=== design 1 ===
Figure 1. Metal 2 (design 1).
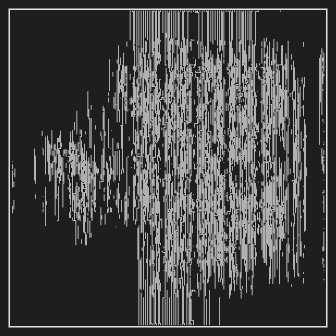
Figure 2. M1 wires (design 1).
Scale bar: 50 um.
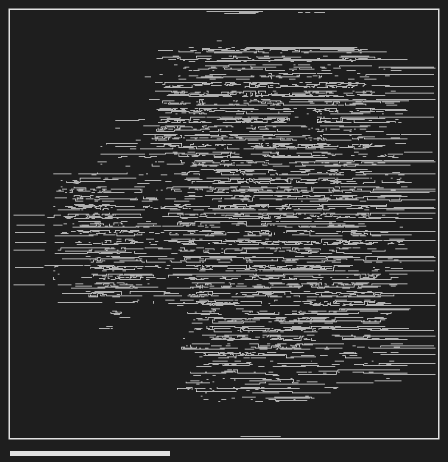
**config.mk**
```make
export PLATFORM = sky130hd
export DESIGN_NAME = tim_cnt_ctrl_flat
export DESIGN_NICKNAME = d
export VERILOG_FILES = /design/src/rtl/tim_cnt_ctrl_pkg.sv /design/src/rtl/tim_cnt_ctrl_if.sv /design/src/rtl/tim_cnt_ctrl_prescaler.sv /design/src/rtl/tim_cnt_ctrl.sv /design/src/flat_wrapper.sv
export SDC_FILE = /design/constraint.sdc
export NUM_CORES = 1
export LEC_CHECK = 0
export ABC_AREA = 0
export CORE_MARGIN = 10
export CORE_UTILIZATION = 43
export CTS_CLUSTER_DIAMETER = 120
export DETAILED_ROUTE_END_ITERATION = 10
export PLACE_DENSITY = 0.9
export SLEW_MARGIN = 25
export SYNTH_ARGS = -nofsm -noshare
export SYNTH_HDL_FRONTEND = slang
export SYNTH_SLANG_ARGS = --single-unit
```
**constraint.sdc**
```tcl
create_clock -name sys_clk -period 3.2 [get_ports sys_clk]
set_input_delay 0.32 -clock sys_clk [delete_from_list [all_inputs] [get_ports sys_clk]]
set_output_delay 0.32 -clock sys_clk [all_outputs]
set_load 0.02 [all_outputs]
```
**src/rtl/tim_cnt_ctrl_pkg.sv**
```systemverilog
// +----------------------------------------------------------------------------+
// | tim_cnt_ctrl_pkg : shared timer widths, register map and TCR field layout   |
// | Revision: 1.0                                                               |
// +----------------------------------------------------------------------------+
`default_nettype none

package tim_cnt_ctrl_pkg;

  localparam int CNT_W   = 64;
  localparam int HALF_W  = CNT_W / 2;
  localparam int DIV_MAX = 8;
  localparam int PRESC_W = 8;

  localparam logic [7:0] ADDR_TCR   = 8'h00;
  localparam logic [7:0] ADDR_TDR0  = 8'h04;
  localparam logic [7:0] ADDR_TDR1  = 8'h08;
  localparam logic [7:0] ADDR_TCMP0 = 8'h0C;
  localparam logic [7:0] ADDR_TCMP1 = 8'h10;
  localparam logic [7:0] ADDR_TIER  = 8'h14;
  localparam logic [7:0] ADDR_TISR  = 8'h18;
  localparam logic [7:0] ADDR_THCSR = 8'h1C;

  localparam int TCR_TIMER_EN_BIT = 0;
  localparam int TCR_DIV_EN_BIT   = 1;
  localparam int TCR_DIV_VAL_LSB  = 8;
  localparam int TCR_DIV_VAL_MSB  = 11;

  // Last prescaler value of a period; only meaningful for div_val <= DIV_MAX.
  function automatic logic [PRESC_W-1:0] presc_term(input logic [3:0] div_val);
    logic [PRESC_W:0] span;
    span = (PRESC_W+1)'(1) << div_val;
    return PRESC_W'(span - (PRESC_W+1)'(1));
  endfunction

endpackage

`default_nettype wire

```
**src/rtl/tim_cnt_ctrl_if.sv**
```systemverilog
// +----------------------------------------------------------------------------+
// | tim_cnt_ctrl_if : register-file side bundle of the timer sequencing core    |
// | Revision: 1.0                                                               |
// +----------------------------------------------------------------------------+
`default_nettype none

interface tim_cnt_ctrl_if;
  import tim_cnt_ctrl_pkg::*;

  logic              timer_en;
  logic              div_en;
  logic [3:0]        div_val;
  logic              halt_req;
  logic              dbg_mode;
  logic              cnt_wr_lo;
  logic              cnt_wr_hi;
  logic [HALF_W-1:0] cnt_wdata;
  logic [CNT_W-1:0]  cmp_val;
  logic              int_en;
  logic              int_clr;
  logic [CNT_W-1:0]  cnt;
  logic              cnt_tick;
  logic              int_st;
  logic              tim_int;
  logic              halt_ack;

  modport master (
    output timer_en, div_en, div_val, halt_req, dbg_mode,
           cnt_wr_lo, cnt_wr_hi, cnt_wdata, cmp_val, int_en, int_clr,
    input  cnt, cnt_tick, int_st, tim_int, halt_ack
  );

  modport slave (
    input  timer_en, div_en, div_val, halt_req, dbg_mode,
           cnt_wr_lo, cnt_wr_hi, cnt_wdata, cmp_val, int_en, int_clr,
    output cnt, cnt_tick, int_st, tim_int, halt_ack
  );

endinterface

`default_nettype wire

```
**src/rtl/tim_cnt_ctrl_prescaler.sv**
```systemverilog
// +----------------------------------------------------------------------------+
// | tim_cnt_ctrl_prescaler : 2^div_val clock divider producing the count tick   |
// | Revision: 1.0                                                               |
// +----------------------------------------------------------------------------+
`default_nettype none

module tim_cnt_ctrl_prescaler
  import tim_cnt_ctrl_pkg::*;
(
  input  logic       sys_clk,
  input  logic       sys_rst_n,
  input  logic       run_i,
  input  logic       halt_i,
  input  logic       clr_i,
  input  logic       div_en_i,
  input  logic [3:0] div_val_i,
  output logic       tick_o
);

  logic [PRESC_W-1:0] presc_q, presc_d;
  logic [PRESC_W-1:0] term;
  logic               div_en_q;
  logic [3:0]         div_val_q;
  logic               active, in_range, at_term, cfg_chg;

  assign term     = presc_term(div_val_i);
  assign in_range = (div_val_i <= 4'(DIV_MAX));
  assign active   = run_i & ~halt_i;
  assign at_term  = in_range & (presc_q == term);
  assign cfg_chg  = (div_en_i != div_en_q) | (div_val_i != div_val_q);
  assign tick_o   = active & (~div_en_i | at_term);

  // A config change restarts the period even while halted.
  always_comb begin
    presc_d = presc_q;
    if (clr_i || cfg_chg) begin
      presc_d = '0;
    end else if (active && div_en_i) begin
      if (!in_range || at_term) presc_d = '0;
      else                      presc_d = presc_q + PRESC_W'(1);
    end
  end

  always_ff @(posedge sys_clk or negedge sys_rst_n) begin
    if (!sys_rst_n) begin
      presc_q   <= '0;
      div_en_q  <= 1'b0;
      div_val_q <= '0;
    end else begin
      presc_q   <= presc_d;
      div_en_q  <= div_en_i;
      div_val_q <= div_val_i;
    end
  end

endmodule

`default_nettype wire

```
**src/rtl/tim_cnt_ctrl.sv**
```systemverilog
// +----------------------------------------------------------------------------+
// | tim_cnt_ctrl : timer counter, compare interrupt and debug-halt sequencing   |
// | Revision: 1.0                                                               |
// +----------------------------------------------------------------------------+
`default_nettype none

module tim_cnt_ctrl
  import tim_cnt_ctrl_pkg::*;
(
  input  logic          sys_clk,
  input  logic          sys_rst_n,
  tim_cnt_ctrl_if.slave bus
);

  logic [CNT_W-1:0] cnt_q, cnt_d, cnt_inc;
  logic             timer_en_q, halt_ack_q, int_st_q, int_st_d, tim_int_q;
  logic             run, en_fall, tick, match;

  // Counting needs timer_en already sampled high, so nothing ticks straight out of reset.
  assign run     = bus.timer_en & timer_en_q;
  assign en_fall = timer_en_q & ~bus.timer_en;
  assign match   = (cnt_q == bus.cmp_val);

  tim_cnt_ctrl_prescaler u_presc (
    .sys_clk   (sys_clk),
    .sys_rst_n (sys_rst_n),
    .run_i     (run),
    .halt_i    (halt_ack_q),
    .clr_i     (en_fall),
    .div_en_i  (bus.div_en),
    .div_val_i (bus.div_val),
    .tick_o    (tick)
  );

  // Written halves overlay cnt+1 so a write in a tick cycle keeps the other half's carry.
  always_comb begin
    cnt_inc = cnt_q + CNT_W'(tick);
    cnt_d   = cnt_inc;
    if (en_fall) begin
      cnt_d = '0;
    end else begin
      if (bus.cnt_wr_lo) cnt_d[HALF_W-1:0]     = bus.cnt_wdata;
      if (bus.cnt_wr_hi) cnt_d[CNT_W-1:HALF_W] = bus.cnt_wdata;
    end
  end

  assign int_st_d = match | (int_st_q & ~bus.int_clr);

  always_ff @(posedge sys_clk or negedge sys_rst_n) begin
    if (!sys_rst_n) begin
      cnt_q      <= '0;
      timer_en_q <= 1'b0;
      halt_ack_q <= 1'b0;
      int_st_q   <= 1'b0;
      tim_int_q  <= 1'b0;
    end else begin
      cnt_q      <= cnt_d;
      timer_en_q <= bus.timer_en;
      halt_ack_q <= bus.halt_req & bus.dbg_mode;
      int_st_q   <= int_st_d;
      tim_int_q  <= int_st_q & bus.int_en;
    end
  end

  assign bus.cnt      = cnt_q;
  assign bus.cnt_tick = tick;
  assign bus.int_st   = int_st_q;
  assign bus.tim_int  = tim_int_q;
  assign bus.halt_ack = halt_ack_q;

endmodule

`default_nettype wire

```
**src/flat_wrapper.sv**
```systemverilog
// flat-port wrapper written by rule: the top's interface ports become plain ports
module tim_cnt_ctrl_flat import tim_cnt_ctrl_pkg::*;
  (sys_clk, sys_rst_n, bus_timer_en, bus_div_en, bus_div_val, bus_halt_req, bus_dbg_mode, bus_cnt_wr_lo, bus_cnt_wr_hi, bus_cnt_wdata, bus_cmp_val, bus_int_en, bus_int_clr, bus_cnt, bus_cnt_tick, bus_int_st, bus_tim_int, bus_halt_ack);
  tim_cnt_ctrl_if bus_i ();
  input  logic sys_clk;
  input  logic sys_rst_n;
  input wire logic [$bits(bus_i.timer_en)-1:0] bus_timer_en;
  input wire logic [$bits(bus_i.div_en)-1:0] bus_div_en;
  input wire logic [$bits(bus_i.div_val)-1:0] bus_div_val;
  input wire logic [$bits(bus_i.halt_req)-1:0] bus_halt_req;
  input wire logic [$bits(bus_i.dbg_mode)-1:0] bus_dbg_mode;
  input wire logic [$bits(bus_i.cnt_wr_lo)-1:0] bus_cnt_wr_lo;
  input wire logic [$bits(bus_i.cnt_wr_hi)-1:0] bus_cnt_wr_hi;
  input wire logic [$bits(bus_i.cnt_wdata)-1:0] bus_cnt_wdata;
  input wire logic [$bits(bus_i.cmp_val)-1:0] bus_cmp_val;
  input wire logic [$bits(bus_i.int_en)-1:0] bus_int_en;
  input wire logic [$bits(bus_i.int_clr)-1:0] bus_int_clr;
  output wire logic [$bits(bus_i.cnt)-1:0] bus_cnt;
  output wire logic [$bits(bus_i.cnt_tick)-1:0] bus_cnt_tick;
  output wire logic [$bits(bus_i.int_st)-1:0] bus_int_st;
  output wire logic [$bits(bus_i.tim_int)-1:0] bus_tim_int;
  output wire logic [$bits(bus_i.halt_ack)-1:0] bus_halt_ack;
  assign bus_i.timer_en = bus_timer_en;
  assign bus_i.div_en = bus_div_en;
  assign bus_i.div_val = bus_div_val;
  assign bus_i.halt_req = bus_halt_req;
  assign bus_i.dbg_mode = bus_dbg_mode;
  assign bus_i.cnt_wr_lo = bus_cnt_wr_lo;
  assign bus_i.cnt_wr_hi = bus_cnt_wr_hi;
  assign bus_i.cnt_wdata = bus_cnt_wdata;
  assign bus_i.cmp_val = bus_cmp_val;
  assign bus_i.int_en = bus_int_en;
  assign bus_i.int_clr = bus_int_clr;
  assign bus_cnt = bus_i.cnt;
  assign bus_cnt_tick = bus_i.cnt_tick;
  assign bus_int_st = bus_i.int_st;
  assign bus_tim_int = bus_i.tim_int;
  assign bus_halt_ack = bus_i.halt_ack;
  tim_cnt_ctrl u_core (.sys_clk(sys_clk), .sys_rst_n(sys_rst_n), .bus(bus_i));
endmodule
```
==> impl_table.tex <==
% Auto-generated results table
\begin{tabular}{lr}
\hline
Metric & Value \\
\hline
\multicolumn{2}{l}{\textbf{Floorplanning}} \\
Floorplan die height & 134 um \\
Total Die Area & 17800 um2 \\
\multicolumn{2}{l}{\textbf{Cells and area}} \\
Most common cell after layout, fill and taps aside & sky130\_fd\_sc\_hd\_\_clkdlybuf4s50\_1 \\
Most common logic cells in the final layout & sky130\_fd\_sc\_hd\_\_clkdlybuf4s50\_1, sky130\_fd\_sc\_hd\_\_xnor2\_1, sky130\_fd\_sc\_hd\_\_dfrtp\_1 \\
\multicolumn{2}{l}{\textbf{Setup path}} \\
Count of cells along the worst register-to-register path & 15 \\
Largest stage delay, worst path & 540 ps \\
Cell class contributing the biggest share of worst-path delay & simple AND/OR/NAND/NOR gates \\
CP Buf/Inv Count & 4 \\
CP required & about 3400 ps \\
\multicolumn{2}{l}{\textbf{Job}} \\
Stage-log warning count & 30 \\
\multicolumn{2}{l}{\textbf{Final timing}} \\
Max Slew Vio Count & 0 \\
FMAX & 257 MHz \\
Crit path setup slack, layout & -693 ps \\
Final Hold Viols & 0 \\
Final setup violation count & 59 \\
Ratio of final minimum period to clock period & 122\% \\
\multicolumn{2}{l}{\textbf{Global routing}} \\
Largest net degree at the start of global routing & a little over 80 \\
\multicolumn{2}{l}{\textbf{Placed design}} \\
Number of buffers inserted by port buffering & 177 \\
DP Area & between 7000 and 8000 um2 \\
\multicolumn{2}{l}{\textbf{CTS}} \\
CTS HTree Levels & 3 \\
Insertion Delay late pin & 350 ps \\
\multicolumn{2}{l}{\textbf{Synth}} \\
Cell accounting for the most synthesized area & sky130\_fd\_sc\_hd\_\_dfrtp\_1 \\
Number of unique standard cell types used by synthesis & 53 \\
Per-instance average area after synthesis & 8.79 um2 \\
Sequential fraction of the synthesis area & roughly 37\% \\
Post-synthesis mux area share & 1.08\% \\
\multicolumn{2}{l}{\textbf{Pwr}} \\
Areal power density over the cells & 371 nW/um2 \\
Maximum ir drop on the vdd rail & 0.270 mV \\
\multicolumn{2}{l}{\textbf{Run status}} \\
Violated checks & setup timing \\
Status & complete, but fails checks \\
\multicolumn{2}{l}{\textbf{Drt}} \\
Ratio of routed vias to standard cells & roughly 6.4 \\
Number of antenna-violating nets in the routed design & 0 \\
Initial drt markers & 1003 \\
Total detailed-routing wirelength & 26300 um \\
\hline
\end{tabular}
About Figure 1:
The layer holds 46% of the routed length. The wires run mostly vertical.

About Figure 2:
The layer carries 8660 um of wire. The wires run mostly horizontal. 870 nets have wire on it.

[cell type report]
cell class / instances / area [um2] / area share [%]
Clock buffer: 11 / 243 / 2.77
Clock inverter: 3 / 42.5 / 0.486
Inverter: 14 / 52.6 / 0.600
Multi-Input combinational cell: 506 / 3850 / 44.0
Sequential cell: 81 / 2030 / 23.1
Tap cell: 172 / 215 / 2.46
Timing Repair Buffer: 238 / 2330 / 26.6
[state kept, by name, summed over array words and instances (netlist names)]
signal / flops
u_core.bus.cnt: 64
u_core.u_presc.presc_q: 8
u_core.u_presc.div_val_q: 4
u_core.bus.halt_ack: 1
u_core.bus.int_st: 1
u_core.bus.tim_int: 1
u_core.timer_en_q: 1
u_core.u_presc.div_en_q: 1
[power groups by stage]
| stage | combinational, mW | sequential, mW | clock, mW |
|---|---|---|---|
| detailed placement | 0.840 | 1.29 | 0 |
| global route | 0.953 | 1.30 | 1.09 |
| floorplan | 0.317 | 1.33 | 0 |
| CTS | 0.853 | 1.27 | 1.03 |
| finish | 0.913 | 1.30 | 1.04 |
| global placement | 0.822 | 1.28 | 0 |
[layer usage]
metal	GRT usage, %	share of wire (%)
met1	28.3	33
met2	43.2	46
met3	8.23	13
met4	15.4	8.1
met5	0	0

=== design 2 ===
Figure 3. Metal 2 (design 2).
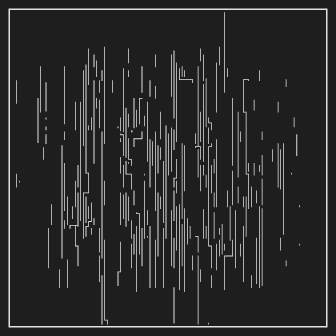
Figure 4. Congestion heat map (design 2).
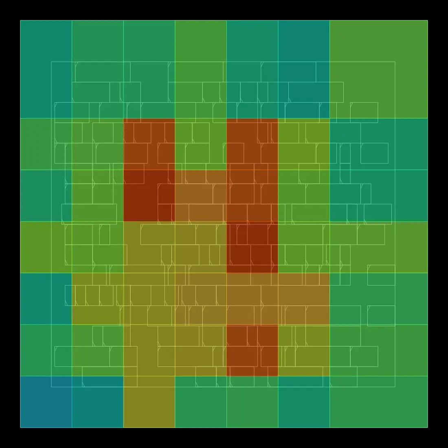
### src/rtl/stream_sum_accumulator.sv
// rtl/stream_sum_accumulator.sv - accumulates COUNT stream samples into a wide total with sticky overflow
module stream_sum_accumulator #(
    parameter int IN_WIDTH  = 3,
    parameter int ACC_WIDTH = 8,
    parameter int COUNT     = 4,
    localparam int CNT_W    = $clog2(COUNT)
) (
    input  logic                 clk,
    input  logic                 rst,
    input  logic                 clear,
    input  logic                 in_valid,
    output logic                 in_ready,
    input  logic [IN_WIDTH-1:0]  in_data,
    output logic                 out_valid,
    input  logic                 out_ready,
    output logic [ACC_WIDTH-1:0] out_sum,
    output logic                 out_overflow,
    output logic [CNT_W-1:0]     sample_cnt
);

    typedef enum logic {
        ACCUM = 1'b0,
        HOLD  = 1'b1
    } state_t;

    localparam logic [CNT_W-1:0] LAST_CNT = CNT_W'(COUNT - 1);

    state_t                 state_q, state_d;
    logic [ACC_WIDTH-1:0]   acc_q, acc_d;
    logic [CNT_W-1:0]       cnt_q, cnt_d;
    logic                   ovf_q, ovf_d;
    logic [ACC_WIDTH-1:0]   res_sum_q, res_sum_d;
    logic                   res_ovf_q, res_ovf_d;
    logic [ACC_WIDTH:0]     sum_ext;

    // Carry bit of the widened add is what feeds the sticky overflow flag.
    assign sum_ext = {1'b0, acc_q} + {{(ACC_WIDTH + 1 - IN_WIDTH){1'b0}}, in_data};

    // Handshake flags decode state only, so neither depends on in_valid/out_ready.
    assign in_ready     = (state_q == ACCUM);
    assign out_valid    = (state_q == HOLD);
    assign out_sum      = res_sum_q;
    assign out_overflow = res_ovf_q;
    assign sample_cnt   = cnt_q;

    // Next-state logic: clear aborts the group/result; otherwise accumulate or wait for the consumer.
    always_comb begin
        state_d   = state_q;
        acc_d     = acc_q;
        cnt_d     = cnt_q;
        ovf_d     = ovf_q;
        res_sum_d = res_sum_q;
        res_ovf_d = res_ovf_q;
        if (clear) begin
            state_d = ACCUM;
            acc_d   = '0;
            cnt_d   = '0;
            ovf_d   = 1'b0;
        end else begin
            case (state_q)
                ACCUM: begin
                    if (in_valid) begin
                        if (cnt_q == LAST_CNT) begin
                            res_sum_d = sum_ext[ACC_WIDTH-1:0];
                            res_ovf_d = ovf_q | sum_ext[ACC_WIDTH];
                            acc_d     = '0;
                            cnt_d     = '0;
                            ovf_d     = 1'b0;
                            state_d   = HOLD;
                        end else begin
                            acc_d = sum_ext[ACC_WIDTH-1:0];
                            ovf_d = ovf_q | sum_ext[ACC_WIDTH];
                            cnt_d = cnt_q + CNT_W'(1);
                        end
                    end
                end
                HOLD: begin
                    if (out_ready) begin
                        state_d = ACCUM;
                    end
                end
                default: state_d = ACCUM;
            endcase
        end
    end

    // State register; reset also zeroes the presented result, unlike clear.
    always_ff @(posedge clk) begin
        if (rst) begin
            state_q   <= ACCUM;
            acc_q     <= '0;
            cnt_q     <= '0;
            ovf_q     <= 1'b0;
            res_sum_q <= '0;
            res_ovf_q <= 1'b0;
        end else begin
            state_q   <= state_d;
            acc_q     <= acc_d;
            cnt_q     <= cnt_d;
            ovf_q     <= ovf_d;
            res_sum_q <= res_sum_d;
            res_ovf_q <= res_ovf_d;
        end
    end

endmodule

### config.mk
export PLATFORM = sky130hd
export DESIGN_NAME = stream_sum_accumulator
export DESIGN_NICKNAME = d
export VERILOG_FILES = /design/src/rtl/stream_sum_accumulator.sv
export SDC_FILE = /design/constraint.sdc
export NUM_CORES = 1
export LEC_CHECK = 0
export CAP_MARGIN = 20
export CORE_MARGIN = 4
export CORE_UTILIZATION = 50
export DETAILED_ROUTE_END_ITERATION = 16
export GPL_ROUTABILITY_DRIVEN = 0
export MAX_ROUTING_LAYER = met4
export PLACE_DENSITY_LB_ADDON = 0.2
export SETUP_SLACK_MARGIN = 0.4
export SLEW_MARGIN = 20
export SYNTH_ARGS = -nofsm -noshare
export SYNTH_HDL_FRONTEND = slang
export SYNTH_SLANG_ARGS = --single-unit
### constraint.sdc
create_clock -name clk -period 2.4 [get_ports clk]
set_input_delay 0.6 -clock clk [delete_from_list [all_inputs] [get_ports clk]]
set_output_delay 0.6 -clock clk [all_outputs]
set_load 0.02 [all_outputs]
==> impl_table.tex <==
% Auto-generated results table
\begin{tabular}{lr}
\hline
Metric & Value \\
\hline
\multicolumn{2}{l}{\textbf{Cells and area}} \\
Fraction of final layout cells sized beyond drive strength 1 & 22.9\% \\
\multicolumn{2}{l}{\textbf{Synth}} \\
Yosys Warn Count & 0 \\
Top flip-flop cell by instance count after synthesis & sky130\_fd\_sc\_hd\_\_dfxtp\_1 \\
Number of cells in the yosys synthesis report & 116 \\
Sequential fraction of the synthesis area & 38.9\% \\
Chip Area, Yosys & 1080 um2 \\
Post-Syn Instances & 116 \\
\multicolumn{2}{l}{\textbf{Global routing}} \\
Met1 layer usage reported by global route & 22.6\% \\
Total track usage & about a fifth \\
\multicolumn{2}{l}{\textbf{Drt}} \\
Number of vias in the routed layout & 954 \\
Highest Signal Layer & met4 \\
Initial drt markers & 13 \\
\multicolumn{2}{l}{\textbf{Run status}} \\
Status & finished clean \\
\multicolumn{2}{l}{\textbf{Job}} \\
Stage-log warning count & 28 \\
\multicolumn{2}{l}{\textbf{Pwr}} \\
P\_sw & between 0.1 and 0.15 mW \\
Power Combinational & roughly 0.071 mW \\
Maximum ir drop on the vdd rail & approximately 0.3 mV \\
Portion of total power attributed to sequential cells & 59.5\% \\
\multicolumn{2}{l}{\textbf{Setup path}} \\
Largest stage delay, worst path & 350 ps \\
Crit path launch type & input port \\
Critical path capture point type & register \\
Count of cell instances traversed by the critical path & 8 \\
Worst R2R Start & sample\_cnt[0] \\
\multicolumn{2}{l}{\textbf{Worst hold path}} \\
Classification of the worst-slack hold path & reg2reg \\
Number of cells on the worst hold path & 2 \\
\multicolumn{2}{l}{\textbf{CTS}} \\
CTS tree & done \\
Total CTS buffers & 3 \\
\multicolumn{2}{l}{\textbf{Final timing}} \\
Max Slew Vio Count & 0 \\
\hline
\end{tabular}
## Picture notes: Figure 3
The longest straight run is 21.8 um. 139 nets have wire on it. The layer carries 1150 um of wire.
met2 Resource Use GR: 35.7%
total detailed-routing wirelength: 2340 um

## Picture notes: Figure 4
fraction of the core area covered by cells at the end of the flow: 70.9%
drt wl/cell: 13.7 um
GRT busiest layer: met2
met3 Resource Use GR: 3.27%

through the flow:
| stage | hold WS, ps | instances |
|---|---|---|
| finish | 479 | 171 |
| global route | 510 | 171 |
| CTS | 484 | 170 |
| detailed placement | 462 | 164 |
| global placement | 442 | 164 |
| floorplan | 436 | 116 |
flip-flops by register name (all words and copies together), names as in the netlist:
| register | count |
|---|---|
| acc_q | 8 |
| out_overflow | 1 |
| out_sum | 8 |
| out_valid | 1 |
| ovf_q | 1 |
| sample_cnt | 2 |
area by class of cell:
cell class                 count  area [um2]
multi-input combinational     84         641
clock buffer                   3        22.5
inverter                       5        18.8
clock inverter                 1        5.00
fill                         173         583
tap                           27        33.8
sequential                    21         420
timing repair buffer          30         278
cell families after synthesis:
family | after synthesis | synth area share (%)
adder cells (fa/ha/maj) | 5 | 6.48
multiplexers | 3 | 2.78
AND-OR/OR-AND | 30 | 21.0
buffers and inverters | 11 | 5.21
flip-flops | 21 | 38.9
XOR/XNOR | 5 | 4.05
AND/OR/NAND/NOR | 41 | 21.6
repair_timing:
action,in CTS,in global routing
endpoints found under the setup margin,8,7
buffers inserted,2,1
gates resized,9,4
pin swaps,4,1

=== design 3 ===
Figure 5. Cell area per tile (design 3).
Scale bar: 20 um. 8 x 8 tiles, from black (low) to pale yellow (high), 0 to 100% covered.
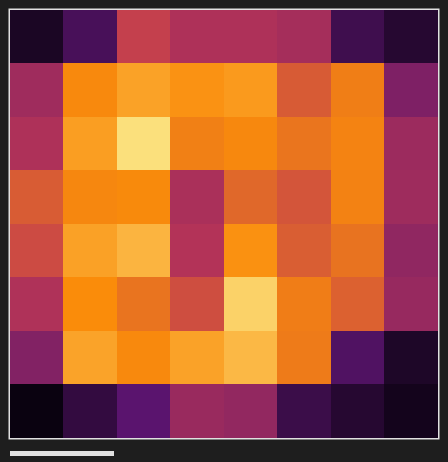
Figure 6. Congestion heat map (design 3).
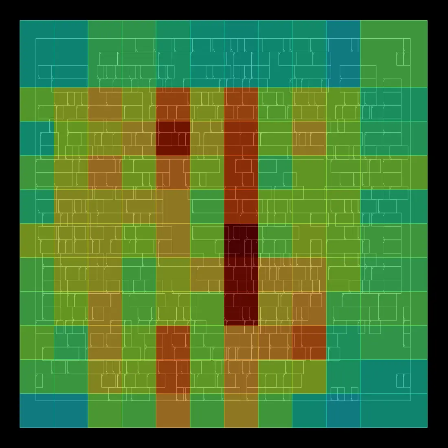
--- src/rtl/walker_pkg.sv ---
// Shared types and default widths for the depth-first tree walker.
// Contents: FSM state enum, packed node word {is_leaf, left, right, rule},
// default width constants and a node-building helper.
package walker_pkg;

  localparam int IDX_W_DEF  = 8;
  localparam int RULE_W_DEF = 16;
  localparam int CNT_W_DEF  = 16;

  typedef enum logic [3:0] {
    IDLE,
    PUSH_ROOT,
    POP,
    POP_WAIT,
    MEM_REQ,
    MEM_WAIT,
    EMIT,
    PUSH_R,
    PUSH_L,
    DONE
  } state_t;

  // Field order matches the memory response word, MSB first.
  typedef struct packed {
    logic                  is_leaf;
    logic [IDX_W_DEF-1:0]  left;
    logic [IDX_W_DEF-1:0]  right;
    logic [RULE_W_DEF-1:0] rule;
  } node_t;

  function automatic node_t mk_node(input logic                  is_leaf,
                                    input logic [IDX_W_DEF-1:0]  left,
                                    input logic [IDX_W_DEF-1:0]  right,
                                    input logic [RULE_W_DEF-1:0] rule);
    node_t n;
    n.is_leaf = is_leaf;
    n.left    = left;
    n.right   = right;
    n.rule    = rule;
    return n;
  endfunction

endpackage

--- src/rtl/dfs_walker.sv ---
// Depth-first walker: reads tree nodes from memory, uses an external LIFO, emits leaf rule ids.
// Latency: 4 cycles per node read plus memory latency; one request outstanding at a time.
// Backpressure: leaf_valid/leaf_rule held stable until leaf_ready; no stack or memory traffic meanwhile.
//
// Ports: clk, reset (sync, active-low); start/root_idx request a walk; stk_* drive the
//   external stack (rdata valid the cycle after pop); mem_* read one node word
//   {is_leaf,left,right,rule}; leaf_valid/leaf_ready/leaf_rule deliver leaves;
//   busy, done, err_overflow (sticky per walk), visited_cnt report status.
// Build option: WALKER_NODE_CNT_EN enables the saturating visited-node counter;
//   without it visited_cnt is constant 0 and no counter flops exist.
module dfs_walker
  import walker_pkg::*;
#(
  parameter int IDX_W  = IDX_W_DEF,
  parameter int RULE_W = RULE_W_DEF,
  parameter int CNT_W  = CNT_W_DEF
) (
  input  logic                      clk,
  input  logic                      reset,
  input  logic                      start,
  input  logic [IDX_W-1:0]          root_idx,
  output logic                      stk_push,
  output logic                      stk_pop,
  output logic [IDX_W-1:0]          stk_wdata,
  input  logic [IDX_W-1:0]          stk_rdata,
  input  logic                      stk_full,
  input  logic                      stk_empty,
  output logic                      mem_req,
  output logic [IDX_W-1:0]          mem_idx,
  input  logic                      mem_rsp_valid,
  input  logic [1+2*IDX_W+RULE_W-1:0] mem_rsp_data,
  output logic                      leaf_valid,
  input  logic                      leaf_ready,
  output logic [RULE_W-1:0]         leaf_rule,
  output logic                      busy,
  output logic                      done,
  output logic                      err_overflow,
  output logic [CNT_W-1:0]          visited_cnt
);

  localparam int NODE_W = 1 + 2*IDX_W + RULE_W;

  state_t              state_q, state_d;
  logic [IDX_W-1:0]    root_q, root_d;
  logic [IDX_W-1:0]    idx_q, idx_d;
  logic [IDX_W-1:0]    left_q, left_d;
  logic [IDX_W-1:0]    right_q, right_d;
  logic [RULE_W-1:0]   rule_q, rule_d;
  logic                err_q, err_d;

  // Unpack the response word; layout is {is_leaf, left, right, rule}.
  logic                rsp_leaf;
  logic [IDX_W-1:0]    rsp_left;
  logic [IDX_W-1:0]    rsp_right;
  logic [RULE_W-1:0]   rsp_rule;

  assign rsp_leaf  = mem_rsp_data[NODE_W-1];
  assign rsp_left  = mem_rsp_data[NODE_W-2 -: IDX_W];
  assign rsp_right = mem_rsp_data[RULE_W+IDX_W-1 -: IDX_W];
  assign rsp_rule  = mem_rsp_data[RULE_W-1:0];

  always_comb begin
    state_d    = state_q;
    root_d     = root_q;
    idx_d      = idx_q;
    left_d     = left_q;
    right_d    = right_q;
    rule_d     = rule_q;
    err_d      = err_q;
    stk_push   = 1'b0;
    stk_pop    = 1'b0;
    stk_wdata  = '0;
    mem_req    = 1'b0;
    mem_idx    = '0;
    leaf_valid = 1'b0;
    leaf_rule  = '0;
    done       = 1'b0;

    case (state_q)
      IDLE: begin
        if (start) begin
          root_d  = root_idx;
          err_d   = 1'b0;
          state_d = PUSH_ROOT;
        end
      end
      PUSH_ROOT: begin
        // A stack left non-empty by an aborted walk can still be full here.
        if (stk_full) begin
          err_d   = 1'b1;
          state_d = DONE;
        end else begin
          stk_push  = 1'b1;
          stk_wdata = root_q;
          state_d   = POP;
        end
      end
      POP: begin
        if (stk_empty) begin
          state_d = DONE;
        end else begin
          stk_pop = 1'b1;
          state_d = POP_WAIT;
        end
      end
      POP_WAIT: begin
        idx_d   = stk_rdata;
        state_d = MEM_REQ;
      end
      MEM_REQ: begin
        mem_req = 1'b1;
        mem_idx = idx_q;
        state_d = MEM_WAIT;
      end
      MEM_WAIT: begin
        if (mem_rsp_valid) begin
          left_d  = rsp_left;
          right_d = rsp_right;
          rule_d  = rsp_rule;
          state_d = rsp_leaf ? EMIT : PUSH_R;
        end
      end
      EMIT: begin
        leaf_valid = 1'b1;
        leaf_rule  = rule_q;
        if (leaf_ready) state_d = POP;
      end
      // Right is pushed before left so that left is popped (visited) first.
      PUSH_R: begin
        if (stk_full) begin
          err_d   = 1'b1;
          state_d = DONE;
        end else begin
          stk_push  = 1'b1;
          stk_wdata = right_q;
          state_d   = PUSH_L;
        end
      end
      PUSH_L: begin
        if (stk_full) begin
          err_d   = 1'b1;
          state_d = DONE;
        end else begin
          stk_push  = 1'b1;
          stk_wdata = left_q;
          state_d   = POP;
        end
      end
      DONE: begin
        done    = 1'b1;
        state_d = IDLE;
      end
      default: state_d = IDLE;
    endcase
  end

  always_ff @(posedge clk) begin
    if (!reset) begin
      state_q <= IDLE;
      root_q  <= '0;
      idx_q   <= '0;
      left_q  <= '0;
      right_q <= '0;
      rule_q  <= '0;
      err_q   <= 1'b0;
    end else begin
      state_q <= state_d;
      root_q  <= root_d;
      idx_q   <= idx_d;
      left_q  <= left_d;
      right_q <= right_d;
      rule_q  <= rule_d;
      err_q   <= err_d;
    end
  end

  assign busy         = (state_q != IDLE);
  assign err_overflow = err_q;

`ifdef WALKER_NODE_CNT_EN
  logic [CNT_W-1:0] cnt_q, cnt_d;

  // Counts node reads; sticks at all-ones rather than wrapping.
  always_comb begin
    cnt_d = cnt_q;
    if (state_q == IDLE && start) begin
      cnt_d = '0;
    end else if (state_q == MEM_REQ && cnt_q != '1) begin
      cnt_d = cnt_q + {{(CNT_W-1){1'b0}}, 1'b1};
    end
  end

  always_ff @(posedge clk) begin
    if (!reset) cnt_q <= '0;
    else        cnt_q <= cnt_d;
  end

  assign visited_cnt = cnt_q;
`else
  assign visited_cnt = '0;
`endif

endmodule

--- config.mk ---
export PLATFORM = sky130hd
export DESIGN_NAME = dfs_walker
export DESIGN_NICKNAME = d
export VERILOG_FILES = /design/src/rtl/walker_pkg.sv /design/src/rtl/dfs_walker.sv
export SDC_FILE = /design/constraint.sdc
export NUM_CORES = 1
export LEC_CHECK = 0
export CORE_MARGIN = 3
export CORE_UTILIZATION = 46
export CTS_BUF_LIST = sky130_fd_sc_hd__clkbuf_16
export DETAILED_ROUTE_END_ITERATION = 7
export PLACE_DENSITY = 0.85
export SLEW_MARGIN = 20
export SYNTH_ARGS = -nofsm -noshare
export SYNTH_HDL_FRONTEND = slang
export SYNTH_SLANG_ARGS = --single-unit
--- constraint.sdc ---
create_clock -name clk -period 3.6 [get_ports clk]
set_input_delay 0.54 -clock clk [delete_from_list [all_inputs] [get_ports clk]]
set_output_delay 0.54 -clock clk [all_outputs]
set_load 0.005 [all_outputs]
==> impl_table.tex <==
% Auto-generated results table
\begin{tabular}{lr}
\hline
Metric & Value \\
\hline
\multicolumn{2}{l}{\textbf{Placed design}} \\
HPWL Detailed & 4940 um \\
\multicolumn{2}{l}{\textbf{Setup path}} \\
CP required & 3060 ps \\
Setup CP Type & reg2out \\
Dominant cell type by count on the critical path & sky130\_fd\_sc\_hd\_\_nor2\_1 \\
\multicolumn{2}{l}{\textbf{CTS}} \\
Total CTS buffers & 5 \\
\multicolumn{2}{l}{\textbf{Synth}} \\
Ranking of synthesized cells by area & sky130\_fd\_sc\_hd\_\_dfxtp\_1, sky130\_fd\_sc\_hd\_\_nand2\_1, sky130\_fd\_sc\_hd\_\_a21boi\_1 \\
Synth Area in XOR/XNOR & 0.325\% \\
Chip Area, Yosys & 2700 um2 \\
\multicolumn{2}{l}{\textbf{Cells and area}} \\
Flops & 53 \\
Comb area & 1450 um2 \\
Non-clock buffer share of cell area & 26.2\% \\
\multicolumn{2}{l}{\textbf{Pwr}} \\
Clock group power & between 0.4 and 0.5 mW \\
Power Combinational & 0.244 mW \\
Maximum ir drop on the vdd rail & 0.216 mV \\
\multicolumn{2}{l}{\textbf{Final timing}} \\
Relative slew margins & 29.6\% \\
FMAX & 314 MHz \\
\multicolumn{2}{l}{\textbf{Floorplanning}} \\
Floorplan Core Area & 5570 um2 \\
\multicolumn{2}{l}{\textbf{Run status}} \\
Status & finished clean \\
\hline
\end{tabular}
Notes on Figure 5 above:
The emptiest ninth of the die: bottom right. The fullest tile reaches 93%. The mean over all tiles is 54%.

Notes on Figure 6 above:
fraction of the core area covered by cells at the end of the flow: 67.0%
drt wl/cell: 13.7 um
met3 Resource Use GR: 5.21%
GRT busiest layer: met2
total track usage: 20.1%

[flip-flops by register name, summed over array words and instances (netlist names)]
register,count
root_q,8
left_q,8
rule_q,16
right_q,8
idx_q,8
err_overflow,1
state_q,4
[through the flow]
| stage | util, % | cells | setup WS (ps) | instance area (um2) |
|---|---|---|---|---|
| 2_1_floorplan | - | 351 | 1860 | 2750 |
| 3_3_place_gp | 64.5 | 485 | 829 | 3600 |
| 3_5_place_dp | 64.5 | 485 | 780 | 3600 |
| 4_1_cts | 67.0 | 493 | 455 | 3740 |
| 5_1_grt | 67.0 | 493 | 235 | 3740 |
| 6_report | 67.0 | 493 | 414 | 3740 |
[final timing paths]
| kind | end | start |
|---|---|---|
| setup / recovery | stk_wdata[6] | state_q[2] |
| hold / removal | rule_q[6] | rule_q[6] |
| setup reg to reg | right_q[6] | state_q[2] |
| hold reg to reg | rule_q[6] | rule_q[6] |
[layer usage]
metal | share of wire, % | track usage, % | routed length (um)
met2 | 50 | 34.9 | 3380
met4 | 0.99 | 5.72 | 67
met1 | 41 | 24.3 | 2760
met5 | 0 | 0 | 0
met3 | 7.9 | 5.21 | 534

=== design 4 ===
Figure 7. Wiring heat map (design 4).
Scale bar: 50 um. 39 x 30 tiles, from black (low) to pale yellow (high), scaled to the fullest tile. Values are wire area over tile area, all layers added.
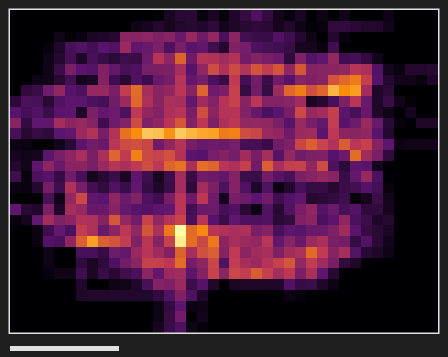
$ cat src/rtl/fp_pkg.sv
// Shared floating-point definitions: default fp16 format constants, operand
// classes, flag bit positions and a classification helper.
package fp_pkg;

  localparam int unsigned DEF_EXP_W = 5;
  localparam int unsigned DEF_MAN_W = 10;
  localparam int unsigned W         = 1 + DEF_EXP_W + DEF_MAN_W;
  localparam int unsigned BIAS      = (1 << (DEF_EXP_W - 1)) - 1;
  localparam logic [W-1:0] NAN_CANON =
    {1'b0, {DEF_EXP_W{1'b1}}, 1'b1, {(DEF_MAN_W-1){1'b0}}};

  typedef enum logic [1:0] {
    CLS_ZERO,
    CLS_NORM,
    CLS_INF,
    CLS_NAN
  } fp_cls_e;

  // flags = {invalid, overflow, underflow, inexact}
  localparam int unsigned FLG_INV = 3;
  localparam int unsigned FLG_OVF = 2;
  localparam int unsigned FLG_UNF = 1;
  localparam int unsigned FLG_INX = 0;

  // Subnormals (exp == 0, frac != 0) are classed as zero.
  function automatic fp_cls_e classify(input logic exp_zero, input logic exp_ones,
                                       input logic frac_zero);
    if (exp_zero) return CLS_ZERO;
    if (exp_ones) return frac_zero ? CLS_INF : CLS_NAN;
    return CLS_NORM;
  endfunction

endpackage

$ cat src/rtl/fp_mul_pipe_round_pack.sv
// Combinational normalise / round-to-nearest-even / pack stage with
// overflow-to-Inf and flush-to-zero underflow handling.
module fp_round_pack
  import fp_pkg::*;
#(
  parameter int unsigned EXP_W = 5,
  parameter int unsigned MAN_W = 10
) (
  input  logic                     sign_i,
  input  logic signed [EXP_W+1:0]  exp_i,
  input  logic [2*MAN_W+1:0]       prod_i,
  output logic [EXP_W+MAN_W:0]     word_o,
  output logic [3:0]               flags_o
);

  localparam int unsigned PW = 2 * MAN_W + 2;
  localparam int unsigned EW = EXP_W + 3;

  logic [PW-1:0]      norm;
  logic [EW-1:0]      exp_n;
  logic [EW-1:0]      exp_f;
  logic               guard;
  logic               sticky;
  logic               rnd_up;
  logic [MAN_W+1:0]   mant_r;
  logic [MAN_W-1:0]   frac;
  logic               ovf;
  logic               unf;

  // Normalise so the leading one sits at the product MSB, round, then pack.
  always_comb begin
    norm   = prod_i[PW-1] ? prod_i : (prod_i << 1);
    exp_n  = EW'(exp_i) + EW'(prod_i[PW-1]);
    guard  = norm[MAN_W];
    sticky = |norm[MAN_W-1:0];
    rnd_up = guard & (sticky | norm[MAN_W+1]);
    mant_r = {1'b0, norm[PW-1:MAN_W+1]} + (MAN_W+2)'(rnd_up);
    exp_f  = exp_n + EW'(mant_r[MAN_W+1]);
    frac   = mant_r[MAN_W+1] ? mant_r[MAN_W:1] : mant_r[MAN_W-1:0];
    // exp_f is two's complement; test sign bit first to keep compares unsigned
    ovf    = ~exp_f[EW-1] & (exp_f >= EW'((1 << EXP_W) - 1));
    unf    = exp_f[EW-1] | (exp_f == '0);

    flags_o = '0;
    word_o  = {sign_i, exp_f[EXP_W-1:0], frac};
    flags_o[FLG_INX] = guard | sticky;
    if (ovf) begin
      word_o           = {sign_i, {EXP_W{1'b1}}, {MAN_W{1'b0}}};
      flags_o[FLG_OVF] = 1'b1;
      flags_o[FLG_INX] = 1'b1;
    end else if (unf) begin
      word_o           = {sign_i, {(EXP_W+MAN_W){1'b0}}};
      flags_o[FLG_UNF] = 1'b1;
      flags_o[FLG_INX] = 1'b1;
    end
  end

endmodule

$ cat src/rtl/fp_mul_pipe.sv
// Three-stage pipelined floating-point multiplier with valid/ready handshake.
// S1 classifies and resolves special cases, S2 multiplies mantissas,
// S3 rounds and packs into the output register.
module fp_mul_pipe
  import fp_pkg::*;
#(
  parameter int unsigned EXP_W = 5,
  parameter int unsigned MAN_W = 10
) (
  input  logic                   CLK,
  input  logic                   RESET,
  input  logic                   in_valid,
  output logic                   in_ready,
  input  logic [EXP_W+MAN_W:0]   A,
  input  logic [EXP_W+MAN_W:0]   B,
  output logic                   out_valid,
  input  logic                   out_ready,
  output logic [EXP_W+MAN_W:0]   out,
  output logic [3:0]             flags
);

  localparam int unsigned WW     = 1 + EXP_W + MAN_W;
  localparam int unsigned BIAS_L = (1 << (EXP_W - 1)) - 1;
  localparam logic [WW-1:0] NAN_L = {1'b0, {EXP_W{1'b1}}, 1'b1, {(MAN_W-1){1'b0}}};

  typedef struct packed {
    logic                    sign;
    logic                    spec;
    logic [WW-1:0]           spec_word;
    logic [3:0]              spec_flags;
    logic signed [EXP_W+1:0] exp;
  } meta_t;

  fp_cls_e              cls_a, cls_b;
  logic                 snan;
  logic                 stall;
  meta_t                meta_d, meta1_q, meta2_q;
  logic [MAN_W:0]       ma_d, mb_d, ma_q, mb_q;
  logic [2*MAN_W+1:0]   prod_d, prod_q;
  logic                 v1_q, v2_q, v3_q;
  logic [WW-1:0]        rp_word, res_d, out_q;
  logic [3:0]           rp_flags, flg_d, flags_q;

  fp_round_pack #(.EXP_W(EXP_W), .MAN_W(MAN_W)) u_round_pack (
    .sign_i  (meta2_q.sign),
    .exp_i   (meta2_q.exp),
    .prod_i  (prod_q),
    .word_o  (rp_word),
    .flags_o (rp_flags)
  );

  // Handshake, operand classification, special-case resolution and S3 select.
  always_comb begin
    stall    = v3_q & ~out_ready;
    in_ready = ~stall;

    cls_a = classify(A[WW-2 -: EXP_W] == '0, A[WW-2 -: EXP_W] == '1, A[MAN_W-1:0] == '0);
    cls_b = classify(B[WW-2 -: EXP_W] == '0, B[WW-2 -: EXP_W] == '1, B[MAN_W-1:0] == '0);
    snan  = (cls_a == CLS_NAN && !A[MAN_W-1]) || (cls_b == CLS_NAN && !B[MAN_W-1]);

    meta_d            = '0;
    meta_d.sign       = A[WW-1] ^ B[WW-1];
    meta_d.exp        = {2'b00, A[WW-2 -: EXP_W]} + {2'b00, B[WW-2 -: EXP_W]}
                        - (EXP_W+2)'(BIAS_L);
    ma_d              = {cls_a == CLS_NORM, A[MAN_W-1:0]};
    mb_d              = {cls_b == CLS_NORM, B[MAN_W-1:0]};

    // Priority: NaN / Inf*0, then Inf, then zero.
    if (cls_a == CLS_NAN || cls_b == CLS_NAN ||
        (cls_a == CLS_INF && cls_b == CLS_ZERO) ||
        (cls_a == CLS_ZERO && cls_b == CLS_INF)) begin
      meta_d.spec                = 1'b1;
      meta_d.spec_word           = NAN_L;
      meta_d.spec_flags[FLG_INV] = snan || (cls_a == CLS_INF && cls_b == CLS_ZERO) ||
                                   (cls_a == CLS_ZERO && cls_b == CLS_INF);
    end else if (cls_a == CLS_INF || cls_b == CLS_INF) begin
      meta_d.spec      = 1'b1;
      meta_d.spec_word = {meta_d.sign, {EXP_W{1'b1}}, {MAN_W{1'b0}}};
    end else if (cls_a == CLS_ZERO || cls_b == CLS_ZERO) begin
      meta_d.spec      = 1'b1;
      meta_d.spec_word = {meta_d.sign, {(EXP_W+MAN_W){1'b0}}};
    end

    prod_d = (2*MAN_W+2)'(ma_q) * (2*MAN_W+2)'(mb_q);

    // Bubbles load zero so out/flags read 0 whenever out_valid is low.
    res_d = '0;
    flg_d = '0;
    if (v2_q) begin
      res_d = meta2_q.spec ? meta2_q.spec_word  : rp_word;
      flg_d = meta2_q.spec ? meta2_q.spec_flags : rp_flags;
    end
  end

  // Pipeline registers: all stages advance together unless the output stalls.
  always_ff @(posedge CLK) begin
    if (RESET) begin
      v1_q    <= 1'b0;
      v2_q    <= 1'b0;
      v3_q    <= 1'b0;
      meta1_q <= '0;
      meta2_q <= '0;
      ma_q    <= '0;
      mb_q    <= '0;
      prod_q  <= '0;
      out_q   <= '0;
      flags_q <= '0;
    end else if (!stall) begin
      v1_q    <= in_valid;
      meta1_q <= meta_d;
      ma_q    <= ma_d;
      mb_q    <= mb_d;
      v2_q    <= v1_q;
      meta2_q <= meta1_q;
      prod_q  <= prod_d;
      v3_q    <= v2_q;
      out_q   <= res_d;
      flags_q <= flg_d;
    end
  end

  assign out_valid = v3_q;
  assign out       = out_q;
  assign flags     = flags_q;

endmodule
$ cat config.mk
export PLATFORM = sky130hd
export DESIGN_NAME = fp_mul_pipe
export DESIGN_NICKNAME = d
export VERILOG_FILES = /design/src/rtl/fp_pkg.sv /design/src/rtl/fp_mul_pipe_round_pack.sv /design/src/rtl/fp_mul_pipe.sv
export SDC_FILE = /design/constraint.sdc
export NUM_CORES = 1
export LEC_CHECK = 0
export CAP_MARGIN = 20
export CORE_ASPECT_RATIO = 0.75
export CORE_MARGIN = 1.5
export CORE_UTILIZATION = 30
export DETAILED_ROUTE_END_ITERATION = 8
export GPL_TIMING_DRIVEN = 0
export PLACE_DENSITY = 0.51
export SYNTH_ARGS = -nofsm -noshare
export SYNTH_HDL_FRONTEND = slang
export SYNTH_SLANG_ARGS = --single-unit
export TNS_END_PERCENT = 1
$ cat constraint.sdc
create_clock -name CLK -period 15.2 [get_ports CLK]
set_input_delay 3.8 -clock CLK [delete_from_list [all_inputs] [get_ports CLK]]
set_output_delay 3.8 -clock CLK [all_outputs]
set_load 0.005 [all_outputs]
==> impl_table.tex <==
% Auto-generated results table
\begin{tabular}{lr}
\hline
Metric & Value \\
\hline
\multicolumn{2}{l}{\textbf{Run status}} \\
Status & finished clean \\
\multicolumn{2}{l}{\textbf{Synth}} \\
Yosys Warn Count & 0 \\
Top cell types by occurrence after synthesis & sky130\_fd\_sc\_hd\_\_nand2\_1, sky130\_fd\_sc\_hd\_\_inv\_1, sky130\_fd\_sc\_hd\_\_dfxtp\_1, sky130\_fd\_sc\_hd\_\_a21oi\_1, sky130\_fd\_sc\_hd\_\_fa\_1 \\
Number of cells in the yosys synthesis report & 1037 \\
Sequential fraction of the synthesis area & between 20\% and 30\% \\
Seq cells post-synth & 93 \\
\multicolumn{2}{l}{\textbf{Final timing}} \\
Max Slew Vio Count & 0 \\
Final setup violation count & 0 \\
\multicolumn{2}{l}{\textbf{Worst hold path}} \\
Number of cells on the worst hold path & 2 \\
\multicolumn{2}{l}{\textbf{Floorplanning}} \\
Io pins & 58 \\
\multicolumn{2}{l}{\textbf{Setup path}} \\
Setup CP Type & in2out \\
Critical path capture point type & output pin \\
Count of cell instances traversed by the critical path & 6 \\
WP data arrival & 6160 ps \\
\multicolumn{2}{l}{\textbf{CTS}} \\
CTS tree & done \\
\multicolumn{2}{l}{\textbf{Pwr}} \\
Pleak & 4.34 nW \\
Areal power density over the cells & 77.7 nW/um2 \\
\multicolumn{2}{l}{\textbf{Cells and area}} \\
Flops & 93 \\
Top cell class by occupied area & logic gates \\
Fraction of the core area covered by cells at the end of the flow & around a third \\
\multicolumn{2}{l}{\textbf{Drt}} \\
Ratio of routed vias to standard cells & 4.97 \\
DRC errors left & 0 \\
Router iterations before antenna repair & 5 \\
Number of antenna-violating nets in the routed design & 0 \\
Drt wl/cell & 17.0 um \\
\multicolumn{2}{l}{\textbf{Placed design}} \\
Total placed cells including tap cells & 1478 \\
Number of buffers inserted by port buffering & roughly 56 \\
\hline
\end{tabular}
Notes on Figure 7 above:
28% of the tiles are nearly empty. The densest ninth of the die: middle. The emptiest ninth of the die: bottom right. The fullest tile reaches 0.65.
total detailed-routing wirelength: 25400 um
number of vias in the routed layout: 7420
total track usage: 18.5%

-- through the flow --
step | power [mW] | hold WS (ps) | cell area, um2
CTS | 0.770 | 451 | 9810
global route | 0.818 | 472 | 9810
finish | 0.763 | 450 | 9810
global placement | 0.536 | 439 | 9520
detailed placement | 0.536 | 442 | 9520
floorplan | 0.458 | 431 | 8480
-- cells by family after synthesis --
family                   synth area share (%)
AND-OR/OR-AND                            14.7
XOR/XNOR                                 1.96
adder cells (fa/ha/maj)                  30.0
buffers and inverters                    8.13
flip-flops                               22.0
multiplexers                             1.56
AND/OR/NAND/NOR                          21.7
-- flip-flops by register name, indices dropped and copies added (netlist names) --
signal and cells:
prod_q 22, meta2_q 13, out_valid 1, ma_q 11, meta1_q 13, flags 4, out 16, v1_q 1
mb_q 11, v2_q 1
-- power breakdown --
part           internal, mW  switching, mW  leakage (nW)
Sequential            0.263         0.0163         0.763
Clock                 0.127          0.105         0.135
Combinational         0.101          0.150          3.44
-- layer usage --
layer | GRT usage (%) | routed length, um | up-vias
met5 | 0 | 0 | -
met4 | 3.51 | 238 | 0
met3 | 3.63 | 1820 | 15
met2 | 25.9 | 9990 | 203
met1 | 28.9 | 13400 | 3640
li1 | - | - | 3562

=== design 5 ===
Figure 8. Metal 2 (design 5).
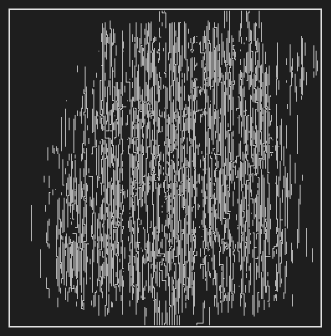
**config.mk**
```make
export PLATFORM = sky130hd
export DESIGN_NAME = msrv_32_branch_predictor_flat
export DESIGN_NICKNAME = d
export VERILOG_FILES = /design/src/rtl/msrv_32_pkg.sv /design/src/rtl/msrv_32_branch_predictor_if.sv /design/src/rtl/msrv_32_sat_counter2.sv /design/src/rtl/msrv_32_branch_predictor.sv /design/src/flat_wrapper.sv
export SDC_FILE = /design/constraint.sdc
export NUM_CORES = 1
export LEC_CHECK = 0
export CAP_MARGIN = 25
export CORE_AREA = 2 2 113 115
export DETAILED_ROUTE_END_ITERATION = 10
export DIE_AREA = 0 0 115 117
export GPL_ROUTABILITY_DRIVEN = 0
export PLACE_DENSITY = 0.84
export SYNTH_ARGS = -nofsm -noshare
export SYNTH_HDL_FRONTEND = slang
export SYNTH_SLANG_ARGS = --single-unit
export TNS_END_PERCENT = 5
```
**constraint.sdc**
```tcl
create_clock -name clk_in -period 7.7 [get_ports clk_in]
set_clock_uncertainty 0.15 [all_clocks]
set_input_delay 1.54 -clock clk_in [delete_from_list [all_inputs] [get_ports clk_in]]
set_output_delay 1.54 -clock clk_in [all_outputs]
set_load 0.005 [all_outputs]
```
**src/rtl/msrv_32_pkg.sv**
```systemverilog
// Shared MSRV-32 definitions: RV32 opcode[6:2] constants for control-transfer
// instructions and the 2-bit branch direction counter encoding. Used by the
// branch predictor and the branch unit so both agree on opcodes and states.
package msrv_32_pkg;

  localparam logic [4:0] OPC_BRANCH = 5'b11000;
  localparam logic [4:0] OPC_JAL    = 5'b11011;
  localparam logic [4:0] OPC_JALR   = 5'b11001;

  // Two-bit saturating direction counter; bit 1 is the predicted direction.
  typedef enum logic [1:0] {
    CTR_STRONG_NT = 2'b00,
    CTR_WEAK_NT   = 2'b01,
    CTR_WEAK_T    = 2'b10,
    CTR_STRONG_T  = 2'b11
  } bp_ctr_e;

  // Every table entry starts weakly not-taken so one taken outcome flips it.
  localparam bp_ctr_e CTR_RESET = CTR_WEAK_NT;

  // Unconditional jumps are always predicted taken.
  function automatic logic is_jump(input logic [4:0] opc);
    return (opc == OPC_JAL) || (opc == OPC_JALR);
  endfunction

  // Only conditional branches consult or train the direction table.
  function automatic logic is_branch(input logic [4:0] opc);
    return (opc == OPC_BRANCH);
  endfunction

  // 32-bit event counter increment that sticks at all-ones.
  function automatic logic [31:0] sat_inc32(input logic [31:0] value);
    return (value == 32'hFFFF_FFFF) ? value : value + 32'd1;
  endfunction

endpackage

```
**src/rtl/msrv_32_branch_predictor_if.sv**
```systemverilog
// Fetch/branch-unit side bus of the MSRV-32 branch predictor: the lookup
// request from fetch, the flush kill, the resolved-branch update report and
// the registered prediction and mispredict results. The master modport is the
// pipeline driving requests; the slave modport is the predictor itself.
interface msrv_32_branch_predictor_if;

  logic        lookup_valid_in;
  logic [31:0] lookup_pc_in;
  logic [4:0]  lookup_opcode_6_to_2_in;
  logic        flush_in;
  logic        pred_valid_out;
  logic        pred_taken_out;

  logic        upd_valid_in;
  logic [31:0] upd_pc_in;
  logic [4:0]  upd_opcode_6_to_2_in;
  logic        upd_taken_in;
  logic        upd_pred_in;
  logic        mispredict_out;

  modport master (
    output lookup_valid_in,
    output lookup_pc_in,
    output lookup_opcode_6_to_2_in,
    output flush_in,
    output upd_valid_in,
    output upd_pc_in,
    output upd_opcode_6_to_2_in,
    output upd_taken_in,
    output upd_pred_in,
    input  pred_valid_out,
    input  pred_taken_out,
    input  mispredict_out
  );

  modport slave (
    input  lookup_valid_in,
    input  lookup_pc_in,
    input  lookup_opcode_6_to_2_in,
    input  flush_in,
    input  upd_valid_in,
    input  upd_pc_in,
    input  upd_opcode_6_to_2_in,
    input  upd_taken_in,
    input  upd_pred_in,
    output pred_valid_out,
    output pred_taken_out,
    output mispredict_out
  );

endinterface

```
**src/rtl/msrv_32_sat_counter2.sv**
```systemverilog
// Next-state logic for one 2-bit saturating direction counter: a taken
// outcome moves one step toward strong-taken, a not-taken outcome one step
// toward strong-not-taken, holding at either end.
module msrv_32_sat_counter2
  import msrv_32_pkg::*;
(
  input  bp_ctr_e state_in,
  input  logic    taken_in,
  output bp_ctr_e state_out
);

  // Step the counter one position in the direction of the resolved outcome.
  always_comb begin
    state_out = state_in;
    unique case (state_in)
      CTR_STRONG_NT: state_out = taken_in ? CTR_WEAK_NT  : CTR_STRONG_NT;
      CTR_WEAK_NT:   state_out = taken_in ? CTR_WEAK_T   : CTR_STRONG_NT;
      CTR_WEAK_T:    state_out = taken_in ? CTR_STRONG_T : CTR_WEAK_NT;
      CTR_STRONG_T:  state_out = taken_in ? CTR_STRONG_T : CTR_WEAK_T;
      default:       state_out = state_in;
    endcase
  end

endmodule

```
**src/rtl/msrv_32_branch_predictor.sv**
```systemverilog
// MSRV-32 bimodal branch predictor. A table of ENTRIES 2-bit counters is
// indexed by pc[IDX_W+1:2] from both the fetch lookup and the branch-unit
// update. Predictions are registered (one cycle after the lookup); jumps are
// always taken, conditional branches follow the counter MSB, everything else
// is not taken. Lookups read the table before any same-cycle update lands.
// Optional feature: define MSRV32_BP_STATS_EN to add saturating 32-bit
// counters of conditional-branch updates and mispredicting updates.
module msrv_32_branch_predictor
  import msrv_32_pkg::*;
#(
  parameter int ENTRIES = 64
) (
  input  logic        clk_in,
  input  logic        rst_n_in,
`ifdef MSRV32_BP_STATS_EN
  output logic [31:0] stat_branches_out,
  output logic [31:0] stat_mispredicts_out,
`endif
  msrv_32_branch_predictor_if.slave bus
);

  localparam int IDX_W = $clog2(ENTRIES);

  // Direction table and registered outputs.
  bp_ctr_e    table_q [ENTRIES];
  bp_ctr_e    table_d [ENTRIES];
  logic       pred_valid_q, pred_valid_d;
  logic       pred_taken_q, pred_taken_d;
  logic       mispredict_q, mispredict_d;

  logic [IDX_W-1:0] lookup_idx;
  logic [IDX_W-1:0] upd_idx;
  bp_ctr_e          lookup_ctr;
  bp_ctr_e          upd_ctr;
  bp_ctr_e          upd_ctr_next;
  logic             lookup_live;
  logic             upd_train;
  logic             upd_wrong;

  // PC bits outside the index field never affect the table.
  logic unused_pc_bits;
  assign unused_pc_bits = ^{bus.lookup_pc_in[31:IDX_W+2], bus.lookup_pc_in[1:0],
                            bus.upd_pc_in[31:IDX_W+2],    bus.upd_pc_in[1:0]};

  assign lookup_idx  = bus.lookup_pc_in[IDX_W+1:2];
  assign upd_idx     = bus.upd_pc_in[IDX_W+1:2];
  assign lookup_ctr  = table_q[lookup_idx];
  assign upd_ctr     = table_q[upd_idx];
  assign lookup_live = bus.lookup_valid_in & ~bus.flush_in;
  assign upd_train   = bus.upd_valid_in & is_branch(bus.upd_opcode_6_to_2_in);
  assign upd_wrong   = bus.upd_valid_in & (bus.upd_taken_in != bus.upd_pred_in);

  msrv_32_sat_counter2 u_sat_counter2 (
    .state_in  (upd_ctr),
    .taken_in  (bus.upd_taken_in),
    .state_out (upd_ctr_next)
  );

  // Only a resolved conditional branch trains its entry; jumps and other
  // opcodes leave the table untouched, and flush does not block training.
  always_comb begin
    table_d = table_q;
    if (upd_train) begin
      table_d[upd_idx] = upd_ctr_next;
    end
  end

  // Prediction for next cycle, taken from the pre-update table contents so a
  // colliding update is only visible to later lookups.
  always_comb begin
    pred_valid_d = lookup_live;
    pred_taken_d = 1'b0;
    if (lookup_live) begin
      if (is_jump(bus.lookup_opcode_6_to_2_in)) begin
        pred_taken_d = 1'b1;
      end else if (is_branch(bus.lookup_opcode_6_to_2_in)) begin
        pred_taken_d = lookup_ctr[1];
      end
    end
    mispredict_d = upd_wrong;
  end

  // Table and output registers; reset drops any in-flight lookup or update
  // and returns every entry to weakly not-taken.
  always_ff @(posedge clk_in or negedge rst_n_in) begin
    if (!rst_n_in) begin
      for (int i = 0; i < ENTRIES; i++) begin
        table_q[i] <= CTR_RESET;
      end
      pred_valid_q <= 1'b0;
      pred_taken_q <= 1'b0;
      mispredict_q <= 1'b0;
    end else begin
      table_q      <= table_d;
      pred_valid_q <= pred_valid_d;
      pred_taken_q <= pred_taken_d;
      mispredict_q <= mispredict_d;
    end
  end

  assign bus.pred_valid_out = pred_valid_q;
  assign bus.pred_taken_out = pred_taken_q;
  assign bus.mispredict_out = mispredict_q;

`ifdef MSRV32_BP_STATS_EN
  logic [31:0] stat_branches_q, stat_branches_d;
  logic [31:0] stat_mispredicts_q, stat_mispredicts_d;

  // Count conditional-branch updates and mispredicting updates, sticking at
  // all-ones instead of wrapping.
  always_comb begin
    stat_branches_d    = stat_branches_q;
    stat_mispredicts_d = stat_mispredicts_q;
    if (upd_train) begin
      stat_branches_d = sat_inc32(stat_branches_q);
    end
    if (upd_wrong) begin
      stat_mispredicts_d = sat_inc32(stat_mispredicts_q);
    end
  end

  // Statistics registers, cleared by reset.
  always_ff @(posedge clk_in or negedge rst_n_in) begin
    if (!rst_n_in) begin
      stat_branches_q    <= 32'd0;
      stat_mispredicts_q <= 32'd0;
    end else begin
      stat_branches_q    <= stat_branches_d;
      stat_mispredicts_q <= stat_mispredicts_d;
    end
  end

  assign stat_branches_out    = stat_branches_q;
  assign stat_mispredicts_out = stat_mispredicts_q;
`endif

endmodule

```
**src/flat_wrapper.sv**
```systemverilog
// flat-port wrapper written by rule: the top's interface ports become plain ports
module msrv_32_branch_predictor_flat import msrv_32_pkg::*;
#(
  parameter int ENTRIES = 64
)
  (clk_in, rst_n_in, bus_lookup_valid_in, bus_lookup_pc_in, bus_lookup_opcode_6_to_2_in, bus_flush_in, bus_upd_valid_in, bus_upd_pc_in, bus_upd_opcode_6_to_2_in, bus_upd_taken_in, bus_upd_pred_in, bus_pred_valid_out, bus_pred_taken_out, bus_mispredict_out);
  msrv_32_branch_predictor_if bus_i ();
  input  logic clk_in;
  input  logic rst_n_in;
  input wire logic [$bits(bus_i.lookup_valid_in)-1:0] bus_lookup_valid_in;
  input wire logic [$bits(bus_i.lookup_pc_in)-1:0] bus_lookup_pc_in;
  input wire logic [$bits(bus_i.lookup_opcode_6_to_2_in)-1:0] bus_lookup_opcode_6_to_2_in;
  input wire logic [$bits(bus_i.flush_in)-1:0] bus_flush_in;
  input wire logic [$bits(bus_i.upd_valid_in)-1:0] bus_upd_valid_in;
  input wire logic [$bits(bus_i.upd_pc_in)-1:0] bus_upd_pc_in;
  input wire logic [$bits(bus_i.upd_opcode_6_to_2_in)-1:0] bus_upd_opcode_6_to_2_in;
  input wire logic [$bits(bus_i.upd_taken_in)-1:0] bus_upd_taken_in;
  input wire logic [$bits(bus_i.upd_pred_in)-1:0] bus_upd_pred_in;
  output wire logic [$bits(bus_i.pred_valid_out)-1:0] bus_pred_valid_out;
  output wire logic [$bits(bus_i.pred_taken_out)-1:0] bus_pred_taken_out;
  output wire logic [$bits(bus_i.mispredict_out)-1:0] bus_mispredict_out;
  assign bus_i.lookup_valid_in = bus_lookup_valid_in;
  assign bus_i.lookup_pc_in = bus_lookup_pc_in;
  assign bus_i.lookup_opcode_6_to_2_in = bus_lookup_opcode_6_to_2_in;
  assign bus_i.flush_in = bus_flush_in;
  assign bus_i.upd_valid_in = bus_upd_valid_in;
  assign bus_i.upd_pc_in = bus_upd_pc_in;
  assign bus_i.upd_opcode_6_to_2_in = bus_upd_opcode_6_to_2_in;
  assign bus_i.upd_taken_in = bus_upd_taken_in;
  assign bus_i.upd_pred_in = bus_upd_pred_in;
  assign bus_pred_valid_out = bus_i.pred_valid_out;
  assign bus_pred_taken_out = bus_i.pred_taken_out;
  assign bus_mispredict_out = bus_i.mispredict_out;
  msrv_32_branch_predictor #(.ENTRIES(ENTRIES)) u_core (.clk_in(clk_in), .rst_n_in(rst_n_in), .bus(bus_i));
endmodule
```
==> impl_table.tex <==
% Auto-generated results table
\begin{tabular}{lr}
\hline
Metric & Value \\
\hline
\multicolumn{2}{l}{\textbf{Run status}} \\
Status & finished clean \\
\multicolumn{2}{l}{\textbf{Cells and area}} \\
Synth-to-layout area growth & 11.7\% \\
Largest register by flop count & u\_core.table\_q \\
Fraction of the core area covered by cells at the end of the flow & 65.5\% \\
Most common logic cells in the final layout & sky130\_fd\_sc\_hd\_\_nand2\_1, sky130\_fd\_sc\_hd\_\_nor2\_1, sky130\_fd\_sc\_hd\_\_dfrtp\_1 \\
\multicolumn{2}{l}{\textbf{Setup path}} \\
Worst setup path endpoint & u\_core.table\_q[3] \\
Critical path capture point type & register \\
Cell class contributing the biggest share of worst-path delay & buffers and inverters \\
Worst r2r dst & u\_core.table\_q[3] \\
Largest stage delay, worst path & 1060 ps \\
Worst R2R Start & u\_core.table\_q[17] \\
Crit path launch type & input port \\
\multicolumn{2}{l}{\textbf{Pwr}} \\
Maximum ir drop on the vdd rail & roughly 0.16 mV \\
\multicolumn{2}{l}{\textbf{Floorplanning}} \\
Io pins & 84 \\
Die width & 115 um \\
Floorplan die height & 117 um \\
\multicolumn{2}{l}{\textbf{Placed design}} \\
Number of buffers inserted by port buffering & 31 \\
\multicolumn{2}{l}{\textbf{Synth}} \\
Yosys Warn Count & 0 \\
Share of synthesized registers carrying an async set or reset & 100\% \\
Yosys top cell area share & a little under a quarter \\
Total nets after synthesis & 829 \\
Fraction of the mapped netlist area in simple logic gates & 18.1\% \\
Synth Area in XOR/XNOR & 0.121\% \\
\multicolumn{2}{l}{\textbf{Final timing}} \\
Final min period & roughly 5300 ps \\
Worst Tran Pin Value & 1110 ps \\
\multicolumn{2}{l}{\textbf{Drt}} \\
Ratio of routed vias to standard cells & 6.57 \\
\hline
\end{tabular}
About Figure 8:
665 nets have wire on it. The wires run mostly vertical.
met2 Resource Use GR: 47.5%
number of vias in the routed layout: 6042
total detailed-routing wirelength: 18800 um

-- cell type report --
class                      count  area, um2
multi-input combinational    559       3520
clock inverter                 3       15.0
inverter                       4       15.0
fill                         896       4250
timing repair buffer          45        412
tap                          150        188
clock buffer                  28        549
sequential                   131       3360
-- per-layer routing --
layer  share of wire (%)  GRT usage [%]
met4                 4.0           16.7
met1                  38           36.6
met3                 8.7           7.98
met5                   0              0
met2                  49           47.5
-- synth_stat cells (all sizes together), types with 2 or more instances --
| cell | n |
|---|---|
| a22oi | 5 |
| nand2 | 144 |
| nor2b | 4 |
| a221oi | 2 |
| clkbuf | 17 |
| and3 | 6 |
| o211ai | 4 |
| a22o | 2 |
| and2 | 4 |
| a31oi | 16 |
| o21ai | 72 |
| and4 | 2 |
| o32ai | 3 |
| o22ai | 3 |
| mux2i | 24 |
| and3b | 3 |
| a211oi | 3 |
| nand2b | 3 |
| nor2 | 109 |
| dfrtp | 67 |
| o31ai | 4 |
| or3b | 3 |
| nor3 | 4 |
| dfstp | 64 |
| a21oi | 73 |
| mux4 | 34 |
| nor3b | 6 |
| inv | 4 |
| nand3b | 4 |
| buf | 37 |
| maj3 | 2 |
| nand3 | 7 |

=== design 6 ===
Figure 9. Congestion heat map (design 6).
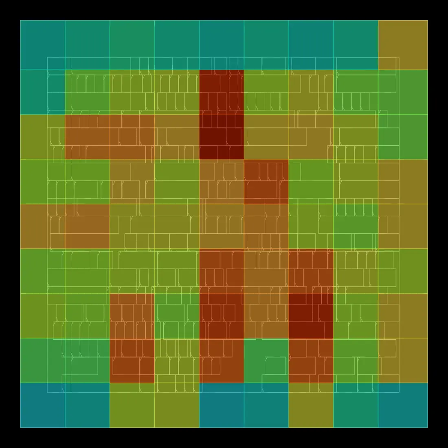
Figure 10. Metal 2 (design 6).
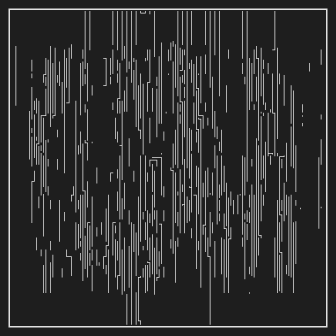
Figure 11. Wiring heat map (design 6).
Scale bar: 20 um. 13 x 13 tiles, from black (low) to pale yellow (high), scaled to the fullest tile. Values are wire area over tile area, all layers added.
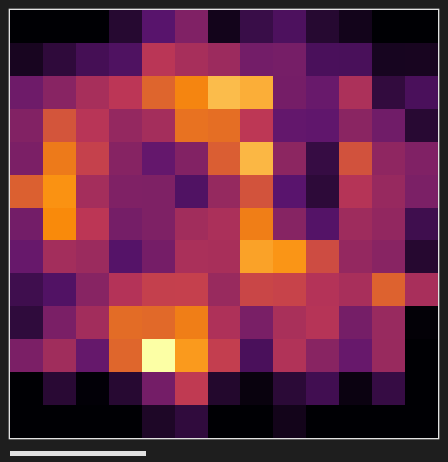
File: src/rtl/cpu_isa_pkg.sv
// Shared ISA definitions for the 8-bit ALU core: opcodes, ALU select codes, field positions, latencies.
// No logic and no latency; the types and constants here are used by both the decode and the issue controller.
package cpu_isa_pkg;

  localparam int DATA_W_DEF     = 8;
  localparam int REG_ADDR_W_DEF = 3;
  localparam int INSTR_W_DEF    = 32;
  localparam int FAST_LAT_DEF   = 1;
  localparam int SLOW_LAT_DEF   = 2;

  localparam int FIELD_W  = 8;
  localparam int OP_LSB   = 24;
  localparam int DEST_LSB = 16;
  localparam int SRC1_LSB = 8;
  localparam int SRC2_LSB = 0;

  localparam logic [7:0] OP_LOADI = 8'h00;
  localparam logic [7:0] OP_MOV   = 8'h01;
  localparam logic [7:0] OP_ADD   = 8'h02;
  localparam logic [7:0] OP_SUB   = 8'h03;
  localparam logic [7:0] OP_AND   = 8'h04;
  localparam logic [7:0] OP_OR    = 8'h05;
  localparam logic [7:0] OP_J     = 8'h06;
  localparam logic [7:0] OP_BEQ   = 8'h07;
  localparam logic [7:0] OP_MULT  = 8'h08;
  localparam logic [7:0] OP_SLL   = 8'h09;
  localparam logic [7:0] OP_SRL   = 8'h0A;
  localparam logic [7:0] OP_SRA   = 8'h0B;
  localparam logic [7:0] OP_ROR   = 8'h0C;

  typedef enum logic [2:0] {
    ALU_FWD   = 3'b000,
    ALU_ADD   = 3'b001,
    ALU_AND   = 3'b010,
    ALU_OR    = 3'b011,
    ALU_MUL   = 3'b100,
    ALU_SHIFT = 3'b101,
    ALU_SRA   = 3'b110,
    ALU_ROR   = 3'b111
  } aluop_e;

  typedef enum logic {LAT_FAST, LAT_SLOW} lat_e;

  typedef enum logic [1:0] {KIND_WB, KIND_JMP, KIND_BEQ, KIND_ILL} kind_e;

  typedef enum logic [2:0] {ST_IDLE, ST_EXEC, ST_WB, ST_BR, ST_ERR} state_e;

  typedef struct packed {
    aluop_e aluop;
    logic   imm_sel;
    logic   neg_sel;
    lat_e   lat;
    kind_e  kind;
  } dec_t;

endpackage

File: src/rtl/alu_issue_decode.sv
// Opcode decode: OP byte to ALU select, operand muxing, latency class and completion kind.
// Purely combinational, zero latency; no handshake of its own.
module alu_issue_decode
  import cpu_isa_pkg::*;
(
  input  logic [7:0] op_i,
  output dec_t       dec_o
);

  always_comb begin
    dec_o = '{aluop: ALU_FWD, imm_sel: 1'b0, neg_sel: 1'b0, lat: LAT_SLOW, kind: KIND_WB};
    case (op_i)
      OP_LOADI: begin dec_o.imm_sel = 1'b1; dec_o.lat = LAT_FAST; end
      OP_MOV:   dec_o.lat = LAT_FAST;
      OP_ADD:   dec_o.aluop = ALU_ADD;
      OP_SUB:   begin dec_o.aluop = ALU_ADD; dec_o.neg_sel = 1'b1; end
      OP_AND:   begin dec_o.aluop = ALU_AND; dec_o.lat = LAT_FAST; end
      OP_OR:    begin dec_o.aluop = ALU_OR;  dec_o.lat = LAT_FAST; end
      OP_J:     dec_o.kind = KIND_JMP;
      OP_BEQ:   begin dec_o.aluop = ALU_ADD; dec_o.neg_sel = 1'b1; dec_o.kind = KIND_BEQ; end
      OP_MULT:  dec_o.aluop = ALU_MUL;
      OP_SLL:   begin dec_o.aluop = ALU_SHIFT; dec_o.imm_sel = 1'b1; end
      // Right-direction shifts/rotates hand the ALU a negated shift amount.
      OP_SRL:   begin dec_o.aluop = ALU_SHIFT; dec_o.imm_sel = 1'b1; dec_o.neg_sel = 1'b1; end
      OP_SRA:   begin dec_o.aluop = ALU_SRA;   dec_o.imm_sel = 1'b1; dec_o.neg_sel = 1'b1; end
      OP_ROR:   begin dec_o.aluop = ALU_ROR;   dec_o.imm_sel = 1'b1; dec_o.neg_sel = 1'b1; end
      default:  dec_o.kind = KIND_ILL;
    endcase
  end

endmodule

File: src/rtl/alu_issue_ctrl.sv
// Issue controller: accepts one instruction, holds decode fields, times ALU latency, then pulses write-back/branch/illegal.
// Latency: fast op WB 1 cycle after accept, slow op 2, j/illegal immediate; INSTR_READY only while idle.
module alu_issue_ctrl
  import cpu_isa_pkg::*;
#(
  parameter int DATA_W     = DATA_W_DEF,
  parameter int REG_ADDR_W = REG_ADDR_W_DEF,
  parameter int INSTR_W    = INSTR_W_DEF,
  parameter int FAST_LAT   = FAST_LAT_DEF,
  parameter int SLOW_LAT   = SLOW_LAT_DEF
)
(
  input  logic                  CLK,
  input  logic                  RESET,
  input  logic [INSTR_W-1:0]    INSTR,
  input  logic                  INSTR_VALID,
  output logic                  INSTR_READY,
  output logic [REG_ADDR_W-1:0] READREG1,
  output logic [REG_ADDR_W-1:0] READREG2,
  output logic [REG_ADDR_W-1:0] WRITEREG,
  output logic [DATA_W-1:0]     IMMEDIATE,
  output logic                  IMM_SEL,
  output logic                  NEG_SEL,
  output logic [2:0]            ALUOP,
  input  logic                  ALU_ZERO,
  output logic                  WRITEENABLE,
  output logic                  BRANCH_TAKEN,
  output logic [DATA_W-1:0]     BRANCH_OFFSET,
  output logic                  ILLEGAL
);

  localparam int MAX_LAT = (SLOW_LAT > FAST_LAT) ? SLOW_LAT : FAST_LAT;
  localparam int CNT_W   = $clog2(MAX_LAT + 1);

  state_e                state_q, state_d;
  kind_e                 kind_q, kind_d;
  logic [CNT_W-1:0]      cnt_q, cnt_d;
  logic                  taken_q, taken_d;
  dec_t                  dec;
  logic [7:0]            op;
  logic                  accept;
  logic [REG_ADDR_W-1:0] rr1_q, rr2_q, wr_q;
  logic [DATA_W-1:0]     imm_q, off_q;
  logic                  imm_sel_q, neg_sel_q;
  logic [2:0]            aluop_q;
  logic                  unused_src1_hi;

  assign op     = INSTR[OP_LSB +: FIELD_W];
  assign accept = INSTR_VALID && (state_q == ST_IDLE);
  assign unused_src1_hi = ^INSTR[SRC1_LSB + REG_ADDR_W +: FIELD_W - REG_ADDR_W];

  alu_issue_decode u_decode (
    .op_i  (op),
    .dec_o (dec)
  );

  always_comb begin
    state_d = state_q;
    kind_d  = kind_q;
    cnt_d   = cnt_q;
    taken_d = taken_q;
    case (state_q)
      ST_IDLE: begin
        if (INSTR_VALID) begin
          kind_d = dec.kind;
          case (dec.kind)
            KIND_ILL: state_d = ST_ERR;
            KIND_JMP: begin state_d = ST_BR; taken_d = 1'b1; end
            default: begin
              state_d = ST_EXEC;
              cnt_d   = (dec.lat == LAT_SLOW) ? CNT_W'(SLOW_LAT - 1) : CNT_W'(FAST_LAT - 1);
            end
          endcase
        end
      end
      ST_EXEC: begin
        if (cnt_q == '0) begin
          if (kind_q == KIND_BEQ) begin
            state_d = ST_BR;
            taken_d = ALU_ZERO;
          end else begin
            state_d = ST_WB;
          end
        end else begin
          cnt_d = cnt_q - CNT_W'(1);
        end
      end
      ST_BR: begin
        state_d = ST_IDLE;
        taken_d = 1'b0;
      end
      default: state_d = ST_IDLE;
    endcase
  end

  always_ff @(posedge CLK or posedge RESET) begin
    if (RESET) begin
      state_q <= ST_IDLE;
      kind_q  <= KIND_WB;
      cnt_q   <= '0;
      taken_q <= 1'b0;
    end else begin
      state_q <= state_d;
      kind_q  <= kind_d;
      cnt_q   <= cnt_d;
      taken_q <= taken_d;
    end
  end

  // Decode fields are captured once at accept and held until the next accept.
  always_ff @(posedge CLK or posedge RESET) begin
    if (RESET) begin
      rr1_q     <= '0;
      rr2_q     <= '0;
      wr_q      <= '0;
      imm_q     <= '0;
      off_q     <= '0;
      imm_sel_q <= 1'b0;
      neg_sel_q <= 1'b0;
      aluop_q   <= '0;
    end else if (accept) begin
      rr1_q     <= INSTR[SRC1_LSB +: REG_ADDR_W];
      rr2_q     <= INSTR[SRC2_LSB +: REG_ADDR_W];
      wr_q      <= INSTR[DEST_LSB +: REG_ADDR_W];
      imm_q     <= INSTR[SRC2_LSB +: DATA_W];
      off_q     <= INSTR[DEST_LSB +: DATA_W];
      imm_sel_q <= dec.imm_sel;
      neg_sel_q <= dec.neg_sel;
      aluop_q   <= dec.aluop;
    end
  end

  assign INSTR_READY   = (state_q == ST_IDLE);
  assign WRITEENABLE   = (state_q == ST_WB);
  assign ILLEGAL       = (state_q == ST_ERR);
  assign BRANCH_TAKEN  = (state_q == ST_BR) && taken_q;
  assign READREG1      = rr1_q;
  assign READREG2      = rr2_q;
  assign WRITEREG      = wr_q;
  assign IMMEDIATE     = imm_q;
  assign BRANCH_OFFSET = off_q;
  assign IMM_SEL       = imm_sel_q;
  assign NEG_SEL       = neg_sel_q;
  assign ALUOP         = aluop_q;

endmodule

File: config.mk
export PLATFORM = sky130hd
export DESIGN_NAME = alu_issue_ctrl
export DESIGN_NICKNAME = d
export VERILOG_FILES = /design/src/rtl/cpu_isa_pkg.sv /design/src/rtl/alu_issue_decode.sv /design/src/rtl/alu_issue_ctrl.sv
export SDC_FILE = /design/constraint.sdc
export NUM_CORES = 1
export LEC_CHECK = 0
export ABC_AREA = 1
export CAP_MARGIN = 30
export CORE_MARGIN = 4
export CORE_UTILIZATION = 56
export DETAILED_ROUTE_END_ITERATION = 8
export DONT_BUFFER_PORTS = 1
export PLACE_DENSITY = 0.74
export SYNTH_ARGS = -nofsm -noshare
export SYNTH_HDL_FRONTEND = slang
export SYNTH_SLANG_ARGS = --single-unit
File: constraint.sdc
create_clock -name CLK -period 1.27 [get_ports CLK]
set_clock_uncertainty 0.1 [all_clocks]
set_input_delay 0.3175 -clock CLK [delete_from_list [all_inputs] [get_ports CLK]]
set_output_delay 0.3175 -clock CLK [all_outputs]
set_load 0.01 [all_outputs]
==> impl_table.tex <==
% Auto-generated results table
\begin{tabular}{lr}
\hline
Metric & Value \\
\hline
\multicolumn{2}{l}{\textbf{Setup path}} \\
Crit path launch type & register \\
Critical path capture point type & output pin \\
Count of cell instances traversed by the critical path & 4 \\
\multicolumn{2}{l}{\textbf{Worst hold path}} \\
Launch point of the worst hold path & INSTR[16] \\
\multicolumn{2}{l}{\textbf{Placed design}} \\
Final weighted congestion of routability-driven global placement & 0.882 \\
Number of buffers inserted by port buffering & 0 \\
\multicolumn{2}{l}{\textbf{Pwr}} \\
Areal power density over the cells & around 1500 nW/um2 \\
Pleak & between 1 and 1.5 nW \\
Maximum ir drop on the vdd rail & approximately 1.3 mV \\
Power share of the combinational group & between 30\% and 40\% \\
Biggest consumer & registers \\
\multicolumn{2}{l}{\textbf{Global routing}} \\
Largest net degree at the start of global routing & 33 \\
Initial antenna violation count & 0 \\
\multicolumn{2}{l}{\textbf{Synth}} \\
Per-instance average area after synthesis & 7.79 um2 \\
Post-Syn Instances & about 220 \\
Top cell types by occurrence after synthesis & sky130\_fd\_sc\_hd\_\_nand2\_1, sky130\_fd\_sc\_hd\_\_dfrtp\_1, sky130\_fd\_sc\_hd\_\_inv\_1, sky130\_fd\_sc\_hd\_\_nor2\_1, sky130\_fd\_sc\_hd\_\_buf\_4 \\
\multicolumn{2}{l}{\textbf{Run status}} \\
Violated checks & setup timing \\
Status & complete, but fails checks \\
\multicolumn{2}{l}{\textbf{Drt}} \\
Number of antenna-violating nets in the routed design & 0 \\
\multicolumn{2}{l}{\textbf{Cells and area}} \\
Fraction of the core area covered by cells at the end of the flow & 80.6\% \\
\multicolumn{2}{l}{\textbf{Final timing}} \\
Ratio of final minimum period to clock period & 127\% \\
Crit path setup slack, layout & -341 ps \\
Final setup violation count & 36 \\
Worst Tran Pin Value & 389 ps \\
\multicolumn{2}{l}{\textbf{Job}} \\
Number of max-cap violations & 0 \\
\multicolumn{2}{l}{\textbf{CTS}} \\
CTS HTree Levels & 2 \\
CTS tree & done \\
\hline
\end{tabular}
Notes on Figure 9 above:
met2 Resource Use GR: 40.9%
total track usage: 22.3%
drt wl/cell: 14.3 um
met3 Resource Use GR: 8.09%

Notes on Figure 10 above:
The layer carries 2310 um of wire. The longest straight run is 33.8 um. The wires run mostly vertical. The layer holds 55% of the routed length. 251 nets have wire on it.

Notes on Figure 11 above:
20% of the tiles are over half the peak. 12% of the tiles are nearly empty. The fullest tile reaches 0.53. The mean over all tiles is 0.18.
number of vias in the routed layout: 1597
total detailed-routing wirelength: 4240 um

-- per-stage QoR --
stage | total power [mW] | setup TNS, ps | hold slack [ps]
2_1_floorplan | 2.32 | -3030 | 327
3_3_place_gp | 2.50 | -1800 | 205
3_5_place_dp | 2.55 | -2800 | 231
4_1_cts | 3.26 | -6730 | 2.91
5_1_grt | 3.56 | -10330 | 11.6
6_report | 3.32 | -7610 | 7.60
-- logic make-up after synthesis --
kind of cell               count (synthesis)  synth area share (%)
AOI/OAI and AO/OA                         16                  6.54
adders and majority gates                  1                 0.743
buffers and inverters                     36                  9.89
DFF                                       32                  47.6
and+or+nand+nor                          131                  35.2
-- area by class of cell --
class | count | area, um2
Inverter | 26 | 113
Timing Repair Buffer | 50 | 452
Tap cell | 31 | 38.8
Sequential cell | 32 | 805
Multi-Input combinational cell | 149 | 796
Fill cell | 196 | 546
Clock buffer | 5 | 37.5
Clock inverter | 3 | 18.8
-- metal layers --
metal  vias up  routed length [um]  part of all wire (%)  global-route usage [%]
li1        763                   -                     -                       -
met1       749                1510                    36                    24.0
met2        75                2310                    55                    40.9
met3        10                 335                   7.9                    8.09
met4         0                  81                   1.9                    5.79
met5         -                   0                     0                       0

=== design 7 ===
--- src/rtl/fetch_stage.sv ---
// Instruction fetch stage: one-cycle fetch with a skid register for stalls and branch redirect.
// Optional macro FETCH_BUBBLE_NOP_EN: bubbles are emitted as a valid NOP instead of instr_valid=0.
module fetch_stage #(
    parameter int unsigned      ARQ      = 32,
    parameter logic [ARQ-1:0]   RESET_PC = '0
) (
    input  logic            clk,
    input  logic            rst,
    input  logic            stall,
    input  logic            branch_taken,
    input  logic [25:0]     branch_target,
    output logic            imem_req,
    output logic [ARQ-1:0]  imem_addr,
    input  logic            imem_ready,
    input  logic [ARQ-1:0]  imem_rdata,
    output logic [ARQ-1:0]  instr_out,
    output logic [ARQ-1:0]  pc_out,
    output logic            instr_valid
);

    localparam logic [ARQ-1:0] NOP = ARQ'(32'h7000_0000);
`ifdef FETCH_BUBBLE_NOP_EN
    localparam logic BUBBLE_VALID = 1'b1;
`else
    localparam logic BUBBLE_VALID = 1'b0;
`endif

    typedef enum logic [1:0] {S_RUN, S_WAIT, S_HOLD} state_t;

    state_t         state, state_n;
    logic [ARQ-1:0] pc, pc_n;
    logic [ARQ-1:0] instr_n, pc_out_n;
    logic           valid_n;
    logic [ARQ-1:0] skid_instr, skid_instr_n;
    logic [ARQ-1:0] skid_pc, skid_pc_n;

    assign imem_addr = pc;

    // Next-state, request and output-register update logic
    always_comb begin
        state_n      = state;
        pc_n         = pc;
        instr_n      = instr_out;
        pc_out_n     = pc_out;
        valid_n      = instr_valid;
        skid_instr_n = skid_instr;
        skid_pc_n    = skid_pc;
        imem_req     = 1'b0;

        if (!rst) begin
            if (branch_taken) begin
                state_n      = S_RUN;
                pc_n         = ARQ'(branch_target);
                skid_instr_n = '0;
                skid_pc_n    = '0;
                instr_n      = NOP;
                valid_n      = BUBBLE_VALID;
            end else begin
                case (state)
                    S_RUN: begin
                        if (!stall) begin
                            imem_req = 1'b1;
                            if (imem_ready) begin
                                instr_n  = imem_rdata;
                                pc_out_n = pc;
                                valid_n  = 1'b1;
                                pc_n     = pc + ARQ'(1);
                            end else begin
                                instr_n = NOP;
                                valid_n = BUBBLE_VALID;
                                state_n = S_WAIT;
                            end
                        end
                    end
                    S_WAIT: begin
                        imem_req = 1'b1;
                        if (imem_ready) begin
                            pc_n = pc + ARQ'(1);
                            if (stall) begin
                                skid_instr_n = imem_rdata;
                                skid_pc_n    = pc;
                                state_n      = S_HOLD;
                            end else begin
                                instr_n  = imem_rdata;
                                pc_out_n = pc;
                                valid_n  = 1'b1;
                                state_n  = S_RUN;
                            end
                        end else if (!stall) begin
                            instr_n = NOP;
                            valid_n = BUBBLE_VALID;
                        end
                    end
                    S_HOLD: begin
                        if (!stall) begin
                            instr_n  = skid_instr;
                            pc_out_n = skid_pc;
                            valid_n  = 1'b1;
                            state_n  = S_RUN;
                        end
                    end
                    default: state_n = S_RUN;
                endcase
            end
        end
    end

    // State and output registers
    always_ff @(posedge clk) begin
        if (rst) begin
            state       <= S_RUN;
            pc          <= RESET_PC;
            instr_out   <= NOP;
            pc_out      <= RESET_PC;
            instr_valid <= 1'b0;
            skid_instr  <= '0;
            skid_pc     <= '0;
        end else begin
            state       <= state_n;
            pc          <= pc_n;
            instr_out   <= instr_n;
            pc_out      <= pc_out_n;
            instr_valid <= valid_n;
            skid_instr  <= skid_instr_n;
            skid_pc     <= skid_pc_n;
        end
    end

endmodule

--- config.mk ---
export PLATFORM = sky130hd
export DESIGN_NAME = fetch_stage
export DESIGN_NICKNAME = d
export VERILOG_FILES = /design/src/rtl/fetch_stage.sv
export SDC_FILE = /design/constraint.sdc
export NUM_CORES = 1
export LEC_CHECK = 0
export CAP_MARGIN = 0
export CORE_ASPECT_RATIO = 1.5
export CORE_MARGIN = 3
export CORE_UTILIZATION = 46
export DETAILED_ROUTE_END_ITERATION = 12
export GPL_TIMING_DRIVEN = 1
export PLACE_DENSITY = 0.88
export SLEW_MARGIN = 15
export SYNTH_ARGS = -nofsm -noshare
export SYNTH_HDL_FRONTEND = slang
export SYNTH_SLANG_ARGS = --single-unit
--- constraint.sdc ---
create_clock -name clk -period 2.3 [get_ports clk]
set_input_delay 0.23 -clock clk [delete_from_list [all_inputs] [get_ports clk]]
set_output_delay 0.23 -clock clk [all_outputs]
set_load 0.005 [all_outputs]
Figure 12. Congestion heat map (design 7).
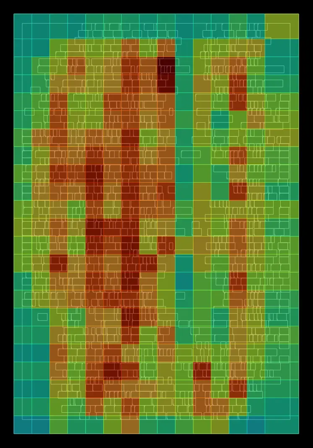
met1 layer usage reported by global route: 28.0%
GRT busiest layer: met2

Figure 13. Cell area per tile (design 7).
Scale bar: 20 um. 11 x 16 tiles, from black (low) to pale yellow (high), 0 to 100% covered.
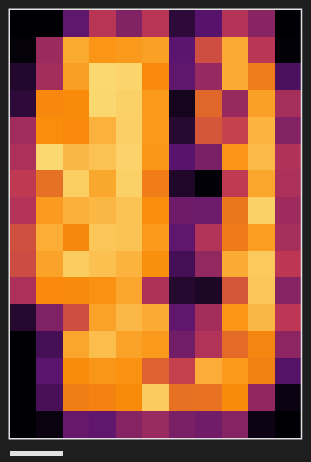
The fullest tile reaches 92%. The mean over all tiles is 55%. The densest ninth of the die: left middle. The emptiest ninth of the die: bottom left. 6.2% of the tiles are nearly empty.

==> impl_table.tex <==
% Auto-generated results table
\begin{tabular}{lr}
\hline
Metric & Value \\
\hline
\multicolumn{2}{l}{\textbf{CTS}} \\
Total CTS buffers & 17 \\
Clock sinks & between 150 and 200 \\
CTS clock-pin slew for the worst setup and hold paths & 70 ps \\
Insertion Delay late pin & 420 ps \\
CTS HTree Levels & 4 \\
\multicolumn{2}{l}{\textbf{Final timing}} \\
Max Slew Vio Count & 0 \\
Relative slew margins & 64.5\% \\
Ratio of final minimum period to clock period & 96.2\% \\
FMAX & roughly 450 MHz \\
Worst hold slack after final layout & 335 ps \\
\multicolumn{2}{l}{\textbf{Drt}} \\
Number of vias in the routed layout & 7362 \\
Drt wl/cell & roughly 17 um \\
Router iterations before antenna repair & 5 \\
\multicolumn{2}{l}{\textbf{Synth}} \\
Yosys Warn Count & 0 \\
Cell accounting for the most synthesized area & sky130\_fd\_sc\_hd\_\_dfxtp\_1 \\
Dominant combinational family & simple AND/OR/NAND/NOR gates \\
Post-synthesis mux area share & between 5 and 6\% \\
Chip Area, Yosys & 7410 um2 \\
Area fraction in full adders, half adders and majority gates & 0.845\% \\
Total nets after synthesis & 1003 \\
Share of synthesized registers carrying an async set or reset & 0\% \\
Top cell types by occurrence after synthesis & sky130\_fd\_sc\_hd\_\_nand2\_1, sky130\_fd\_sc\_hd\_\_dfxtp\_1, sky130\_fd\_sc\_hd\_\_nor2\_1, sky130\_fd\_sc\_hd\_\_a21oi\_1, sky130\_fd\_sc\_hd\_\_a211oi\_1 \\
\multicolumn{2}{l}{\textbf{Cells and area}} \\
Antenna diode count & 0 \\
\multicolumn{2}{l}{\textbf{Placed design}} \\
HPWL Detailed & 14400 um \\
Total placed cells including tap cells & 1257 \\
\multicolumn{2}{l}{\textbf{Pwr}} \\
Power share of the combinational group & 12.5\% \\
Clock power frac & 41.1\% \\
P\_sw & around 1.7 mW \\
Sw Ratio & about a quarter \\
Maximum ir drop on the vdd rail & 0.430 mV \\
Biggest consumer & registers \\
\multicolumn{2}{l}{\textbf{Setup path}} \\
Critical path capture point type & register \\
Reg2reg setup slack & approximately 87 ps \\
Count of cells along the worst register-to-register path & 7 \\
Crit path launch type & register \\
\multicolumn{2}{l}{\textbf{Global routing}} \\
Initial antenna violation count & 0 \\
Met2 Resource Use GR & 42.2\% \\
Met3 Resource Use GR & under 10\% \\
\multicolumn{2}{l}{\textbf{Floorplanning}} \\
Total Die Area & 17700 um2 \\
Fraction of the core area occupied by cells at floorplan & between 40\% and 50\% \\
Floorplan Core Area & 15700 um2 \\
\multicolumn{2}{l}{\textbf{Run status}} \\
Status & finished clean \\
\hline
\end{tabular}
==> per-stage QoR <==
step / utilization, % / power, mW
3_5_place_dp: 59.5 / 3.84
3_3_place_gp: 59.5 / 3.82
6_report: 63.4 / 6.45
2_1_floorplan: - / 3.40
5_1_grt: 63.4 / 6.68
4_1_cts: 63.1 / 6.47
==> final timing paths <==
path                    start       endpoint
setup / recovery     state[1]      pc_out[6]
setup reg to reg     state[1]      pc_out[6]
hold / removal            rst  imem_addr[16]
hold reg to reg   skid_pc[18]    skid_pc[18]
==> worst max-delay path, stage by stage (launching register included) <==
cell and delay (ps):
sky130_fd_sc_hd__dfxtp_1 350, sky130_fd_sc_hd__inv_1 100, sky130_fd_sc_hd__ha_4 200, sky130_fd_sc_hd__or3_4 420
sky130_fd_sc_hd__a2111oi_4 480, sky130_fd_sc_hd__buf_4 200, sky130_fd_sc_hd__buf_6 220, sky130_fd_sc_hd__a211oi_1 110
==> cell type report <==
class                      instances  area (um2)
clock inverter                    12         100
clock buffer                      19         443
sequential                       163        3260
fill                            1310        5750
multi-input combinational        677        3820
inverter                          11        41.3
timing repair buffer             205        2030
tap                              203         254

=== design 8 ===
Figure 14. Cell area per tile (design 8).
Scale bar: 20 um. 12 x 21 tiles, from black (low) to pale yellow (high), 0 to 100% covered.
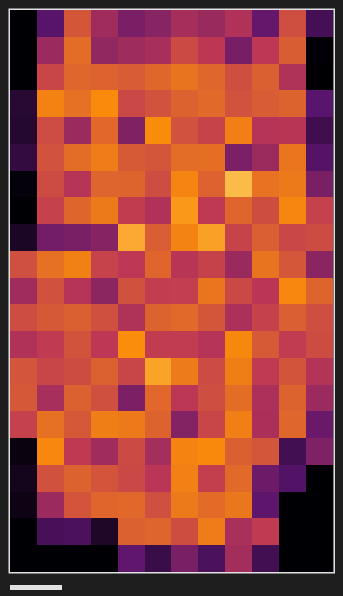
File: config.mk
export PLATFORM = sky130hd
export DESIGN_NAME = ycrcb2rgb_pipe
export DESIGN_NICKNAME = d
export VERILOG_FILES = /design/src/rtl/ycrcb_pkg.sv /design/src/rtl/coef_mul_tz.sv /design/src/rtl/ycrcb2rgb_pipe.sv
export SDC_FILE = /design/constraint.sdc
export NUM_CORES = 1
export LEC_CHECK = 0
export CORE_ASPECT_RATIO = 1.75
export CORE_UTILIZATION = 45
export DETAILED_ROUTE_END_ITERATION = 16
export SKIP_LAST_GASP = 1
export SLEW_MARGIN = 25
export SYNTH_ARGS = -nofsm -noshare
export SYNTH_HDL_FRONTEND = slang
export SYNTH_SLANG_ARGS = --single-unit
File: constraint.sdc
create_clock -name clk -period 12.9 [get_ports clk]
set_input_delay 2.58 -clock clk [delete_from_list [all_inputs] [get_ports clk]]
set_output_delay 2.58 -clock clk [all_outputs]
set_load 0.005 [all_outputs]
File: src/rtl/ycrcb_pkg.sv
`default_nettype none
// ------------------------------------------------------------------
// ycrcb_pkg: shared coefficients, internal width and clamp helpers
// Rev 1.0
// ------------------------------------------------------------------
package ycrcb_pkg;

    localparam int c_FRAC   = 6;
    localparam int c_K_R_CB = 73;
    localparam int c_K_G_CR = 25;
    localparam int c_K_G_CB = 37;
    localparam int c_K_B_CR = 130;

    // Three guard bits keep Y plus two chroma terms free of overflow.
    function automatic int int_w(input int in_w);
        return in_w + 3;
    endfunction

    function automatic logic [31:0] clamp_u(input logic signed [31:0] value, input int out_w);
        logic signed [31:0] max_v;
        max_v = (32'sd1 <<< out_w) - 32'sd1;
        if (value < 32'sd0)
            return '0;
        else if (value > max_v)
            return $unsigned(max_v);
        else
            return $unsigned(value);
    endfunction

    function automatic logic is_sat(input logic signed [31:0] value, input int out_w);
        logic signed [31:0] max_v;
        max_v = (32'sd1 <<< out_w) - 32'sd1;
        return (value < 32'sd0) || (value > max_v);
    endfunction

endpackage
`default_nettype wire

File: src/rtl/coef_mul_tz.sv
`default_nettype none
// ------------------------------------------------------------------
// coef_mul_tz: signed term sign(c)*((K*|c|) >> FRAC), truncating toward zero
// Rev 1.0
// ------------------------------------------------------------------
module coef_mul_tz
    import ycrcb_pkg::*;
#(
    parameter int IN_W = 10,
    parameter int K    = 73,
    parameter int FRAC = 6
) (
    input  logic signed [IN_W-1:0]        i_c,
    output logic signed [int_w(IN_W)-1:0] o_term
);

    localparam int K_W    = $clog2(K + 1);
    localparam int PROD_W = IN_W + K_W;
    localparam int INT_W  = int_w(IN_W);

    logic                    w_neg;
    logic [IN_W-1:0]         w_mag;
    logic [PROD_W-1:0]       w_prod;
    logic signed [INT_W-1:0] w_mag_t;

    // Most negative input negates to itself, which reads correctly as unsigned 2^(IN_W-1).
    assign w_neg   = i_c[IN_W-1];
    assign w_mag   = w_neg ? $unsigned(-i_c) : $unsigned(i_c);
    assign w_prod  = PROD_W'(w_mag) * PROD_W'(K);
    assign w_mag_t = $signed(INT_W'(w_prod >> FRAC));
    assign o_term  = w_neg ? -w_mag_t : w_mag_t;

endmodule
`default_nettype wire

File: src/rtl/ycrcb2rgb_pipe.sv
`default_nettype none
// ------------------------------------------------------------------
// ycrcb2rgb_pipe: 3-stage YCrCb->RGB with global stall, clamping and sat counter
// Rev 1.0
// ------------------------------------------------------------------
module ycrcb2rgb_pipe
    import ycrcb_pkg::*;
#(
    parameter int IN_W   = 10,
    parameter int OUT_W  = 8,
    parameter int FRAC   = c_FRAC,
    parameter int K_R_CB = c_K_R_CB,
    parameter int K_G_CR = c_K_G_CR,
    parameter int K_G_CB = c_K_G_CB,
    parameter int K_B_CR = c_K_B_CR,
    parameter int USER_W = 2,
    parameter int CNT_W  = 16
) (
    input  logic                   clk,
    input  logic                   reset,
    input  logic                   in_valid,
    output logic                   in_ready,
    input  logic [IN_W-1:0]        y,
    input  logic signed [IN_W-1:0] cr,
    input  logic signed [IN_W-1:0] cb,
    input  logic [USER_W-1:0]      in_user,
    output logic                   out_valid,
    input  logic                   out_ready,
    output logic [OUT_W-1:0]       r,
    output logic [OUT_W-1:0]       g,
    output logic [OUT_W-1:0]       b,
    output logic [USER_W-1:0]      out_user,
    output logic                   out_sat,
    input  logic                   sat_clear,
    output logic [CNT_W-1:0]       sat_count
);

    localparam int INT_W = int_w(IN_W);
    localparam logic [CNT_W-1:0] c_CNT_MAX = '1;

    logic                    w_adv;
    logic signed [INT_W-1:0] w_t_rcb, w_t_gcr, w_t_gcb, w_t_bcr;

    logic                    r_s1_valid;
    logic signed [INT_W-1:0] r_s1_y, r_s1_t_rcb, r_s1_t_gcr, r_s1_t_gcb, r_s1_t_bcr;
    logic [USER_W-1:0]       r_s1_user;

    logic                    r_s2_valid;
    logic signed [INT_W-1:0] r_s2_r, r_s2_g, r_s2_b;
    logic [USER_W-1:0]       r_s2_user;

    logic                    r_s3_valid;
    logic [OUT_W-1:0]        r_s3_r, r_s3_g, r_s3_b;
    logic [USER_W-1:0]       r_s3_user;
    logic                    r_s3_sat;
    logic [CNT_W-1:0]        r_sat_count;

    coef_mul_tz #(.IN_W(IN_W), .K(K_R_CB), .FRAC(FRAC)) u_mul_rcb (.i_c(cb), .o_term(w_t_rcb));
    coef_mul_tz #(.IN_W(IN_W), .K(K_G_CR), .FRAC(FRAC)) u_mul_gcr (.i_c(cr), .o_term(w_t_gcr));
    coef_mul_tz #(.IN_W(IN_W), .K(K_G_CB), .FRAC(FRAC)) u_mul_gcb (.i_c(cb), .o_term(w_t_gcb));
    coef_mul_tz #(.IN_W(IN_W), .K(K_B_CR), .FRAC(FRAC)) u_mul_bcr (.i_c(cr), .o_term(w_t_bcr));

    // Whole pipe moves together; bubbles shift too so spacing is preserved.
    assign w_adv    = !r_s3_valid || out_ready;
    assign in_ready = w_adv;

    always_ff @(posedge clk or posedge reset) begin
        if (reset) begin
            r_s1_valid <= 1'b0;
            r_s1_y     <= '0;
            r_s1_t_rcb <= '0;
            r_s1_t_gcr <= '0;
            r_s1_t_gcb <= '0;
            r_s1_t_bcr <= '0;
            r_s1_user  <= '0;
            r_s2_valid <= 1'b0;
            r_s2_r     <= '0;
            r_s2_g     <= '0;
            r_s2_b     <= '0;
            r_s2_user  <= '0;
            r_s3_valid <= 1'b0;
            r_s3_r     <= '0;
            r_s3_g     <= '0;
            r_s3_b     <= '0;
            r_s3_user  <= '0;
            r_s3_sat   <= 1'b0;
        end else if (w_adv) begin
            r_s1_valid <= in_valid;
            r_s1_y     <= $signed(INT_W'(y));
            r_s1_t_rcb <= w_t_rcb;
            r_s1_t_gcr <= w_t_gcr;
            r_s1_t_gcb <= w_t_gcb;
            r_s1_t_bcr <= w_t_bcr;
            r_s1_user  <= in_user;

            r_s2_valid <= r_s1_valid;
            r_s2_r     <= r_s1_y + r_s1_t_rcb;
            r_s2_g     <= r_s1_y - r_s1_t_gcr - r_s1_t_gcb;
            r_s2_b     <= r_s1_y + r_s1_t_bcr;
            r_s2_user  <= r_s1_user;

            r_s3_valid <= r_s2_valid;
            r_s3_r     <= OUT_W'(clamp_u(32'(r_s2_r), OUT_W));
            r_s3_g     <= OUT_W'(clamp_u(32'(r_s2_g), OUT_W));
            r_s3_b     <= OUT_W'(clamp_u(32'(r_s2_b), OUT_W));
            r_s3_sat   <= is_sat(32'(r_s2_r), OUT_W) || is_sat(32'(r_s2_g), OUT_W)
                       || is_sat(32'(r_s2_b), OUT_W);
            r_s3_user  <= r_s2_user;
        end
    end

    // Clear has priority over a same-cycle increment.
    always_ff @(posedge clk or posedge reset) begin
        if (reset)
            r_sat_count <= '0;
        else if (sat_clear)
            r_sat_count <= '0;
        else if (r_s3_valid && out_ready && r_s3_sat && (r_sat_count != c_CNT_MAX))
            r_sat_count <= r_sat_count + CNT_W'(1);
    end

    assign out_valid = r_s3_valid;
    assign r         = r_s3_r;
    assign g         = r_s3_g;
    assign b         = r_s3_b;
    assign out_user  = r_s3_user;
    assign out_sat   = r_s3_sat;
    assign sat_count = r_sat_count;

endmodule
`default_nettype wire

==> impl_table.tex <==
% Auto-generated results table
\begin{tabular}{lr}
\hline
Metric & Value \\
\hline
\multicolumn{2}{l}{\textbf{Run status}} \\
Status & finished clean \\
\multicolumn{2}{l}{\textbf{Cells and area}} \\
Synth-to-layout area growth & 14.5\% \\
Antenna diode count & 0 \\
Post-layout net count & 1586 \\
Fraction of the core area covered by cells at the end of the flow & a little over half \\
Fraction of final layout cells sized beyond drive strength 1 & between 4 and 5\% \\
\multicolumn{2}{l}{\textbf{CTS}} \\
Deepest clock path buffer count & 2 \\
Count of hold buffers inserted by post-cts repair & 0 \\
CTS tree & done \\
\multicolumn{2}{l}{\textbf{Global routing}} \\
First-pass GRT wire length & 42500 um \\
Met3 Resource Use GR & about 2.6\% \\
GR Overflow Total & 0 \\
Total track usage & about a fifth \\
\multicolumn{2}{l}{\textbf{Setup path}} \\
Cell class contributing the biggest share of worst-path delay & buffers and inverters \\
Setup CP Type & in2out \\
Crit path launch type & input port \\
WP data arrival & 5180 ps \\
Largest stage delay, worst path & 730 ps \\
Slowest CP cell & sky130\_fd\_sc\_hd\_\_clkinv\_2 \\
\multicolumn{2}{l}{\textbf{Placed design}} \\
HPWL Detailed & 19500 um \\
Place WS & 4800 ps \\
DP Area & 12700 um2 \\
\multicolumn{2}{l}{\textbf{Synth}} \\
Sequential fraction of the synthesis area & between 30 and 40\% \\
Number of cells in the yosys synthesis report & 1327 \\
Cell accounting for the most synthesized area & sky130\_fd\_sc\_hd\_\_dfrtp\_1 \\
Yosys top cell area share & between 30\% and 40\% \\
Number of unique standard cell types used by synthesis & between 70 and 80 \\
Post-Syn Instances & 1327 \\
Yosys Warn Count & 0 \\
Fraction of the mapped netlist area in simple logic gates & 17.4\% \\
\multicolumn{2}{l}{\textbf{Floorplanning}} \\
Floorplan die height & 215 um \\
Fraction of the core area occupied by cells at floorplan & between 40\% and 50\% \\
Total Die Area & 26500 um2 \\
Rows & slightly below 80 \\
\multicolumn{2}{l}{\textbf{Job}} \\
Stage-log warning count & 33 \\
\multicolumn{2}{l}{\textbf{Drt}} \\
Highest Signal Layer & met4 \\
Detailed route wirelength on metal3 & approximately 420 um \\
\multicolumn{2}{l}{\textbf{Final timing}} \\
Final min period & 7760 ps \\
Setup TNS & 0 ps \\
\hline
\end{tabular}
## Picture notes: Figure 14
7.5% of the tiles are nearly empty. The mean over all tiles is 49%. The fullest tile reaches 85%.

-- stage by stage --
step | hold WS, ps | cells
final | 470 | 1716
after CTS | 473 | 1716
after global placement | 452 | 1684
after floorplan | 430 | 1327
after detailed placement | 458 | 1684
after global routing | 493 | 1716
-- worst paths after layout --
check	start	end	slack (ps)	cells past startpoint
setup / recovery	out_ready	in_ready	5140	5
hold / removal	r_s2_b[10]	r_s2_b[10]	470	2
setup reg to reg	r_s1_y[2]	r_s2_g[12]	9560	11
hold reg to reg	r_s2_b[10]	r_s2_b[10]	470	2
max in group asynchronous	reset	r_s1_t_rcb[10]	8900	3
min in group asynchronous	reset	out_user[1]	2660	2
-- power by group --
part / switching (mW) / total (mW) / leakage (nW) / internal, mW
logic: 0.904 / 1.65 / 4.06 / 0.747
registers: 0.129 / 0.801 / 1.82 / 0.671
clock network: 0.199 / 0.510 / 0.294 / 0.311
total: 1.23 / 2.96 / 6.17 / 1.73
-- layout make-up --
type	count	area (um2)
flip-flops and latches	151	3780
clock buffers	19	443
well taps	316	395
multi-input cells	1002	7170
inverters	127	483
fillers	2407	12000
repair buffers	88	876
clock inverters	13	171

=== design 9 ===
Figure 15. Congestion heat map (design 9).
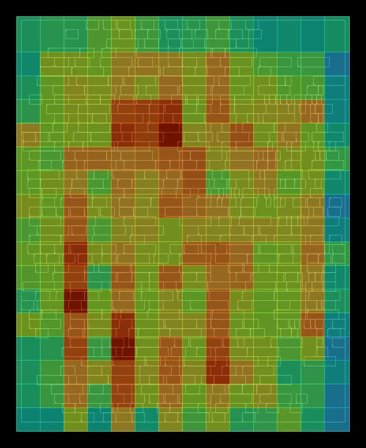
Figure 16. Metal 2 (design 9).
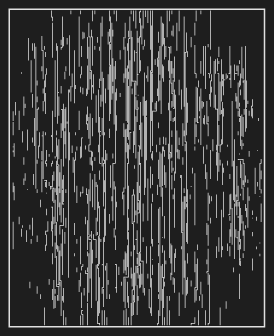
## src/rtl/spectrum_frame_capture.sv

```systemverilog
// spectrum_frame_capture
//   Gathers N consecutive ADC samples into a capture buffer, then publishes the
//   whole frame to an output register for a downstream FFT using a
//   valid/ready handshake. After each completed frame, SKIP accepted samples
//   are thrown away before capture restarts at index 0. A completed frame that
//   finds the output register still occupied is dropped and counted. A frame
//   completed while freeze is high is discarded without being counted.
//
// Ports
//   clk           clock, rising edge
//   rst           asynchronous active-high reset
//   sample_valid  one-cycle strobe qualifying sample_in
//   sample_in     ADC sample, W bits
//   freeze        while high, completed frames are not published
//   frame_out     published frame; sample k at [k*W +: W], sample 0 oldest
//   frame_valid   frame_out holds an unconsumed frame
//   frame_ready   downstream accepts the frame when frame_valid is also high
//   overrun       one-cycle pulse when a completed frame is dropped
//   overrun_cnt   saturating count of dropped frames
//   busy_fill     high while capturing (FILL state)
module spectrum_frame_capture #(
  parameter int unsigned N    = 8,
  parameter int unsigned W    = 8,
  parameter int unsigned SKIP = 8,
  parameter int unsigned TWOS = 0
) (
  input  logic           clk,
  input  logic           rst,
  input  logic           sample_valid,
  input  logic [W-1:0]   sample_in,
  input  logic           freeze,
  output logic [N*W-1:0] frame_out,
  output logic           frame_valid,
  input  logic           frame_ready,
  output logic           overrun,
  output logic [7:0]     overrun_cnt,
  output logic           busy_fill
);

  localparam int unsigned IW = $clog2(N);
  localparam logic [IW-1:0] IdxLast = IW'(N - 1);
  // Only meaningful when SKIP > 0; with SKIP = 0 the DISCARD state is unreachable.
  localparam logic [7:0] SkipLast = 8'(SKIP - 1);

  typedef enum logic {StFill, StDiscard} state_e;

  state_e        state;
  logic [IW-1:0] idx;
  logic [7:0]    skip_cnt;
  logic [W-1:0]  cap [N];

  logic [W-1:0]   cond_sample;
  logic           accept;
  logic           complete;
  logic           publish;
  logic           drop;
  logic [N*W-1:0] full_frame;

  // Offset-binary to two's complement is just an MSB flip.
  assign cond_sample = (TWOS != 0) ? {~sample_in[W-1], sample_in[W-2:0]} : sample_in;

  assign accept   = sample_valid && (state == StFill);
  assign complete = accept && (idx == IdxLast);
  // Freeze wins over the full-output check, so a frozen frame never counts as overrun.
  assign publish  = complete && !freeze && (!frame_valid || frame_ready);
  assign drop     = complete && !freeze && frame_valid && !frame_ready;

  // The completing sample is not yet in the buffer, so splice it into the last lane.
  always_comb begin
    full_frame = '0;
    for (int k = 0; k < int'(N); k++) begin
      if (k == int'(N) - 1) begin
        full_frame[k*W +: W] = cond_sample;
      end else begin
        full_frame[k*W +: W] = cap[k];
      end
    end
  end

  assign busy_fill = (state == StFill);

  always_ff @(posedge clk or posedge rst) begin
    if (rst) begin
      state       <= StFill;
      idx         <= '0;
      skip_cnt    <= '0;
      frame_out   <= '0;
      frame_valid <= 1'b0;
      overrun     <= 1'b0;
      overrun_cnt <= '0;
      for (int k = 0; k < int'(N); k++) begin
        cap[k] <= '0;
      end
    end else begin
      overrun <= drop;
      if (drop && (overrun_cnt != 8'hFF)) begin
        overrun_cnt <= overrun_cnt + 8'd1;
      end

      // A same-cycle publish overrides the handshake clear.
      if (publish) begin
        frame_out   <= full_frame;
        frame_valid <= 1'b1;
      end else if (frame_valid && frame_ready) begin
        frame_valid <= 1'b0;
      end

      unique case (state)
        StFill: begin
          if (sample_valid) begin
            cap[idx] <= cond_sample;
            idx      <= idx + 1'b1;
            if ((idx == IdxLast) && (SKIP != 0)) begin
              state    <= StDiscard;
              skip_cnt <= '0;
            end
          end
        end
        StDiscard: begin
          if (sample_valid) begin
            if (skip_cnt == SkipLast) begin
              state    <= StFill;
              skip_cnt <= '0;
              idx      <= '0;
            end else begin
              skip_cnt <= skip_cnt + 8'd1;
            end
          end
        end
        default: state <= StFill;
      endcase
    end
  end

endmodule

```

## config.mk

```make
export PLATFORM = sky130hd
export DESIGN_NAME = spectrum_frame_capture
export DESIGN_NICKNAME = d
export VERILOG_FILES = /design/src/rtl/spectrum_frame_capture.sv
export SDC_FILE = /design/constraint.sdc
export NUM_CORES = 1
export LEC_CHECK = 0
export CORE_ASPECT_RATIO = 1.25
export CORE_MARGIN = 1
export CORE_UTILIZATION = 50
export CTS_CLUSTER_SIZE = 28
export DETAILED_ROUTE_END_ITERATION = 7
export PLACE_DENSITY_LB_ADDON = 0.2
export SYNTH_ARGS = -nofsm -noshare
export SYNTH_HDL_FRONTEND = slang
export SYNTH_SLANG_ARGS = --single-unit
```

## constraint.sdc

```tcl
create_clock -name clk -period 5.2 [get_ports clk]
set_input_delay 0.52 -clock clk [delete_from_list [all_inputs] [get_ports clk]]
set_output_delay 0.52 -clock clk [all_outputs]
set_load 0.005 [all_outputs]
```

==> impl_table.tex <==
% Auto-generated results table
\begin{tabular}{lr}
\hline
Metric & Value \\
\hline
\multicolumn{2}{l}{\textbf{Run status}} \\
Status & finished clean \\
\multicolumn{2}{l}{\textbf{Worst hold path}} \\
Worst-case hold path end point & overrun\_cnt[6] \\
\multicolumn{2}{l}{\textbf{Synth}} \\
Post-synthesis mux area share & 24.5\% \\
Seq cells post-synth & 142 \\
\multicolumn{2}{l}{\textbf{Pwr}} \\
Maximum ir drop on the vdd rail & 0.309 mV \\
Seq group & about 1.8 mW \\
\multicolumn{2}{l}{\textbf{Drt}} \\
Number of antenna-violating nets in the routed design & 0 \\
Number of vias in the routed layout & 3267 \\
DRC errors left & 0 \\
\multicolumn{2}{l}{\textbf{Setup path}} \\
Count of cells along the worst register-to-register path & 7 \\
Worst r2r dst & frame\_out[43] \\
\multicolumn{2}{l}{\textbf{Global routing}} \\
Vias in the first global route & 3412 \\
GRT busiest layer & met2 \\
\multicolumn{2}{l}{\textbf{Final timing}} \\
FMAX & 339 MHz \\
\multicolumn{2}{l}{\textbf{Cells and area}} \\
Synth-to-layout area growth & 28.6\% \\
\multicolumn{2}{l}{\textbf{Floorplanning}} \\
Io pins & around 88 \\
\hline
\end{tabular}
## Picture notes: Figure 15
met2 Resource Use GR: 34.0%
fraction of the core area covered by cells at the end of the flow: 65.7%
met3 Resource Use GR: 4.97%

## Picture notes: Figure 16
458 nets have wire on it. The longest straight run is 71.7 um. The wires run mostly vertical. The layer carries 5660 um of wire.

## final cells by class
class / instances / area (um2) / area share, %
tap: 135 / 169 / 2.33
clock inverter: 9 / 156 / 2.16
timing repair buffer: 89 / 886 / 12.2
sequential: 142 / 3550 / 49.0
multi-input combinational: 206 / 1950 / 26.9
clock buffer: 22 / 494 / 6.82
inverter: 9 / 38.8 / 0.535
## worst max-delay path: stages, from the launching register on
cell and delay, ps:
sky130_fd_sc_hd__dfrtp_1 480, sky130_fd_sc_hd__ha_1 250, sky130_fd_sc_hd__ha_1 210, sky130_fd_sc_hd__nand3b_1 210
sky130_fd_sc_hd__nor2_1 80, sky130_fd_sc_hd__nand2_2 720, sky130_fd_sc_hd__buf_4 470, sky130_fd_sc_hd__mux2_2 390
## through the flow
step / std cells / hold WS [ps] / power (mW) / area [um2] / setup slack [ps]
6_report: 612 / 497 / 3.95 / 7250 / 2250
5_1_grt: 612 / 513 / 4.16 / 7250 / 2070
4_1_cts: 612 / 500 / 4.00 / 7250 / 2230
3_5_place_dp: 581 / 488 / 2.68 / 6600 / 2020
3_3_place_gp: 581 / 482 / 2.63 / 6600 / 2050
2_1_floorplan: 366 / 475 / 2.22 / 5640 / 870

=== design 10 ===
Figure 17. Wiring heat map (design 10).
Scale bar: 20 um. 21 x 21 tiles, from black (low) to pale yellow (high), scaled to the fullest tile. Values are wire area over tile area, all layers added.
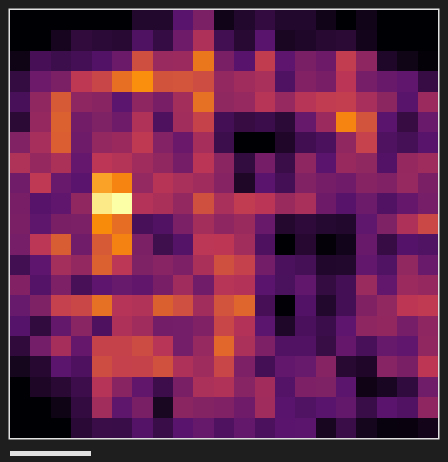
`config.mk`:
```
export PLATFORM = sky130hd
export DESIGN_NAME = rv32i_id_stage_flat
export DESIGN_NICKNAME = d
export VERILOG_FILES = /design/src/rtl/rv32i_id_stage_if.sv /design/src/rtl/rv32i_id_stage.sv /design/src/flat_wrapper.sv
export SDC_FILE = /design/constraint.sdc
export NUM_CORES = 1
export LEC_CHECK = 0
export CAP_MARGIN = 0
export CORE_MARGIN = 2
export CORE_UTILIZATION = 45
export CTS_CLUSTER_SIZE = 20
export DETAILED_ROUTE_END_ITERATION = 16
export PLACE_DENSITY = 0.81
export REMOVE_ABC_BUFFERS = 1
export SYNTH_ARGS = -nofsm -noshare
export SYNTH_HDL_FRONTEND = slang
export SYNTH_SLANG_ARGS = --single-unit
export TNS_END_PERCENT = 50
```
`constraint.sdc`:
```
create_clock -name clk -period 3.45 [get_ports clk]
set_input_delay 0.69 -clock clk [delete_from_list [all_inputs] [get_ports clk]]
set_output_delay 0.69 -clock clk [all_outputs]
set_load 0.03 [all_outputs]
```
`src/rtl/rv32i_id_stage_if.sv`:
```
// ---------------------------------------------------------------------------
// rv32i_id_stage_if
// Bundles the upstream (IF/ID) and downstream (ID/EX) handshakes of the
// RV32I decode stage, plus its flush input and stall counter.
//   slave  : decode stage side (consumes in_*, produces out_*)
//   master : environment side (fetch, execute, pipeline control)
// Signals:
//   in_valid/in_ready/in_instr/in_pc  upstream instruction handshake
//   flush                             discard held and incoming instruction
//   out_valid/out_ready               downstream handshake
//   out_rs1/out_rs2/out_rd            decoded register addresses
//   out_imm/out_pc                    sign-extended immediate, instruction pc
//   out_we/out_is_load/out_illegal    decoded control flags
//   stall_cnt                         saturating load-use bubble count
// ---------------------------------------------------------------------------
interface rv32i_id_stage_if #(
   parameter int unsigned XLEN      = 32,
   parameter int unsigned RF_ADDR_W = 5
);
   logic                 in_valid;
   logic                 in_ready;
   logic [31:0]          in_instr;
   logic [XLEN-1:0]      in_pc;
   logic                 flush;
   logic                 out_valid;
   logic                 out_ready;
   logic [RF_ADDR_W-1:0] out_rs1;
   logic [RF_ADDR_W-1:0] out_rs2;
   logic [RF_ADDR_W-1:0] out_rd;
   logic [XLEN-1:0]      out_imm;
   logic [XLEN-1:0]      out_pc;
   logic                 out_we;
   logic                 out_is_load;
   logic                 out_illegal;
   logic [15:0]          stall_cnt;

   modport slave (
      input  in_valid, in_instr, in_pc, flush, out_ready,
      output in_ready, out_valid, out_rs1, out_rs2, out_rd, out_imm, out_pc,
             out_we, out_is_load, out_illegal, stall_cnt
   );

   modport master (
      output in_valid, in_instr, in_pc, flush, out_ready,
      input  in_ready, out_valid, out_rs1, out_rs2, out_rd, out_imm, out_pc,
             out_we, out_is_load, out_illegal, stall_cnt
   );
endinterface

```
`src/rtl/rv32i_id_stage.sv`:
```
// ---------------------------------------------------------------------------
// rv32i_id_stage
// RV32I instruction decode stage with a one-entry ID/EX output register,
// load-use bubble insertion and flush.
// Ports:
//   clk    rising-edge clock
//   rst_n  asynchronous active-low reset
//   bus    rv32i_id_stage_if.slave (handshakes, decoded fields, stall_cnt)
// Parameters:
//   XLEN            datapath width of pc and immediate (32 only)
//   RF_ADDR_W       register address width, 4 selects RV32E
//   LOAD_USE_STALL  insert one bubble between a load and a dependent
// ---------------------------------------------------------------------------
module rv32i_id_stage #(
   parameter int unsigned XLEN           = 32,
   parameter int unsigned RF_ADDR_W      = 5,
   parameter bit          LOAD_USE_STALL = 1'b1
) (
   input logic                clk,
   input logic                rst_n,
   rv32i_id_stage_if.slave    bus
);
   typedef enum logic [0:0] {StEmpty, StFull} state_e;

   state_e               r_state;
   logic [RF_ADDR_W-1:0] r_rs1, r_rs2, r_rd;
   logic [XLEN-1:0]      r_imm, r_pc;
   logic                 r_we, r_is_load, r_illegal;
   logic [15:0]          r_stall_cnt;

   logic [6:0]           w_opcode;
   logic                 w_use_rs1, w_use_rs2, w_use_rd;
   logic                 w_legal, w_is_load_raw, w_rve_bad, w_illegal;
   logic [XLEN-1:0]      w_imm_raw;
   logic [RF_ADDR_W-1:0] w_rs1_raw, w_rs2_raw, w_rd_raw;
   logic [RF_ADDR_W-1:0] w_rs1, w_rs2, w_rd;
   logic [XLEN-1:0]      w_imm;
   logic                 w_we, w_is_load;
   logic                 w_hazard, w_in_ready, w_accept, w_transfer;

   assign w_opcode  = bus.in_instr[6:0];
   assign w_rs1_raw = bus.in_instr[15 +: RF_ADDR_W];
   assign w_rs2_raw = bus.in_instr[20 +: RF_ADDR_W];
   assign w_rd_raw  = bus.in_instr[7 +: RF_ADDR_W];

   always_comb begin
      w_use_rs1     = 1'b0;
      w_use_rs2     = 1'b0;
      w_use_rd      = 1'b0;
      w_is_load_raw = 1'b0;
      w_legal       = 1'b1;
      w_imm_raw     = '0;
      case (w_opcode)
         7'b0110011: begin  // R
            w_use_rs1 = 1'b1;
            w_use_rs2 = 1'b1;
            w_use_rd  = 1'b1;
         end
         7'b0010011, 7'b1100111, 7'b0000011: begin  // I-ALU, JALR, load
            w_use_rs1     = 1'b1;
            w_use_rd      = 1'b1;
            w_is_load_raw = (w_opcode == 7'b0000011);
            w_imm_raw     = {{20{bus.in_instr[31]}}, bus.in_instr[31:20]};
         end
         7'b0100011: begin  // S
            w_use_rs1 = 1'b1;
            w_use_rs2 = 1'b1;
            w_imm_raw = {{20{bus.in_instr[31]}}, bus.in_instr[31:25], bus.in_instr[11:7]};
         end
         7'b1100011: begin  // B
            w_use_rs1 = 1'b1;
            w_use_rs2 = 1'b1;
            w_imm_raw = {{19{bus.in_instr[31]}}, bus.in_instr[31], bus.in_instr[7],
                         bus.in_instr[30:25], bus.in_instr[11:8], 1'b0};
         end
         7'b0110111, 7'b0010111: begin  // LUI, AUIPC
            w_use_rd  = 1'b1;
            w_imm_raw = {bus.in_instr[31:12], 12'h000};
         end
         7'b1101111: begin  // JAL
            w_use_rd  = 1'b1;
            w_imm_raw = {{11{bus.in_instr[31]}}, bus.in_instr[31], bus.in_instr[19:12],
                         bus.in_instr[20], bus.in_instr[30:21], 1'b0};
         end
         default: w_legal = 1'b0;
      endcase
   end

   // RV32E only has x0..x15: a used field with bit 4 set names a missing register
   assign w_rve_bad = (RF_ADDR_W < 5) &&
                      ((w_use_rs1 && bus.in_instr[19]) ||
                       (w_use_rs2 && bus.in_instr[24]) ||
                       (w_use_rd  && bus.in_instr[11]));
   assign w_illegal = !w_legal || w_rve_bad;

   // Illegal instructions carry no addresses, immediate or side effects
   assign w_rs1     = (w_use_rs1 && !w_illegal) ? w_rs1_raw : '0;
   assign w_rs2     = (w_use_rs2 && !w_illegal) ? w_rs2_raw : '0;
   assign w_rd      = (w_use_rd  && !w_illegal) ? w_rd_raw  : '0;
   assign w_imm     = w_illegal ? '0 : w_imm_raw;
   assign w_we      = (w_rd != '0);
   assign w_is_load = w_is_load_raw && !w_illegal;

   assign w_hazard = LOAD_USE_STALL && (r_state == StFull) && r_is_load && (r_rd != '0) &&
                     bus.in_valid &&
                     ((w_use_rs1 && (w_rs1_raw == r_rd)) || (w_use_rs2 && (w_rs2_raw == r_rd)));

   assign w_in_ready = ((r_state == StEmpty) || bus.out_ready) && !w_hazard && !bus.flush;
   assign w_accept   = bus.in_valid && w_in_ready;
   assign w_transfer = (r_state == StFull) && bus.out_ready;

   always_ff @(posedge clk or negedge rst_n) begin
      if (!rst_n) begin
         r_state     <= StEmpty;
         r_rs1       <= '0;
         r_rs2       <= '0;
         r_rd        <= '0;
         r_imm       <= '0;
         r_pc        <= '0;
         r_we        <= 1'b0;
         r_is_load   <= 1'b0;
         r_illegal   <= 1'b0;
         r_stall_cnt <= '0;
      end else begin
         // Count bubbles only when EX could otherwise have taken a new instruction
         if (w_hazard && bus.out_ready && (r_stall_cnt != 16'hFFFF)) begin
            r_stall_cnt <= r_stall_cnt + 16'd1;
         end
         if (bus.flush) begin
            r_state <= StEmpty;
         end else if (w_accept) begin
            r_state   <= StFull;
            r_rs1     <= w_rs1;
            r_rs2     <= w_rs2;
            r_rd      <= w_rd;
            r_imm     <= w_imm;
            r_pc      <= bus.in_pc;
            r_we      <= w_we;
            r_is_load <= w_is_load;
            r_illegal <= w_illegal;
         end else if (w_transfer) begin
            r_state <= StEmpty;
         end
      end
   end

   assign bus.in_ready    = w_in_ready;
   assign bus.out_valid   = (r_state == StFull);
   assign bus.out_rs1     = r_rs1;
   assign bus.out_rs2     = r_rs2;
   assign bus.out_rd      = r_rd;
   assign bus.out_imm     = r_imm;
   assign bus.out_pc      = r_pc;
   assign bus.out_we      = r_we;
   assign bus.out_is_load = r_is_load;
   assign bus.out_illegal = r_illegal;
   assign bus.stall_cnt   = r_stall_cnt;
endmodule

```
`src/flat_wrapper.sv`:
```
// flat-port wrapper written by rule: the top's interface ports become plain ports
module rv32i_id_stage_flat 
#(
   parameter int unsigned XLEN           = 32,
   parameter int unsigned RF_ADDR_W      = 5,
   parameter bit          LOAD_USE_STALL = 1'b1
)
  (clk, rst_n, bus_in_valid, bus_in_instr, bus_in_pc, bus_flush, bus_out_ready, bus_in_ready, bus_out_valid, bus_out_rs1, bus_out_rs2, bus_out_rd, bus_out_imm, bus_out_pc, bus_out_we, bus_out_is_load, bus_out_illegal, bus_stall_cnt);
  rv32i_id_stage_if #(.XLEN(XLEN), .RF_ADDR_W(RF_ADDR_W)) bus_i ();
  input logic clk;
  input logic rst_n;
  input wire logic [$bits(bus_i.in_valid)-1:0] bus_in_valid;
  input wire logic [$bits(bus_i.in_instr)-1:0] bus_in_instr;
  input wire logic [$bits(bus_i.in_pc)-1:0] bus_in_pc;
  input wire logic [$bits(bus_i.flush)-1:0] bus_flush;
  input wire logic [$bits(bus_i.out_ready)-1:0] bus_out_ready;
  output wire logic [$bits(bus_i.in_ready)-1:0] bus_in_ready;
  output wire logic [$bits(bus_i.out_valid)-1:0] bus_out_valid;
  output wire logic [$bits(bus_i.out_rs1)-1:0] bus_out_rs1;
  output wire logic [$bits(bus_i.out_rs2)-1:0] bus_out_rs2;
  output wire logic [$bits(bus_i.out_rd)-1:0] bus_out_rd;
  output wire logic [$bits(bus_i.out_imm)-1:0] bus_out_imm;
  output wire logic [$bits(bus_i.out_pc)-1:0] bus_out_pc;
  output wire logic [$bits(bus_i.out_we)-1:0] bus_out_we;
  output wire logic [$bits(bus_i.out_is_load)-1:0] bus_out_is_load;
  output wire logic [$bits(bus_i.out_illegal)-1:0] bus_out_illegal;
  output wire logic [$bits(bus_i.stall_cnt)-1:0] bus_stall_cnt;
  assign bus_i.in_valid = bus_in_valid;
  assign bus_i.in_instr = bus_in_instr;
  assign bus_i.in_pc = bus_in_pc;
  assign bus_i.flush = bus_flush;
  assign bus_i.out_ready = bus_out_ready;
  assign bus_in_ready = bus_i.in_ready;
  assign bus_out_valid = bus_i.out_valid;
  assign bus_out_rs1 = bus_i.out_rs1;
  assign bus_out_rs2 = bus_i.out_rs2;
  assign bus_out_rd = bus_i.out_rd;
  assign bus_out_imm = bus_i.out_imm;
  assign bus_out_pc = bus_i.out_pc;
  assign bus_out_we = bus_i.out_we;
  assign bus_out_is_load = bus_i.out_is_load;
  assign bus_out_illegal = bus_i.out_illegal;
  assign bus_stall_cnt = bus_i.stall_cnt;
  rv32i_id_stage #(.XLEN(XLEN), .RF_ADDR_W(RF_ADDR_W), .LOAD_USE_STALL(LOAD_USE_STALL)) u_core (.clk(clk), .rst_n(rst_n), .bus(bus_i));
endmodule
```
==> impl_table.tex <==
% Auto-generated results table
\begin{tabular}{lr}
\hline
Metric & Value \\
\hline
\multicolumn{2}{l}{\textbf{Synth}} \\
Share of synthesized cell area in and-or and or-and compound cells & around 12\% \\
Post-synthesis instance area & 4620 um2 \\
Chip Area, Yosys & between 4000 and 5000 um2 \\
Synth Area in XOR/XNOR & 4.36\% \\
Yosys top cell area share & between 50\% and 60\% \\
Ranking of synthesized cells by area & sky130\_fd\_sc\_hd\_\_dfrtp\_1, sky130\_fd\_sc\_hd\_\_mux2\_1, sky130\_fd\_sc\_hd\_\_o21ai\_0 \\
Fraction of the mapped netlist area in simple logic gates & between 10\% and 20\% \\
Post-synthesis mux area share & 13.5\% \\
Area fraction in full adders, half adders and majority gates & 0.271\% \\
Top cell types by occurrence after synthesis & sky130\_fd\_sc\_hd\_\_dfrtp\_1, sky130\_fd\_sc\_hd\_\_o21ai\_0, sky130\_fd\_sc\_hd\_\_mux2\_1, sky130\_fd\_sc\_hd\_\_nand2\_1, sky130\_fd\_sc\_hd\_\_inv\_1 \\
\multicolumn{2}{l}{\textbf{Setup path}} \\
CP Cell Sequence & clkdlybuf4s50\_1 > xor2\_1 > nor3\_1 > buf\_4 > nand4\_2 > a2111oi\_4 > nor3\_1 > dlygate4sd2\_1 \\
Reg2reg setup slack & 570 ps \\
Critical path capture point type & output pin \\
Largest stage delay, worst path & 430 ps \\
Crit path launch type & input port \\
\multicolumn{2}{l}{\textbf{Pwr}} \\
Internal power of the cells & 1.88 mW \\
Power share of the combinational group & 25.0\% \\
Portion of total power attributed to sequential cells & 48.4\% \\
\multicolumn{2}{l}{\textbf{Run status}} \\
Status & finished clean \\
\multicolumn{2}{l}{\textbf{Floorplanning}} \\
Total Die Area & 11100 um2 \\
Die width & 105 um \\
Fraction of the core area occupied by cells at floorplan & 46.8\% \\
\multicolumn{2}{l}{\textbf{CTS}} \\
\# resized after CTS & 1 \\
Total CTS buffers & 9 \\
\multicolumn{2}{l}{\textbf{Final timing}} \\
Worst clock skew on the final layout & 7.08 ps \\
Worst Tran Pin Value & 930 ps \\
\multicolumn{2}{l}{\textbf{Cells and area}} \\
Count of non-filler cells in the finished layout & 738 \\
Fraction of area in multi-input gates & between 20 and 30\% \\
Fraction of the core area covered by cells at the end of the flow & between 60\% and 70\% \\
\multicolumn{2}{l}{\textbf{Global routing}} \\
Total track usage & between 20\% and 30\% \\
\multicolumn{2}{l}{\textbf{Placed design}} \\
Final weighted congestion of routability-driven global placement & 0.852 \\
\hline
\end{tabular}
## Picture notes: Figure 17
6.1% of the tiles are nearly empty. 13% of the tiles are over half the peak. The mean over all tiles is 0.18. The densest ninth of the die: left middle.
drt wl/cell: 16.6 um
total detailed-routing wirelength: 12200 um

power groups by stage:
stage,clock network (mW),logic [mW],registers [mW]
floorplan,0,0.126,1.50
CTS,0.730,0.677,1.30
global route,0.783,0.710,1.31
finish,0.713,0.671,1.30
global placement,0,0.664,1.32
detailed placement,0,0.676,1.32
path summary, 6_finish.rpt:
path / from / depth (start not counted) / to
setup / recovery: bus_in_instr[22] / 8 / bus_in_ready
hold / removal: rst_n / 1 / u_core.bus.stall_cnt[11]
setup reg to reg: u_core.bus.out_rd[2] / 9 / u_core.bus.out_pc[26]
hold reg to reg: u_core.bus.out_pc[2] / 1 / u_core.bus.out_pc[2]
max in group asynchronous: rst_n / 2 / u_core.bus.out_imm[17]
min in group clk: u_core.bus.out_pc[2] / 1 / u_core.bus.out_pc[2]
state kept, by name, indices dropped and copies added, names as in the netlist:
register / flops
u_core.bus.out_rd: 5
u_core.bus.out_valid: 1
u_core.bus.out_we: 1
u_core.bus.out_imm: 32
u_core.bus.out_rs2: 5
u_core.bus.out_pc: 32
u_core.bus.out_illegal: 1
u_core.bus.out_is_load: 1
u_core.bus.out_rs1: 5
u_core.bus.stall_cnt: 16

=== design 11 ===
<file path="src/rtl/clock_divider.sv">
`default_nettype none
//============================================================================
// Module   : clock_divider
// Purpose  : Multi-channel runtime-programmable clock divider / tick
//            generator. Each channel owns a double-buffered divisor, an
//            enable, a 50%-duty divided clock and a one-cycle tick strobe.
//            New divisors take effect only at a period boundary (wrap,
//            sync, or while the channel is idle) so the outputs never glitch.
// Revision : 1.0 - initial parametrised multi-channel release
//============================================================================
module clock_divider #(
  parameter int          NUM_CH        = 2,
  parameter int          COUNTER_WIDTH = 13,
  parameter int unsigned RESET_DIV     = 624,
  localparam int         CH_W          = (NUM_CH > 1) ? $clog2(NUM_CH) : 1
) (
  input  logic                     i_clk,
  input  logic                     i_rst,
  input  logic [NUM_CH-1:0]        i_en,
  input  logic                     i_wr,
  input  logic [CH_W-1:0]          i_wr_ch,
  input  logic [COUNTER_WIDTH-1:0] i_wr_div,
  input  logic                     i_sync,
  output logic [NUM_CH-1:0]        o_clk,
  output logic [NUM_CH-1:0]        o_tick,
  output logic [NUM_CH-1:0]        o_pending
);

  localparam logic [COUNTER_WIDTH-1:0] c_reset_div = RESET_DIV[COUNTER_WIDTH-1:0];

  for (genvar c = 0; c < NUM_CH; c++) begin : g_ch
    logic [COUNTER_WIDTH-1:0] r_cnt;
    logic [COUNTER_WIDTH-1:0] r_div_active;
    logic [COUNTER_WIDTH-1:0] r_div_shadow;
    logic                     r_pending;
    logic                     r_clk;
    logic                     r_tick;

    logic w_wr_hit;
    logic w_wrap;
    logic w_load;

    // A write aimed at a channel index that does not exist never matches,
    // so out-of-range writes leave every channel untouched.
    assign w_wr_hit = i_wr && (i_wr_ch == CH_W'(c));

    // The counter never exceeds the active divisor, so equality is the wrap.
    assign w_wrap   = (r_cnt == r_div_active);

    // A pending shadow becomes active on sync, on an enabled wrap, or on
    // the first idle cycle of a disabled channel. The value loaded is the
    // shadow as it stood before this cycle's write, so a write that lands
    // on the activation cycle stays pending for the next boundary.
    assign w_load   = r_pending && (i_sync || !i_en[c] || w_wrap);

    // Counter and output generation: sync restarts phase, enabled channels
    // count and toggle on wrap, disabled channels hold (restart on reload).
    always_ff @(posedge i_clk or posedge i_rst) begin
      if (i_rst) begin
        r_cnt  <= '0;
        r_clk  <= 1'b0;
        r_tick <= 1'b0;
      end else if (i_sync) begin
        r_cnt  <= '0;
        r_clk  <= 1'b0;
        r_tick <= 1'b0;
      end else if (i_en[c]) begin
        if (w_wrap) begin
          r_cnt  <= '0;
          r_clk  <= ~r_clk;
          r_tick <= 1'b1;
        end else begin
          r_cnt  <= r_cnt + 1'b1;
          r_tick <= 1'b0;
        end
      end else begin
        r_tick <= 1'b0;
        if (r_pending) begin
          r_cnt <= '0;
        end
      end
    end

    // Divisor double buffer: writes always land in the shadow; the shadow
    // moves to the active divisor only at a boundary selected by w_load.
    always_ff @(posedge i_clk or posedge i_rst) begin
      if (i_rst) begin
        r_div_active <= c_reset_div;
        r_div_shadow <= c_reset_div;
        r_pending    <= 1'b0;
      end else begin
        if (w_load) begin
          r_div_active <= r_div_shadow;
        end
        if (w_wr_hit) begin
          r_div_shadow <= i_wr_div;
          r_pending    <= 1'b1;
        end else if (w_load) begin
          r_pending    <= 1'b0;
        end
      end
    end

    assign o_clk[c]     = r_clk;
    assign o_tick[c]    = r_tick;
    assign o_pending[c] = r_pending;
  end

endmodule
`default_nettype wire

</file>
<file path="config.mk">
export PLATFORM = sky130hd
export DESIGN_NAME = clock_divider
export DESIGN_NICKNAME = d
export VERILOG_FILES = /design/src/rtl/clock_divider.sv
export SDC_FILE = /design/constraint.sdc
export NUM_CORES = 1
export LEC_CHECK = 0
export ABC_AREA = 1
export CAP_MARGIN = 0
export CORE_UTILIZATION = 54
export CTS_CLUSTER_SIZE = 40
export DETAILED_ROUTE_END_ITERATION = 12
export PLACE_DENSITY_LB_ADDON = 0.25
export SLEW_MARGIN = 20
export SYNTH_ARGS = -nofsm -noshare
export SYNTH_HDL_FRONTEND = slang
export SYNTH_SLANG_ARGS = --single-unit
export TNS_END_PERCENT = 50
</file>
<file path="constraint.sdc">
create_clock -name i_clk -period 2.7 [get_ports i_clk]
set_input_delay 0.54 -clock i_clk [delete_from_list [all_inputs] [get_ports i_clk]]
set_output_delay 0.54 -clock i_clk [all_outputs]
set_load 0.1 [all_outputs]
</file>
Figure 18. Congestion heat map (design 11).
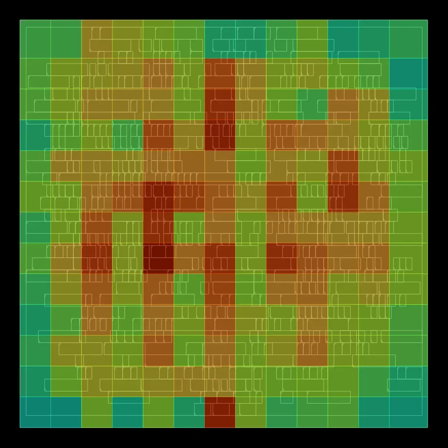
met3 Resource Use GR: 4.69%
total track usage: 22.9%
fraction of the core area covered by cells at the end of the flow: 62.5%
drt wl/cell: 12.4 um

Figure 19. M1 wires (design 11).
Scale bar: 20 um.
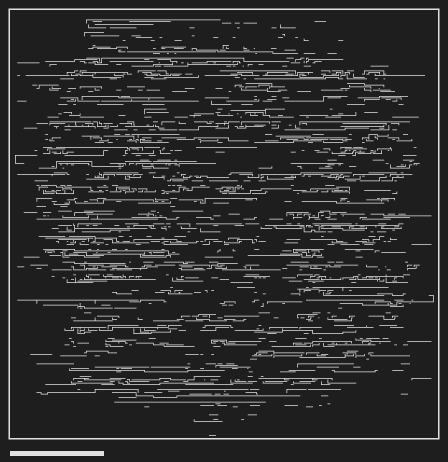
The layer holds 46% of the routed length. The layer carries 3980 um of wire. 576 nets have wire on it. The longest straight run is 32.2 um. The wires run mostly horizontal.
met1 layer usage reported by global route: 29.5%
total detailed-routing wirelength: 8650 um
number of vias in the routed layout: 3479

==> impl_table.tex <==
% Auto-generated results table
\begin{tabular}{lr}
\hline
Metric & Value \\
\hline
\multicolumn{2}{l}{\textbf{Cells and area}} \\
Combinational gate count & 384 \\
FF/Latch Area & roughly 2100 um2 \\
Flops & about 84 \\
Non-clock buffer share of cell area & 5.75\% \\
Number of logic inverters in the finished layout & 85 \\
Most common logic cells in the final layout & sky130\_fd\_sc\_hd\_\_nand2\_1, sky130\_fd\_sc\_hd\_\_inv\_1, sky130\_fd\_sc\_hd\_\_dfrtp\_1 \\
Fraction of final layout cells sized beyond drive strength 1 & 9.03\% \\
Comb area & about 1700 um2 \\
\multicolumn{2}{l}{\textbf{Synth}} \\
Seq cells post-synth & about 84 \\
Synth Area in XOR/XNOR & $\sim$3.9\% \\
\multicolumn{2}{l}{\textbf{Pwr}} \\
Power share of the combinational group & 16.8\% \\
\multicolumn{2}{l}{\textbf{Setup path}} \\
Slowest CP cell & sky130\_fd\_sc\_hd\_\_dfstp\_2 \\
CP required & 2950 ps \\
Worst setup path endpoint & g\_ch[0].r\_div\_active[10] \\
\multicolumn{2}{l}{\textbf{Global routing}} \\
Met2 Resource Use GR & 38.6\% \\
GR Overflow Total & 0 \\
GRT busiest layer & met2 \\
\multicolumn{2}{l}{\textbf{Worst hold path}} \\
Launch point of the worst hold path & g\_ch[0].r\_div\_active[9] \\
\multicolumn{2}{l}{\textbf{Placed design}} \\
Number of buffers inserted by port buffering & 25 \\
\multicolumn{2}{l}{\textbf{Run status}} \\
Status & finished clean \\
\hline
\end{tabular}
## state kept, by name (all words and copies together), names as in the netlist
register / flops
g_ch.r_cnt: 26
g_ch.r_div_active: 26
g_ch.r_div_shadow: 26
g_ch.r_clk: 2
g_ch.r_pending: 2
g_ch.r_tick: 2
## cell usage after synthesis (3+ instances only)
cell type	instances	area, um2
sky130_fd_sc_hd__a21oi_1	21	105
sky130_fd_sc_hd__buf_4	9	67.6
sky130_fd_sc_hd__clkbuf_1	7	26.3
sky130_fd_sc_hd__dfrtp_1	68	1700
sky130_fd_sc_hd__dfstp_2	16	420
sky130_fd_sc_hd__inv_1	83	312
sky130_fd_sc_hd__nand2_1	208	781
sky130_fd_sc_hd__nand2_2	3	18.8
sky130_fd_sc_hd__nand2_4	3	33.8
sky130_fd_sc_hd__nand3_1	42	210
sky130_fd_sc_hd__nand4_1	7	43.8
sky130_fd_sc_hd__nor2_1	36	135
sky130_fd_sc_hd__nor3_1	3	15.0
sky130_fd_sc_hd__o21ai_0	32	160
sky130_fd_sc_hd__xnor2_1	3	26.3
sky130_fd_sc_hd__xor2_1	16	140

=== design 12 ===
Figure 20. Cell area per tile (design 12).
Scale bar: 10 um. 9 x 11 tiles, from black (low) to pale yellow (high), 0 to 100% covered.
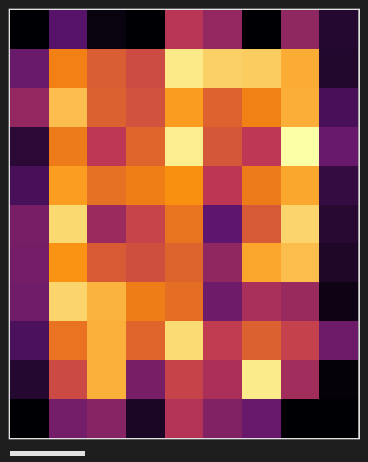
Figure 21. Congestion heat map (design 12).
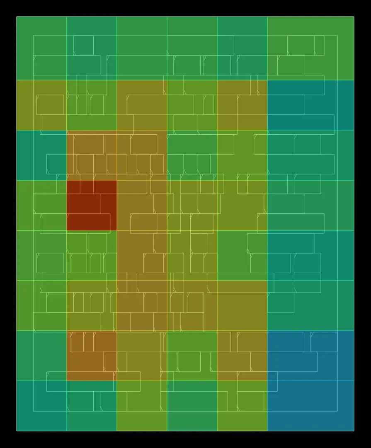
`config.mk`:
```
export PLATFORM = sky130hd
export DESIGN_NAME = demux_1to8_deser
export DESIGN_NICKNAME = d
export VERILOG_FILES = /design/src/rtl/demux_1to8_deser.sv
export SDC_FILE = /design/constraint.sdc
export NUM_CORES = 1
export LEC_CHECK = 0
export CAP_MARGIN = 10
export CORE_ASPECT_RATIO = 1.25
export CORE_MARGIN = 2
export CORE_UTILIZATION = 50
export CTS_CLUSTER_SIZE = 16
export DETAILED_ROUTE_END_ITERATION = 10
export HOLD_SLACK_MARGIN = 0.12
export MAX_ROUTING_LAYER = met4
export PLACE_DENSITY_LB_ADDON = 0.08
export SYNTH_ARGS = -nofsm -noshare
export SYNTH_HDL_FRONTEND = slang
export SYNTH_SLANG_ARGS = --single-unit
export TNS_END_PERCENT = 10
```
`constraint.sdc`:
```
create_clock -name clk -period 3 [get_ports clk]
set_clock_uncertainty 0.2 [all_clocks]
set_input_delay 0.6 -clock clk [delete_from_list [all_inputs] [get_ports clk]]
set_output_delay 0.6 -clock clk [all_outputs]
set_load 0.05 [all_outputs]
```
`src/rtl/demux_1to8_deser.sv`:
```
// Serial-to-parallel receiver. Bits arrive LSB first and are steered by a select counter
// into a shadow word. Each completed word is presented on Y with a valid/ready handshake.
module demux_1to8_deser #(
    parameter  int WIDTH = 8,
    localparam int SEL_W = $clog2(WIDTH)
) (
    input  logic             clk,
    input  logic             rst,
    input  logic             start,
    input  logic             D,
    input  logic             D_valid,
    output logic [WIDTH-1:0] Y,
    output logic             Y_valid,
    input  logic             Y_ready,
    output logic [SEL_W-1:0] Sel,
    output logic             busy,
    output logic             overrun
);

    typedef enum logic [1:0] {
        IDLE = 2'd0,
        FILL = 2'd1,
        DONE = 2'd2
    } state_t;

    state_t           r_state;
    logic [WIDTH-1:0] r_shadow;
    logic [WIDTH-1:0] r_y;
    logic             r_y_valid;
    logic [SEL_W-1:0] r_sel;
    logic             r_busy;
    logic             r_overrun;

    state_t           w_state_nxt;
    logic [WIDTH-1:0] w_shadow_nxt;
    logic [WIDTH-1:0] w_y_nxt;
    logic             w_y_valid_nxt;
    logic [SEL_W-1:0] w_sel_nxt;
    logic             w_overrun_nxt;

    logic w_handshake;
    logic w_start_acc;
    logic w_capture;
    logic w_last;

    // In DONE a start only counts when it rides on the handshake; otherwise it is ignored.
    assign w_handshake = (r_state == DONE) && r_y_valid && Y_ready;
    assign w_start_acc = start && ((r_state != DONE) || w_handshake);
    assign w_capture   = (r_state == FILL) && !start && D_valid;
    assign w_last      = (r_sel == SEL_W'(WIDTH - 1));

    // State and datapath registers.
    always_ff @(posedge clk or posedge rst) begin
        if (rst) begin
            r_state   <= IDLE;
            r_shadow  <= {WIDTH{1'b0}};
            r_y       <= {WIDTH{1'b0}};
            r_y_valid <= 1'b0;
            r_sel     <= {SEL_W{1'b0}};
            r_busy    <= 1'b0;
            r_overrun <= 1'b0;
        end else begin
            r_state   <= w_state_nxt;
            r_shadow  <= w_shadow_nxt;
            r_y       <= w_y_nxt;
            r_y_valid <= w_y_valid_nxt;
            r_sel     <= w_sel_nxt;
            r_busy    <= (w_state_nxt != IDLE);
            r_overrun <= w_overrun_nxt;
        end
    end

    // Next-state logic.
    always_comb begin
        w_state_nxt = r_state;
        case (r_state)
            IDLE: begin
                if (start) w_state_nxt = FILL;
                else       w_state_nxt = IDLE;
            end
            FILL: begin
                if (w_capture && w_last) w_state_nxt = DONE;
                else                     w_state_nxt = FILL;
            end
            DONE: begin
                if (w_handshake) w_state_nxt = start ? FILL : IDLE;
                else             w_state_nxt = DONE;
            end
            default: w_state_nxt = IDLE;
        endcase
    end

    // Datapath next values: shadow fill, word output, select counter and overrun flag.
    always_comb begin
        w_shadow_nxt  = r_shadow;
        w_y_nxt       = r_y;
        w_y_valid_nxt = r_y_valid;
        w_sel_nxt     = r_sel;
        w_overrun_nxt = r_overrun;

        if (w_start_acc) begin
            w_shadow_nxt  = {WIDTH{1'b0}};
            w_sel_nxt     = {SEL_W{1'b0}};
            w_overrun_nxt = 1'b0;
        end else if (w_capture) begin
            if (w_last) begin
                w_y_nxt       = {D, r_shadow[WIDTH-2:0]};
                w_y_valid_nxt = 1'b1;
                w_sel_nxt     = {SEL_W{1'b0}};
            end else begin
                w_shadow_nxt[r_sel] = D;
                w_sel_nxt           = r_sel + SEL_W'(1);
            end
        end else if ((r_state == DONE) && D_valid) begin
            w_overrun_nxt = 1'b1;
        end else begin
            w_overrun_nxt = r_overrun;
        end

        if (w_handshake) begin
            w_y_valid_nxt = 1'b0;
        end else begin
            w_y_valid_nxt = w_y_valid_nxt;
        end
    end

    assign Y       = r_y;
    assign Y_valid = r_y_valid;
    assign Sel     = r_sel;
    assign busy    = r_busy;
    assign overrun = r_overrun;

endmodule
```
==> impl_table.tex <==
% Auto-generated results table
\begin{tabular}{lr}
\hline
Metric & Value \\
\hline
\multicolumn{2}{l}{\textbf{Run status}} \\
Status & finished clean \\
\multicolumn{2}{l}{\textbf{Job}} \\
Stage-log warning count & 26 \\
\multicolumn{2}{l}{\textbf{Setup path}} \\
Critical path capture point type & output pin \\
Cell class contributing the biggest share of worst-path delay & buffers and inverters \\
CP required & around 2200 ps \\
Crit. Startpoint & Sel[0] \\
\multicolumn{2}{l}{\textbf{Pwr}} \\
Power Combinational & between 0.05 and 0.06 mW \\
Clock group power & 0.140 mW \\
Clock power frac & roughly 27\% \\
Areal power density over the cells & 382 nW/um2 \\
Seq group & 0.322 mW \\
\multicolumn{2}{l}{\textbf{Global routing}} \\
Met2 Resource Use GR & 28.0\% \\
Met1 layer usage reported by global route & 21.7\% \\
Vias in the first global route & 743 \\
\multicolumn{2}{l}{\textbf{CTS}} \\
Total CTS buffers & 3 \\
Clk Tree Root Cell & sky130\_fd\_sc\_hd\_\_clkbuf\_4 \\
CTS tree & done \\
Count of hold buffers inserted by post-cts repair & 0 \\
CTS clock-pin slew for the worst setup and hold paths & 120 ps \\
Insertion Delay late pin & 300 ps \\
\multicolumn{2}{l}{\textbf{Drt}} \\
Drt wl/cell & 14.0 um \\
Initial drt markers & 4 \\
Highest Signal Layer & met4 \\
\multicolumn{2}{l}{\textbf{Final timing}} \\
Final min period & between 2000 and 3000 ps \\
Relative slew margins & 43.1\% \\
Max Slew Vio Count & 0 \\
Worst Tran Pin Value & about 850 ps \\
\multicolumn{2}{l}{\textbf{Cells and area}} \\
Synth-to-layout area growth & 20.7\% \\
Comb area & 488 um2 \\
Top cell class by occupied area & flip-flops and latches \\
Non-clock buffer share of cell area & 15.1\% \\
\multicolumn{2}{l}{\textbf{Worst hold path}} \\
Worst-case hold path end point & Y[0] \\
Launch point of the worst hold path & r\_shadow[0] \\
\multicolumn{2}{l}{\textbf{Synth}} \\
Total nets after synthesis & roughly 110 \\
Per-instance average area after synthesis & 11.6 um2 \\
Leading cell type by number of instances after synthesis & sky130\_fd\_sc\_hd\_\_dfrtp\_1 \\
Top flip-flop cell by instance count after synthesis & sky130\_fd\_sc\_hd\_\_dfrtp\_1 \\
\multicolumn{2}{l}{\textbf{Floorplanning}} \\
Rows & 19 \\
Io pins & 20 \\
Floorplan die height & approximately 57 um \\
\hline
\end{tabular}
About Figure 20:
7.1% of the tiles are nearly empty. The emptiest ninth of the die: bottom right. 23% of the tiles are over 75% full. The mean over all tiles is 50%.
Floorplan Core Area: 2160 um2
fraction of the core area occupied by cells at floorplan: 52.0%
fraction of the core area covered by cells at the end of the flow: 62.8%

About Figure 21:
GRT busiest layer: met2
met3 Resource Use GR: 2.85%

## per-stage QoR
stage | hold WS (ps) | cells | util, % | cell area, um2 | power (mW)
after floorplan | 272 | 97 | - | 1120 | 0.367
after global placement | 289 | 143 | 61.5 | 1330 | 0.383
after detailed placement | 291 | 143 | 61.5 | 1330 | 0.385
after CTS | 326 | 147 | 62.8 | 1360 | 0.526
after global routing | 344 | 147 | 62.8 | 1360 | 0.548
final | 319 | 147 | 62.8 | 1360 | 0.518
## cell families (layout without fill, tap and decap cells)
family / Yosys count / count (layout) / share of synthesized area, %
AND/OR/NAND/NOR: 27 / 27 / 15.5
AND-OR/OR-AND: 25 / 25 / 14.5
flip-flops: 23 / 23 / 51.2
buffers and inverters: 12 / 31 / 6.01
multiplexers: 8 / 8 / 10.7
adder cells (fa/ha/maj): 2 / 2 / 2.22
## sequential cells by signal (all words and copies together), names as in the netlist
register and count:
Y_valid 1, Y 8, Sel 3, overrun 1
r_state 2, r_shadow 7, busy 1

=== design 13 ===
[src/rtl/hififo_pkg.sv]
// -----------------------------------------------------------------------------
// hififo_pkg
// Shared constants for the block-RAM backed FIFO controller, plus a helper that
// counts the reads currently travelling through the RAM read pipeline.
// -----------------------------------------------------------------------------
package hififo_pkg;

    localparam int DEFAULT_ABITS   = 9;
    localparam int DEFAULT_DBITS   = 64;
    localparam int BRAM_RD_LATENCY = 2;
    localparam int PREFETCH_DEPTH  = 4;

    // Width able to hold 0..BRAM_RD_LATENCY outstanding reads
    localparam int INFLIGHT_CW = $clog2(BRAM_RD_LATENCY + 1);

    // One bit per RAM read pipeline stage; MSB means r_data is valid now
    typedef logic [BRAM_RD_LATENCY-1:0] inflight_t;

    function automatic logic [INFLIGHT_CW-1:0] inflight_count(input inflight_t v);
        logic [INFLIGHT_CW-1:0] n;
        n = '0;
        for (int i = 0; i < BRAM_RD_LATENCY; i++) begin
            n = n + INFLIGHT_CW'(v[i]);
        end
        return n;
    endfunction

endpackage

[src/rtl/fifo_prefetch_buf.sv]
// -----------------------------------------------------------------------------
// fifo_prefetch_buf
// Small circular buffer that holds words returned by the block RAM until the
// consumer takes them. Head word is presented combinationally.
//   clock    in   sole clock
//   reset_n  in   asynchronous active-low reset, empties the buffer
//   i_push   in   write i_data at the tail (caller guarantees room)
//   i_data   in   word to store
//   i_pop    in   drop the head word (ignored when empty)
//   o_data   out  head word
//   o_count  out  number of words held
// -----------------------------------------------------------------------------
module fifo_prefetch_buf #(
    parameter  int DEPTH = 4,
    parameter  int DBITS = 64,
    localparam int IW    = (DEPTH > 1) ? $clog2(DEPTH) : 1,
    localparam int CW    = $clog2(DEPTH + 1)
) (
    input  logic             clock,
    input  logic             reset_n,
    input  logic             i_push,
    input  logic [DBITS-1:0] i_data,
    input  logic             i_pop,
    output logic [DBITS-1:0] o_data,
    output logic [CW-1:0]    o_count
);

    localparam logic [IW-1:0] LAST_IDX = IW'(DEPTH - 1);

    logic [DBITS-1:0] r_mem [DEPTH];
    logic [IW-1:0]    r_wr_idx;
    logic [IW-1:0]    r_rd_idx;
    logic [CW-1:0]    r_count;
    logic             w_pop;

    assign w_pop   = i_pop && (r_count != '0);
    assign o_data  = r_mem[r_rd_idx];
    assign o_count = r_count;

    // Tail write: store the pushed word and advance the tail index
    always_ff @(posedge clock or negedge reset_n) begin
        if (!reset_n) begin
            for (int i = 0; i < DEPTH; i++) begin
                r_mem[i] <= '0;
            end
            r_wr_idx <= '0;
        end else if (i_push) begin
            r_mem[r_wr_idx] <= i_data;
            r_wr_idx        <= (r_wr_idx == LAST_IDX) ? '0 : r_wr_idx + IW'(1);
        end
    end

    // Head advance on pop
    always_ff @(posedge clock or negedge reset_n) begin
        if (!reset_n) begin
            r_rd_idx <= '0;
        end else if (w_pop) begin
            r_rd_idx <= (r_rd_idx == LAST_IDX) ? '0 : r_rd_idx + IW'(1);
        end
    end

    // Occupancy: simultaneous push and pop leave it unchanged
    always_ff @(posedge clock or negedge reset_n) begin
        if (!reset_n) begin
            r_count <= '0;
        end else begin
            case ({i_push, w_pop})
                2'b10:   r_count <= r_count + CW'(1);
                2'b01:   r_count <= r_count - CW'(1);
                default: r_count <= r_count;
            endcase
        end
    end

endmodule

[src/rtl/bram_fifo_ctrl.sv]
// -----------------------------------------------------------------------------
// bram_fifo_ctrl
// FIFO controller around an external dual-port block RAM whose write port is
// registered (a write lands in the array one edge after it is presented) and
// whose read data appears BRAM_RD_LATENCY clocks after r_addr is sampled.
// Reads are prefetched into a small output buffer so both sides run at one
// word per clock.
//   clock, reset_n            clock and asynchronous active-low reset
//   i_data/i_valid/i_ready    write side (ready/valid)
//   o_data/o_valid/o_ready    read side (ready/valid), head of prefetch buffer
//   count                     words held: RAM + reads in flight + buffer
//   ram_w_data/valid/addr     block RAM write port
//   ram_r_addr/ram_r_data     block RAM read port
// -----------------------------------------------------------------------------
module bram_fifo_ctrl
    import hififo_pkg::*;
#(
    parameter int ABITS     = DEFAULT_ABITS,
    parameter int DBITS     = DEFAULT_DBITS,
    parameter int BUF_DEPTH = PREFETCH_DEPTH
) (
    input  logic             clock,
    input  logic             reset_n,
    input  logic [DBITS-1:0] i_data,
    input  logic             i_valid,
    output logic             i_ready,
    output logic [DBITS-1:0] o_data,
    output logic             o_valid,
    input  logic             o_ready,
    output logic [ABITS+1:0] count,
    output logic [DBITS-1:0] ram_w_data,
    output logic             ram_w_valid,
    output logic [ABITS-1:0] ram_w_addr,
    output logic [ABITS-1:0] ram_r_addr,
    input  logic [DBITS-1:0] ram_r_data
);

    localparam int PW  = ABITS + 1;
    localparam int CW  = ABITS + 2;
    localparam int BCW = $clog2(BUF_DEPTH + 1);
    localparam int OW  = BCW + INFLIGHT_CW;

    localparam logic [PW-1:0] RAM_FULL     = {1'b1, {ABITS{1'b0}}};
    localparam logic [OW-1:0] CREDIT_LIMIT = OW'(BUF_DEPTH);

    logic [PW-1:0]  r_wr_ptr;
    logic [PW-1:0]  r_wr_ptr_vis;   // write pointer whose words have landed in the array
    logic [PW-1:0]  r_rd_ptr;
    inflight_t      r_inflight;

    logic [PW-1:0]  w_ram_used;
    logic           w_wr_en;
    logic           w_rd_en;
    logic           w_pop;
    logic           w_ram_rvalid;
    logic [BCW-1:0] w_buf_count;
    logic [OW-1:0]  w_outstanding;

    assign w_ram_used = r_wr_ptr - r_rd_ptr;
    assign i_ready    = (w_ram_used != RAM_FULL);
    assign w_wr_en    = i_valid && i_ready;

    // Buffer slots already promised: held words plus reads still in the RAM.
    // A pop in this same cycle is deliberately not credited.
    assign w_outstanding = OW'(w_buf_count) + OW'(inflight_count(r_inflight));

    // Only read words whose RAM write has already landed, so the read address
    // is never sampled on the same edge the array is being written.
    assign w_rd_en = (r_rd_ptr != r_wr_ptr_vis) && (w_outstanding < CREDIT_LIMIT);

    assign w_ram_rvalid = r_inflight[BRAM_RD_LATENCY-1];
    assign o_valid      = (w_buf_count != '0);
    assign w_pop        = o_valid && o_ready;

    assign ram_w_data  = i_data;
    assign ram_w_valid = w_wr_en;
    assign ram_w_addr  = r_wr_ptr[ABITS-1:0];
    assign ram_r_addr  = r_rd_ptr[ABITS-1:0];

    assign count = CW'(w_ram_used) + CW'(inflight_count(r_inflight)) + CW'(w_buf_count);

    // Write pointer and its one-edge-delayed copy (tracks the registered RAM write port)
    always_ff @(posedge clock or negedge reset_n) begin
        if (!reset_n) begin
            r_wr_ptr     <= '0;
            r_wr_ptr_vis <= '0;
        end else begin
            r_wr_ptr_vis <= r_wr_ptr;
            if (w_wr_en) begin
                r_wr_ptr <= r_wr_ptr + PW'(1);
            end
        end
    end

    // Read pointer advances on every read issued to the RAM
    always_ff @(posedge clock or negedge reset_n) begin
        if (!reset_n) begin
            r_rd_ptr <= '0;
        end else if (w_rd_en) begin
            r_rd_ptr <= r_rd_ptr + PW'(1);
        end
    end

    // In-flight tracker mirrors the RAM read latency; clearing it on reset
    // discards any read data still on its way out of the RAM.
    always_ff @(posedge clock or negedge reset_n) begin
        if (!reset_n) begin
            r_inflight <= '0;
        end else begin
            r_inflight <= {r_inflight[BRAM_RD_LATENCY-2:0], w_rd_en};
        end
    end

    fifo_prefetch_buf #(
        .DEPTH (BUF_DEPTH),
        .DBITS (DBITS)
    ) u_prefetch_buf (
        .clock   (clock),
        .reset_n (reset_n),
        .i_push  (w_ram_rvalid),
        .i_data  (ram_r_data),
        .i_pop   (w_pop),
        .o_data  (o_data),
        .o_count (w_buf_count)
    );

endmodule

[config.mk]
export PLATFORM = sky130hd
export DESIGN_NAME = bram_fifo_ctrl
export DESIGN_NICKNAME = d
export VERILOG_FILES = /design/src/rtl/hififo_pkg.sv /design/src/rtl/fifo_prefetch_buf.sv /design/src/rtl/bram_fifo_ctrl.sv
export SDC_FILE = /design/constraint.sdc
export NUM_CORES = 1
export LEC_CHECK = 0
export ABC_AREA = 0
export CAP_MARGIN = 20
export CORE_MARGIN = 2
export CORE_UTILIZATION = 44
export CTS_BUF_LIST = sky130_fd_sc_hd__clkbuf_16
export DETAILED_ROUTE_END_ITERATION = 7
export GPL_TIMING_DRIVEN = 0
export PLACE_DENSITY = 0.68
export SLEW_MARGIN = 20
export SYNTH_ARGS = -nofsm -noshare
export SYNTH_HDL_FRONTEND = slang
export SYNTH_SLANG_ARGS = --single-unit
[constraint.sdc]
create_clock -name clock -period 8.83 [get_ports clock]
set_clock_uncertainty 0.2 [all_clocks]
set_input_delay 1.766 -clock clock [delete_from_list [all_inputs] [get_ports clock]]
set_output_delay 1.766 -clock clock [all_outputs]
set_load 0.01 [all_outputs]
Figure 22. M1 wires (design 13).
Scale bar: 50 um.
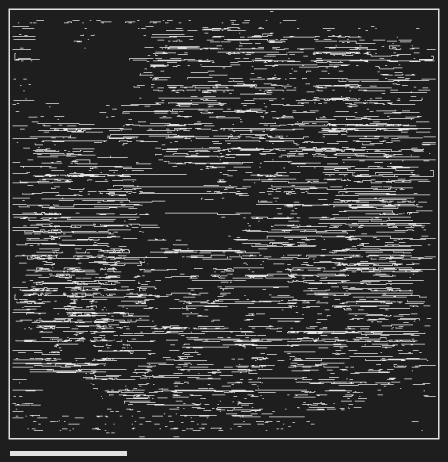
The layer holds 45% of the routed length. The longest straight run is 48.8 um. The wires run mostly horizontal. 1256 nets have wire on it. The layer carries 13700 um of wire.

Figure 23. Metal 2 (design 13).
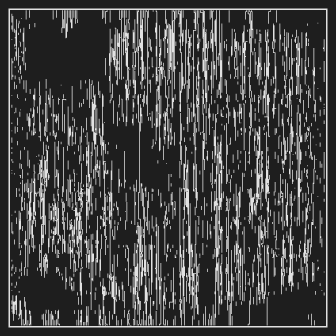
The layer holds 48% of the routed length. 1296 nets have wire on it. The wires run mostly vertical. The layer carries 14700 um of wire.
number of vias in the routed layout: 8659
total detailed-routing wirelength: 30500 um
met2 Resource Use GR: 30.3%

==> impl_table.tex <==
% Auto-generated results table
\begin{tabular}{lr}
\hline
Metric & Value \\
\hline
\multicolumn{2}{l}{\textbf{Pwr}} \\
Clock power frac & 17.4\% \\
Power Combinational & 4.05 mW \\
Clock group power & 1.36 mW \\
Sw Ratio & 33.2\% \\
Internal power of the cells & approximately 5.2 mW \\
Portion of total power attributed to sequential cells & 30.9\% \\
\multicolumn{2}{l}{\textbf{CTS}} \\
Clk Tree Root Cell & sky130\_fd\_sc\_hd\_\_clkbuf\_16 \\
\multicolumn{2}{l}{\textbf{Drt}} \\
Highest Signal Layer & met5 \\
Ratio of routed vias to standard cells & about 5.2 \\
Router iterations before antenna repair & 5 \\
DRC errors left & 0 \\
\multicolumn{2}{l}{\textbf{Floorplanning}} \\
Floorplan Core Area & 31600 um2 \\
Die width & about 180 um \\
\multicolumn{2}{l}{\textbf{Worst hold path}} \\
Classification of the worst-slack hold path & reg2reg \\
\multicolumn{2}{l}{\textbf{Final timing}} \\
Unrepaired setup endpoints after global routing & no \\
Max Slew Vio Count & 0 \\
\multicolumn{2}{l}{\textbf{Setup path}} \\
Crit path launch type & register \\
CP max FO & 6 \\
Critical path capture point type & output pin \\
CP required & 6860 ps \\
CP Buf/Inv Count & 4 \\
\multicolumn{2}{l}{\textbf{Synth}} \\
Number of cells in the yosys synthesis report & approximately 970 \\
Yosys top cell area share & 52.1\% \\
Leading cell type by number of instances after synthesis & sky130\_fd\_sc\_hd\_\_dfrtp\_1 \\
Top cell types by occurrence after synthesis & sky130\_fd\_sc\_hd\_\_dfrtp\_1, sky130\_fd\_sc\_hd\_\_mux2\_2, sky130\_fd\_sc\_hd\_\_buf\_4, sky130\_fd\_sc\_hd\_\_mux4\_2 \\
Per-instance average area after synthesis & 14.7 um2 \\
Seq cells post-synth & 295 \\
Top flip-flop cell by instance count after synthesis & sky130\_fd\_sc\_hd\_\_dfrtp\_1 \\
Fraction of the mapped netlist area in simple logic gates & 2.69\% \\
Yosys Warn Count & 0 \\
\multicolumn{2}{l}{\textbf{Cells and area}} \\
Flip-flop count of the largest register, all copies and words added & 256 \\
Fraction of final layout cells sized beyond drive strength 1 & 36.9\% \\
\multicolumn{2}{l}{\textbf{Placed design}} \\
Place WS & 3070 ps \\
Number of buffers inserted by port buffering & 227 \\
Total placed cells including tap cells & between 1.5k and 2k \\
\multicolumn{2}{l}{\textbf{Run status}} \\
Status & finished clean \\
\hline
\end{tabular}
## stage by stage
step                      setup TNS, ps  power [mW]  hold slack (ps)  cell area, um2
after floorplan                       0        4.88              160           14200
after global placement         -2092740        6.45              168           16900
after detailed placement              0        6.52              168           17000
after CTS                             0        7.93              181           18100
after global routing                  0        8.35              193           18100
final                                 0        7.82              179           18100
## area by class of cell
type                            count  area [um2]
Antenna cell                        1        2.50
Sequential cell                   295        7380
Timing Repair Buffer              230        2360
Fill cell                        2622       13500
Inverter                           32         120
Buffer                            126         800
Clock inverter                     27         209
Tap cell                          402         503
Multi-Input combinational cell    514        5870
Clock buffer                       35         876
## path summary, 6_finish.rpt
kind,depth (start not counted),start,slack (ps),end
min,0,r_inflight[0],180,r_inflight[1]
max in group asynchronous,3,reset_n,6430,u_prefetch_buf.r_mem[241]
min reg2reg,0,r_inflight[0],180,r_inflight[1]
min in group asynchronous,1,reset_n,850,u_prefetch_buf.r_mem[201]
max reg2reg,10,r_wr_ptr[0],5310,r_wr_ptr[1]
max,14,r_wr_ptr[0],2530,count[9]

=== design 14 ===
[config.mk]
export PLATFORM = sky130hd
export DESIGN_NAME = gates_sweep_unit
export DESIGN_NICKNAME = d
export VERILOG_FILES = /design/src/rtl/gates_sweep_unit.sv
export SDC_FILE = /design/constraint.sdc
export NUM_CORES = 1
export LEC_CHECK = 0
export ABC_AREA = 1
export ABC_CLOCK_PERIOD_IN_PS = 1600
export CORE_AREA = 4 4 72 107
export CTS_CLUSTER_DIAMETER = 200
export DETAILED_ROUTE_END_ITERATION = 8
export DIE_AREA = 0 0 76 111
export HOLD_SLACK_MARGIN = 0.03
export PLACE_DENSITY = 0.57
export SYNTH_ARGS = -nofsm -noshare
export SYNTH_HDL_FRONTEND = slang
export SYNTH_SLANG_ARGS = --single-unit
[constraint.sdc]
create_clock -name clk -period 1.6 [get_ports clk]
set_input_delay 0.32 -clock clk [delete_from_list [all_inputs] [get_ports clk]]
set_output_delay 0.32 -clock clk [all_outputs]
set_load 0.02 [all_outputs]
[src/rtl/gates_sweep_unit.sv]
// Registered WIDTH-bit bitwise logic unit with a valid/ready output stage and
// a built-in exhaustive (A,B) sweep that folds every result into a signature.
module gates_sweep_unit #(
  parameter int WIDTH = 4,
  parameter int SIG_W = 16
) (
  input  logic             clk,
  input  logic             rst_n,
  input  logic [WIDTH-1:0] a,
  input  logic [WIDTH-1:0] b,
  input  logic [2:0]       op,
  input  logic             in_valid,
  output logic             in_ready,
  output logic [WIDTH-1:0] y,
  output logic             out_valid,
  input  logic             out_ready,
  input  logic             start,
  output logic             busy,
  output logic             done,
  output logic [SIG_W-1:0] signature
);

  localparam int CNT_W = 2 * WIDTH;
  localparam logic [CNT_W-1:0] CNT_MAX = '1;

  typedef enum logic [1:0] {
    ST_IDLE  = 2'd0,
    ST_SWEEP = 2'd1,
    ST_DONE  = 2'd2
  } state_e;

  state_e             state_q, state_d;
  logic [WIDTH-1:0]   y_q, y_d;
  logic               out_valid_q, out_valid_d;
  logic [CNT_W-1:0]   cnt_q, cnt_d;
  logic [2:0]         op_q, op_d;
  logic [SIG_W-1:0]   sig_q, sig_d;
  logic [WIDTH-1:0]   sweep_r;
  logic               xfer;
  logic               start_accept;

  function automatic logic [WIDTH-1:0] logic_op(
    input logic [2:0]       sel,
    input logic [WIDTH-1:0] x,
    input logic [WIDTH-1:0] z
  );
    logic [WIDTH-1:0] r;
    case (sel)
      3'd0:    r = x & z;
      3'd1:    r = x | z;
      3'd2:    r = ~x;
      3'd3:    r = x ^ z;
      3'd4:    r = ~(x & z);
      3'd5:    r = ~(x | z);
      3'd6:    r = ~(x ^ z);
      default: r = ~z;
    endcase
    return r;
  endfunction

  // The OR form keeps the rotate legal for a 1-bit signature as well.
  function automatic logic [SIG_W-1:0] rotl1(input logic [SIG_W-1:0] v);
    return (v << 1) | (v >> (SIG_W - 1));
  endfunction

  assign xfer         = in_valid && in_ready;
  assign start_accept = (state_q == ST_IDLE) && start && !out_valid_q && !in_valid;

  always_ff @(posedge clk or negedge rst_n) begin
    if (!rst_n) begin
      state_q     <= ST_IDLE;
      y_q         <= '0;
      out_valid_q <= 1'b0;
      cnt_q       <= '0;
      op_q        <= '0;
      sig_q       <= '0;
    end else begin
      state_q     <= state_d;
      y_q         <= y_d;
      out_valid_q <= out_valid_d;
      cnt_q       <= cnt_d;
      op_q        <= op_d;
      sig_q       <= sig_d;
    end
  end

  always_comb begin
    state_d = state_q;
    case (state_q)
      ST_IDLE:  if (start_accept) state_d = ST_SWEEP;
      ST_SWEEP: if (cnt_q == CNT_MAX) state_d = ST_DONE;
      ST_DONE:  state_d = ST_IDLE;
      default:  state_d = ST_IDLE;
    endcase
  end

  // Sweep operands come straight from the counter: upper half is A, lower half is B.
  always_comb begin
    y_d         = y_q;
    out_valid_d = out_valid_q;
    cnt_d       = cnt_q;
    op_d        = op_q;
    sig_d       = sig_q;
    sweep_r     = logic_op(op_q, cnt_q[CNT_W-1:WIDTH], cnt_q[WIDTH-1:0]);
    if (state_q == ST_IDLE) begin
      if (xfer) begin
        y_d         = logic_op(op, a, b);
        out_valid_d = 1'b1;
      end else if (out_valid_q && out_ready) begin
        out_valid_d = 1'b0;
      end
      if (start_accept) begin
        op_d  = op;
        cnt_d = '0;
        sig_d = '0;
      end
    end else if (state_q == ST_SWEEP) begin
      sig_d = rotl1(sig_q) ^ SIG_W'(sweep_r);
      cnt_d = cnt_q + CNT_W'(1);
    end
  end

  always_comb begin
    in_ready = (state_q == ST_IDLE) && (!out_valid_q || out_ready);
    busy     = (state_q == ST_SWEEP);
    done     = (state_q == ST_DONE);
  end

  assign y         = y_q;
  assign out_valid = out_valid_q;
  assign signature = sig_q;

endmodule

Figure 24. Cell area per tile (design 14).
Scale bar: 20 um. 8 x 11 tiles, from black (low) to pale yellow (high), 0 to 100% covered.
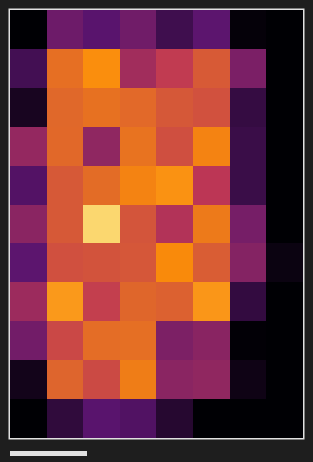
18% of the tiles are nearly empty. The fullest tile reaches 91%. 5.7% of the tiles are over 75% full. The densest ninth of the die: middle. The mean over all tiles is 38%. The emptiest ninth of the die: bottom right.

==> impl_table.tex <==
% Auto-generated results table
\begin{tabular}{lr}
\hline
Metric & Value \\
\hline
\multicolumn{2}{l}{\textbf{Setup path}} \\
CP Buf/Inv Count & 1 \\
Setup CP Type & reg2out \\
Cell class contributing the biggest share of worst-path delay & buffers and inverters \\
Slowest CP cell & sky130\_fd\_sc\_hd\_\_clkdlybuf4s50\_1 \\
CP max FO & 2 \\
\multicolumn{2}{l}{\textbf{Final timing}} \\
Setup TNS & 0 ps \\
FMAX & $\sim$640 MHz \\
\multicolumn{2}{l}{\textbf{Floorplanning}} \\
Io pins & 40 \\
\multicolumn{2}{l}{\textbf{Pwr}} \\
Areal power density over the cells & 617 nW/um2 \\
\multicolumn{2}{l}{\textbf{Drt}} \\
Router iterations before antenna repair & 4 \\
Detailed route wirelength on metal3 & 162 um \\
Highest Signal Layer & met4 \\
\multicolumn{2}{l}{\textbf{Run status}} \\
Status & finished clean \\
\multicolumn{2}{l}{\textbf{Synth}} \\
Top cell types by occurrence after synthesis & sky130\_fd\_sc\_hd\_\_nand2\_1, sky130\_fd\_sc\_hd\_\_inv\_1, sky130\_fd\_sc\_hd\_\_nor2\_1, sky130\_fd\_sc\_hd\_\_dfrtp\_1, sky130\_fd\_sc\_hd\_\_nand3\_1 \\
\multicolumn{2}{l}{\textbf{Job}} \\
Stage-log warning count & 34 \\
\hline
\end{tabular}
## final cells by class
class | count | area [um2] | area share, %
multi-input cells | 226 | 1230 | 37.4
flip-flops and latches | 34 | 852 | 25.9
repair buffers | 79 | 719 | 21.9
inverters | 64 | 243 | 7.39
well taps | 78 | 97.6 | 2.97
clock buffers | 6 | 82.6 | 2.51
clock inverters | 2 | 60.1 | 1.83
## worst reg2reg max path, cell delays in order (launching register included)
cell	delay, ps
sky130_fd_sc_hd__dfrtp_1	380
sky130_fd_sc_hd__buf_4	150
sky130_fd_sc_hd__ha_1	200
sky130_fd_sc_hd__nand3b_1	150
sky130_fd_sc_hd__nand2_1	70
sky130_fd_sc_hd__nor2_1	40
sky130_fd_sc_hd__nand2_1	120
sky130_fd_sc_hd__nand3_1	80
sky130_fd_sc_hd__nand3_1	90
sky130_fd_sc_hd__nand2_1	50
## state kept, by name, summed over array words and instances, names as in the netlist
register	cells
cnt_q	8
state_q	2
op_q	3
signature	16
out_valid	1
y	4
## what timing repair did
action                     4_1_cts  5_1_grt
setup buffers                    0        2
setup endpoints to repair        9       18
gates resized                   12       17

=== design 15 ===
Figure 25. Metal 2 (design 15).
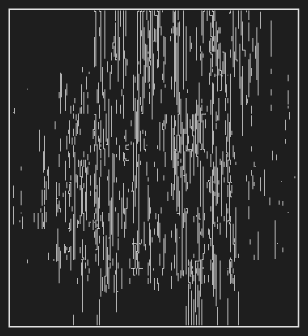
Figure 26. M1 wires (design 15).
Scale bar: 20 um.
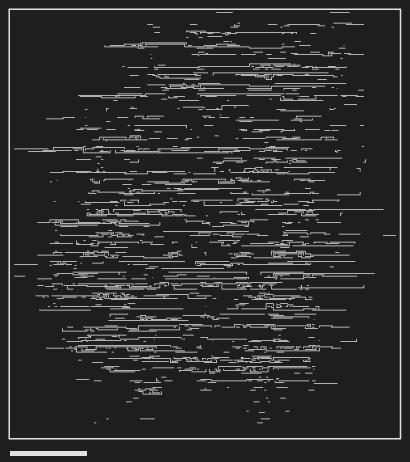
### src/rtl/spi_ram_arbiter.sv
// Shares one single-port RAM between an SPI command stream and a host port.
// SPI RAM commands wait in a one-entry buffer; ties alternate between requesters.
module spi_ram_arbiter (
    input  logic       clk,
    input  logic       rst_n,
    input  logic [9:0] rx_data,
    input  logic       rx_valid,
    output logic [7:0] tx_data,
    output logic       tx_valid,
    input  logic       host_req,
    input  logic       host_we,
    input  logic [7:0] host_addr,
    input  logic [7:0] host_wdata,
    output logic       host_gnt,
    output logic       host_rvalid,
    output logic [7:0] host_rdata,
    output logic       ram_en,
    output logic       ram_we,
    output logic [7:0] ram_addr,
    output logic [7:0] ram_wdata,
    input  logic [7:0] ram_rdata,
    output logic       spi_ovf
);

    typedef enum logic [1:0] {IDLE, ISSUE, RD_WAIT} state_t;
    typedef enum logic {GNT_SPI, GNT_HOST} who_t;

    state_t     state;
    who_t       last_gnt;
    logic [7:0] wr_addr, rd_addr;
    logic       pend_vld, pend_rd;
    logic [7:0] pend_addr, pend_data;
    logic       acc_spi, acc_rd;

    logic [1:0] op;
    logic [7:0] payload;
    logic       spi_cmd;
    logic       spi_win, host_win;

    assign op      = rx_data[9:8];
    assign payload = rx_data[7:0];
    assign spi_cmd = rx_valid && op[0];

    // SPI wins when it is alone or when the host had the previous grant.
    always_comb begin
        spi_win  = 1'b0;
        host_win = 1'b0;
        if (state == IDLE) begin
            if (pend_vld && (!host_req || last_gnt == GNT_HOST))
                spi_win = 1'b1;
            else if (host_req)
                host_win = 1'b1;
        end
    end

    always_ff @(posedge clk) begin
        if (!rst_n) begin
            state       <= IDLE;
            last_gnt    <= GNT_HOST;
            wr_addr     <= '0;
            rd_addr     <= '0;
            pend_vld    <= 1'b0;
            pend_rd     <= 1'b0;
            pend_addr   <= '0;
            pend_data   <= '0;
            acc_spi     <= 1'b0;
            acc_rd      <= 1'b0;
            tx_data     <= '0;
            tx_valid    <= 1'b0;
            host_gnt    <= 1'b0;
            host_rvalid <= 1'b0;
            host_rdata  <= '0;
            ram_en      <= 1'b0;
            ram_we      <= 1'b0;
            ram_addr    <= '0;
            ram_wdata   <= '0;
            spi_ovf     <= 1'b0;
        end else begin
            ram_en      <= 1'b0;
            ram_we      <= 1'b0;
            host_gnt    <= 1'b0;
            tx_valid    <= 1'b0;
            host_rvalid <= 1'b0;

            if (rx_valid && op == 2'b00) wr_addr <= payload;
            if (rx_valid && op == 2'b10) rd_addr <= payload;

            // A grant frees the buffer in time to take a same-cycle command.
            if (spi_win) pend_vld <= 1'b0;
            if (spi_cmd) begin
                if (!pend_vld || spi_win) begin
                    pend_vld  <= 1'b1;
                    pend_rd   <= op[1];
                    pend_addr <= op[1] ? rd_addr : wr_addr;
                    pend_data <= payload;
                end else begin
                    spi_ovf <= 1'b1;
                end
            end

            case (state)
                IDLE: begin
                    if (spi_win) begin
                        state     <= ISSUE;
                        last_gnt  <= GNT_SPI;
                        acc_spi   <= 1'b1;
                        acc_rd    <= pend_rd;
                        ram_en    <= 1'b1;
                        ram_we    <= !pend_rd;
                        ram_addr  <= pend_addr;
                        ram_wdata <= pend_data;
                    end else if (host_win) begin
                        state     <= ISSUE;
                        last_gnt  <= GNT_HOST;
                        acc_spi   <= 1'b0;
                        acc_rd    <= !host_we;
                        ram_en    <= 1'b1;
                        ram_we    <= host_we;
                        ram_addr  <= host_addr;
                        ram_wdata <= host_wdata;
                        host_gnt  <= 1'b1;
                    end
                end
                ISSUE: state <= acc_rd ? RD_WAIT : IDLE;
                RD_WAIT: begin
                    state <= IDLE;
                    if (acc_spi) begin
                        tx_data  <= ram_rdata;
                        tx_valid <= 1'b1;
                    end else begin
                        host_rdata  <= ram_rdata;
                        host_rvalid <= 1'b1;
                    end
                end
                default: state <= IDLE;
            endcase
        end
    end

endmodule

### config.mk
export PLATFORM = sky130hd
export DESIGN_NAME = spi_ram_arbiter
export DESIGN_NICKNAME = d
export VERILOG_FILES = /design/src/rtl/spi_ram_arbiter.sv
export SDC_FILE = /design/constraint.sdc
export NUM_CORES = 1
export LEC_CHECK = 0
export ABC_AREA = 1
export CORE_ASPECT_RATIO = 1.1
export CORE_UTILIZATION = 30
export CTS_CLUSTER_DIAMETER = 80
export DETAILED_ROUTE_END_ITERATION = 16
export GPL_ROUTABILITY_DRIVEN = 0
export PLACE_DENSITY = 0.55
export SYNTH_ARGS = -nofsm -noshare
export SYNTH_HDL_FRONTEND = slang
export SYNTH_SLANG_ARGS = --single-unit
### constraint.sdc
create_clock -name clk -period 1.1 [get_ports clk]
set_input_delay 0.165 -clock clk [delete_from_list [all_inputs] [get_ports clk]]
set_output_delay 0.165 -clock clk [all_outputs]
set_load 0.05 [all_outputs]
==> impl_table.tex <==
% Auto-generated results table
\begin{tabular}{lr}
\hline
Metric & Value \\
\hline
\multicolumn{2}{l}{\textbf{Cells and area}} \\
Clock network area share & under 10\% \\
Post-layout net count & 584 \\
Sequential portion of the cell area & 28.3\% \\
Number of logic inverters in the finished layout & 53 \\
\multicolumn{2}{l}{\textbf{Synth}} \\
Cell accounting for the most synthesized area & sky130\_fd\_sc\_hd\_\_dfxtp\_1 \\
Leading cell type by number of instances after synthesis & sky130\_fd\_sc\_hd\_\_dfxtp\_1 \\
Post-synthesis instance area & approximately 3200 um2 \\
Fraction of the mapped netlist area in simple logic gates & 27.4\% \\
Dominant combinational family & simple AND/OR/NAND/NOR gates \\
Post-synthesis mux area share & 0\% \\
Yosys top cell area share & 47.5\% \\
Sequential fraction of the synthesis area & 47.5\% \\
Number of unique standard cell types used by synthesis & 26 \\
Top flip-flop cell by instance count after synthesis & sky130\_fd\_sc\_hd\_\_dfxtp\_1 \\
Total nets after synthesis & 476 \\
Number of cells in the yosys synthesis report & roughly 440 \\
\multicolumn{2}{l}{\textbf{Pwr}} \\
Pleak & 2.26 nW \\
Post-layout power & around 7.9 mW \\
\multicolumn{2}{l}{\textbf{Drt}} \\
Ratio of routed vias to standard cells & 4.47 \\
Number of antenna-violating nets in the routed design & 0 \\
DRC errors left & 0 \\
\multicolumn{2}{l}{\textbf{Setup path}} \\
CP Buf/Inv Count & 2 \\
WP data arrival & 1550 ps \\
CP max FO & 8 \\
Count of cell instances traversed by the critical path & 7 \\
Crit. Startpoint & state[1] \\
CP required & 1370 ps \\
Setup CP Type & reg2reg \\
Dominant cell type by count on the critical path & sky130\_fd\_sc\_hd\_\_nand2\_1 \\
\multicolumn{2}{l}{\textbf{Global routing}} \\
Initial antenna violation count & 0 \\
GR Overflow Total & 0 \\
GRT busiest layer & met2 \\
\multicolumn{2}{l}{\textbf{Floorplanning}} \\
Die width & 101 um \\
\multicolumn{2}{l}{\textbf{Final timing}} \\
Worst Tran Pin Value & between 200 and 300 ps \\
Crit path setup slack, layout & -185 ps \\
Worst clock skew on the final layout & 6.82 ps \\
Final setup violation count & 48 \\
Unrepaired setup endpoints after global routing & yes \\
\multicolumn{2}{l}{\textbf{CTS}} \\
\# resized after CTS & 32 \\
Count of hold buffers inserted by post-cts repair & 0 \\
Deepest clock path buffer count & 2 \\
CTS clock-pin slew for the worst setup and hold paths & 60 ps \\
\multicolumn{2}{l}{\textbf{Run status}} \\
Status & complete, but fails checks \\
Violated checks & setup timing \\
\multicolumn{2}{l}{\textbf{Worst hold path}} \\
Worst-case hold path end point & ram\_addr[4] \\
\hline
\end{tabular}
About Figure 25:
The longest straight run is 38.4 um. 442 nets have wire on it. The wires run mostly vertical.
met2 Resource Use GR: 23.7%
total detailed-routing wirelength: 8530 um
number of vias in the routed layout: 3090

About Figure 26:
The layer carries 3970 um of wire. The longest straight run is 29.9 um.
met1 layer usage reported by global route: 19.6%

==> metrics by stage <==
stage	setup TNS [ps]	cells	hold slack (ps)
global route	-9030	692	420
CTS	-4080	682	382
finish	-5650	692	383
detailed placement	-19490	661	431
global placement	-18130	661	426
floorplan	-755	437	275
==> worst reg2reg max path, cell delays in order (launching register included) <==
cell and delay [ps]:
sky130_fd_sc_hd__dfxtp_2 330, sky130_fd_sc_hd__nor2_4 230, sky130_fd_sc_hd__nand3_4 110, sky130_fd_sc_hd__buf_12 180, sky130_fd_sc_hd__buf_8 140, sky130_fd_sc_hd__nand2_1 60
sky130_fd_sc_hd__nand2_1 60, sky130_fd_sc_hd__a21oi_2 110
==> flip-flops by register name (all words and copies together), names as in the netlist, 2 cells and up <==
register and cells:
ram_wdata 8, host_rdata 8, state 2, ram_addr 8, wr_addr 8, tx_data 8, pend_addr 8, rd_addr 8
pend_data 8
==> where the power goes <==
group	internal (mW)	total, mW	switching, mW
logic	0.760	1.56	0.795
clock network	2.16	3.29	1.13
registers	2.94	3.06	0.112
==> routing by layer <==
metal  vias to the layer above  part of all wire (%)
met5                         -                     0
met2                        54                    49
met1                      1405                    47
met4                         0                   1.1
li1                       1624                     -
met3                         7                   3.4

=== design 16 ===
Figure 27. Metal 2 (design 16).
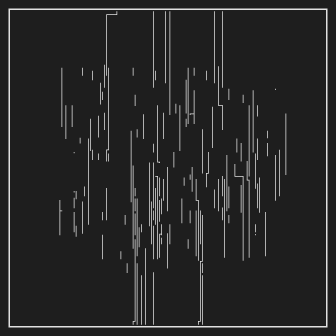
[config.mk]
export PLATFORM = sky130hd
export DESIGN_NAME = neuron_layer_seq
export DESIGN_NICKNAME = d
export VERILOG_FILES = /design/src/rtl/neuron_layer_seq.sv
export SDC_FILE = /design/constraint.sdc
export NUM_CORES = 1
export LEC_CHECK = 0
export CAP_MARGIN = 20
export CELL_PAD_IN_SITES_DETAIL_PLACEMENT = 2
export CELL_PAD_IN_SITES_GLOBAL_PLACEMENT = 2
export CORE_MARGIN = 10
export CORE_UTILIZATION = 31
export CTS_BUF_LIST = sky130_fd_sc_hd__clkbuf_2 sky130_fd_sc_hd__clkbuf_4 sky130_fd_sc_hd__clkbuf_8
export CTS_CLUSTER_DIAMETER = 40
export DETAILED_ROUTE_END_ITERATION = 6
export HOLD_SLACK_MARGIN = 0.06
export PLACE_DENSITY_LB_ADDON = 0.12
export SLEW_MARGIN = 10
export SYNTH_ARGS = -nofsm -noshare
export SYNTH_HDL_FRONTEND = slang
export SYNTH_SLANG_ARGS = --single-unit
export TNS_END_PERCENT = 20
[constraint.sdc]
create_clock -name clk_i -period 1.95 [get_ports clk_i]
set_input_delay 0.195 -clock clk_i [delete_from_list [all_inputs] [get_ports clk_i]]
set_output_delay 0.195 -clock clk_i [all_outputs]
set_load 0.005 [all_outputs]
[src/rtl/neuron_layer_seq.sv]
// Time-multiplexed fully connected layer: one MAC reused across channels and neurons.
// Optional output ReLU enabled by defining NEURON_LAYER_SEQ_RELU_EN.
module neuron_layer_seq #(
  parameter int WidthIn     = 1,
  parameter int WidthOut    = 16,
  parameter int WeightWidth = 2,
  parameter int BiasWidth   = 8,
  parameter int InChannels  = 4,
  parameter int OutChannels = 2,
  parameter logic [OutChannels*InChannels*WeightWidth-1:0] Weights = '0,
  parameter logic [OutChannels*BiasWidth-1:0]              Biases  = '0,
  localparam int NeuronW = (OutChannels > 1) ? $clog2(OutChannels) : 1,
  localparam int ChanW   = (InChannels > 1) ? $clog2(InChannels) : 1
) (
  input  logic                          clk_i,
  input  logic                          rst_ni,
  input  logic                          valid_i,
  output logic                          ready_o,
  input  logic [InChannels*WidthIn-1:0] data_i,
  output logic                          valid_o,
  input  logic                          ready_i,
  output logic [WidthOut-1:0]           data_o,
  output logic [NeuronW-1:0]            neuron_o,
  output logic                          last_o,
  output logic                          busy_o
);

  typedef enum logic [1:0] {
    IDLE,
    ACCUM,
    EMIT
  } state_e;

  state_e                        state_q, state_d;
  logic signed [WidthOut-1:0]    acc_q, acc_d;
  logic [InChannels*WidthIn-1:0] x_q, x_d;
  logic [ChanW-1:0]              ch_q, ch_d;
  logic [NeuronW-1:0]            out_q, out_d;
  logic [WidthIn-1:0]            x_ch;
  logic signed [WidthOut-1:0]    prod;

  function automatic logic signed [WidthOut-1:0] weight_ext(input int o, input int ch);
    logic signed [WeightWidth-1:0] w;
    w = Weights[(o*InChannels+ch)*WeightWidth +: WeightWidth];
    return WidthOut'(w);
  endfunction

  function automatic logic signed [WidthOut-1:0] bias_ext(input int o);
    logic signed [BiasWidth-1:0] b;
    b = Biases[o*BiasWidth +: BiasWidth];
    return WidthOut'(b);
  endfunction

  always_ff @(posedge clk_i or negedge rst_ni) begin
    if (!rst_ni) begin
      state_q <= IDLE;
      acc_q   <= '0;
      x_q     <= '0;
      ch_q    <= '0;
      out_q   <= '0;
    end else begin
      state_q <= state_d;
      acc_q   <= acc_d;
      x_q     <= x_d;
      ch_q    <= ch_d;
      out_q   <= out_d;
    end
  end

  // Inputs are unsigned, so the channel value is zero-extended before the signed multiply.
  always_comb begin
    state_d = state_q;
    acc_d   = acc_q;
    x_d     = x_q;
    ch_d    = ch_q;
    out_d   = out_q;
    x_ch    = x_q[ch_q*WidthIn +: WidthIn];
    prod    = weight_ext(int'(out_q), int'(ch_q)) * signed'(WidthOut'(x_ch));

    case (state_q)
      IDLE: begin
        if (valid_i) begin
          x_d     = data_i;
          acc_d   = bias_ext(0);
          ch_d    = '0;
          out_d   = '0;
          state_d = ACCUM;
        end
      end
      ACCUM: begin
        acc_d = acc_q + prod;
        ch_d  = ch_q + ChanW'(1);
        if (ch_q == ChanW'(InChannels - 1)) begin
          ch_d    = '0;
          state_d = EMIT;
        end
      end
      EMIT: begin
        if (ready_i) begin
          if (out_q == NeuronW'(OutChannels - 1)) begin
            state_d = IDLE;
          end else begin
            out_d   = out_q + NeuronW'(1);
            ch_d    = '0;
            acc_d   = bias_ext(int'(out_q) + 1);
            state_d = ACCUM;
          end
        end
      end
      default: state_d = IDLE;
    endcase
  end

  assign ready_o  = (state_q == IDLE);
  assign busy_o   = (state_q != IDLE);
  assign valid_o  = (state_q == EMIT);
  assign neuron_o = out_q;
  assign last_o   = (state_q == EMIT) && (out_q == NeuronW'(OutChannels - 1));

`ifdef NEURON_LAYER_SEQ_RELU_EN
  assign data_o = acc_q[WidthOut-1] ? '0 : acc_q;
`else
  assign data_o = acc_q;
`endif

endmodule
==> impl_table.tex <==
% Auto-generated results table
\begin{tabular}{lr}
\hline
Metric & Value \\
\hline
\multicolumn{2}{l}{\textbf{Global routing}} \\
First-pass GRT wire length & 3350 um \\
Initial antenna violation count & 0 \\
GR Overflow Total & 0 \\
Largest net degree at the start of global routing & 22 \\
Total track usage & approximately 8.1\% \\
\multicolumn{2}{l}{\textbf{Setup path}} \\
Count of cells along the worst register-to-register path & 4 \\
Dominant cell type by count on the critical path & sky130\_fd\_sc\_hd\_\_inv\_1 \\
CP max FO & 4 \\
Critical path capture point type & output pin \\
\multicolumn{2}{l}{\textbf{Synth}} \\
Top cell types by occurrence after synthesis & sky130\_fd\_sc\_hd\_\_dfrtp\_1, sky130\_fd\_sc\_hd\_\_nor2b\_1, sky130\_fd\_sc\_hd\_\_a21oi\_1, sky130\_fd\_sc\_hd\_\_inv\_1, sky130\_fd\_sc\_hd\_\_nor2\_1 \\
Per-instance average area after synthesis & between 10 and 15 um2 \\
Number of enable flip-flop cells & 0 \\
Chip Area, Yosys & 820 um2 \\
\multicolumn{2}{l}{\textbf{Final timing}} \\
Max Slew Vio Count & 0 \\
Final min period & 1820 ps \\
Ratio of final minimum period to clock period & 93.5\% \\
Worst Tran Pin Value & 462 ps \\
Final Hold Viols & 0 \\
FMAX & 548 MHz \\
\multicolumn{2}{l}{\textbf{Drt}} \\
Router iterations before antenna repair & 2 \\
Detailed route wirelength on metal3 & 180 um \\
Number of antenna-violating nets in the routed design & 0 \\
Ratio of routed vias to standard cells & 4.65 \\
Drt wl/cell & between 15 and 20 um \\
Detail Route met2 WL & just under 1000 um \\
Routed length on met1 & 856 um \\
\multicolumn{2}{l}{\textbf{Pwr}} \\
Clock power frac & 19.8\% \\
Post-layout power & 1.12 mW \\
Seq group & 0.512 mW \\
Internal power of the cells & 0.747 mW \\
Sw Ratio & 33.6\% \\
Portion of total power attributed to sequential cells & $\sim$46\% \\
\multicolumn{2}{l}{\textbf{Placed design}} \\
DP Area & between 1000 and 1500 um2 \\
Final weighted congestion of routability-driven global placement & $\sim$0.65 \\
Place WS & 364 ps \\
\multicolumn{2}{l}{\textbf{Run status}} \\
Status & finished clean \\
\multicolumn{2}{l}{\textbf{Floorplanning}} \\
Rows & 18 \\
\multicolumn{2}{l}{\textbf{Cells and area}} \\
Count of non-filler cells in the finished layout & 123 \\
Total non-filler cell area in the finished layout & $\sim$1100 um2 \\
Post-layout net count & 103 \\
\multicolumn{2}{l}{\textbf{Worst hold path}} \\
Classification of the worst-slack hold path & in2async \\
\multicolumn{2}{l}{\textbf{CTS}} \\
Clk Tree Root Cell & sky130\_fd\_sc\_hd\_\_clkbuf\_4 \\
Setup Fix Bufs, Post-CTS & 0 \\
CTS tree & done \\
\hline
\end{tabular}
About Figure 27:
95 nets have wire on it. The layer holds 48% of the routed length. The longest straight run is 23.3 um. The wires run mostly vertical.
total detailed-routing wirelength: 2010 um
number of vias in the routed layout: 572
met2 Resource Use GR: 12.2%

==> kinds of logic (layout without fill, tap and decap cells) <==
kind of cell,count (synthesis),count (layout),synth area share [%]
AND-OR/OR-AND,10,10,9.16
adder cells (fa/ha/maj),1,1,1.53
buffers and inverters,5,34,3.66
flip-flops,21,21,64.1
multiplexers,1,1,1.22
AND/OR/NAND/NOR,26,26,20.3
==> sequential cells by signal, summed over array words and instances (netlist names) <==
register	cells
neuron_o	1
ch_q	2
data_o	16
state_q	2
==> final cells by class <==
cell class                 count  area (um2)  area share (%)
sequential                    21         526            46.5
multi-input combinational     38         264            23.3
timing repair buffer          27         263            23.2
tap                           30        37.5            3.32
clock buffer                   4        30.0            2.65
inverter                       3        11.3           0.996
==> final timing paths <==
| check | from | to |
|---|---|---|
| setup reg to reg | state_q[1] | data_o[7] |
| hold / removal | rst_ni | ch_q[1] |
| setup / recovery | state_q[0] | last_o |
| hold reg to reg | data_o[14] | data_o[14] |
| max in group asynchronous | rst_ni | data_o[3] |
| min in group clk_i | data_o[14] | data_o[14] |
==> critical path, delay by kind of cell, from the launching register on <==
kind          cells  cell delay [ps]
flops             1              400
simple gates      2              220
buf+inv           3              700

=== design 17 ===
==> src/rtl/regfile_pkg.sv <==
`default_nettype none
// ============================================================================
// regfile_pkg : shared widths and write-request type for the register file
// Revision    : 1.0
// ============================================================================
package regfile_pkg;
    localparam int ADDR_W = 3;
    localparam int DATA_W = 32;
    localparam int NREGS  = 2 ** ADDR_W;

    typedef struct packed {
        logic [ADDR_W-1:0] rd;
        logic [DATA_W-1:0] data;
    } wr_req_t;
endpackage
`default_nettype wire

==> src/rtl/regfile_write_arbiter_wr_slot.sv <==
`default_nettype none
// ============================================================================
// wr_slot : one-entry holding register with full flag and same-edge refill
// Revision: 1.0
// ============================================================================
module wr_slot
    import regfile_pkg::*;
(
    input  logic    clk,
    input  logic    reset,
    input  logic    load,
    input  logic    drain,
    input  wr_req_t in_req,
    output logic    full,
    output logic    ready,
    output wr_req_t entry
);
    // A load on the same edge as a drain wins, keeping the slot full.
    always_ff @(posedge clk) begin
        if (reset) begin
            full  <= 1'b0;
            entry <= '0;
        end else if (load) begin
            full  <= 1'b1;
            entry <= in_req;
        end else if (drain) begin
            full  <= 1'b0;
        end
    end

    assign ready = !full || drain;
endmodule
`default_nettype wire

==> src/rtl/regfile_write_arbiter.sv <==
`default_nettype none
// ============================================================================
// regfile_write_arbiter : round-robin / oldest-first sharing of the RF write port
// Revision             : 1.0
// ============================================================================
module regfile_write_arbiter
    import regfile_pkg::*;
(
    input  logic              clk,
    input  logic              reset,
    input  logic              req0_valid,
    output logic              req0_ready,
    input  logic [ADDR_W-1:0] req0_reg,
    input  logic [DATA_W-1:0] req0_data,
    input  logic              req1_valid,
    output logic              req1_ready,
    input  logic [ADDR_W-1:0] req1_reg,
    input  logic [DATA_W-1:0] req1_data,
    output logic              write_enable,
    output logic [ADDR_W-1:0] write_reg,
    output logic [DATA_W-1:0] write_data,
    output logic              grant_id,
    output logic [NREGS-1:0]  pending
);
    wr_req_t slot0, slot1, granted;
    logic    full0, full1;
    logic    load0, load1, drain0, drain1;
    logic    grant_valid, grant;
    logic    rr, age;   // age = 1 : slot 0 holds the older entry

    assign load0 = req0_valid && req0_ready;
    assign load1 = req1_valid && req1_ready;

    wr_slot u_slot0 (
        .clk    (clk),
        .reset  (reset),
        .load   (load0),
        .drain  (drain0),
        .in_req ('{rd: req0_reg, data: req0_data}),
        .full   (full0),
        .ready  (req0_ready),
        .entry  (slot0)
    );

    wr_slot u_slot1 (
        .clk    (clk),
        .reset  (reset),
        .load   (load1),
        .drain  (drain1),
        .in_req ('{rd: req1_reg, data: req1_data}),
        .full   (full1),
        .ready  (req1_ready),
        .entry  (slot1)
    );

    always_comb begin
        grant_valid = 1'b0;
        grant       = 1'b0;
        if (full0 && full1) begin
            grant_valid = 1'b1;
            grant       = (slot0.rd == slot1.rd) ? !age : rr;
        end else if (full0) begin
            grant_valid = 1'b1;
        end else if (full1) begin
            grant_valid = 1'b1;
            grant       = 1'b1;
        end
    end

    assign drain0  = grant_valid && !grant;
    assign drain1  = grant_valid && grant;
    assign granted = grant ? slot1 : slot0;

    always_ff @(posedge clk) begin
        if (reset) begin
            write_enable <= 1'b0;
            write_reg    <= '0;
            write_data   <= '0;
            grant_id     <= 1'b0;
            rr           <= 1'b0;
            age          <= 1'b0;
        end else begin
            write_enable <= grant_valid;
            if (grant_valid) begin
                write_reg  <= granted.rd;
                write_data <= granted.data;
                grant_id   <= grant;
                rr         <= !grant;
            end
            // A new entry is younger than one that stays resident.
            if (load0 && load1)
                age <= 1'b1;
            else if (load0 && full1 && !drain1)
                age <= 1'b0;
            else if (load1 && full0 && !drain0)
                age <= 1'b1;
        end
    end

    for (genvar r = 0; r < NREGS; r++) begin : g_pending
        assign pending[r] = (full0 && slot0.rd == ADDR_W'(r)) ||
                            (full1 && slot1.rd == ADDR_W'(r)) ||
                            (write_enable && write_reg == ADDR_W'(r));
    end
endmodule
`default_nettype wire
==> config.mk <==
export PLATFORM = sky130hd
export DESIGN_NAME = regfile_write_arbiter
export DESIGN_NICKNAME = d
export VERILOG_FILES = /design/src/rtl/regfile_pkg.sv /design/src/rtl/regfile_write_arbiter_wr_slot.sv /design/src/rtl/regfile_write_arbiter.sv
export SDC_FILE = /design/constraint.sdc
export NUM_CORES = 1
export LEC_CHECK = 0
export CORE_ASPECT_RATIO = 1.2
export CORE_UTILIZATION = 64
export DETAILED_ROUTE_END_ITERATION = 8
export DONT_BUFFER_PORTS = 1
export PLACE_DENSITY = 0.8
export SYNTH_ARGS = -nofsm -noshare
export SYNTH_HDL_FRONTEND = slang
export SYNTH_SLANG_ARGS = --single-unit
==> constraint.sdc <==
create_clock -name clk -period 2.5 [get_ports clk]
set_input_delay 0.5 -clock clk [delete_from_list [all_inputs] [get_ports clk]]
set_output_delay 0.5 -clock clk [all_outputs]
set_load 0.05 [all_outputs]
Figure 28. Wiring heat map (design 17).
Scale bar: 20 um. 18 x 21 tiles, from black (low) to pale yellow (high), scaled to the fullest tile. Values are wire area over tile area, all layers added.
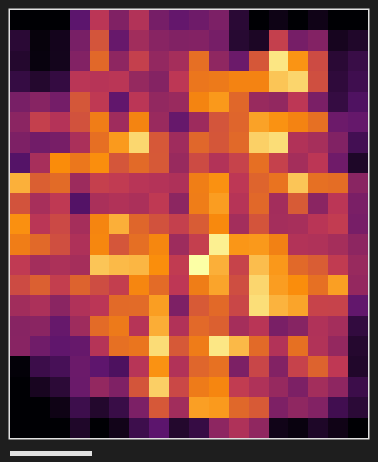
44% of the tiles are over half the peak. The mean over all tiles is 0.29. The emptiest ninth of the die: bottom left.

==> impl_table.tex <==
% Auto-generated results table
\begin{tabular}{lr}
\hline
Metric & Value \\
\hline
\multicolumn{2}{l}{\textbf{Run status}} \\
Status & finished clean \\
\multicolumn{2}{l}{\textbf{Cells and area}} \\
FF/Latch Area & 2220 um2 \\
Combinational gate count & 426 \\
Synth-to-layout area growth & 9.83\% \\
Clock network area share & 3.12\% \\
Flops & 111 \\
Fraction of area in multi-input gates & 49.1\% \\
Registers with the most flip-flops & u\_slot0.entry (35), u\_slot1.entry (35), write\_data (32) \\
\multicolumn{2}{l}{\textbf{Setup path}} \\
WP data arrival & slightly below 2000 ps \\
Worst r2r dst & u\_slot1.entry[21] \\
CP Cell Sequence & xor2\_4 > o31a\_2 > buf\_12 > o21bai\_2 > buf\_6 \\
\multicolumn{2}{l}{\textbf{Pwr}} \\
Internal power of the cells & 2.52 mW \\
Power Combinational & 0.629 mW \\
Portion of total power attributed to sequential cells & between 50 and 60\% \\
Clock power frac & between 20\% and 30\% \\
Pleak & 2.27 nW \\
P\_sw & 1.22 mW \\
\multicolumn{2}{l}{\textbf{CTS}} \\
Clock sinks & 111 \\
\# resized after CTS & 2 \\
CTS HTree Levels & 3 \\
\multicolumn{2}{l}{\textbf{Synth}} \\
Yosys Warn Count & 0 \\
Ranking of synthesized cells by area & sky130\_fd\_sc\_hd\_\_dfxtp\_1, sky130\_fd\_sc\_hd\_\_o31ai\_1, sky130\_fd\_sc\_hd\_\_o211ai\_2 \\
Number of enable flip-flop cells & 0 \\
Share of synthesized registers carrying an async set or reset & 0\% \\
Cell accounting for the most synthesized area & sky130\_fd\_sc\_hd\_\_dfxtp\_1 \\
\multicolumn{2}{l}{\textbf{Drt}} \\
Number of vias in the routed layout & 5288 \\
Highest Signal Layer & met4 \\
Detailed route wirelength on metal3 & 1260 um \\
Number of antenna-violating nets in the routed design & 0 \\
Routed length on met1 & 6660 um \\
\multicolumn{2}{l}{\textbf{Global routing}} \\
Met2 Resource Use GR & 56.7\% \\
Vias in the first global route & 4949 \\
Total track usage & 35.7\% \\
\multicolumn{2}{l}{\textbf{Final timing}} \\
Max Slew Vio Count & 0 \\
Ratio of final minimum period to clock period & 97.6\% \\
\multicolumn{2}{l}{\textbf{Floorplanning}} \\
Rows & 37 \\
Io pins & roughly 120 \\
Total Die Area & $\sim$9000 um2 \\
Floorplan die height & 105 um \\
\multicolumn{2}{l}{\textbf{Placed design}} \\
DP Area & 5950 um2 \\
HPWL Detailed & 10500 um \\
\hline
\end{tabular}
## critical path, delay by kind of cell, from the launching register on
family          cells  cell delay [ps]
flops               1              530
compound gates      2              510
buf+inv             2              400
xor+xnor            1              120
## cells in the mapped netlist (4+ instances only)
master / count
sky130_fd_sc_hd__dfxtp_1: 111
sky130_fd_sc_hd__nand2_1: 77
sky130_fd_sc_hd__a21oi_1: 72
sky130_fd_sc_hd__o31ai_1: 70
sky130_fd_sc_hd__clkbuf_1: 55
sky130_fd_sc_hd__nand4_1: 38
sky130_fd_sc_hd__o2111ai_1: 34
sky130_fd_sc_hd__o211ai_2: 29
sky130_fd_sc_hd__o311ai_0: 22
sky130_fd_sc_hd__buf_2: 15
sky130_fd_sc_hd__nand3_1: 14
sky130_fd_sc_hd__o311ai_1: 14
sky130_fd_sc_hd__buf_4: 6
sky130_fd_sc_hd__nor2_1: 6
sky130_fd_sc_hd__nor2b_1: 6
sky130_fd_sc_hd__o211ai_1: 6
sky130_fd_sc_hd__buf_1: 5
sky130_fd_sc_hd__buf_6: 5
sky130_fd_sc_hd__nand3b_1: 4

=== design 18 ===
## src/rtl/reg_file_mp.sv

```systemverilog
// Multi-port integer register file with hardwired-zero x0 and a per-register busy scoreboard.
// Optional same-cycle write-to-read bypass is enabled by defining REGFILE_BYPASS_EN.
module reg_file_mp #(
  parameter int DATA_WIDTH = 32,
  parameter int ADDR_DEPTH = 32,
  parameter int NUM_RD     = 2,
  parameter int NUM_WR     = 2,
  localparam int AW        = $clog2(ADDR_DEPTH)
) (
  input  logic                         clk_i,
  input  logic                         rst_i,
  input  logic [NUM_RD*AW-1:0]         rd_addr_i,
  output logic [NUM_RD*DATA_WIDTH-1:0] rd_data_o,
  output logic [NUM_RD-1:0]            rd_busy_o,
  input  logic [NUM_WR-1:0]            wr_en_i,
  input  logic [NUM_WR*AW-1:0]         wr_addr_i,
  input  logic [NUM_WR*DATA_WIDTH-1:0] wr_data_i,
  input  logic                         set_busy_i,
  input  logic [AW-1:0]                set_addr_i,
  output logic [ADDR_DEPTH-1:0]        busy_vec_o
);

  logic [DATA_WIDTH-1:0] regs [ADDR_DEPTH];
  logic [ADDR_DEPTH-1:0] busy_q;
  logic [ADDR_DEPTH-1:0] busy_nxt;

  // Later loop iterations win, so write port 1 overrides port 0 on a shared address.
  always_ff @(posedge clk_i) begin
    if (rst_i) begin
      for (int i = 0; i < ADDR_DEPTH; i++) begin
        regs[i] <= '0;
      end
      busy_q <= '0;
    end else begin
      for (int w = 0; w < NUM_WR; w++) begin
        if (wr_en_i[w] && (wr_addr_i[w*AW +: AW] != '0)) begin
          regs[wr_addr_i[w*AW +: AW]] <= wr_data_i[w*DATA_WIDTH +: DATA_WIDTH];
        end
      end
      busy_q <= busy_nxt;
    end
  end

  // A newly issued producer supersedes a retiring one, so set is applied after clears.
  always_comb begin
    busy_nxt = busy_q;
    for (int w = 0; w < NUM_WR; w++) begin
      if (wr_en_i[w]) begin
        busy_nxt[wr_addr_i[w*AW +: AW]] = 1'b0;
      end
    end
    if (set_busy_i) begin
      busy_nxt[set_addr_i] = 1'b1;
    end
    busy_nxt[0] = 1'b0;
  end

  assign busy_vec_o = busy_q;

  always_comb begin
    rd_data_o = '0;
    rd_busy_o = '0;
    for (int k = 0; k < NUM_RD; k++) begin
      rd_data_o[k*DATA_WIDTH +: DATA_WIDTH] = regs[rd_addr_i[k*AW +: AW]];
      rd_busy_o[k] = busy_q[rd_addr_i[k*AW +: AW]];
`ifdef REGFILE_BYPASS_EN
      for (int w = 0; w < NUM_WR; w++) begin
        if (wr_en_i[w] && (wr_addr_i[w*AW +: AW] != '0) &&
            (wr_addr_i[w*AW +: AW] == rd_addr_i[k*AW +: AW])) begin
          rd_data_o[k*DATA_WIDTH +: DATA_WIDTH] = wr_data_i[w*DATA_WIDTH +: DATA_WIDTH];
          if (!(set_busy_i && (set_addr_i == rd_addr_i[k*AW +: AW]))) begin
            rd_busy_o[k] = 1'b0;
          end
        end
      end
`endif
      if (rd_addr_i[k*AW +: AW] == '0) begin
        rd_data_o[k*DATA_WIDTH +: DATA_WIDTH] = '0;
        rd_busy_o[k] = 1'b0;
      end
    end
  end

endmodule

```

## config.mk

```make
export PLATFORM = sky130hd
export DESIGN_NAME = reg_file_mp
export DESIGN_NICKNAME = d
export VERILOG_FILES = /design/src/rtl/reg_file_mp.sv
export SDC_FILE = /design/constraint.sdc
export NUM_CORES = 2
export LEC_CHECK = 0
export CORE_ASPECT_RATIO = 1.2
export CORE_MARGIN = 1
export CORE_UTILIZATION = 30
export DETAILED_ROUTE_END_ITERATION = 10
export PLACE_DENSITY_LB_ADDON = 0.1
export SLEW_MARGIN = 15
export SYNTH_ARGS = -nofsm -noshare
export SYNTH_HDL_FRONTEND = slang
export SYNTH_SLANG_ARGS = --single-unit
```

## constraint.sdc

```tcl
create_clock -name clk_i -period 6.5 [get_ports clk_i]
set_input_delay 1.3 -clock clk_i [delete_from_list [all_inputs] [get_ports clk_i]]
set_output_delay 1.3 -clock clk_i [all_outputs]
set_load 0.005 [all_outputs]
```

Figure 29. Metal 2 (design 18).
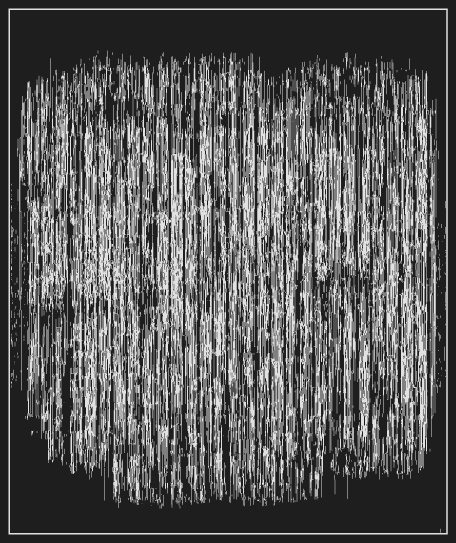
The layer carries 141 mm of wire. 3554 nets have wire on it. The wires run mostly vertical.
total detailed-routing wirelength: 306000 um
met2 Resource Use GR: 46.5%
number of vias in the routed layout: 45.6k

==> impl_table.tex <==
% Auto-generated results table
\begin{tabular}{lr}
\hline
Metric & Value \\
\hline
\multicolumn{2}{l}{\textbf{Run status}} \\
Status & finished clean \\
\multicolumn{2}{l}{\textbf{Synth}} \\
Dominant combinational family & multiplexers \\
Yosys top cell area share & 50.9\% \\
Post-synthesis instance area & 60400 um2 \\
Cell accounting for the most synthesized area & sky130\_fd\_sc\_hd\_\_edfxtp\_1 \\
\multicolumn{2}{l}{\textbf{CTS}} \\
Clk Tree Root Cell & sky130\_fd\_sc\_hd\_\_clkbuf\_16 \\
Setup Fix Bufs, Post-CTS & 0 \\
\multicolumn{2}{l}{\textbf{Setup path}} \\
Critical path capture point type & output pin \\
Worst r2r dst & busy\_vec\_o[2] \\
\multicolumn{2}{l}{\textbf{Worst hold path}} \\
Classification of the worst-slack hold path & reg2reg \\
\multicolumn{2}{l}{\textbf{Drt}} \\
DRC errors left & 0 \\
\multicolumn{2}{l}{\textbf{Cells and area}} \\
Number of clock-tree buffers in the layout & 166 \\
Plain + repair buffers & 535 \\
Number of logic inverters in the finished layout & 3 \\
Fraction of the core area covered by cells at the end of the flow & 35.3\% \\
\multicolumn{2}{l}{\textbf{Placed design}} \\
Final weighted congestion of routability-driven global placement & 0.941 \\
\multicolumn{2}{l}{\textbf{Final timing}} \\
Final Hold Viols & 0 \\
FMAX & 167 MHz \\
\multicolumn{2}{l}{\textbf{Pwr}} \\
Post-layout power & 18.2 mW \\
Biggest consumer & registers \\
\hline
\end{tabular}
## worst max-delay path, delay by kind of cell
kind / cells / cell delay [ps]
buffers and inverters: 4 / 1760
AOI/OAI and AO/OA: 2 / 870
muxes: 1 / 660
## worst max-delay path by stage
| stage | startpoint | to | cells past startpoint |
|---|---|---|---|
| after floorplan | rd_addr_i[1] | rd_data_o[14] | 6 |
| after global placement | rd_addr_i[6] | rd_busy_o[1] | 7 |
| after detailed placement | rd_addr_i[5] | rd_data_o[53] | 8 |
| after CTS | rd_addr_i[5] | rd_data_o[53] | 8 |
| after global routing | rd_addr_i[6] | rd_data_o[62] | 6 |
| final | rd_addr_i[6] | rd_busy_o[1] | 7 |
## cell families after synthesis
| logic type | after synthesis |
|---|---|
| AOI/OAI and AO/OA | 1461 |
| buffers and inverters | 634 |
| DFF | 1055 |
| muxes | 660 |
| other | 1 |
| and+or+nand+nor | 289 |
## state kept, by name, indices dropped and copies added (netlist names)
signal and count:
busy_vec_o 31, regs 1024
## layer usage
layer	track usage, %	vias up	routed length, um	part of all wire (%)
li1	-	17700	-	-
met1	38.5	24600	122000	40
met2	46.5	2703	141000	46
met3	5.84	584	25200	8.2
met4	15.7	2	18500	6.0
met5	0	-	9	0.0029

=== design 19 ===
Figure 30. Wiring heat map (design 19).
Scale bar: 50 um. 37 x 37 tiles, from black (low) to pale yellow (high), scaled to the fullest tile. Values are wire area over tile area, all layers added.
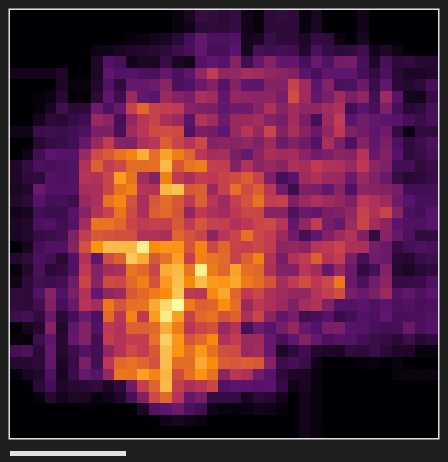
Figure 31. Congestion heat map (design 19).
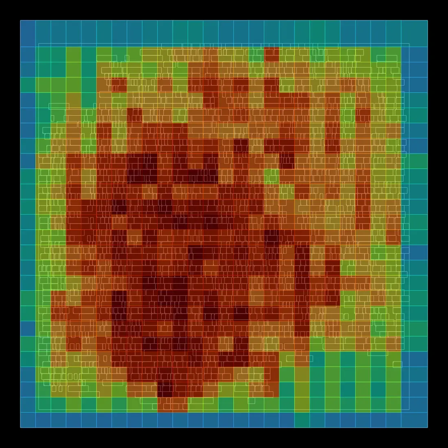
Figure 32. Metal 2 (design 19).
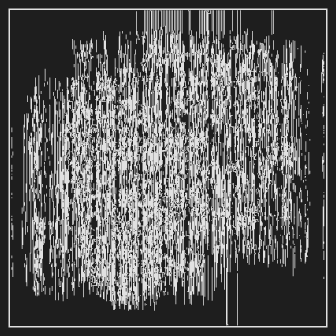
`config.mk`:
```
export PLATFORM = sky130hd
export DESIGN_NAME = mdu_ctrl
export DESIGN_NICKNAME = d
export VERILOG_FILES = /design/src/rtl/mdu_ctrl_pkg.sv /design/src/rtl/mdu_step.sv /design/src/rtl/mdu_ctrl.sv
export SDC_FILE = /design/constraint.sdc
export NUM_CORES = 1
export LEC_CHECK = 0
export ABC_CLOCK_PERIOD_IN_PS = 3520
export CORE_MARGIN = 8
export CORE_UTILIZATION = 52
export DETAILED_ROUTE_END_ITERATION = 7
export GPL_ROUTABILITY_DRIVEN = 0
export HOLD_SLACK_MARGIN = 0.05
export PLACE_DENSITY = 0.78
export REMOVE_ABC_BUFFERS = 1
export SETUP_SLACK_MARGIN = 0.5
export SYNTH_ARGS = -nofsm -noshare
export SYNTH_HDL_FRONTEND = slang
export SYNTH_SLANG_ARGS = --single-unit
export TNS_END_PERCENT = 100
```
`constraint.sdc`:
```
create_clock -name clk -period 3.52 [get_ports clk]
set_input_delay 0.704 -clock clk [delete_from_list [all_inputs] [get_ports clk]]
set_output_delay 0.704 -clock clk [all_outputs]
set_load 0.1 [all_outputs]
```
`src/rtl/mdu_ctrl_pkg.sv`:
```
// Shared CPU constants for the multiply/divide unit: op codes, sequencer states and a helper.
`default_nettype none

package mdu_ctrl_pkg;

    typedef enum logic [1:0] {
        OP_MULT  = 2'b00,
        OP_MULTU = 2'b01,
        OP_DIV   = 2'b10,
        OP_DIVU  = 2'b11
    } mdu_op_e;

    typedef enum logic [1:0] {
        ST_IDLE = 2'b00,
        ST_CALC = 2'b01,
        ST_FIX  = 2'b10
    } mdu_state_e;

    localparam int unsigned MDU_W     = 32;
    localparam logic [4:0]  LAST_STEP = 5'd31;

    function automatic logic [MDU_W-1:0] neg32(input logic [MDU_W-1:0] v);
        return ~v + 32'd1;
    endfunction

endpackage

`default_nettype wire

```
`src/rtl/mdu_step.sv`:
```
// One iteration of the MDU datapath: shift-add multiply or restoring-subtract divide on a 64-bit accumulator.
`default_nettype none

module mdu_step (
    input  logic        div_i,
    input  logic [63:0] acc_i,
    input  logic [31:0] opnd_i,
    output logic [63:0] acc_o
);

    logic [32:0] w_add;
    logic [32:0] w_rem_sh;
    logic [32:0] w_sub;
    logic        w_ge;

    // Multiply: acc = {partial product, remaining multiplier bits}; carry lands in bit 63 after the shift.
    assign w_add    = {1'b0, acc_i[63:32]} + (acc_i[0] ? {1'b0, opnd_i} : 33'd0);

    // Divide: acc = {remainder, dividend/quotient}; shifting brings the next dividend bit into the remainder.
    assign w_rem_sh = acc_i[63:31];
    assign w_ge     = (w_rem_sh >= {1'b0, opnd_i});
    assign w_sub    = w_rem_sh - {1'b0, opnd_i};

    always_comb begin
        acc_o = {w_add, acc_i[31:1]};
        if (div_i) begin
            if (w_ge) begin
                acc_o = {w_sub[31:0], acc_i[30:0], 1'b1};
            end else begin
                acc_o = {acc_i[62:0], 1'b0};
            end
        end
    end

endmodule

`default_nettype wire

```
`src/rtl/mdu_ctrl.sv`:
```
// Multiply/divide unit controller: sequences 32 datapath steps, applies sign correction and owns HI/LO.
`default_nettype none

module mdu_ctrl (
    input  logic        clk,
    input  logic        clrn,
    input  logic        start,
    input  logic [1:0]  op,
    input  logic [31:0] a,
    input  logic [31:0] b,
    input  logic        hi_we,
    input  logic        lo_we,
    input  logic [31:0] wd,
    input  logic        rd_req,
    output logic [31:0] hi,
    output logic [31:0] lo,
    output logic        busy,
    output logic        done,
    output logic        dz,
    output logic        stall
);

    import mdu_ctrl_pkg::*;

    mdu_state_e  state_q, state_d;
    mdu_op_e     op_q, op_d;
    logic [4:0]  cnt_q, cnt_d;
    logic [63:0] acc_q, acc_d;
    logic [31:0] opnd_q, opnd_d;
    logic        sa_q, sa_d;
    logic        sb_q, sb_d;
    logic [31:0] hi_q, hi_d;
    logic [31:0] lo_q, lo_d;
    logic        done_q, done_d;
    logic        dz_q, dz_d;

    logic        w_signed_in;
    logic        w_sa_in;
    logic        w_sb_in;
    logic        w_is_div;
    logic        w_div_zero;
    logic        w_neg_res;
    logic [63:0] w_step;
    logic [63:0] w_prod;
    logic [31:0] w_quot;
    logic [31:0] w_rem;

    assign w_signed_in = (op == OP_MULT) || (op == OP_DIV);
    assign w_sa_in     = w_signed_in & a[31];
    assign w_sb_in     = w_signed_in & b[31];

    assign w_is_div    = (op_q == OP_DIV) || (op_q == OP_DIVU);
    assign w_div_zero  = w_is_div && (opnd_q == 32'd0);
    assign w_neg_res   = sa_q ^ sb_q;

    mdu_step u_step (
        .div_i  (w_is_div),
        .acc_i  (acc_q),
        .opnd_i (opnd_q),
        .acc_o  (w_step)
    );

    assign w_prod = w_neg_res ? (~acc_q + 64'd1) : acc_q;
    // A zero divisor leaves the quotient all-ones regardless of operand signs.
    assign w_quot = w_div_zero ? 32'hFFFF_FFFF :
                    (w_neg_res ? neg32(acc_q[31:0]) : acc_q[31:0]);
    assign w_rem  = sa_q ? neg32(acc_q[63:32]) : acc_q[63:32];

    always_comb begin
        state_d = state_q;
        op_d    = op_q;
        cnt_d   = cnt_q;
        acc_d   = acc_q;
        opnd_d  = opnd_q;
        sa_d    = sa_q;
        sb_d    = sb_q;
        hi_d    = hi_q;
        lo_d    = lo_q;
        done_d  = 1'b0;
        dz_d    = 1'b0;

        case (state_q)
            ST_IDLE: begin
                if (start) begin
                    op_d    = mdu_op_e'(op);
                    sa_d    = w_sa_in;
                    sb_d    = w_sb_in;
                    acc_d   = {32'd0, (w_sa_in ? neg32(a) : a)};
                    opnd_d  = w_sb_in ? neg32(b) : b;
                    cnt_d   = 5'd0;
                    state_d = ST_CALC;
                end else begin
                    if (hi_we) hi_d = wd;
                    if (lo_we) lo_d = wd;
                end
            end
            ST_CALC: begin
                acc_d = w_step;
                cnt_d = cnt_q + 5'd1;
                if (cnt_q == LAST_STEP) begin
                    state_d = ST_FIX;
                end
            end
            ST_FIX: begin
                if (w_is_div) begin
                    hi_d = w_rem;
                    lo_d = w_quot;
                end else begin
                    hi_d = w_prod[63:32];
                    lo_d = w_prod[31:0];
                end
                done_d  = 1'b1;
                dz_d    = w_div_zero;
                state_d = ST_IDLE;
            end
            default: begin
                state_d = ST_IDLE;
            end
        endcase
    end

    always_ff @(posedge clk or negedge clrn) begin
        if (!clrn) begin
            state_q <= ST_IDLE;
            op_q    <= OP_MULT;
            cnt_q   <= 5'd0;
            acc_q   <= 64'd0;
            opnd_q  <= 32'd0;
            sa_q    <= 1'b0;
            sb_q    <= 1'b0;
            hi_q    <= 32'd0;
            lo_q    <= 32'd0;
            done_q  <= 1'b0;
            dz_q    <= 1'b0;
        end else begin
            state_q <= state_d;
            op_q    <= op_d;
            cnt_q   <= cnt_d;
            acc_q   <= acc_d;
            opnd_q  <= opnd_d;
            sa_q    <= sa_d;
            sb_q    <= sb_d;
            hi_q    <= hi_d;
            lo_q    <= lo_d;
            done_q  <= done_d;
            dz_q    <= dz_d;
        end
    end

    assign hi    = hi_q;
    assign lo    = lo_q;
    assign busy  = (state_q != ST_IDLE);
    assign done  = done_q;
    assign dz    = dz_q;
    assign stall = busy & (rd_req | start | hi_we | lo_we);

endmodule

`default_nettype wire

```
==> impl_table.tex <==
% Auto-generated results table
\begin{tabular}{lr}
\hline
Metric & Value \\
\hline
\multicolumn{2}{l}{\textbf{Cells and area}} \\
Number of logic inverters in the finished layout & 71 \\
Count of non-filler cells in the finished layout & 2546 \\
Largest register by flop count & acc\_q \\
Synth-to-layout area growth & 33.8\% \\
Flip-flop count of the largest register, all copies and words added & 64 \\
\multicolumn{2}{l}{\textbf{Synth}} \\
Chip Area, Yosys & 14800 um2 \\
Top flip-flop cell by instance count after synthesis & sky130\_fd\_sc\_hd\_\_dfrtp\_1 \\
Seq cells post-synth & 172 \\
\multicolumn{2}{l}{\textbf{Final timing}} \\
Final setup violation count & 7 \\
Crit path setup slack, layout & -228 ps \\
Ratio of final minimum period to clock period & 106\% \\
\multicolumn{2}{l}{\textbf{Run status}} \\
Violated checks & setup timing \\
Status & complete, but fails checks \\
\multicolumn{2}{l}{\textbf{CTS}} \\
Clk Tree Root Cell & sky130\_fd\_sc\_hd\_\_clkbuf\_16 \\
Count of hold buffers inserted by post-cts repair & 0 \\
Deepest clock path buffer count & 2 \\
\multicolumn{2}{l}{\textbf{Setup path}} \\
CP Cell Sequence & inv\_2 > buf\_12 > buf\_12 > nor2\_1 > ha\_1 > nand4\_1 > nor3\_4 > o211ai\_1 > buf\_4 > a31oi\_4 > buf\_4 > buf\_6 > buf\_6 > buf\_4 > nor2\_1 > xor2\_1 > a21oi\_1 > a22o\_1 \\
\multicolumn{2}{l}{\textbf{Floorplanning}} \\
Floorplan Core Area & 27900 um2 \\
\hline
\end{tabular}
## Picture notes: Figure 30
20% of the tiles are over half the peak. The emptiest ninth of the die: bottom right. The densest ninth of the die: middle. 17% of the tiles are nearly empty. The mean over all tiles is 0.32. The fullest tile reaches 1.1.
number of vias in the routed layout: 17.3k
total detailed-routing wirelength: 60200 um
drt wl/cell: 23.6 um

## Picture notes: Figure 31
met3 Resource Use GR: 5.77%
met1 layer usage reported by global route: 38.8%

## Picture notes: Figure 32
2067 nets have wire on it. The layer carries 26.5 mm of wire. The layer holds 44% of the routed length. The wires run mostly vertical. The longest straight run is 63.2 um.
met2 Resource Use GR: 50.2%

==> metal layers <==
| layer | up-vias | routed length, um | share of wire, % | track usage, % |
|---|---|---|---|---|
| met1 | 8048 | 21900 | 36 | 38.8 |
| met5 | - | 37 | 0.061 | 0 |
| li1 | 7418 | - | - | - |
| met2 | 1447 | 26500 | 44 | 50.2 |
| met3 | 433 | 7610 | 13 | 5.77 |
| met4 | 3 | 4100 | 6.8 | 16.5 |
==> stage by stage <==
stage / cell area, um2 / util [%] / hold slack [ps]
2_1_floorplan: 14300 / - / 408
3_3_place_gp: 17500 / 63.0 / 461
3_5_place_dp: 17500 / 63.0 / 470
4_1_cts: 18800 / 67.6 / 324
5_1_grt: 19800 / 70.9 / 350
6_report: 19800 / 70.9 / 271
==> repair_timing <==
action / CTS / global route
setup endpoints to repair: 51 / 60
setup buffers: 34 / 31
cloned: 2 / 1
gates resized: 103 / 144
pin swaps: 48 / 60

=== design 20 ===
**src/rtl/ufp_pkg.sv**
```systemverilog
// ufp_pkg: shared FSM state type and iteration-count helper for the fixed-point square root
package ufp_pkg;
  typedef enum logic [1:0] {IDLE, CALC, DONE} sqrt_state_e;
  function automatic int sqrt_iters(int iw, int qw);
    int rw;
    rw = iw + 2 * qw;
    return (rw + rw % 2) / 2;
  endfunction
endpackage

```
**src/rtl/ufp_if.sv**
```systemverilog
// ufp_if: unsigned fixed-point IW.QW value bus
interface ufp_if #(parameter int IW = 8, parameter int QW = 8);
  logic [IW+QW-1:0] val;
  modport in(input val);
  modport out(output val);
endinterface

```
**src/rtl/ufp_sqrt_step.sv**
```systemverilog
// ufp_sqrt_step: one combinational restoring square-root iteration
module ufp_sqrt_step #(parameter int N = 12) (
  input  logic [N+1:0] rem,
  input  logic [N-1:0] root,
  input  logic [1:0]   b,
  output logic [N+1:0] rem_n,
  output logic [N-1:0] root_n
);
  logic [N+3:0] rs, tr, df;
  logic ge;
  assign rs = {rem, b};
  assign tr = {2'b00, root, 2'b01};
  assign df = rs - tr;
  assign ge = rs >= tr;
  assign rem_n = ge ? df[N+1:0] : rs[N+1:0];
  assign root_n = {root[N-2:0], ge};
endmodule

```
**src/rtl/ufp_sqrt_seq.sv**
```systemverilog
// ufp_sqrt_seq: iterative floor(sqrt) of an IW.QW operand, one result bit per clock
module ufp_sqrt_seq import ufp_pkg::*; #(
  parameter int IW = 8,
  parameter int QW = 8
) (
  input  logic clk,
  input  logic rst,
  input  logic in_valid,
  output logic in_ready,
  ufp_if.in    op,
  output logic out_valid,
  input  logic out_ready,
  ufp_if.out   res,
  output logic res_exact
);
  localparam int WL = IW + QW;
  localparam int N = sqrt_iters(IW, QW);
  localparam int RW = 2 * N;
  localparam int CW = $clog2(N + 1);
  if ($bits(op.val) != WL || $bits(res.val) != WL) begin : g_width_chk
    $error("ufp_sqrt_seq: bound interface IW/QW do not match module parameters");
  end
  sqrt_state_e state;
  logic [RW-1:0] rad;
  logic [N+1:0] rem, rem_n;
  logic [N-1:0] root, root_n;
  logic [CW-1:0] cnt;
  ufp_sqrt_step #(.N(N)) u_step (
    .rem(rem), .root(root), .b(rad[RW-1:RW-2]), .rem_n(rem_n), .root_n(root_n)
  );
  assign in_ready = state == IDLE;
  assign out_valid = state == DONE;
  assign res.val = WL'(root);
  assign res_exact = state == DONE && rem == '0;
  always_ff @(posedge clk) begin
    if (rst) begin
      state <= IDLE;
      rad <= '0;
      rem <= '0;
      root <= '0;
      cnt <= '0;
    end else if (state == IDLE && in_valid) begin
      rad <= RW'({op.val, {QW{1'b0}}});
      rem <= '0;
      root <= '0;
      cnt <= CW'(N - 1);
      state <= CALC;
    end else if (state == CALC) begin
      rad <= rad << 2;
      rem <= rem_n;
      root <= root_n;
      cnt <= cnt == '0 ? cnt : cnt - 1'b1;
      state <= cnt == '0 ? DONE : CALC;
    end else if (state == DONE && out_ready) begin
      state <= IDLE;
    end
  end
endmodule

```
**src/flat_wrapper.sv**
```systemverilog
// flat-port wrapper written by rule: the top's interface ports become plain ports
module ufp_sqrt_seq_flat import ufp_pkg::*;
#(
  parameter int IW = 8,
  parameter int QW = 8
)
  (clk, rst, in_valid, in_ready, out_valid, out_ready, res_exact, op_val, res_val);
  ufp_if #(.IW(IW), .QW(QW)) op_i ();
  ufp_if #(.IW(IW), .QW(QW)) res_i ();
  input  logic clk;
  input  logic rst;
  input  logic in_valid;
  output logic in_ready;
  output logic out_valid;
  input  logic out_ready;
  output logic res_exact;
  input wire logic [$bits(op_i.val)-1:0] op_val;
  output wire logic [$bits(res_i.val)-1:0] res_val;
  assign op_i.val = op_val;
  assign res_val = res_i.val;
  ufp_sqrt_seq #(.IW(IW), .QW(QW)) u_core (.clk(clk), .rst(rst), .in_valid(in_valid), .in_ready(in_ready), .op(op_i), .out_valid(out_valid), .out_ready(out_ready), .res(res_i), .res_exact(res_exact));
endmodule
```
**config.mk**
```make
export PLATFORM = sky130hd
export DESIGN_NAME = ufp_sqrt_seq_flat
export DESIGN_NICKNAME = d
export VERILOG_FILES = /design/src/rtl/ufp_pkg.sv /design/src/rtl/ufp_if.sv /design/src/rtl/ufp_sqrt_step.sv /design/src/rtl/ufp_sqrt_seq.sv /design/src/flat_wrapper.sv
export SDC_FILE = /design/constraint.sdc
export NUM_CORES = 1
export LEC_CHECK = 0
export CORE_UTILIZATION = 45
export DETAILED_ROUTE_END_ITERATION = 8
export MAX_ROUTING_LAYER = met4
export PLACE_DENSITY_LB_ADDON = 0.2
export SLEW_MARGIN = 5
export SYNTH_ARGS = -nofsm -noshare
export SYNTH_HDL_FRONTEND = slang
export SYNTH_SLANG_ARGS = --single-unit
```
**constraint.sdc**
```tcl
create_clock -name clk -period 5.4 [get_ports clk]
set_input_delay 1.35 -clock clk [delete_from_list [all_inputs] [get_ports clk]]
set_output_delay 1.35 -clock clk [all_outputs]
set_load 0.02 [all_outputs]
```
Figure 33. Cell area per tile (design 20).
Scale bar: 20 um. 8 x 8 tiles, from black (low) to pale yellow (high), 0 to 100% covered.
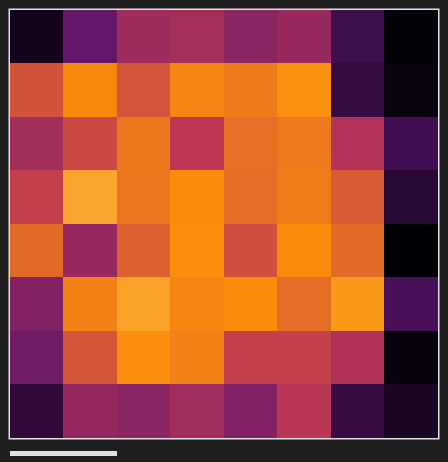
The densest ninth of the die: middle. The fullest tile reaches 80%. 9.4% of the tiles are over 75% full.
fraction of the core area covered by cells at the end of the flow: 56.2%
fraction of the core area occupied by cells at floorplan: 48.0%

Figure 34. M1 wires (design 20).
Scale bar: 20 um.
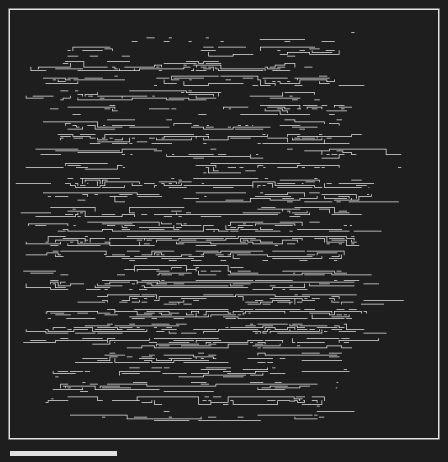
The wires run mostly horizontal. The layer carries 3280 um of wire. 367 nets have wire on it. The longest straight run is 36.3 um.
met1 layer usage reported by global route: 32.1%
number of vias in the routed layout: 2470
total detailed-routing wirelength: 6230 um

-- path summary, 6_finish.rpt --
kind	from	endpoint	slack, ps	depth (start not counted)
setup / recovery	u_core.state[1]	res_exact	1980	4
hold / removal	u_core.rad[20]	u_core.rad[20]	450	2
setup reg to reg	u_core.root[5]	u_core.rem[11]	2580	9
hold reg to reg	u_core.rad[20]	u_core.rad[20]	450	2
-- routing by layer --
metal  global-route usage [%]  share of wire [%]  wire length (um)
met5                        -                  0                 0
met4                     7.14                1.0                65
met3                     3.77                4.4               272
met2                     30.5                 42              2610
met1                     32.1                 53              3280
-- final cells by class --
class	instances	area (um2)
Clock inverter	2	38.8
Timing Repair Buffer	35	348
Tap cell	72	90.1
Sequential cell	48	961
Inverter	19	71.3
Fill cell	539	2490
Multi-Input combinational cell	261	1600
Clock buffer	6	82.6
-- sequential cells by signal, indices dropped and copies added (netlist names) --
register,cells
u_core.root,12
u_core.cnt,4
u_core.state,2
u_core.rad,16
u_core.rem,14
==> impl_table.tex <==
% Auto-generated results table
\begin{tabular}{lr}
\hline
Metric & Value \\
\hline
\multicolumn{2}{l}{\textbf{Placed design}} \\
Place WS & around 1700 ps \\
HPWL Detailed & 4280 um \\
DP Area & 3070 um2 \\
Total placed cells including tap cells & roughly 440 \\
\multicolumn{2}{l}{\textbf{Cells and area}} \\
Fraction of final layout cells sized beyond drive strength 1 & 3.77\% \\
Post-layout net count & between 400 and 500 \\
Most common cell after layout, fill and taps aside & sky130\_fd\_sc\_hd\_\_a21oi\_1 \\
Total non-filler cell area in the finished layout & 3190 um2 \\
Antenna diode count & 0 \\
\multicolumn{2}{l}{\textbf{Setup path}} \\
Largest stage delay, worst path & $\sim$600 ps \\
CP required & 4050 ps \\
Slowest CP cell & sky130\_fd\_sc\_hd\_\_clkdlybuf4s50\_1 \\
Setup CP Type & reg2out \\
\multicolumn{2}{l}{\textbf{Synth}} \\
Number of cells in the yosys synthesis report & 348 \\
Seq cells post-synth & 48 \\
Share of synthesized cell area in and-or and or-and compound cells & 23.8\% \\
Post-Syn Instances & roughly 350 \\
Ranking of synthesized cells by area & sky130\_fd\_sc\_hd\_\_dfxtp\_1, sky130\_fd\_sc\_hd\_\_a21oi\_1, sky130\_fd\_sc\_hd\_\_ha\_1 \\
Top flip-flop cell by instance count after synthesis & sky130\_fd\_sc\_hd\_\_dfxtp\_1 \\
Leading cell type by number of instances after synthesis & sky130\_fd\_sc\_hd\_\_a21oi\_1 \\
Post-synthesis mux area share & 3.67\% \\
Yosys top cell area share & 35.2\% \\
\multicolumn{2}{l}{\textbf{Drt}} \\
DRC errors left & 0 \\
Router iterations before antenna repair & 4 \\
\multicolumn{2}{l}{\textbf{Final timing}} \\
Worst hold slack after final layout & 455 ps \\
Crit path setup slack, layout & 1980 ps \\
Setup TNS & 0 ps \\
Ratio of final minimum period to clock period & 63.4\% \\
Final min period & 3420 ps \\
FMAX & 292 MHz \\
\multicolumn{2}{l}{\textbf{Global routing}} \\
Initial antenna violation count & 0 \\
Largest net degree at the start of global routing & 55 \\
\multicolumn{2}{l}{\textbf{Pwr}} \\
Portion of total power attributed to sequential cells & a little over a third \\
Pleak & 1.19 nW \\
Maximum ir drop on the vdd rail & 0.144 mV \\
Biggest consumer & combinational cells \\
P\_sw & 0.407 mW \\
\multicolumn{2}{l}{\textbf{CTS}} \\
\# resized after CTS & 0 \\
Clk Tree Root Cell & sky130\_fd\_sc\_hd\_\_clkbuf\_8 \\
CTS clock-pin slew for the worst setup and hold paths & 90 ps \\
Setup Fix Bufs, Post-CTS & 0 \\
Deepest clock path buffer count & 2 \\
\multicolumn{2}{l}{\textbf{Floorplanning}} \\
Io pins & 39 \\
\multicolumn{2}{l}{\textbf{Run status}} \\
Status & finished clean \\
\hline
\end{tabular}

=== design 21 ===
Figure 35. Cell area per tile (design 21).
Scale bar: 20 um. 8 x 5 tiles, from black (low) to pale yellow (high), 0 to 100% covered.
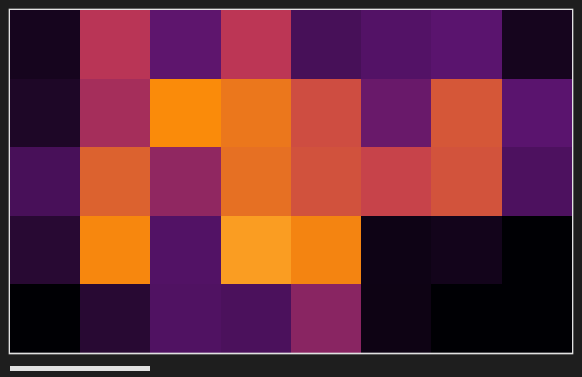
===== src/rtl/serial_parity_rx.sv =====
// serial_parity_rx
// Receives one serial frame at a time: start(0), NDATA data bits LSB first,
// one even-parity bit, stop(1). The data word is deserialised, the parity is
// accumulated bit by bit, and the stop bit is checked. The word is then
// presented together with its status flags.
//
// Parameters
//   NDATA       data bits per frame, 1..16
// Ports
//   clk_2       clock, all logic on the rising edge
//   reset       synchronous active-high reset
//   in_valid    qualifies in_bit; only qualified edges advance the receiver
//   in_bit      serial line, idles high
//   data_out    last received data word (updated even on errored frames)
//   data_valid  one-cycle pulse after the stop bit has been sampled
//   parity_err  last frame failed even parity
//   frame_err   last frame had a low stop bit
//   busy        frame in progress (state is not IDLE)
module serial_parity_rx #(
  parameter int NDATA = 8
) (
  input  logic             clk_2,
  input  logic             reset,
  input  logic             in_valid,
  input  logic             in_bit,
  output logic [NDATA-1:0] data_out,
  output logic             data_valid,
  output logic             parity_err,
  output logic             frame_err,
  output logic             busy
);

  localparam int CW = (NDATA > 1) ? $clog2(NDATA) : 1;
  localparam logic [CW-1:0] LAST_IDX = CW'(NDATA - 1);

  typedef enum logic [1:0] {
    IDLE   = 2'd0,
    DATA   = 2'd1,
    PARITY = 2'd2,
    STOP   = 2'd3
  } state_t;

  state_t           state_r;
  logic [NDATA-1:0] shreg_r;
  logic [CW-1:0]    count_r;
  logic             parity_r;
  logic             perr_r;

  // Shift a new bit in at the MSB end; after NDATA shifts the first
  // (least significant) bit received sits at bit 0.
  function automatic logic [NDATA-1:0] shift_in(input logic [NDATA-1:0] s,
                                                input logic b);
    logic [NDATA-1:0] r;
    r = s;
    for (int i = 0; i < NDATA - 1; i++) begin
      r[i] = s[i + 1];
    end
    r[NDATA-1] = b;
    return r;
  endfunction

  // Running even-parity accumulator: XOR of every bit seen so far.
  function automatic logic parity_step(input logic p, input logic b);
    return p ^ b;
  endfunction

  // Receiver FSM with registered data path and status outputs.
  always_ff @(posedge clk_2) begin
    if (reset) begin
      state_r    <= IDLE;
      shreg_r    <= '0;
      count_r    <= '0;
      parity_r   <= 1'b0;
      perr_r     <= 1'b0;
      data_out   <= '0;
      data_valid <= 1'b0;
      parity_err <= 1'b0;
      frame_err  <= 1'b0;
    end else begin
      // data_valid is a pulse: low unless the stop bit is taken this edge
      data_valid <= 1'b0;
      if (in_valid) begin
        case (state_r)
          IDLE: begin
            if (!in_bit) begin
              state_r  <= DATA;
              count_r  <= '0;
              parity_r <= 1'b0;
            end else begin
              state_r <= IDLE;
            end
          end
          DATA: begin
            shreg_r  <= shift_in(shreg_r, in_bit);
            parity_r <= parity_step(parity_r, in_bit);
            if (count_r == LAST_IDX) begin
              state_r <= PARITY;
              count_r <= '0;
            end else begin
              count_r <= count_r + CW'(1);
            end
          end
          PARITY: begin
            // Non-zero total parity over data plus parity bit is an error
            perr_r  <= parity_step(parity_r, in_bit);
            state_r <= STOP;
          end
          STOP: begin
            data_out   <= shreg_r;
            parity_err <= perr_r;
            frame_err  <= ~in_bit;
            data_valid <= 1'b1;
            state_r    <= IDLE;
          end
          default: begin
            state_r <= IDLE;
          end
        endcase
      end
    end
  end

  assign busy = (state_r != IDLE);

endmodule


===== config.mk =====
export PLATFORM = sky130hd
export DESIGN_NAME = serial_parity_rx
export DESIGN_NICKNAME = d
export VERILOG_FILES = /design/src/rtl/serial_parity_rx.sv
export SDC_FILE = /design/constraint.sdc
export NUM_CORES = 1
export LEC_CHECK = 0
export ABC_CLOCK_PERIOD_IN_PS = 3450
export CAP_MARGIN = 15
export CORE_ASPECT_RATIO = 0.6
export CORE_UTILIZATION = 30
export CTS_CLUSTER_DIAMETER = 120
export DETAILED_ROUTE_END_ITERATION = 10
export PLACE_DENSITY = 0.52
export SLEW_MARGIN = 20
export SYNTH_ARGS = -nofsm -noshare
export SYNTH_HDL_FRONTEND = slang
export SYNTH_SLANG_ARGS = --single-unit

===== constraint.sdc =====
create_clock -name clk_2 -period 3.45 [get_ports clk_2]
set_input_delay 0.69 -clock clk_2 [delete_from_list [all_inputs] [get_ports clk_2]]
set_output_delay 0.69 -clock clk_2 [all_outputs]
set_load 0.02 [all_outputs]

==> impl_table.tex <==
% Auto-generated results table
\begin{tabular}{lr}
\hline
Metric & Value \\
\hline
\multicolumn{2}{l}{\textbf{Final timing}} \\
Unrepaired setup endpoints after global routing & no \\
Setup TNS & 0 ps \\
Worst clock skew on the final layout & roughly 7.4 ps \\
Crit path setup slack, layout & around 1000 ps \\
\multicolumn{2}{l}{\textbf{Synth}} \\
Sequential fraction of the synthesis area & 47.3\% \\
Leading cell type by number of instances after synthesis & sky130\_fd\_sc\_hd\_\_nand2\_1 \\
\multicolumn{2}{l}{\textbf{CTS}} \\
Deepest clock path buffer count & 2 \\
Count of hold buffers inserted by post-cts repair & 0 \\
Clock sinks & 26 \\
\multicolumn{2}{l}{\textbf{Run status}} \\
Status & finished clean \\
\multicolumn{2}{l}{\textbf{Cells and area}} \\
Comb area & 515 um2 \\
\multicolumn{2}{l}{\textbf{Placed design}} \\
HPWL Detailed & 1570 um \\
\multicolumn{2}{l}{\textbf{Pwr}} \\
Pleak & 0.488 nW \\
\multicolumn{2}{l}{\textbf{Global routing}} \\
Vias in the first global route & 784 \\
\multicolumn{2}{l}{\textbf{Drt}} \\
Highest Signal Layer & met3 \\
\hline
\end{tabular}
Notes on Figure 35 above:
The mean over all tiles is 33%. 10% of the tiles are nearly empty. The emptiest ninth of the die: bottom right. 2.5% of the tiles are over 75% full. The fullest tile reaches 79%. The densest ninth of the die: middle.

## logic make-up (layout without fill, tap and decap cells)
family,Yosys count,count (layout)
XOR/XNOR,1,1
adder cells (fa/ha/maj),7,7
buffers and inverters,14,26
AND/OR/NAND/NOR,49,49
flip-flops,26,26
multiplexers,2,2
AND-OR/OR-AND,31,31
## layout make-up
class | count | share of cell area, %
sequential | 26 | 38.7
multi-input combinational | 90 | 38.4
timing repair buffer | 16 | 11.7
tap | 45 | 4.19
clock buffer | 3 | 3.07
clock inverter | 1 | 2.23
inverter | 6 | 1.68
## metal layers
metal  vias to the layer above  global-route usage [%]
met5                         -                       0
met4                         0                    2.68
met3                         0                    3.93
met2                        18                    18.1
met1                       408                    18.1
li1                        453                       -
## worst max-delay path, cell delays in order, from the launching register on
cell and delay [ps]:
sky130_fd_sc_hd__dfxtp_1 390, sky130_fd_sc_hd__inv_1 100, sky130_fd_sc_hd__ha_1 280, sky130_fd_sc_hd__inv_1 130
sky130_fd_sc_hd__clkdlybuf4s50_1 620

=== design 22 ===
### src/rtl/fp_pkg.sv
// Shared definitions for the floating-point rounding path.
// - rm_e        : rounding-mode encoding carried on in_rm.
// - rm_legal    : true when a 3-bit mode value is one of the defined modes.
// - round_up_fn : increment decision for a truncated mantissa given its LSB,
//                 guard, round and sticky bits.
package fp_pkg;

  typedef enum logic [2:0] {
    RNE = 3'b000,
    RTZ = 3'b001,
    RDN = 3'b010,
    RUP = 3'b011,
    RMM = 3'b100
  } rm_e;

  function automatic logic rm_legal(input logic [2:0] rm);
    return rm <= 3'b100;
  endfunction

  function automatic logic round_up_fn(input logic [2:0] rm,
                                       input logic       sign,
                                       input logic       lsb,
                                       input logic       g,
                                       input logic       r,
                                       input logic       s);
    logic up;
    up = 1'b0;
    case (rm)
      RNE:     up = g & (r | s | lsb);
      RDN:     up = sign & (g | r | s);
      RUP:     up = ~sign & (g | r | s);
      RMM:     up = g;
      default: up = 1'b0;  // RTZ and illegal modes truncate
    endcase
    return up;
  endfunction

endpackage

### src/rtl/fp_round_decide.sv
// Combinational rounding decision for one operation.
// Inputs : rounding mode, sign, special flag (inf/NaN exponent), truncated
//          mantissa and the guard/round/sticky bits below it.
// Outputs: mantissa plus the round increment (one extra bit for carry-out),
//          inexact and illegal-mode flags.
module fp_round_decide #(
  parameter int unsigned MANT_W = 23
) (
  input  logic [2:0]        rm_i,
  input  logic              sign_i,
  input  logic              special_i,
  input  logic [MANT_W-1:0] mant_i,
  input  logic              guard_i,
  input  logic              round_i,
  input  logic              sticky_i,
  output logic [MANT_W:0]   mant_p1_o,
  output logic              inexact_o,
  output logic              bad_rm_o
);
  import fp_pkg::*;

  logic legal;
  logic round_up;

  assign legal = rm_legal(rm_i);

  // Illegal modes fall back to truncation; inf/NaN is never rounded.
  assign round_up = ~special_i & legal &
                    round_up_fn(rm_i, sign_i, mant_i[0], guard_i, round_i, sticky_i);

  assign mant_p1_o = {1'b0, mant_i} + {{MANT_W{1'b0}}, round_up};
  assign inexact_o = ~special_i & (guard_i | round_i | sticky_i);
  assign bad_rm_o  = ~special_i & ~legal;

endmodule

### src/rtl/fp_round_pipe.sv
// Two-stage pipelined IEEE-754 mantissa rounder with valid/ready on both sides.
// S1 takes the rounding decision and increments the mantissa; S2 folds any
// mantissa carry into the exponent and flags overflow to infinity.
// Ports:
//   clk, reset                 : clock, synchronous active-high reset
//   in_valid / in_ready        : input handshake
//   in_sign/exp/mant           : normalised operand, truncated mantissa
//   in_guard/round/sticky      : bits below the mantissa LSB
//   in_rm, in_tag              : rounding mode, opaque sideband tag
//   out_valid / out_ready      : output handshake
//   out_sign/exp/mant/tag      : rounded result
//   out_inexact/overflow/bad_rm: status flags
module fp_round_pipe #(
  parameter int unsigned MANT_W = 23,
  parameter int unsigned EXP_W  = 8,
  parameter int unsigned TAG_W  = 4
) (
  input  logic              clk,
  input  logic              reset,
  input  logic              in_valid,
  output logic              in_ready,
  input  logic              in_sign,
  input  logic [EXP_W-1:0]  in_exp,
  input  logic [MANT_W-1:0] in_mant,
  input  logic              in_guard,
  input  logic              in_round,
  input  logic              in_sticky,
  input  logic [2:0]        in_rm,
  input  logic [TAG_W-1:0]  in_tag,
  output logic              out_valid,
  input  logic              out_ready,
  output logic              out_sign,
  output logic [EXP_W-1:0]  out_exp,
  output logic [MANT_W-1:0] out_mant,
  output logic              out_inexact,
  output logic              out_overflow,
  output logic              out_bad_rm,
  output logic [TAG_W-1:0]  out_tag
);
  import fp_pkg::*;

  localparam logic [EXP_W-1:0] EXP_ONES = '1;

  logic s1_adv, s2_adv;
  logic s1_valid_q, s2_valid_q;

  assign s2_adv    = ~s2_valid_q | out_ready;
  assign s1_adv    = ~s1_valid_q | s2_adv;
  assign in_ready  = s1_adv;
  assign out_valid = s2_valid_q;

  // ---------------- S1: rounding decision ----------------
  logic              in_special;
  logic [MANT_W:0]   dec_mant_p1;
  logic              dec_inexact, dec_bad_rm;

  assign in_special = (in_exp == EXP_ONES);

  fp_round_decide #(
    .MANT_W(MANT_W)
  ) u_decide (
    .rm_i      (in_rm),
    .sign_i    (in_sign),
    .special_i (in_special),
    .mant_i    (in_mant),
    .guard_i   (in_guard),
    .round_i   (in_round),
    .sticky_i  (in_sticky),
    .mant_p1_o (dec_mant_p1),
    .inexact_o (dec_inexact),
    .bad_rm_o  (dec_bad_rm)
  );

  logic              s1_sign_q;
  logic [EXP_W-1:0]  s1_exp_q;
  logic [MANT_W:0]   s1_mant_p1_q;
  logic              s1_inexact_q, s1_bad_rm_q;
  logic [TAG_W-1:0]  s1_tag_q;

  always_ff @(posedge clk) begin
    if (reset) begin
      s1_valid_q   <= 1'b0;
      s1_sign_q    <= 1'b0;
      s1_exp_q     <= '0;
      s1_mant_p1_q <= '0;
      s1_inexact_q <= 1'b0;
      s1_bad_rm_q  <= 1'b0;
      s1_tag_q     <= '0;
    end else begin
      if (s1_adv) s1_valid_q <= in_valid;
      if (s1_adv && in_valid) begin
        s1_sign_q    <= in_sign;
        s1_exp_q     <= in_exp;
        s1_mant_p1_q <= dec_mant_p1;
        s1_inexact_q <= dec_inexact;
        s1_bad_rm_q  <= dec_bad_rm;
        s1_tag_q     <= in_tag;
      end
    end
  end

  // ---------------- S2: carry resolution ----------------
  logic [EXP_W-1:0]  exp_inc;
  logic [EXP_W-1:0]  s2_exp_d;
  logic [MANT_W-1:0] s2_mant_d;
  logic              s2_ovf_d;

  assign exp_inc = s1_exp_q + 1'b1;

  // Special operands never carry, so they pass through this path untouched.
  always_comb begin
    s2_exp_d  = s1_exp_q;
    s2_mant_d = s1_mant_p1_q[MANT_W-1:0];
    s2_ovf_d  = 1'b0;
    if (s1_mant_p1_q[MANT_W]) begin
      s2_exp_d  = exp_inc;
      s2_mant_d = '0;
      s2_ovf_d  = (exp_inc == EXP_ONES);
    end
  end

  always_ff @(posedge clk) begin
    if (reset) begin
      s2_valid_q   <= 1'b0;
      out_sign     <= 1'b0;
      out_exp      <= '0;
      out_mant     <= '0;
      out_inexact  <= 1'b0;
      out_overflow <= 1'b0;
      out_bad_rm   <= 1'b0;
      out_tag      <= '0;
    end else begin
      if (s2_adv) s2_valid_q <= s1_valid_q;
      if (s2_adv && s1_valid_q) begin
        out_sign     <= s1_sign_q;
        out_exp      <= s2_exp_d;
        out_mant     <= s2_mant_d;
        out_inexact  <= s1_inexact_q | s2_ovf_d;
        out_overflow <= s2_ovf_d;
        out_bad_rm   <= s1_bad_rm_q;
        out_tag      <= s1_tag_q;
      end
    end
  end

endmodule

### config.mk
export PLATFORM = sky130hd
export DESIGN_NAME = fp_round_pipe
export DESIGN_NICKNAME = d
export VERILOG_FILES = /design/src/rtl/fp_pkg.sv /design/src/rtl/fp_round_decide.sv /design/src/rtl/fp_round_pipe.sv
export SDC_FILE = /design/constraint.sdc
export NUM_CORES = 1
export LEC_CHECK = 0
export ABC_AREA = 0
export CAP_MARGIN = 5
export CORE_ASPECT_RATIO = 1.75
export CORE_MARGIN = 8
export CORE_UTILIZATION = 49
export DETAILED_ROUTE_END_ITERATION = 8
export GPL_TIMING_DRIVEN = 1
export PLACE_DENSITY_LB_ADDON = 0.15
export SYNTH_ARGS = -nofsm -noshare
export SYNTH_HDL_FRONTEND = slang
export SYNTH_SLANG_ARGS = --single-unit
### constraint.sdc
create_clock -name clk -period 2.75 [get_ports clk]
set_clock_uncertainty 0.15 [all_clocks]
set_input_delay 0.275 -clock clk [delete_from_list [all_inputs] [get_ports clk]]
set_output_delay 0.275 -clock clk [all_outputs]
set_load 0.05 [all_outputs]
Figure 36. Cell area per tile (design 22).
Scale bar: 20 um. 8 x 13 tiles, from black (low) to pale yellow (high), 0 to 100% covered.
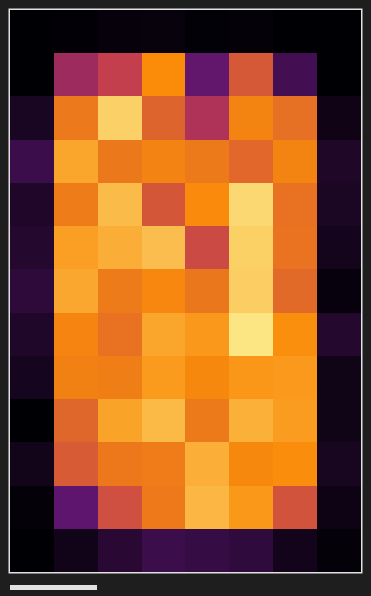
The mean over all tiles is 47%. 25% of the tiles are over 75% full. The fullest tile reaches 95%.

Figure 37. Metal 2 (design 22).
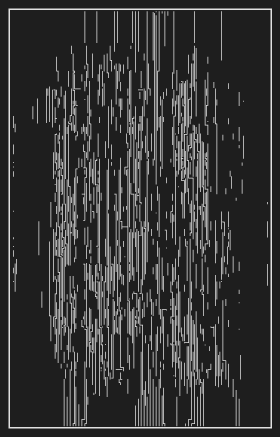
The layer holds 53% of the routed length. The longest straight run is 52.4 um.

==> impl_table.tex <==
% Auto-generated results table
\begin{tabular}{lr}
\hline
Metric & Value \\
\hline
\multicolumn{2}{l}{\textbf{Synth}} \\
Sequential fraction of the synthesis area & 44.5\% \\
Yosys top cell area share & 44.5\% \\
\multicolumn{2}{l}{\textbf{Run status}} \\
Status & finished clean \\
\multicolumn{2}{l}{\textbf{Worst hold path}} \\
Worst-case hold path end point & s1\_sign\_q \\
\multicolumn{2}{l}{\textbf{Pwr}} \\
Post-layout power & 2.88 mW \\
\multicolumn{2}{l}{\textbf{Drt}} \\
Number of vias in the routed layout & roughly 3.5k \\
Total detailed-routing wirelength & 9700 um \\
\multicolumn{2}{l}{\textbf{Final timing}} \\
Final Hold Viols & 0 \\
\multicolumn{2}{l}{\textbf{Setup path}} \\
CP max FO & 4 \\
Reg2reg setup slack & 930 ps \\
CP Buf/Inv Count & 2 \\
Worst r2r dst & out\_exp[4] \\
\multicolumn{2}{l}{\textbf{Cells and area}} \\
Most common cell after layout, fill and taps aside & sky130\_fd\_sc\_hd\_\_nand2\_1 \\
Total non-filler cell area in the finished layout & 4990 um2 \\
\multicolumn{2}{l}{\textbf{Global routing}} \\
Total track usage & 19.0\% \\
\multicolumn{2}{l}{\textbf{Job}} \\
Number of max-cap violations & 0 \\
\hline
\end{tabular}
[metal layers]
metal  vias to the layer above  part of all wire (%)
li1                       1744                     -
met1                      1616                    38
met2                        97                    53
met3                        29                   5.2
met4                         0                   4.0
met5                         -                     0
[stage by stage]
stage	setup TNS [ps]	setup slack, ps	utilization, %	cells	hold WS [ps]
after floorplan	0	251	-	439	254
after global placement	-3030	-363	64.4	603	287
after detailed placement	-4500	-503	64.4	603	294
after CTS	0	13.8	68.9	619	279
after global routing	0	18.2	69.4	618	143
final	0	149	69.4	618	149
[report_power, final]
part           switching, mW  total, mW  internal [mW]
registers             0.0424       1.26           1.22
logic                  0.235      0.409          0.173
clock network          0.458       1.21          0.748
total                  0.735       2.88           2.14
[state kept, by name, summed over array words and instances (netlist names)]
signal and count:
s1_exp_q 8, s1_mant_p1_q 24, out_tag 4, out_sign 1
out_valid 1, out_mant 23, s1_valid_q 1, s1_tag_q 4
s1_sign_q 1, s1_inexact_q 1, s1_bad_rm_q 1, out_inexact 1
out_exp 8, out_bad_rm 1, out_overflow 1

=== design 23 ===
<file path="config.mk">
export PLATFORM = sky130hd
export DESIGN_NAME = mmio_ctrl
export DESIGN_NICKNAME = d
export VERILOG_FILES = /design/src/rtl/mmio_ctrl_pkg.sv /design/src/rtl/mmio_ctrl_in_chan.sv /design/src/rtl/mmio_ctrl.sv
export SDC_FILE = /design/constraint.sdc
export NUM_CORES = 1
export LEC_CHECK = 0
export CAP_MARGIN = 40
export CORE_AREA = 2 2 95 97
export CTS_CLUSTER_SIZE = 14
export DETAILED_ROUTE_END_ITERATION = 16
export DIE_AREA = 0 0 97 99
export MAX_ROUTING_LAYER = met4
export PLACE_DENSITY = 0.67
export SYNTH_ARGS = -nofsm -noshare
export SYNTH_HDL_FRONTEND = slang
export SYNTH_SLANG_ARGS = --single-unit
</file>
<file path="constraint.sdc">
create_clock -name clk -period 2.2 [get_ports clk]
set_input_delay 0.44 -clock clk [delete_from_list [all_inputs] [get_ports clk]]
set_output_delay 0.44 -clock clk [all_outputs]
set_load 0.02 [all_outputs]
</file>
<file path="src/rtl/mmio_ctrl_pkg.sv">
// Shared definitions for the memory-mapped I/O controller: CPU command
// encodings and the default I/O base addresses.
package mmio_ctrl_pkg;

    typedef enum logic [1:0] {
        MNONE  = 2'd0,
        MREAD  = 2'd1,
        MWRITE = 2'd2
    } mem_cmd_e;

    localparam logic [8:0] OUT_BASE_DEF = 9'h100;
    localparam logic [8:0] IN_BASE_DEF  = 9'h140;

endpackage

</file>
<file path="src/rtl/mmio_ctrl_in_chan.sv">
// One input channel: 2-flop synchroniser, previous-level flop and a sticky
// rising-edge register whose set term wins over a same-cycle clear.
module in_chan #(
    parameter int IN_W = 8
) (
    input  logic            clk,
    input  logic            reset,
    input  logic [IN_W-1:0] pin_i,
    input  logic [IN_W-1:0] clr_i,
    output logic [IN_W-1:0] lvl_o,
    output logic [IN_W-1:0] edge_o
);

    logic [IN_W-1:0] sync1_q;
    logic [IN_W-1:0] lvl_q;
    logic [IN_W-1:0] prev_q;
    logic [IN_W-1:0] edge_q;
    logic [IN_W-1:0] edge_d;

    assign edge_d = (edge_q & ~clr_i) | (lvl_q & ~prev_q);

    always_ff @(posedge clk) begin
        if (reset) begin
            sync1_q <= '0;
            lvl_q   <= '0;
            prev_q  <= '0;
            edge_q  <= '0;
        end else begin
            sync1_q <= pin_i;
            lvl_q   <= sync1_q;
            prev_q  <= lvl_q;
            edge_q  <= edge_d;
        end
    end

    assign lvl_o  = lvl_q;
    assign edge_o = edge_q;

endmodule

</file>
<file path="src/rtl/mmio_ctrl.sv">
// Memory-mapped I/O controller: RAM write gating, output registers, input
// channels with sticky edge capture, maskable irq and a registered read mux.
module mmio_ctrl
    import mmio_ctrl_pkg::*;
#(
    parameter int DATA_W  = 16,
    parameter int ADDR_W  = 9,
    parameter int NUM_OUT = 2,
    parameter int OUT_W   = 8,
    parameter int NUM_IN  = 2,
    parameter int IN_W    = 8,
    parameter logic [ADDR_W-1:0] OUT_BASE = ADDR_W'(OUT_BASE_DEF),
    parameter logic [ADDR_W-1:0] IN_BASE  = ADDR_W'(IN_BASE_DEF)
) (
    input  logic                      clk,
    input  logic                      reset,
    input  logic [1:0]                mem_cmd,
    input  logic [ADDR_W-1:0]         mem_addr,
    input  logic [DATA_W-1:0]         wdata,
    input  logic [DATA_W-1:0]         ram_dout,
    output logic                      ram_write,
    output logic [DATA_W-1:0]         rdata,
    output logic [NUM_OUT*OUT_W-1:0]  out_ports,
    input  logic [NUM_IN*IN_W-1:0]    in_ports,
    output logic                      irq
);

    localparam logic [ADDR_W-1:0] MASK_ADDR = IN_BASE + ADDR_W'(2 * NUM_IN);

    logic               rd_en;
    logic               wr_en;
    logic               is_io;
    logic [OUT_W-1:0]   out_q [NUM_OUT];
    logic [OUT_W-1:0]   out_d [NUM_OUT];
    logic [NUM_IN-1:0]  mask_q;
    logic [NUM_IN-1:0]  mask_d;
    logic               irq_q;
    logic               irq_d;
    logic               rd_io_q;
    logic               rd_ram_q;
    logic [DATA_W-1:0]  io_q;
    logic [DATA_W-1:0]  io_rd_d;
    logic [IN_W-1:0]    lvl_w  [NUM_IN];
    logic [IN_W-1:0]    edge_w [NUM_IN];
    logic [IN_W-1:0]    clr_w  [NUM_IN];
    logic               unused_w;

    assign rd_en     = (mem_cmd == MREAD);
    assign wr_en     = (mem_cmd == MWRITE);
    assign is_io     = mem_addr[ADDR_W-1];
    assign ram_write = wr_en && !is_io;
    assign unused_w  = ^wdata;

    for (genvar j = 0; j < NUM_IN; j++) begin : g_in
        // Reading the edge-status word clears it at the same edge that latches it.
        assign clr_w[j] = {IN_W{rd_en && (mem_addr == IN_BASE + ADDR_W'(2 * j + 1))}};

        in_chan #(
            .IN_W(IN_W)
        ) u_in_chan (
            .clk   (clk),
            .reset (reset),
            .pin_i (in_ports[j*IN_W +: IN_W]),
            .clr_i (clr_w[j]),
            .lvl_o (lvl_w[j]),
            .edge_o(edge_w[j])
        );
    end

    for (genvar i = 0; i < NUM_OUT; i++) begin : g_out
        assign out_ports[i*OUT_W +: OUT_W] = out_q[i];
    end

    always_comb begin
        out_d  = out_q;
        mask_d = mask_q;
        if (wr_en) begin
            for (int i = 0; i < NUM_OUT; i++) begin
                if (mem_addr == OUT_BASE + ADDR_W'(i)) out_d[i] = wdata[OUT_W-1:0];
            end
            if (mem_addr == MASK_ADDR) mask_d = wdata[NUM_IN-1:0];
        end
    end

    always_comb begin
        io_rd_d = '0;
        for (int i = 0; i < NUM_OUT; i++) begin
            if (mem_addr == OUT_BASE + ADDR_W'(i)) io_rd_d = DATA_W'(out_q[i]);
        end
        for (int j = 0; j < NUM_IN; j++) begin
            if (mem_addr == IN_BASE + ADDR_W'(2 * j))     io_rd_d = DATA_W'(lvl_w[j]);
            if (mem_addr == IN_BASE + ADDR_W'(2 * j + 1)) io_rd_d = DATA_W'(edge_w[j]);
        end
        if (mem_addr == MASK_ADDR) io_rd_d = DATA_W'(mask_q);
    end

    always_comb begin
        irq_d = 1'b0;
        for (int j = 0; j < NUM_IN; j++) begin
            irq_d = irq_d | (mask_q[j] & (|edge_w[j]));
        end
    end

    always_ff @(posedge clk) begin
        if (reset) begin
            for (int i = 0; i < NUM_OUT; i++) out_q[i] <= '0;
            mask_q   <= '0;
            irq_q    <= 1'b0;
            rd_io_q  <= 1'b0;
            rd_ram_q <= 1'b0;
            io_q     <= '0;
        end else begin
            out_q    <= out_d;
            mask_q   <= mask_d;
            irq_q    <= irq_d;
            rd_io_q  <= rd_en && is_io;
            rd_ram_q <= rd_en && !is_io;
            if (rd_en) io_q <= io_rd_d;
        end
    end

    // Source select is registered; RAM data arrives on its own one cycle later.
    assign rdata = rd_io_q  ? io_q     :
                   rd_ram_q ? ram_dout : '0;
    assign irq   = irq_q;

endmodule

</file>
==> impl_table.tex <==
% Auto-generated results table
\begin{tabular}{lr}
\hline
Metric & Value \\
\hline
\multicolumn{2}{l}{\textbf{Cells and area}} \\
Total non-filler cell area in the finished layout & between 5000 and 6000 um2 \\
Fraction of final layout cells sized beyond drive strength 1 & 10.9\% \\
Fraction of the core area covered by cells at the end of the flow & 58.5\% \\
\multicolumn{2}{l}{\textbf{Placed design}} \\
Number of buffers inserted by port buffering & 86 \\
\multicolumn{2}{l}{\textbf{Synth}} \\
Top cell types by occurrence after synthesis & sky130\_fd\_sc\_hd\_\_dfxtp\_1, sky130\_fd\_sc\_hd\_\_nor2b\_1, sky130\_fd\_sc\_hd\_\_nor2\_1, sky130\_fd\_sc\_hd\_\_a22o\_1, sky130\_fd\_sc\_hd\_\_o21ai\_0 \\
Post-synthesis mux area share & just over 6\% \\
Share of synthesized cell area in and-or and or-and compound cells & roughly 17\% \\
Total nets after synthesis & 438 \\
Area fraction in full adders, half adders and majority gates & 0\% \\
\multicolumn{2}{l}{\textbf{Pwr}} \\
Sw Ratio & 24.9\% \\
\multicolumn{2}{l}{\textbf{Setup path}} \\
CP max FO & 16 \\
Critical path capture point type & output pin \\
Cell class contributing the biggest share of worst-path delay & buffers and inverters \\
WP data arrival & 1470 ps \\
Crit. Startpoint & rd\_ram\_q \\
\multicolumn{2}{l}{\textbf{CTS}} \\
Deepest clock path buffer count & 2 \\
\multicolumn{2}{l}{\textbf{Drt}} \\
Router iterations before antenna repair & 4 \\
\multicolumn{2}{l}{\textbf{Run status}} \\
Status & finished clean \\
\multicolumn{2}{l}{\textbf{Final timing}} \\
Final min period & 1910 ps \\
\multicolumn{2}{l}{\textbf{Global routing}} \\
Initial antenna violation count & 0 \\
Largest net degree at the start of global routing & 52 \\
\hline
\end{tabular}
==> layout make-up <==
class	count	area (um2)	share of cell area (%)
flip-flops and latches	93	1860	37.2
inverters	18	67.6	1.35
repair buffers	114	1110	22.3
multi-input cells	246	1610	32.1
clock inverters	7	91.3	1.83
well taps	108	135	2.70
clock buffers	9	124	2.48
==> cell families (layout without fill, tap and decap cells) <==
| group | Yosys count | count (layout) |
|---|---|---|
| buffers and inverters | 38 | 148 |
| AND/OR/NAND/NOR | 138 | 138 |
| multiplexers | 22 | 22 |
| AND-OR/OR-AND | 86 | 86 |
| flip-flops | 93 | 93 |
==> state kept, by name, summed over array words and instances (netlist names), 2 cells and up <==
register                cells
g_in.u_in_chan.edge_o      16
io_q                        8
g_in.u_in_chan.lvl_o       16
g_in.u_in_chan.sync1_q     16
g_in.u_in_chan.prev_q      16
out_ports                  16
mask_q                      2
==> power groups by stage <==
stage | clock [mW] | sequential (mW) | combinational [mW]
2_1_floorplan | 0 | 1.79 | 0.165
3_3_place_gp | 0 | 1.81 | 0.331
3_5_place_dp | 0 | 1.81 | 0.337
4_1_cts | 1.22 | 1.77 | 0.337
5_1_grt | 1.29 | 1.78 | 0.367
6_report | 1.20 | 1.77 | 0.334
Figure 38. M1 wires (design 23).
Scale bar: 20 um.
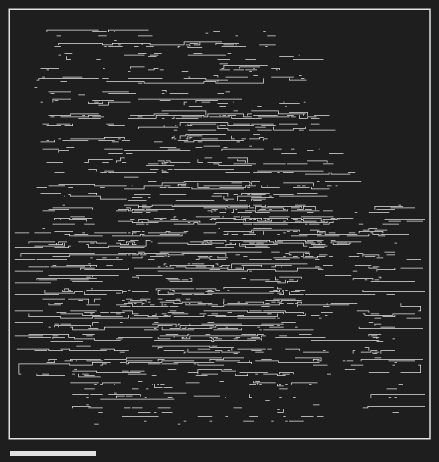
488 nets have wire on it. The wires run mostly horizontal.
number of vias in the routed layout: 3057
met1 layer usage reported by global route: 23.1%

Figure 39. Congestion heat map (design 23).
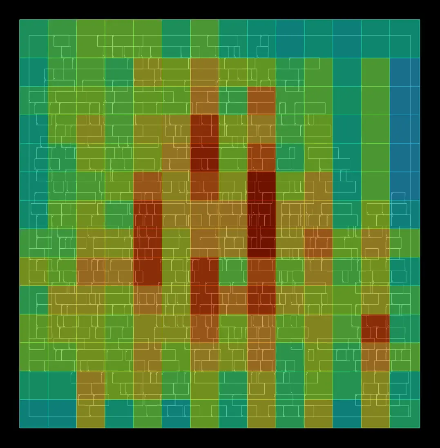
GRT busiest layer: met2
met2 Resource Use GR: 31.6%
total track usage: 18.9%



## Gallery

Cell area per tile.
shot_01.png
Scale bar: 20 um. 7 x 7 tiles, from black (low) to pale yellow (high), 0 to 100% covered.
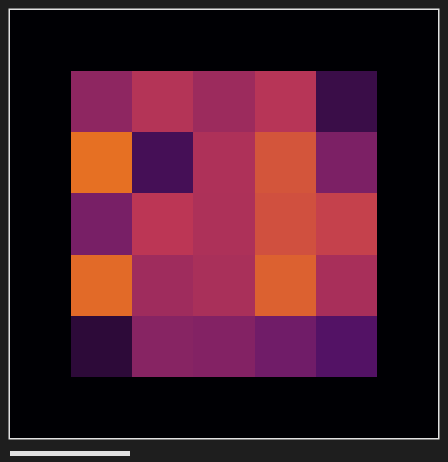
shot_02.png
Scale bar: 50 um. 20 x 15 tiles, from black (low) to pale yellow (high), 0 to 100% covered.
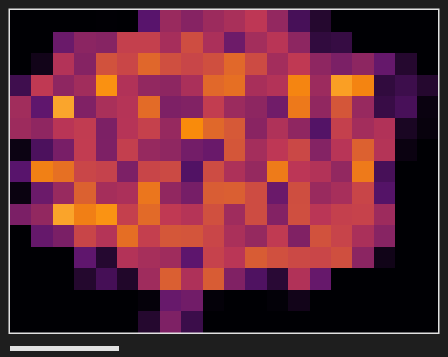
shot_03.png
Scale bar: 20 um. 9 x 9 tiles, from black (low) to pale yellow (high), 0 to 100% covered.
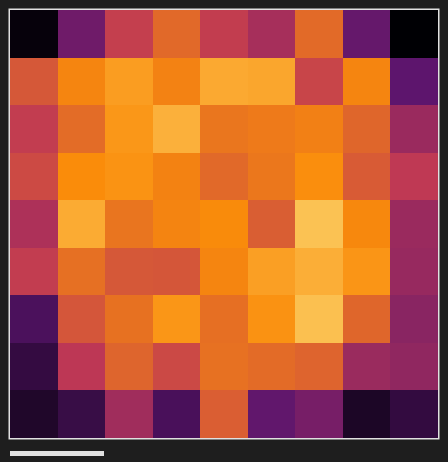
shot_04.png
Scale bar: 50 um. 18 x 18 tiles, from black (low) to pale yellow (high), 0 to 100% covered.
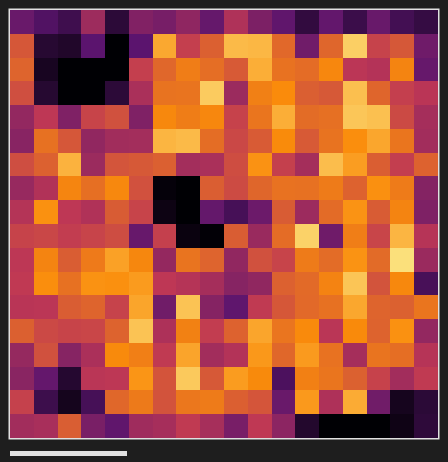
shot_05.png
Scale bar: 100 um. 21 x 25 tiles, from black (low) to pale yellow (high), 0 to 100% covered.
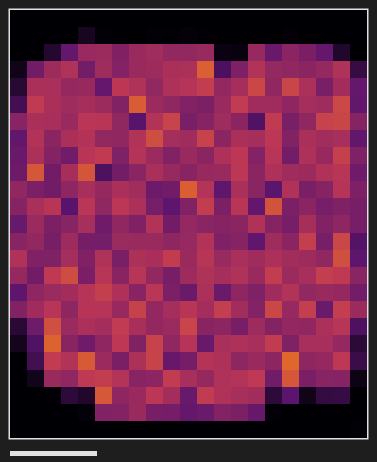
shot_06.png
Scale bar: 20 um. 10 x 12 tiles, from black (low) to pale yellow (high), 0 to 100% covered.
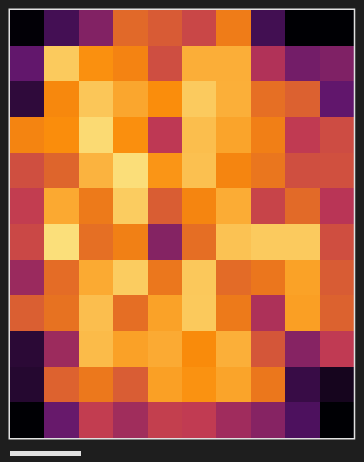
For design 18, see shot_05.png.
For design 9, see shot_06.png.
For design 4, see shot_02.png.
For design 13, see shot_04.png.
For design 11, see shot_03.png.
For design 16, see shot_01.png.
- smallest die: shot_01.png


==> screenshots <==
Wiring heat map.
picture 1
Scale bar: 20 um. 16 x 16 tiles, from black (low) to pale yellow (high), scaled to the fullest tile. Values are wire area over tile area, all layers added.
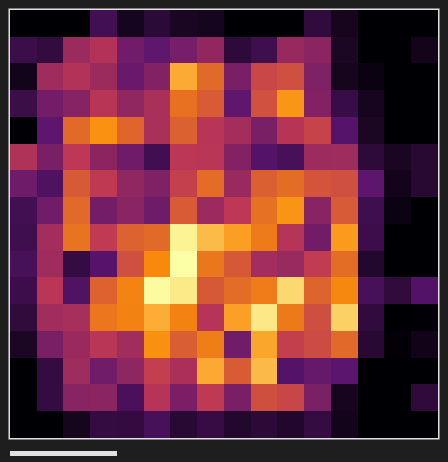
picture 2
Scale bar: 20 um. 17 x 17 tiles, from black (low) to pale yellow (high), scaled to the fullest tile. Values are wire area over tile area, all layers added.
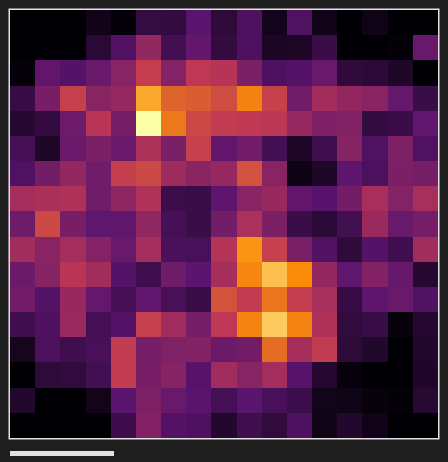
picture 3
Scale bar: 20 um. 19 x 24 tiles, from black (low) to pale yellow (high), scaled to the fullest tile. Values are wire area over tile area, all layers added.
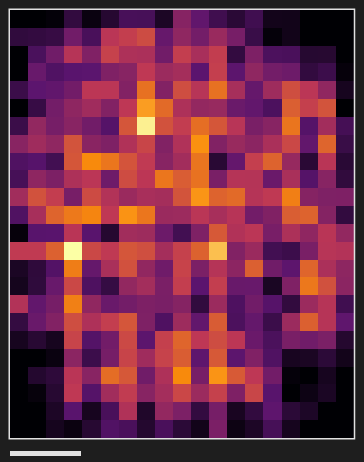
picture 4
Scale bar: 20 um. 19 x 20 tiles, from black (low) to pale yellow (high), scaled to the fullest tile. Values are wire area over tile area, all layers added.
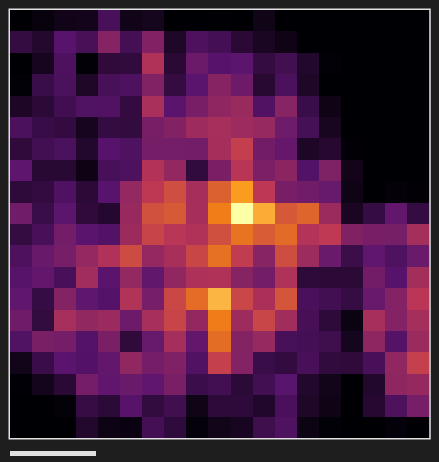
picture 5
Scale bar: 100 um. 21 x 25 tiles, from black (low) to pale yellow (high), scaled to the fullest tile. Values are wire area over tile area, all layers added.
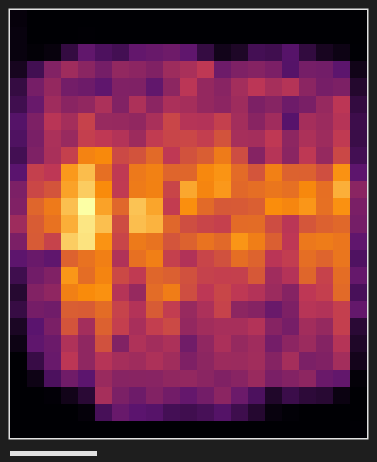
picture 6
Scale bar: 20 um. 11 x 11 tiles, from black (low) to pale yellow (high), scaled to the fullest tile. Values are wire area over tile area, all layers added.
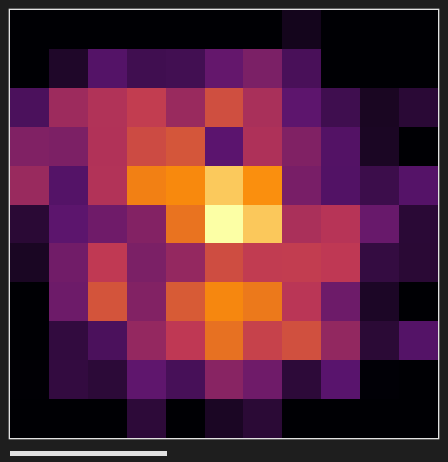
picture 2: design 3
picture 5: design 18
picture 4: design 23
picture 1: design 20
picture 3: design 9
picture 6: design 2
- smallest die: picture 6

Key to picture 4:
The densest ninth of the die: middle. 8.9% of the tiles are over half the peak. 17% of the tiles are nearly empty. The emptiest ninth of the die: top right. The fullest tile reaches 0.61.

Power figures rest on the tool's default switching activity, not on a simulated workload.
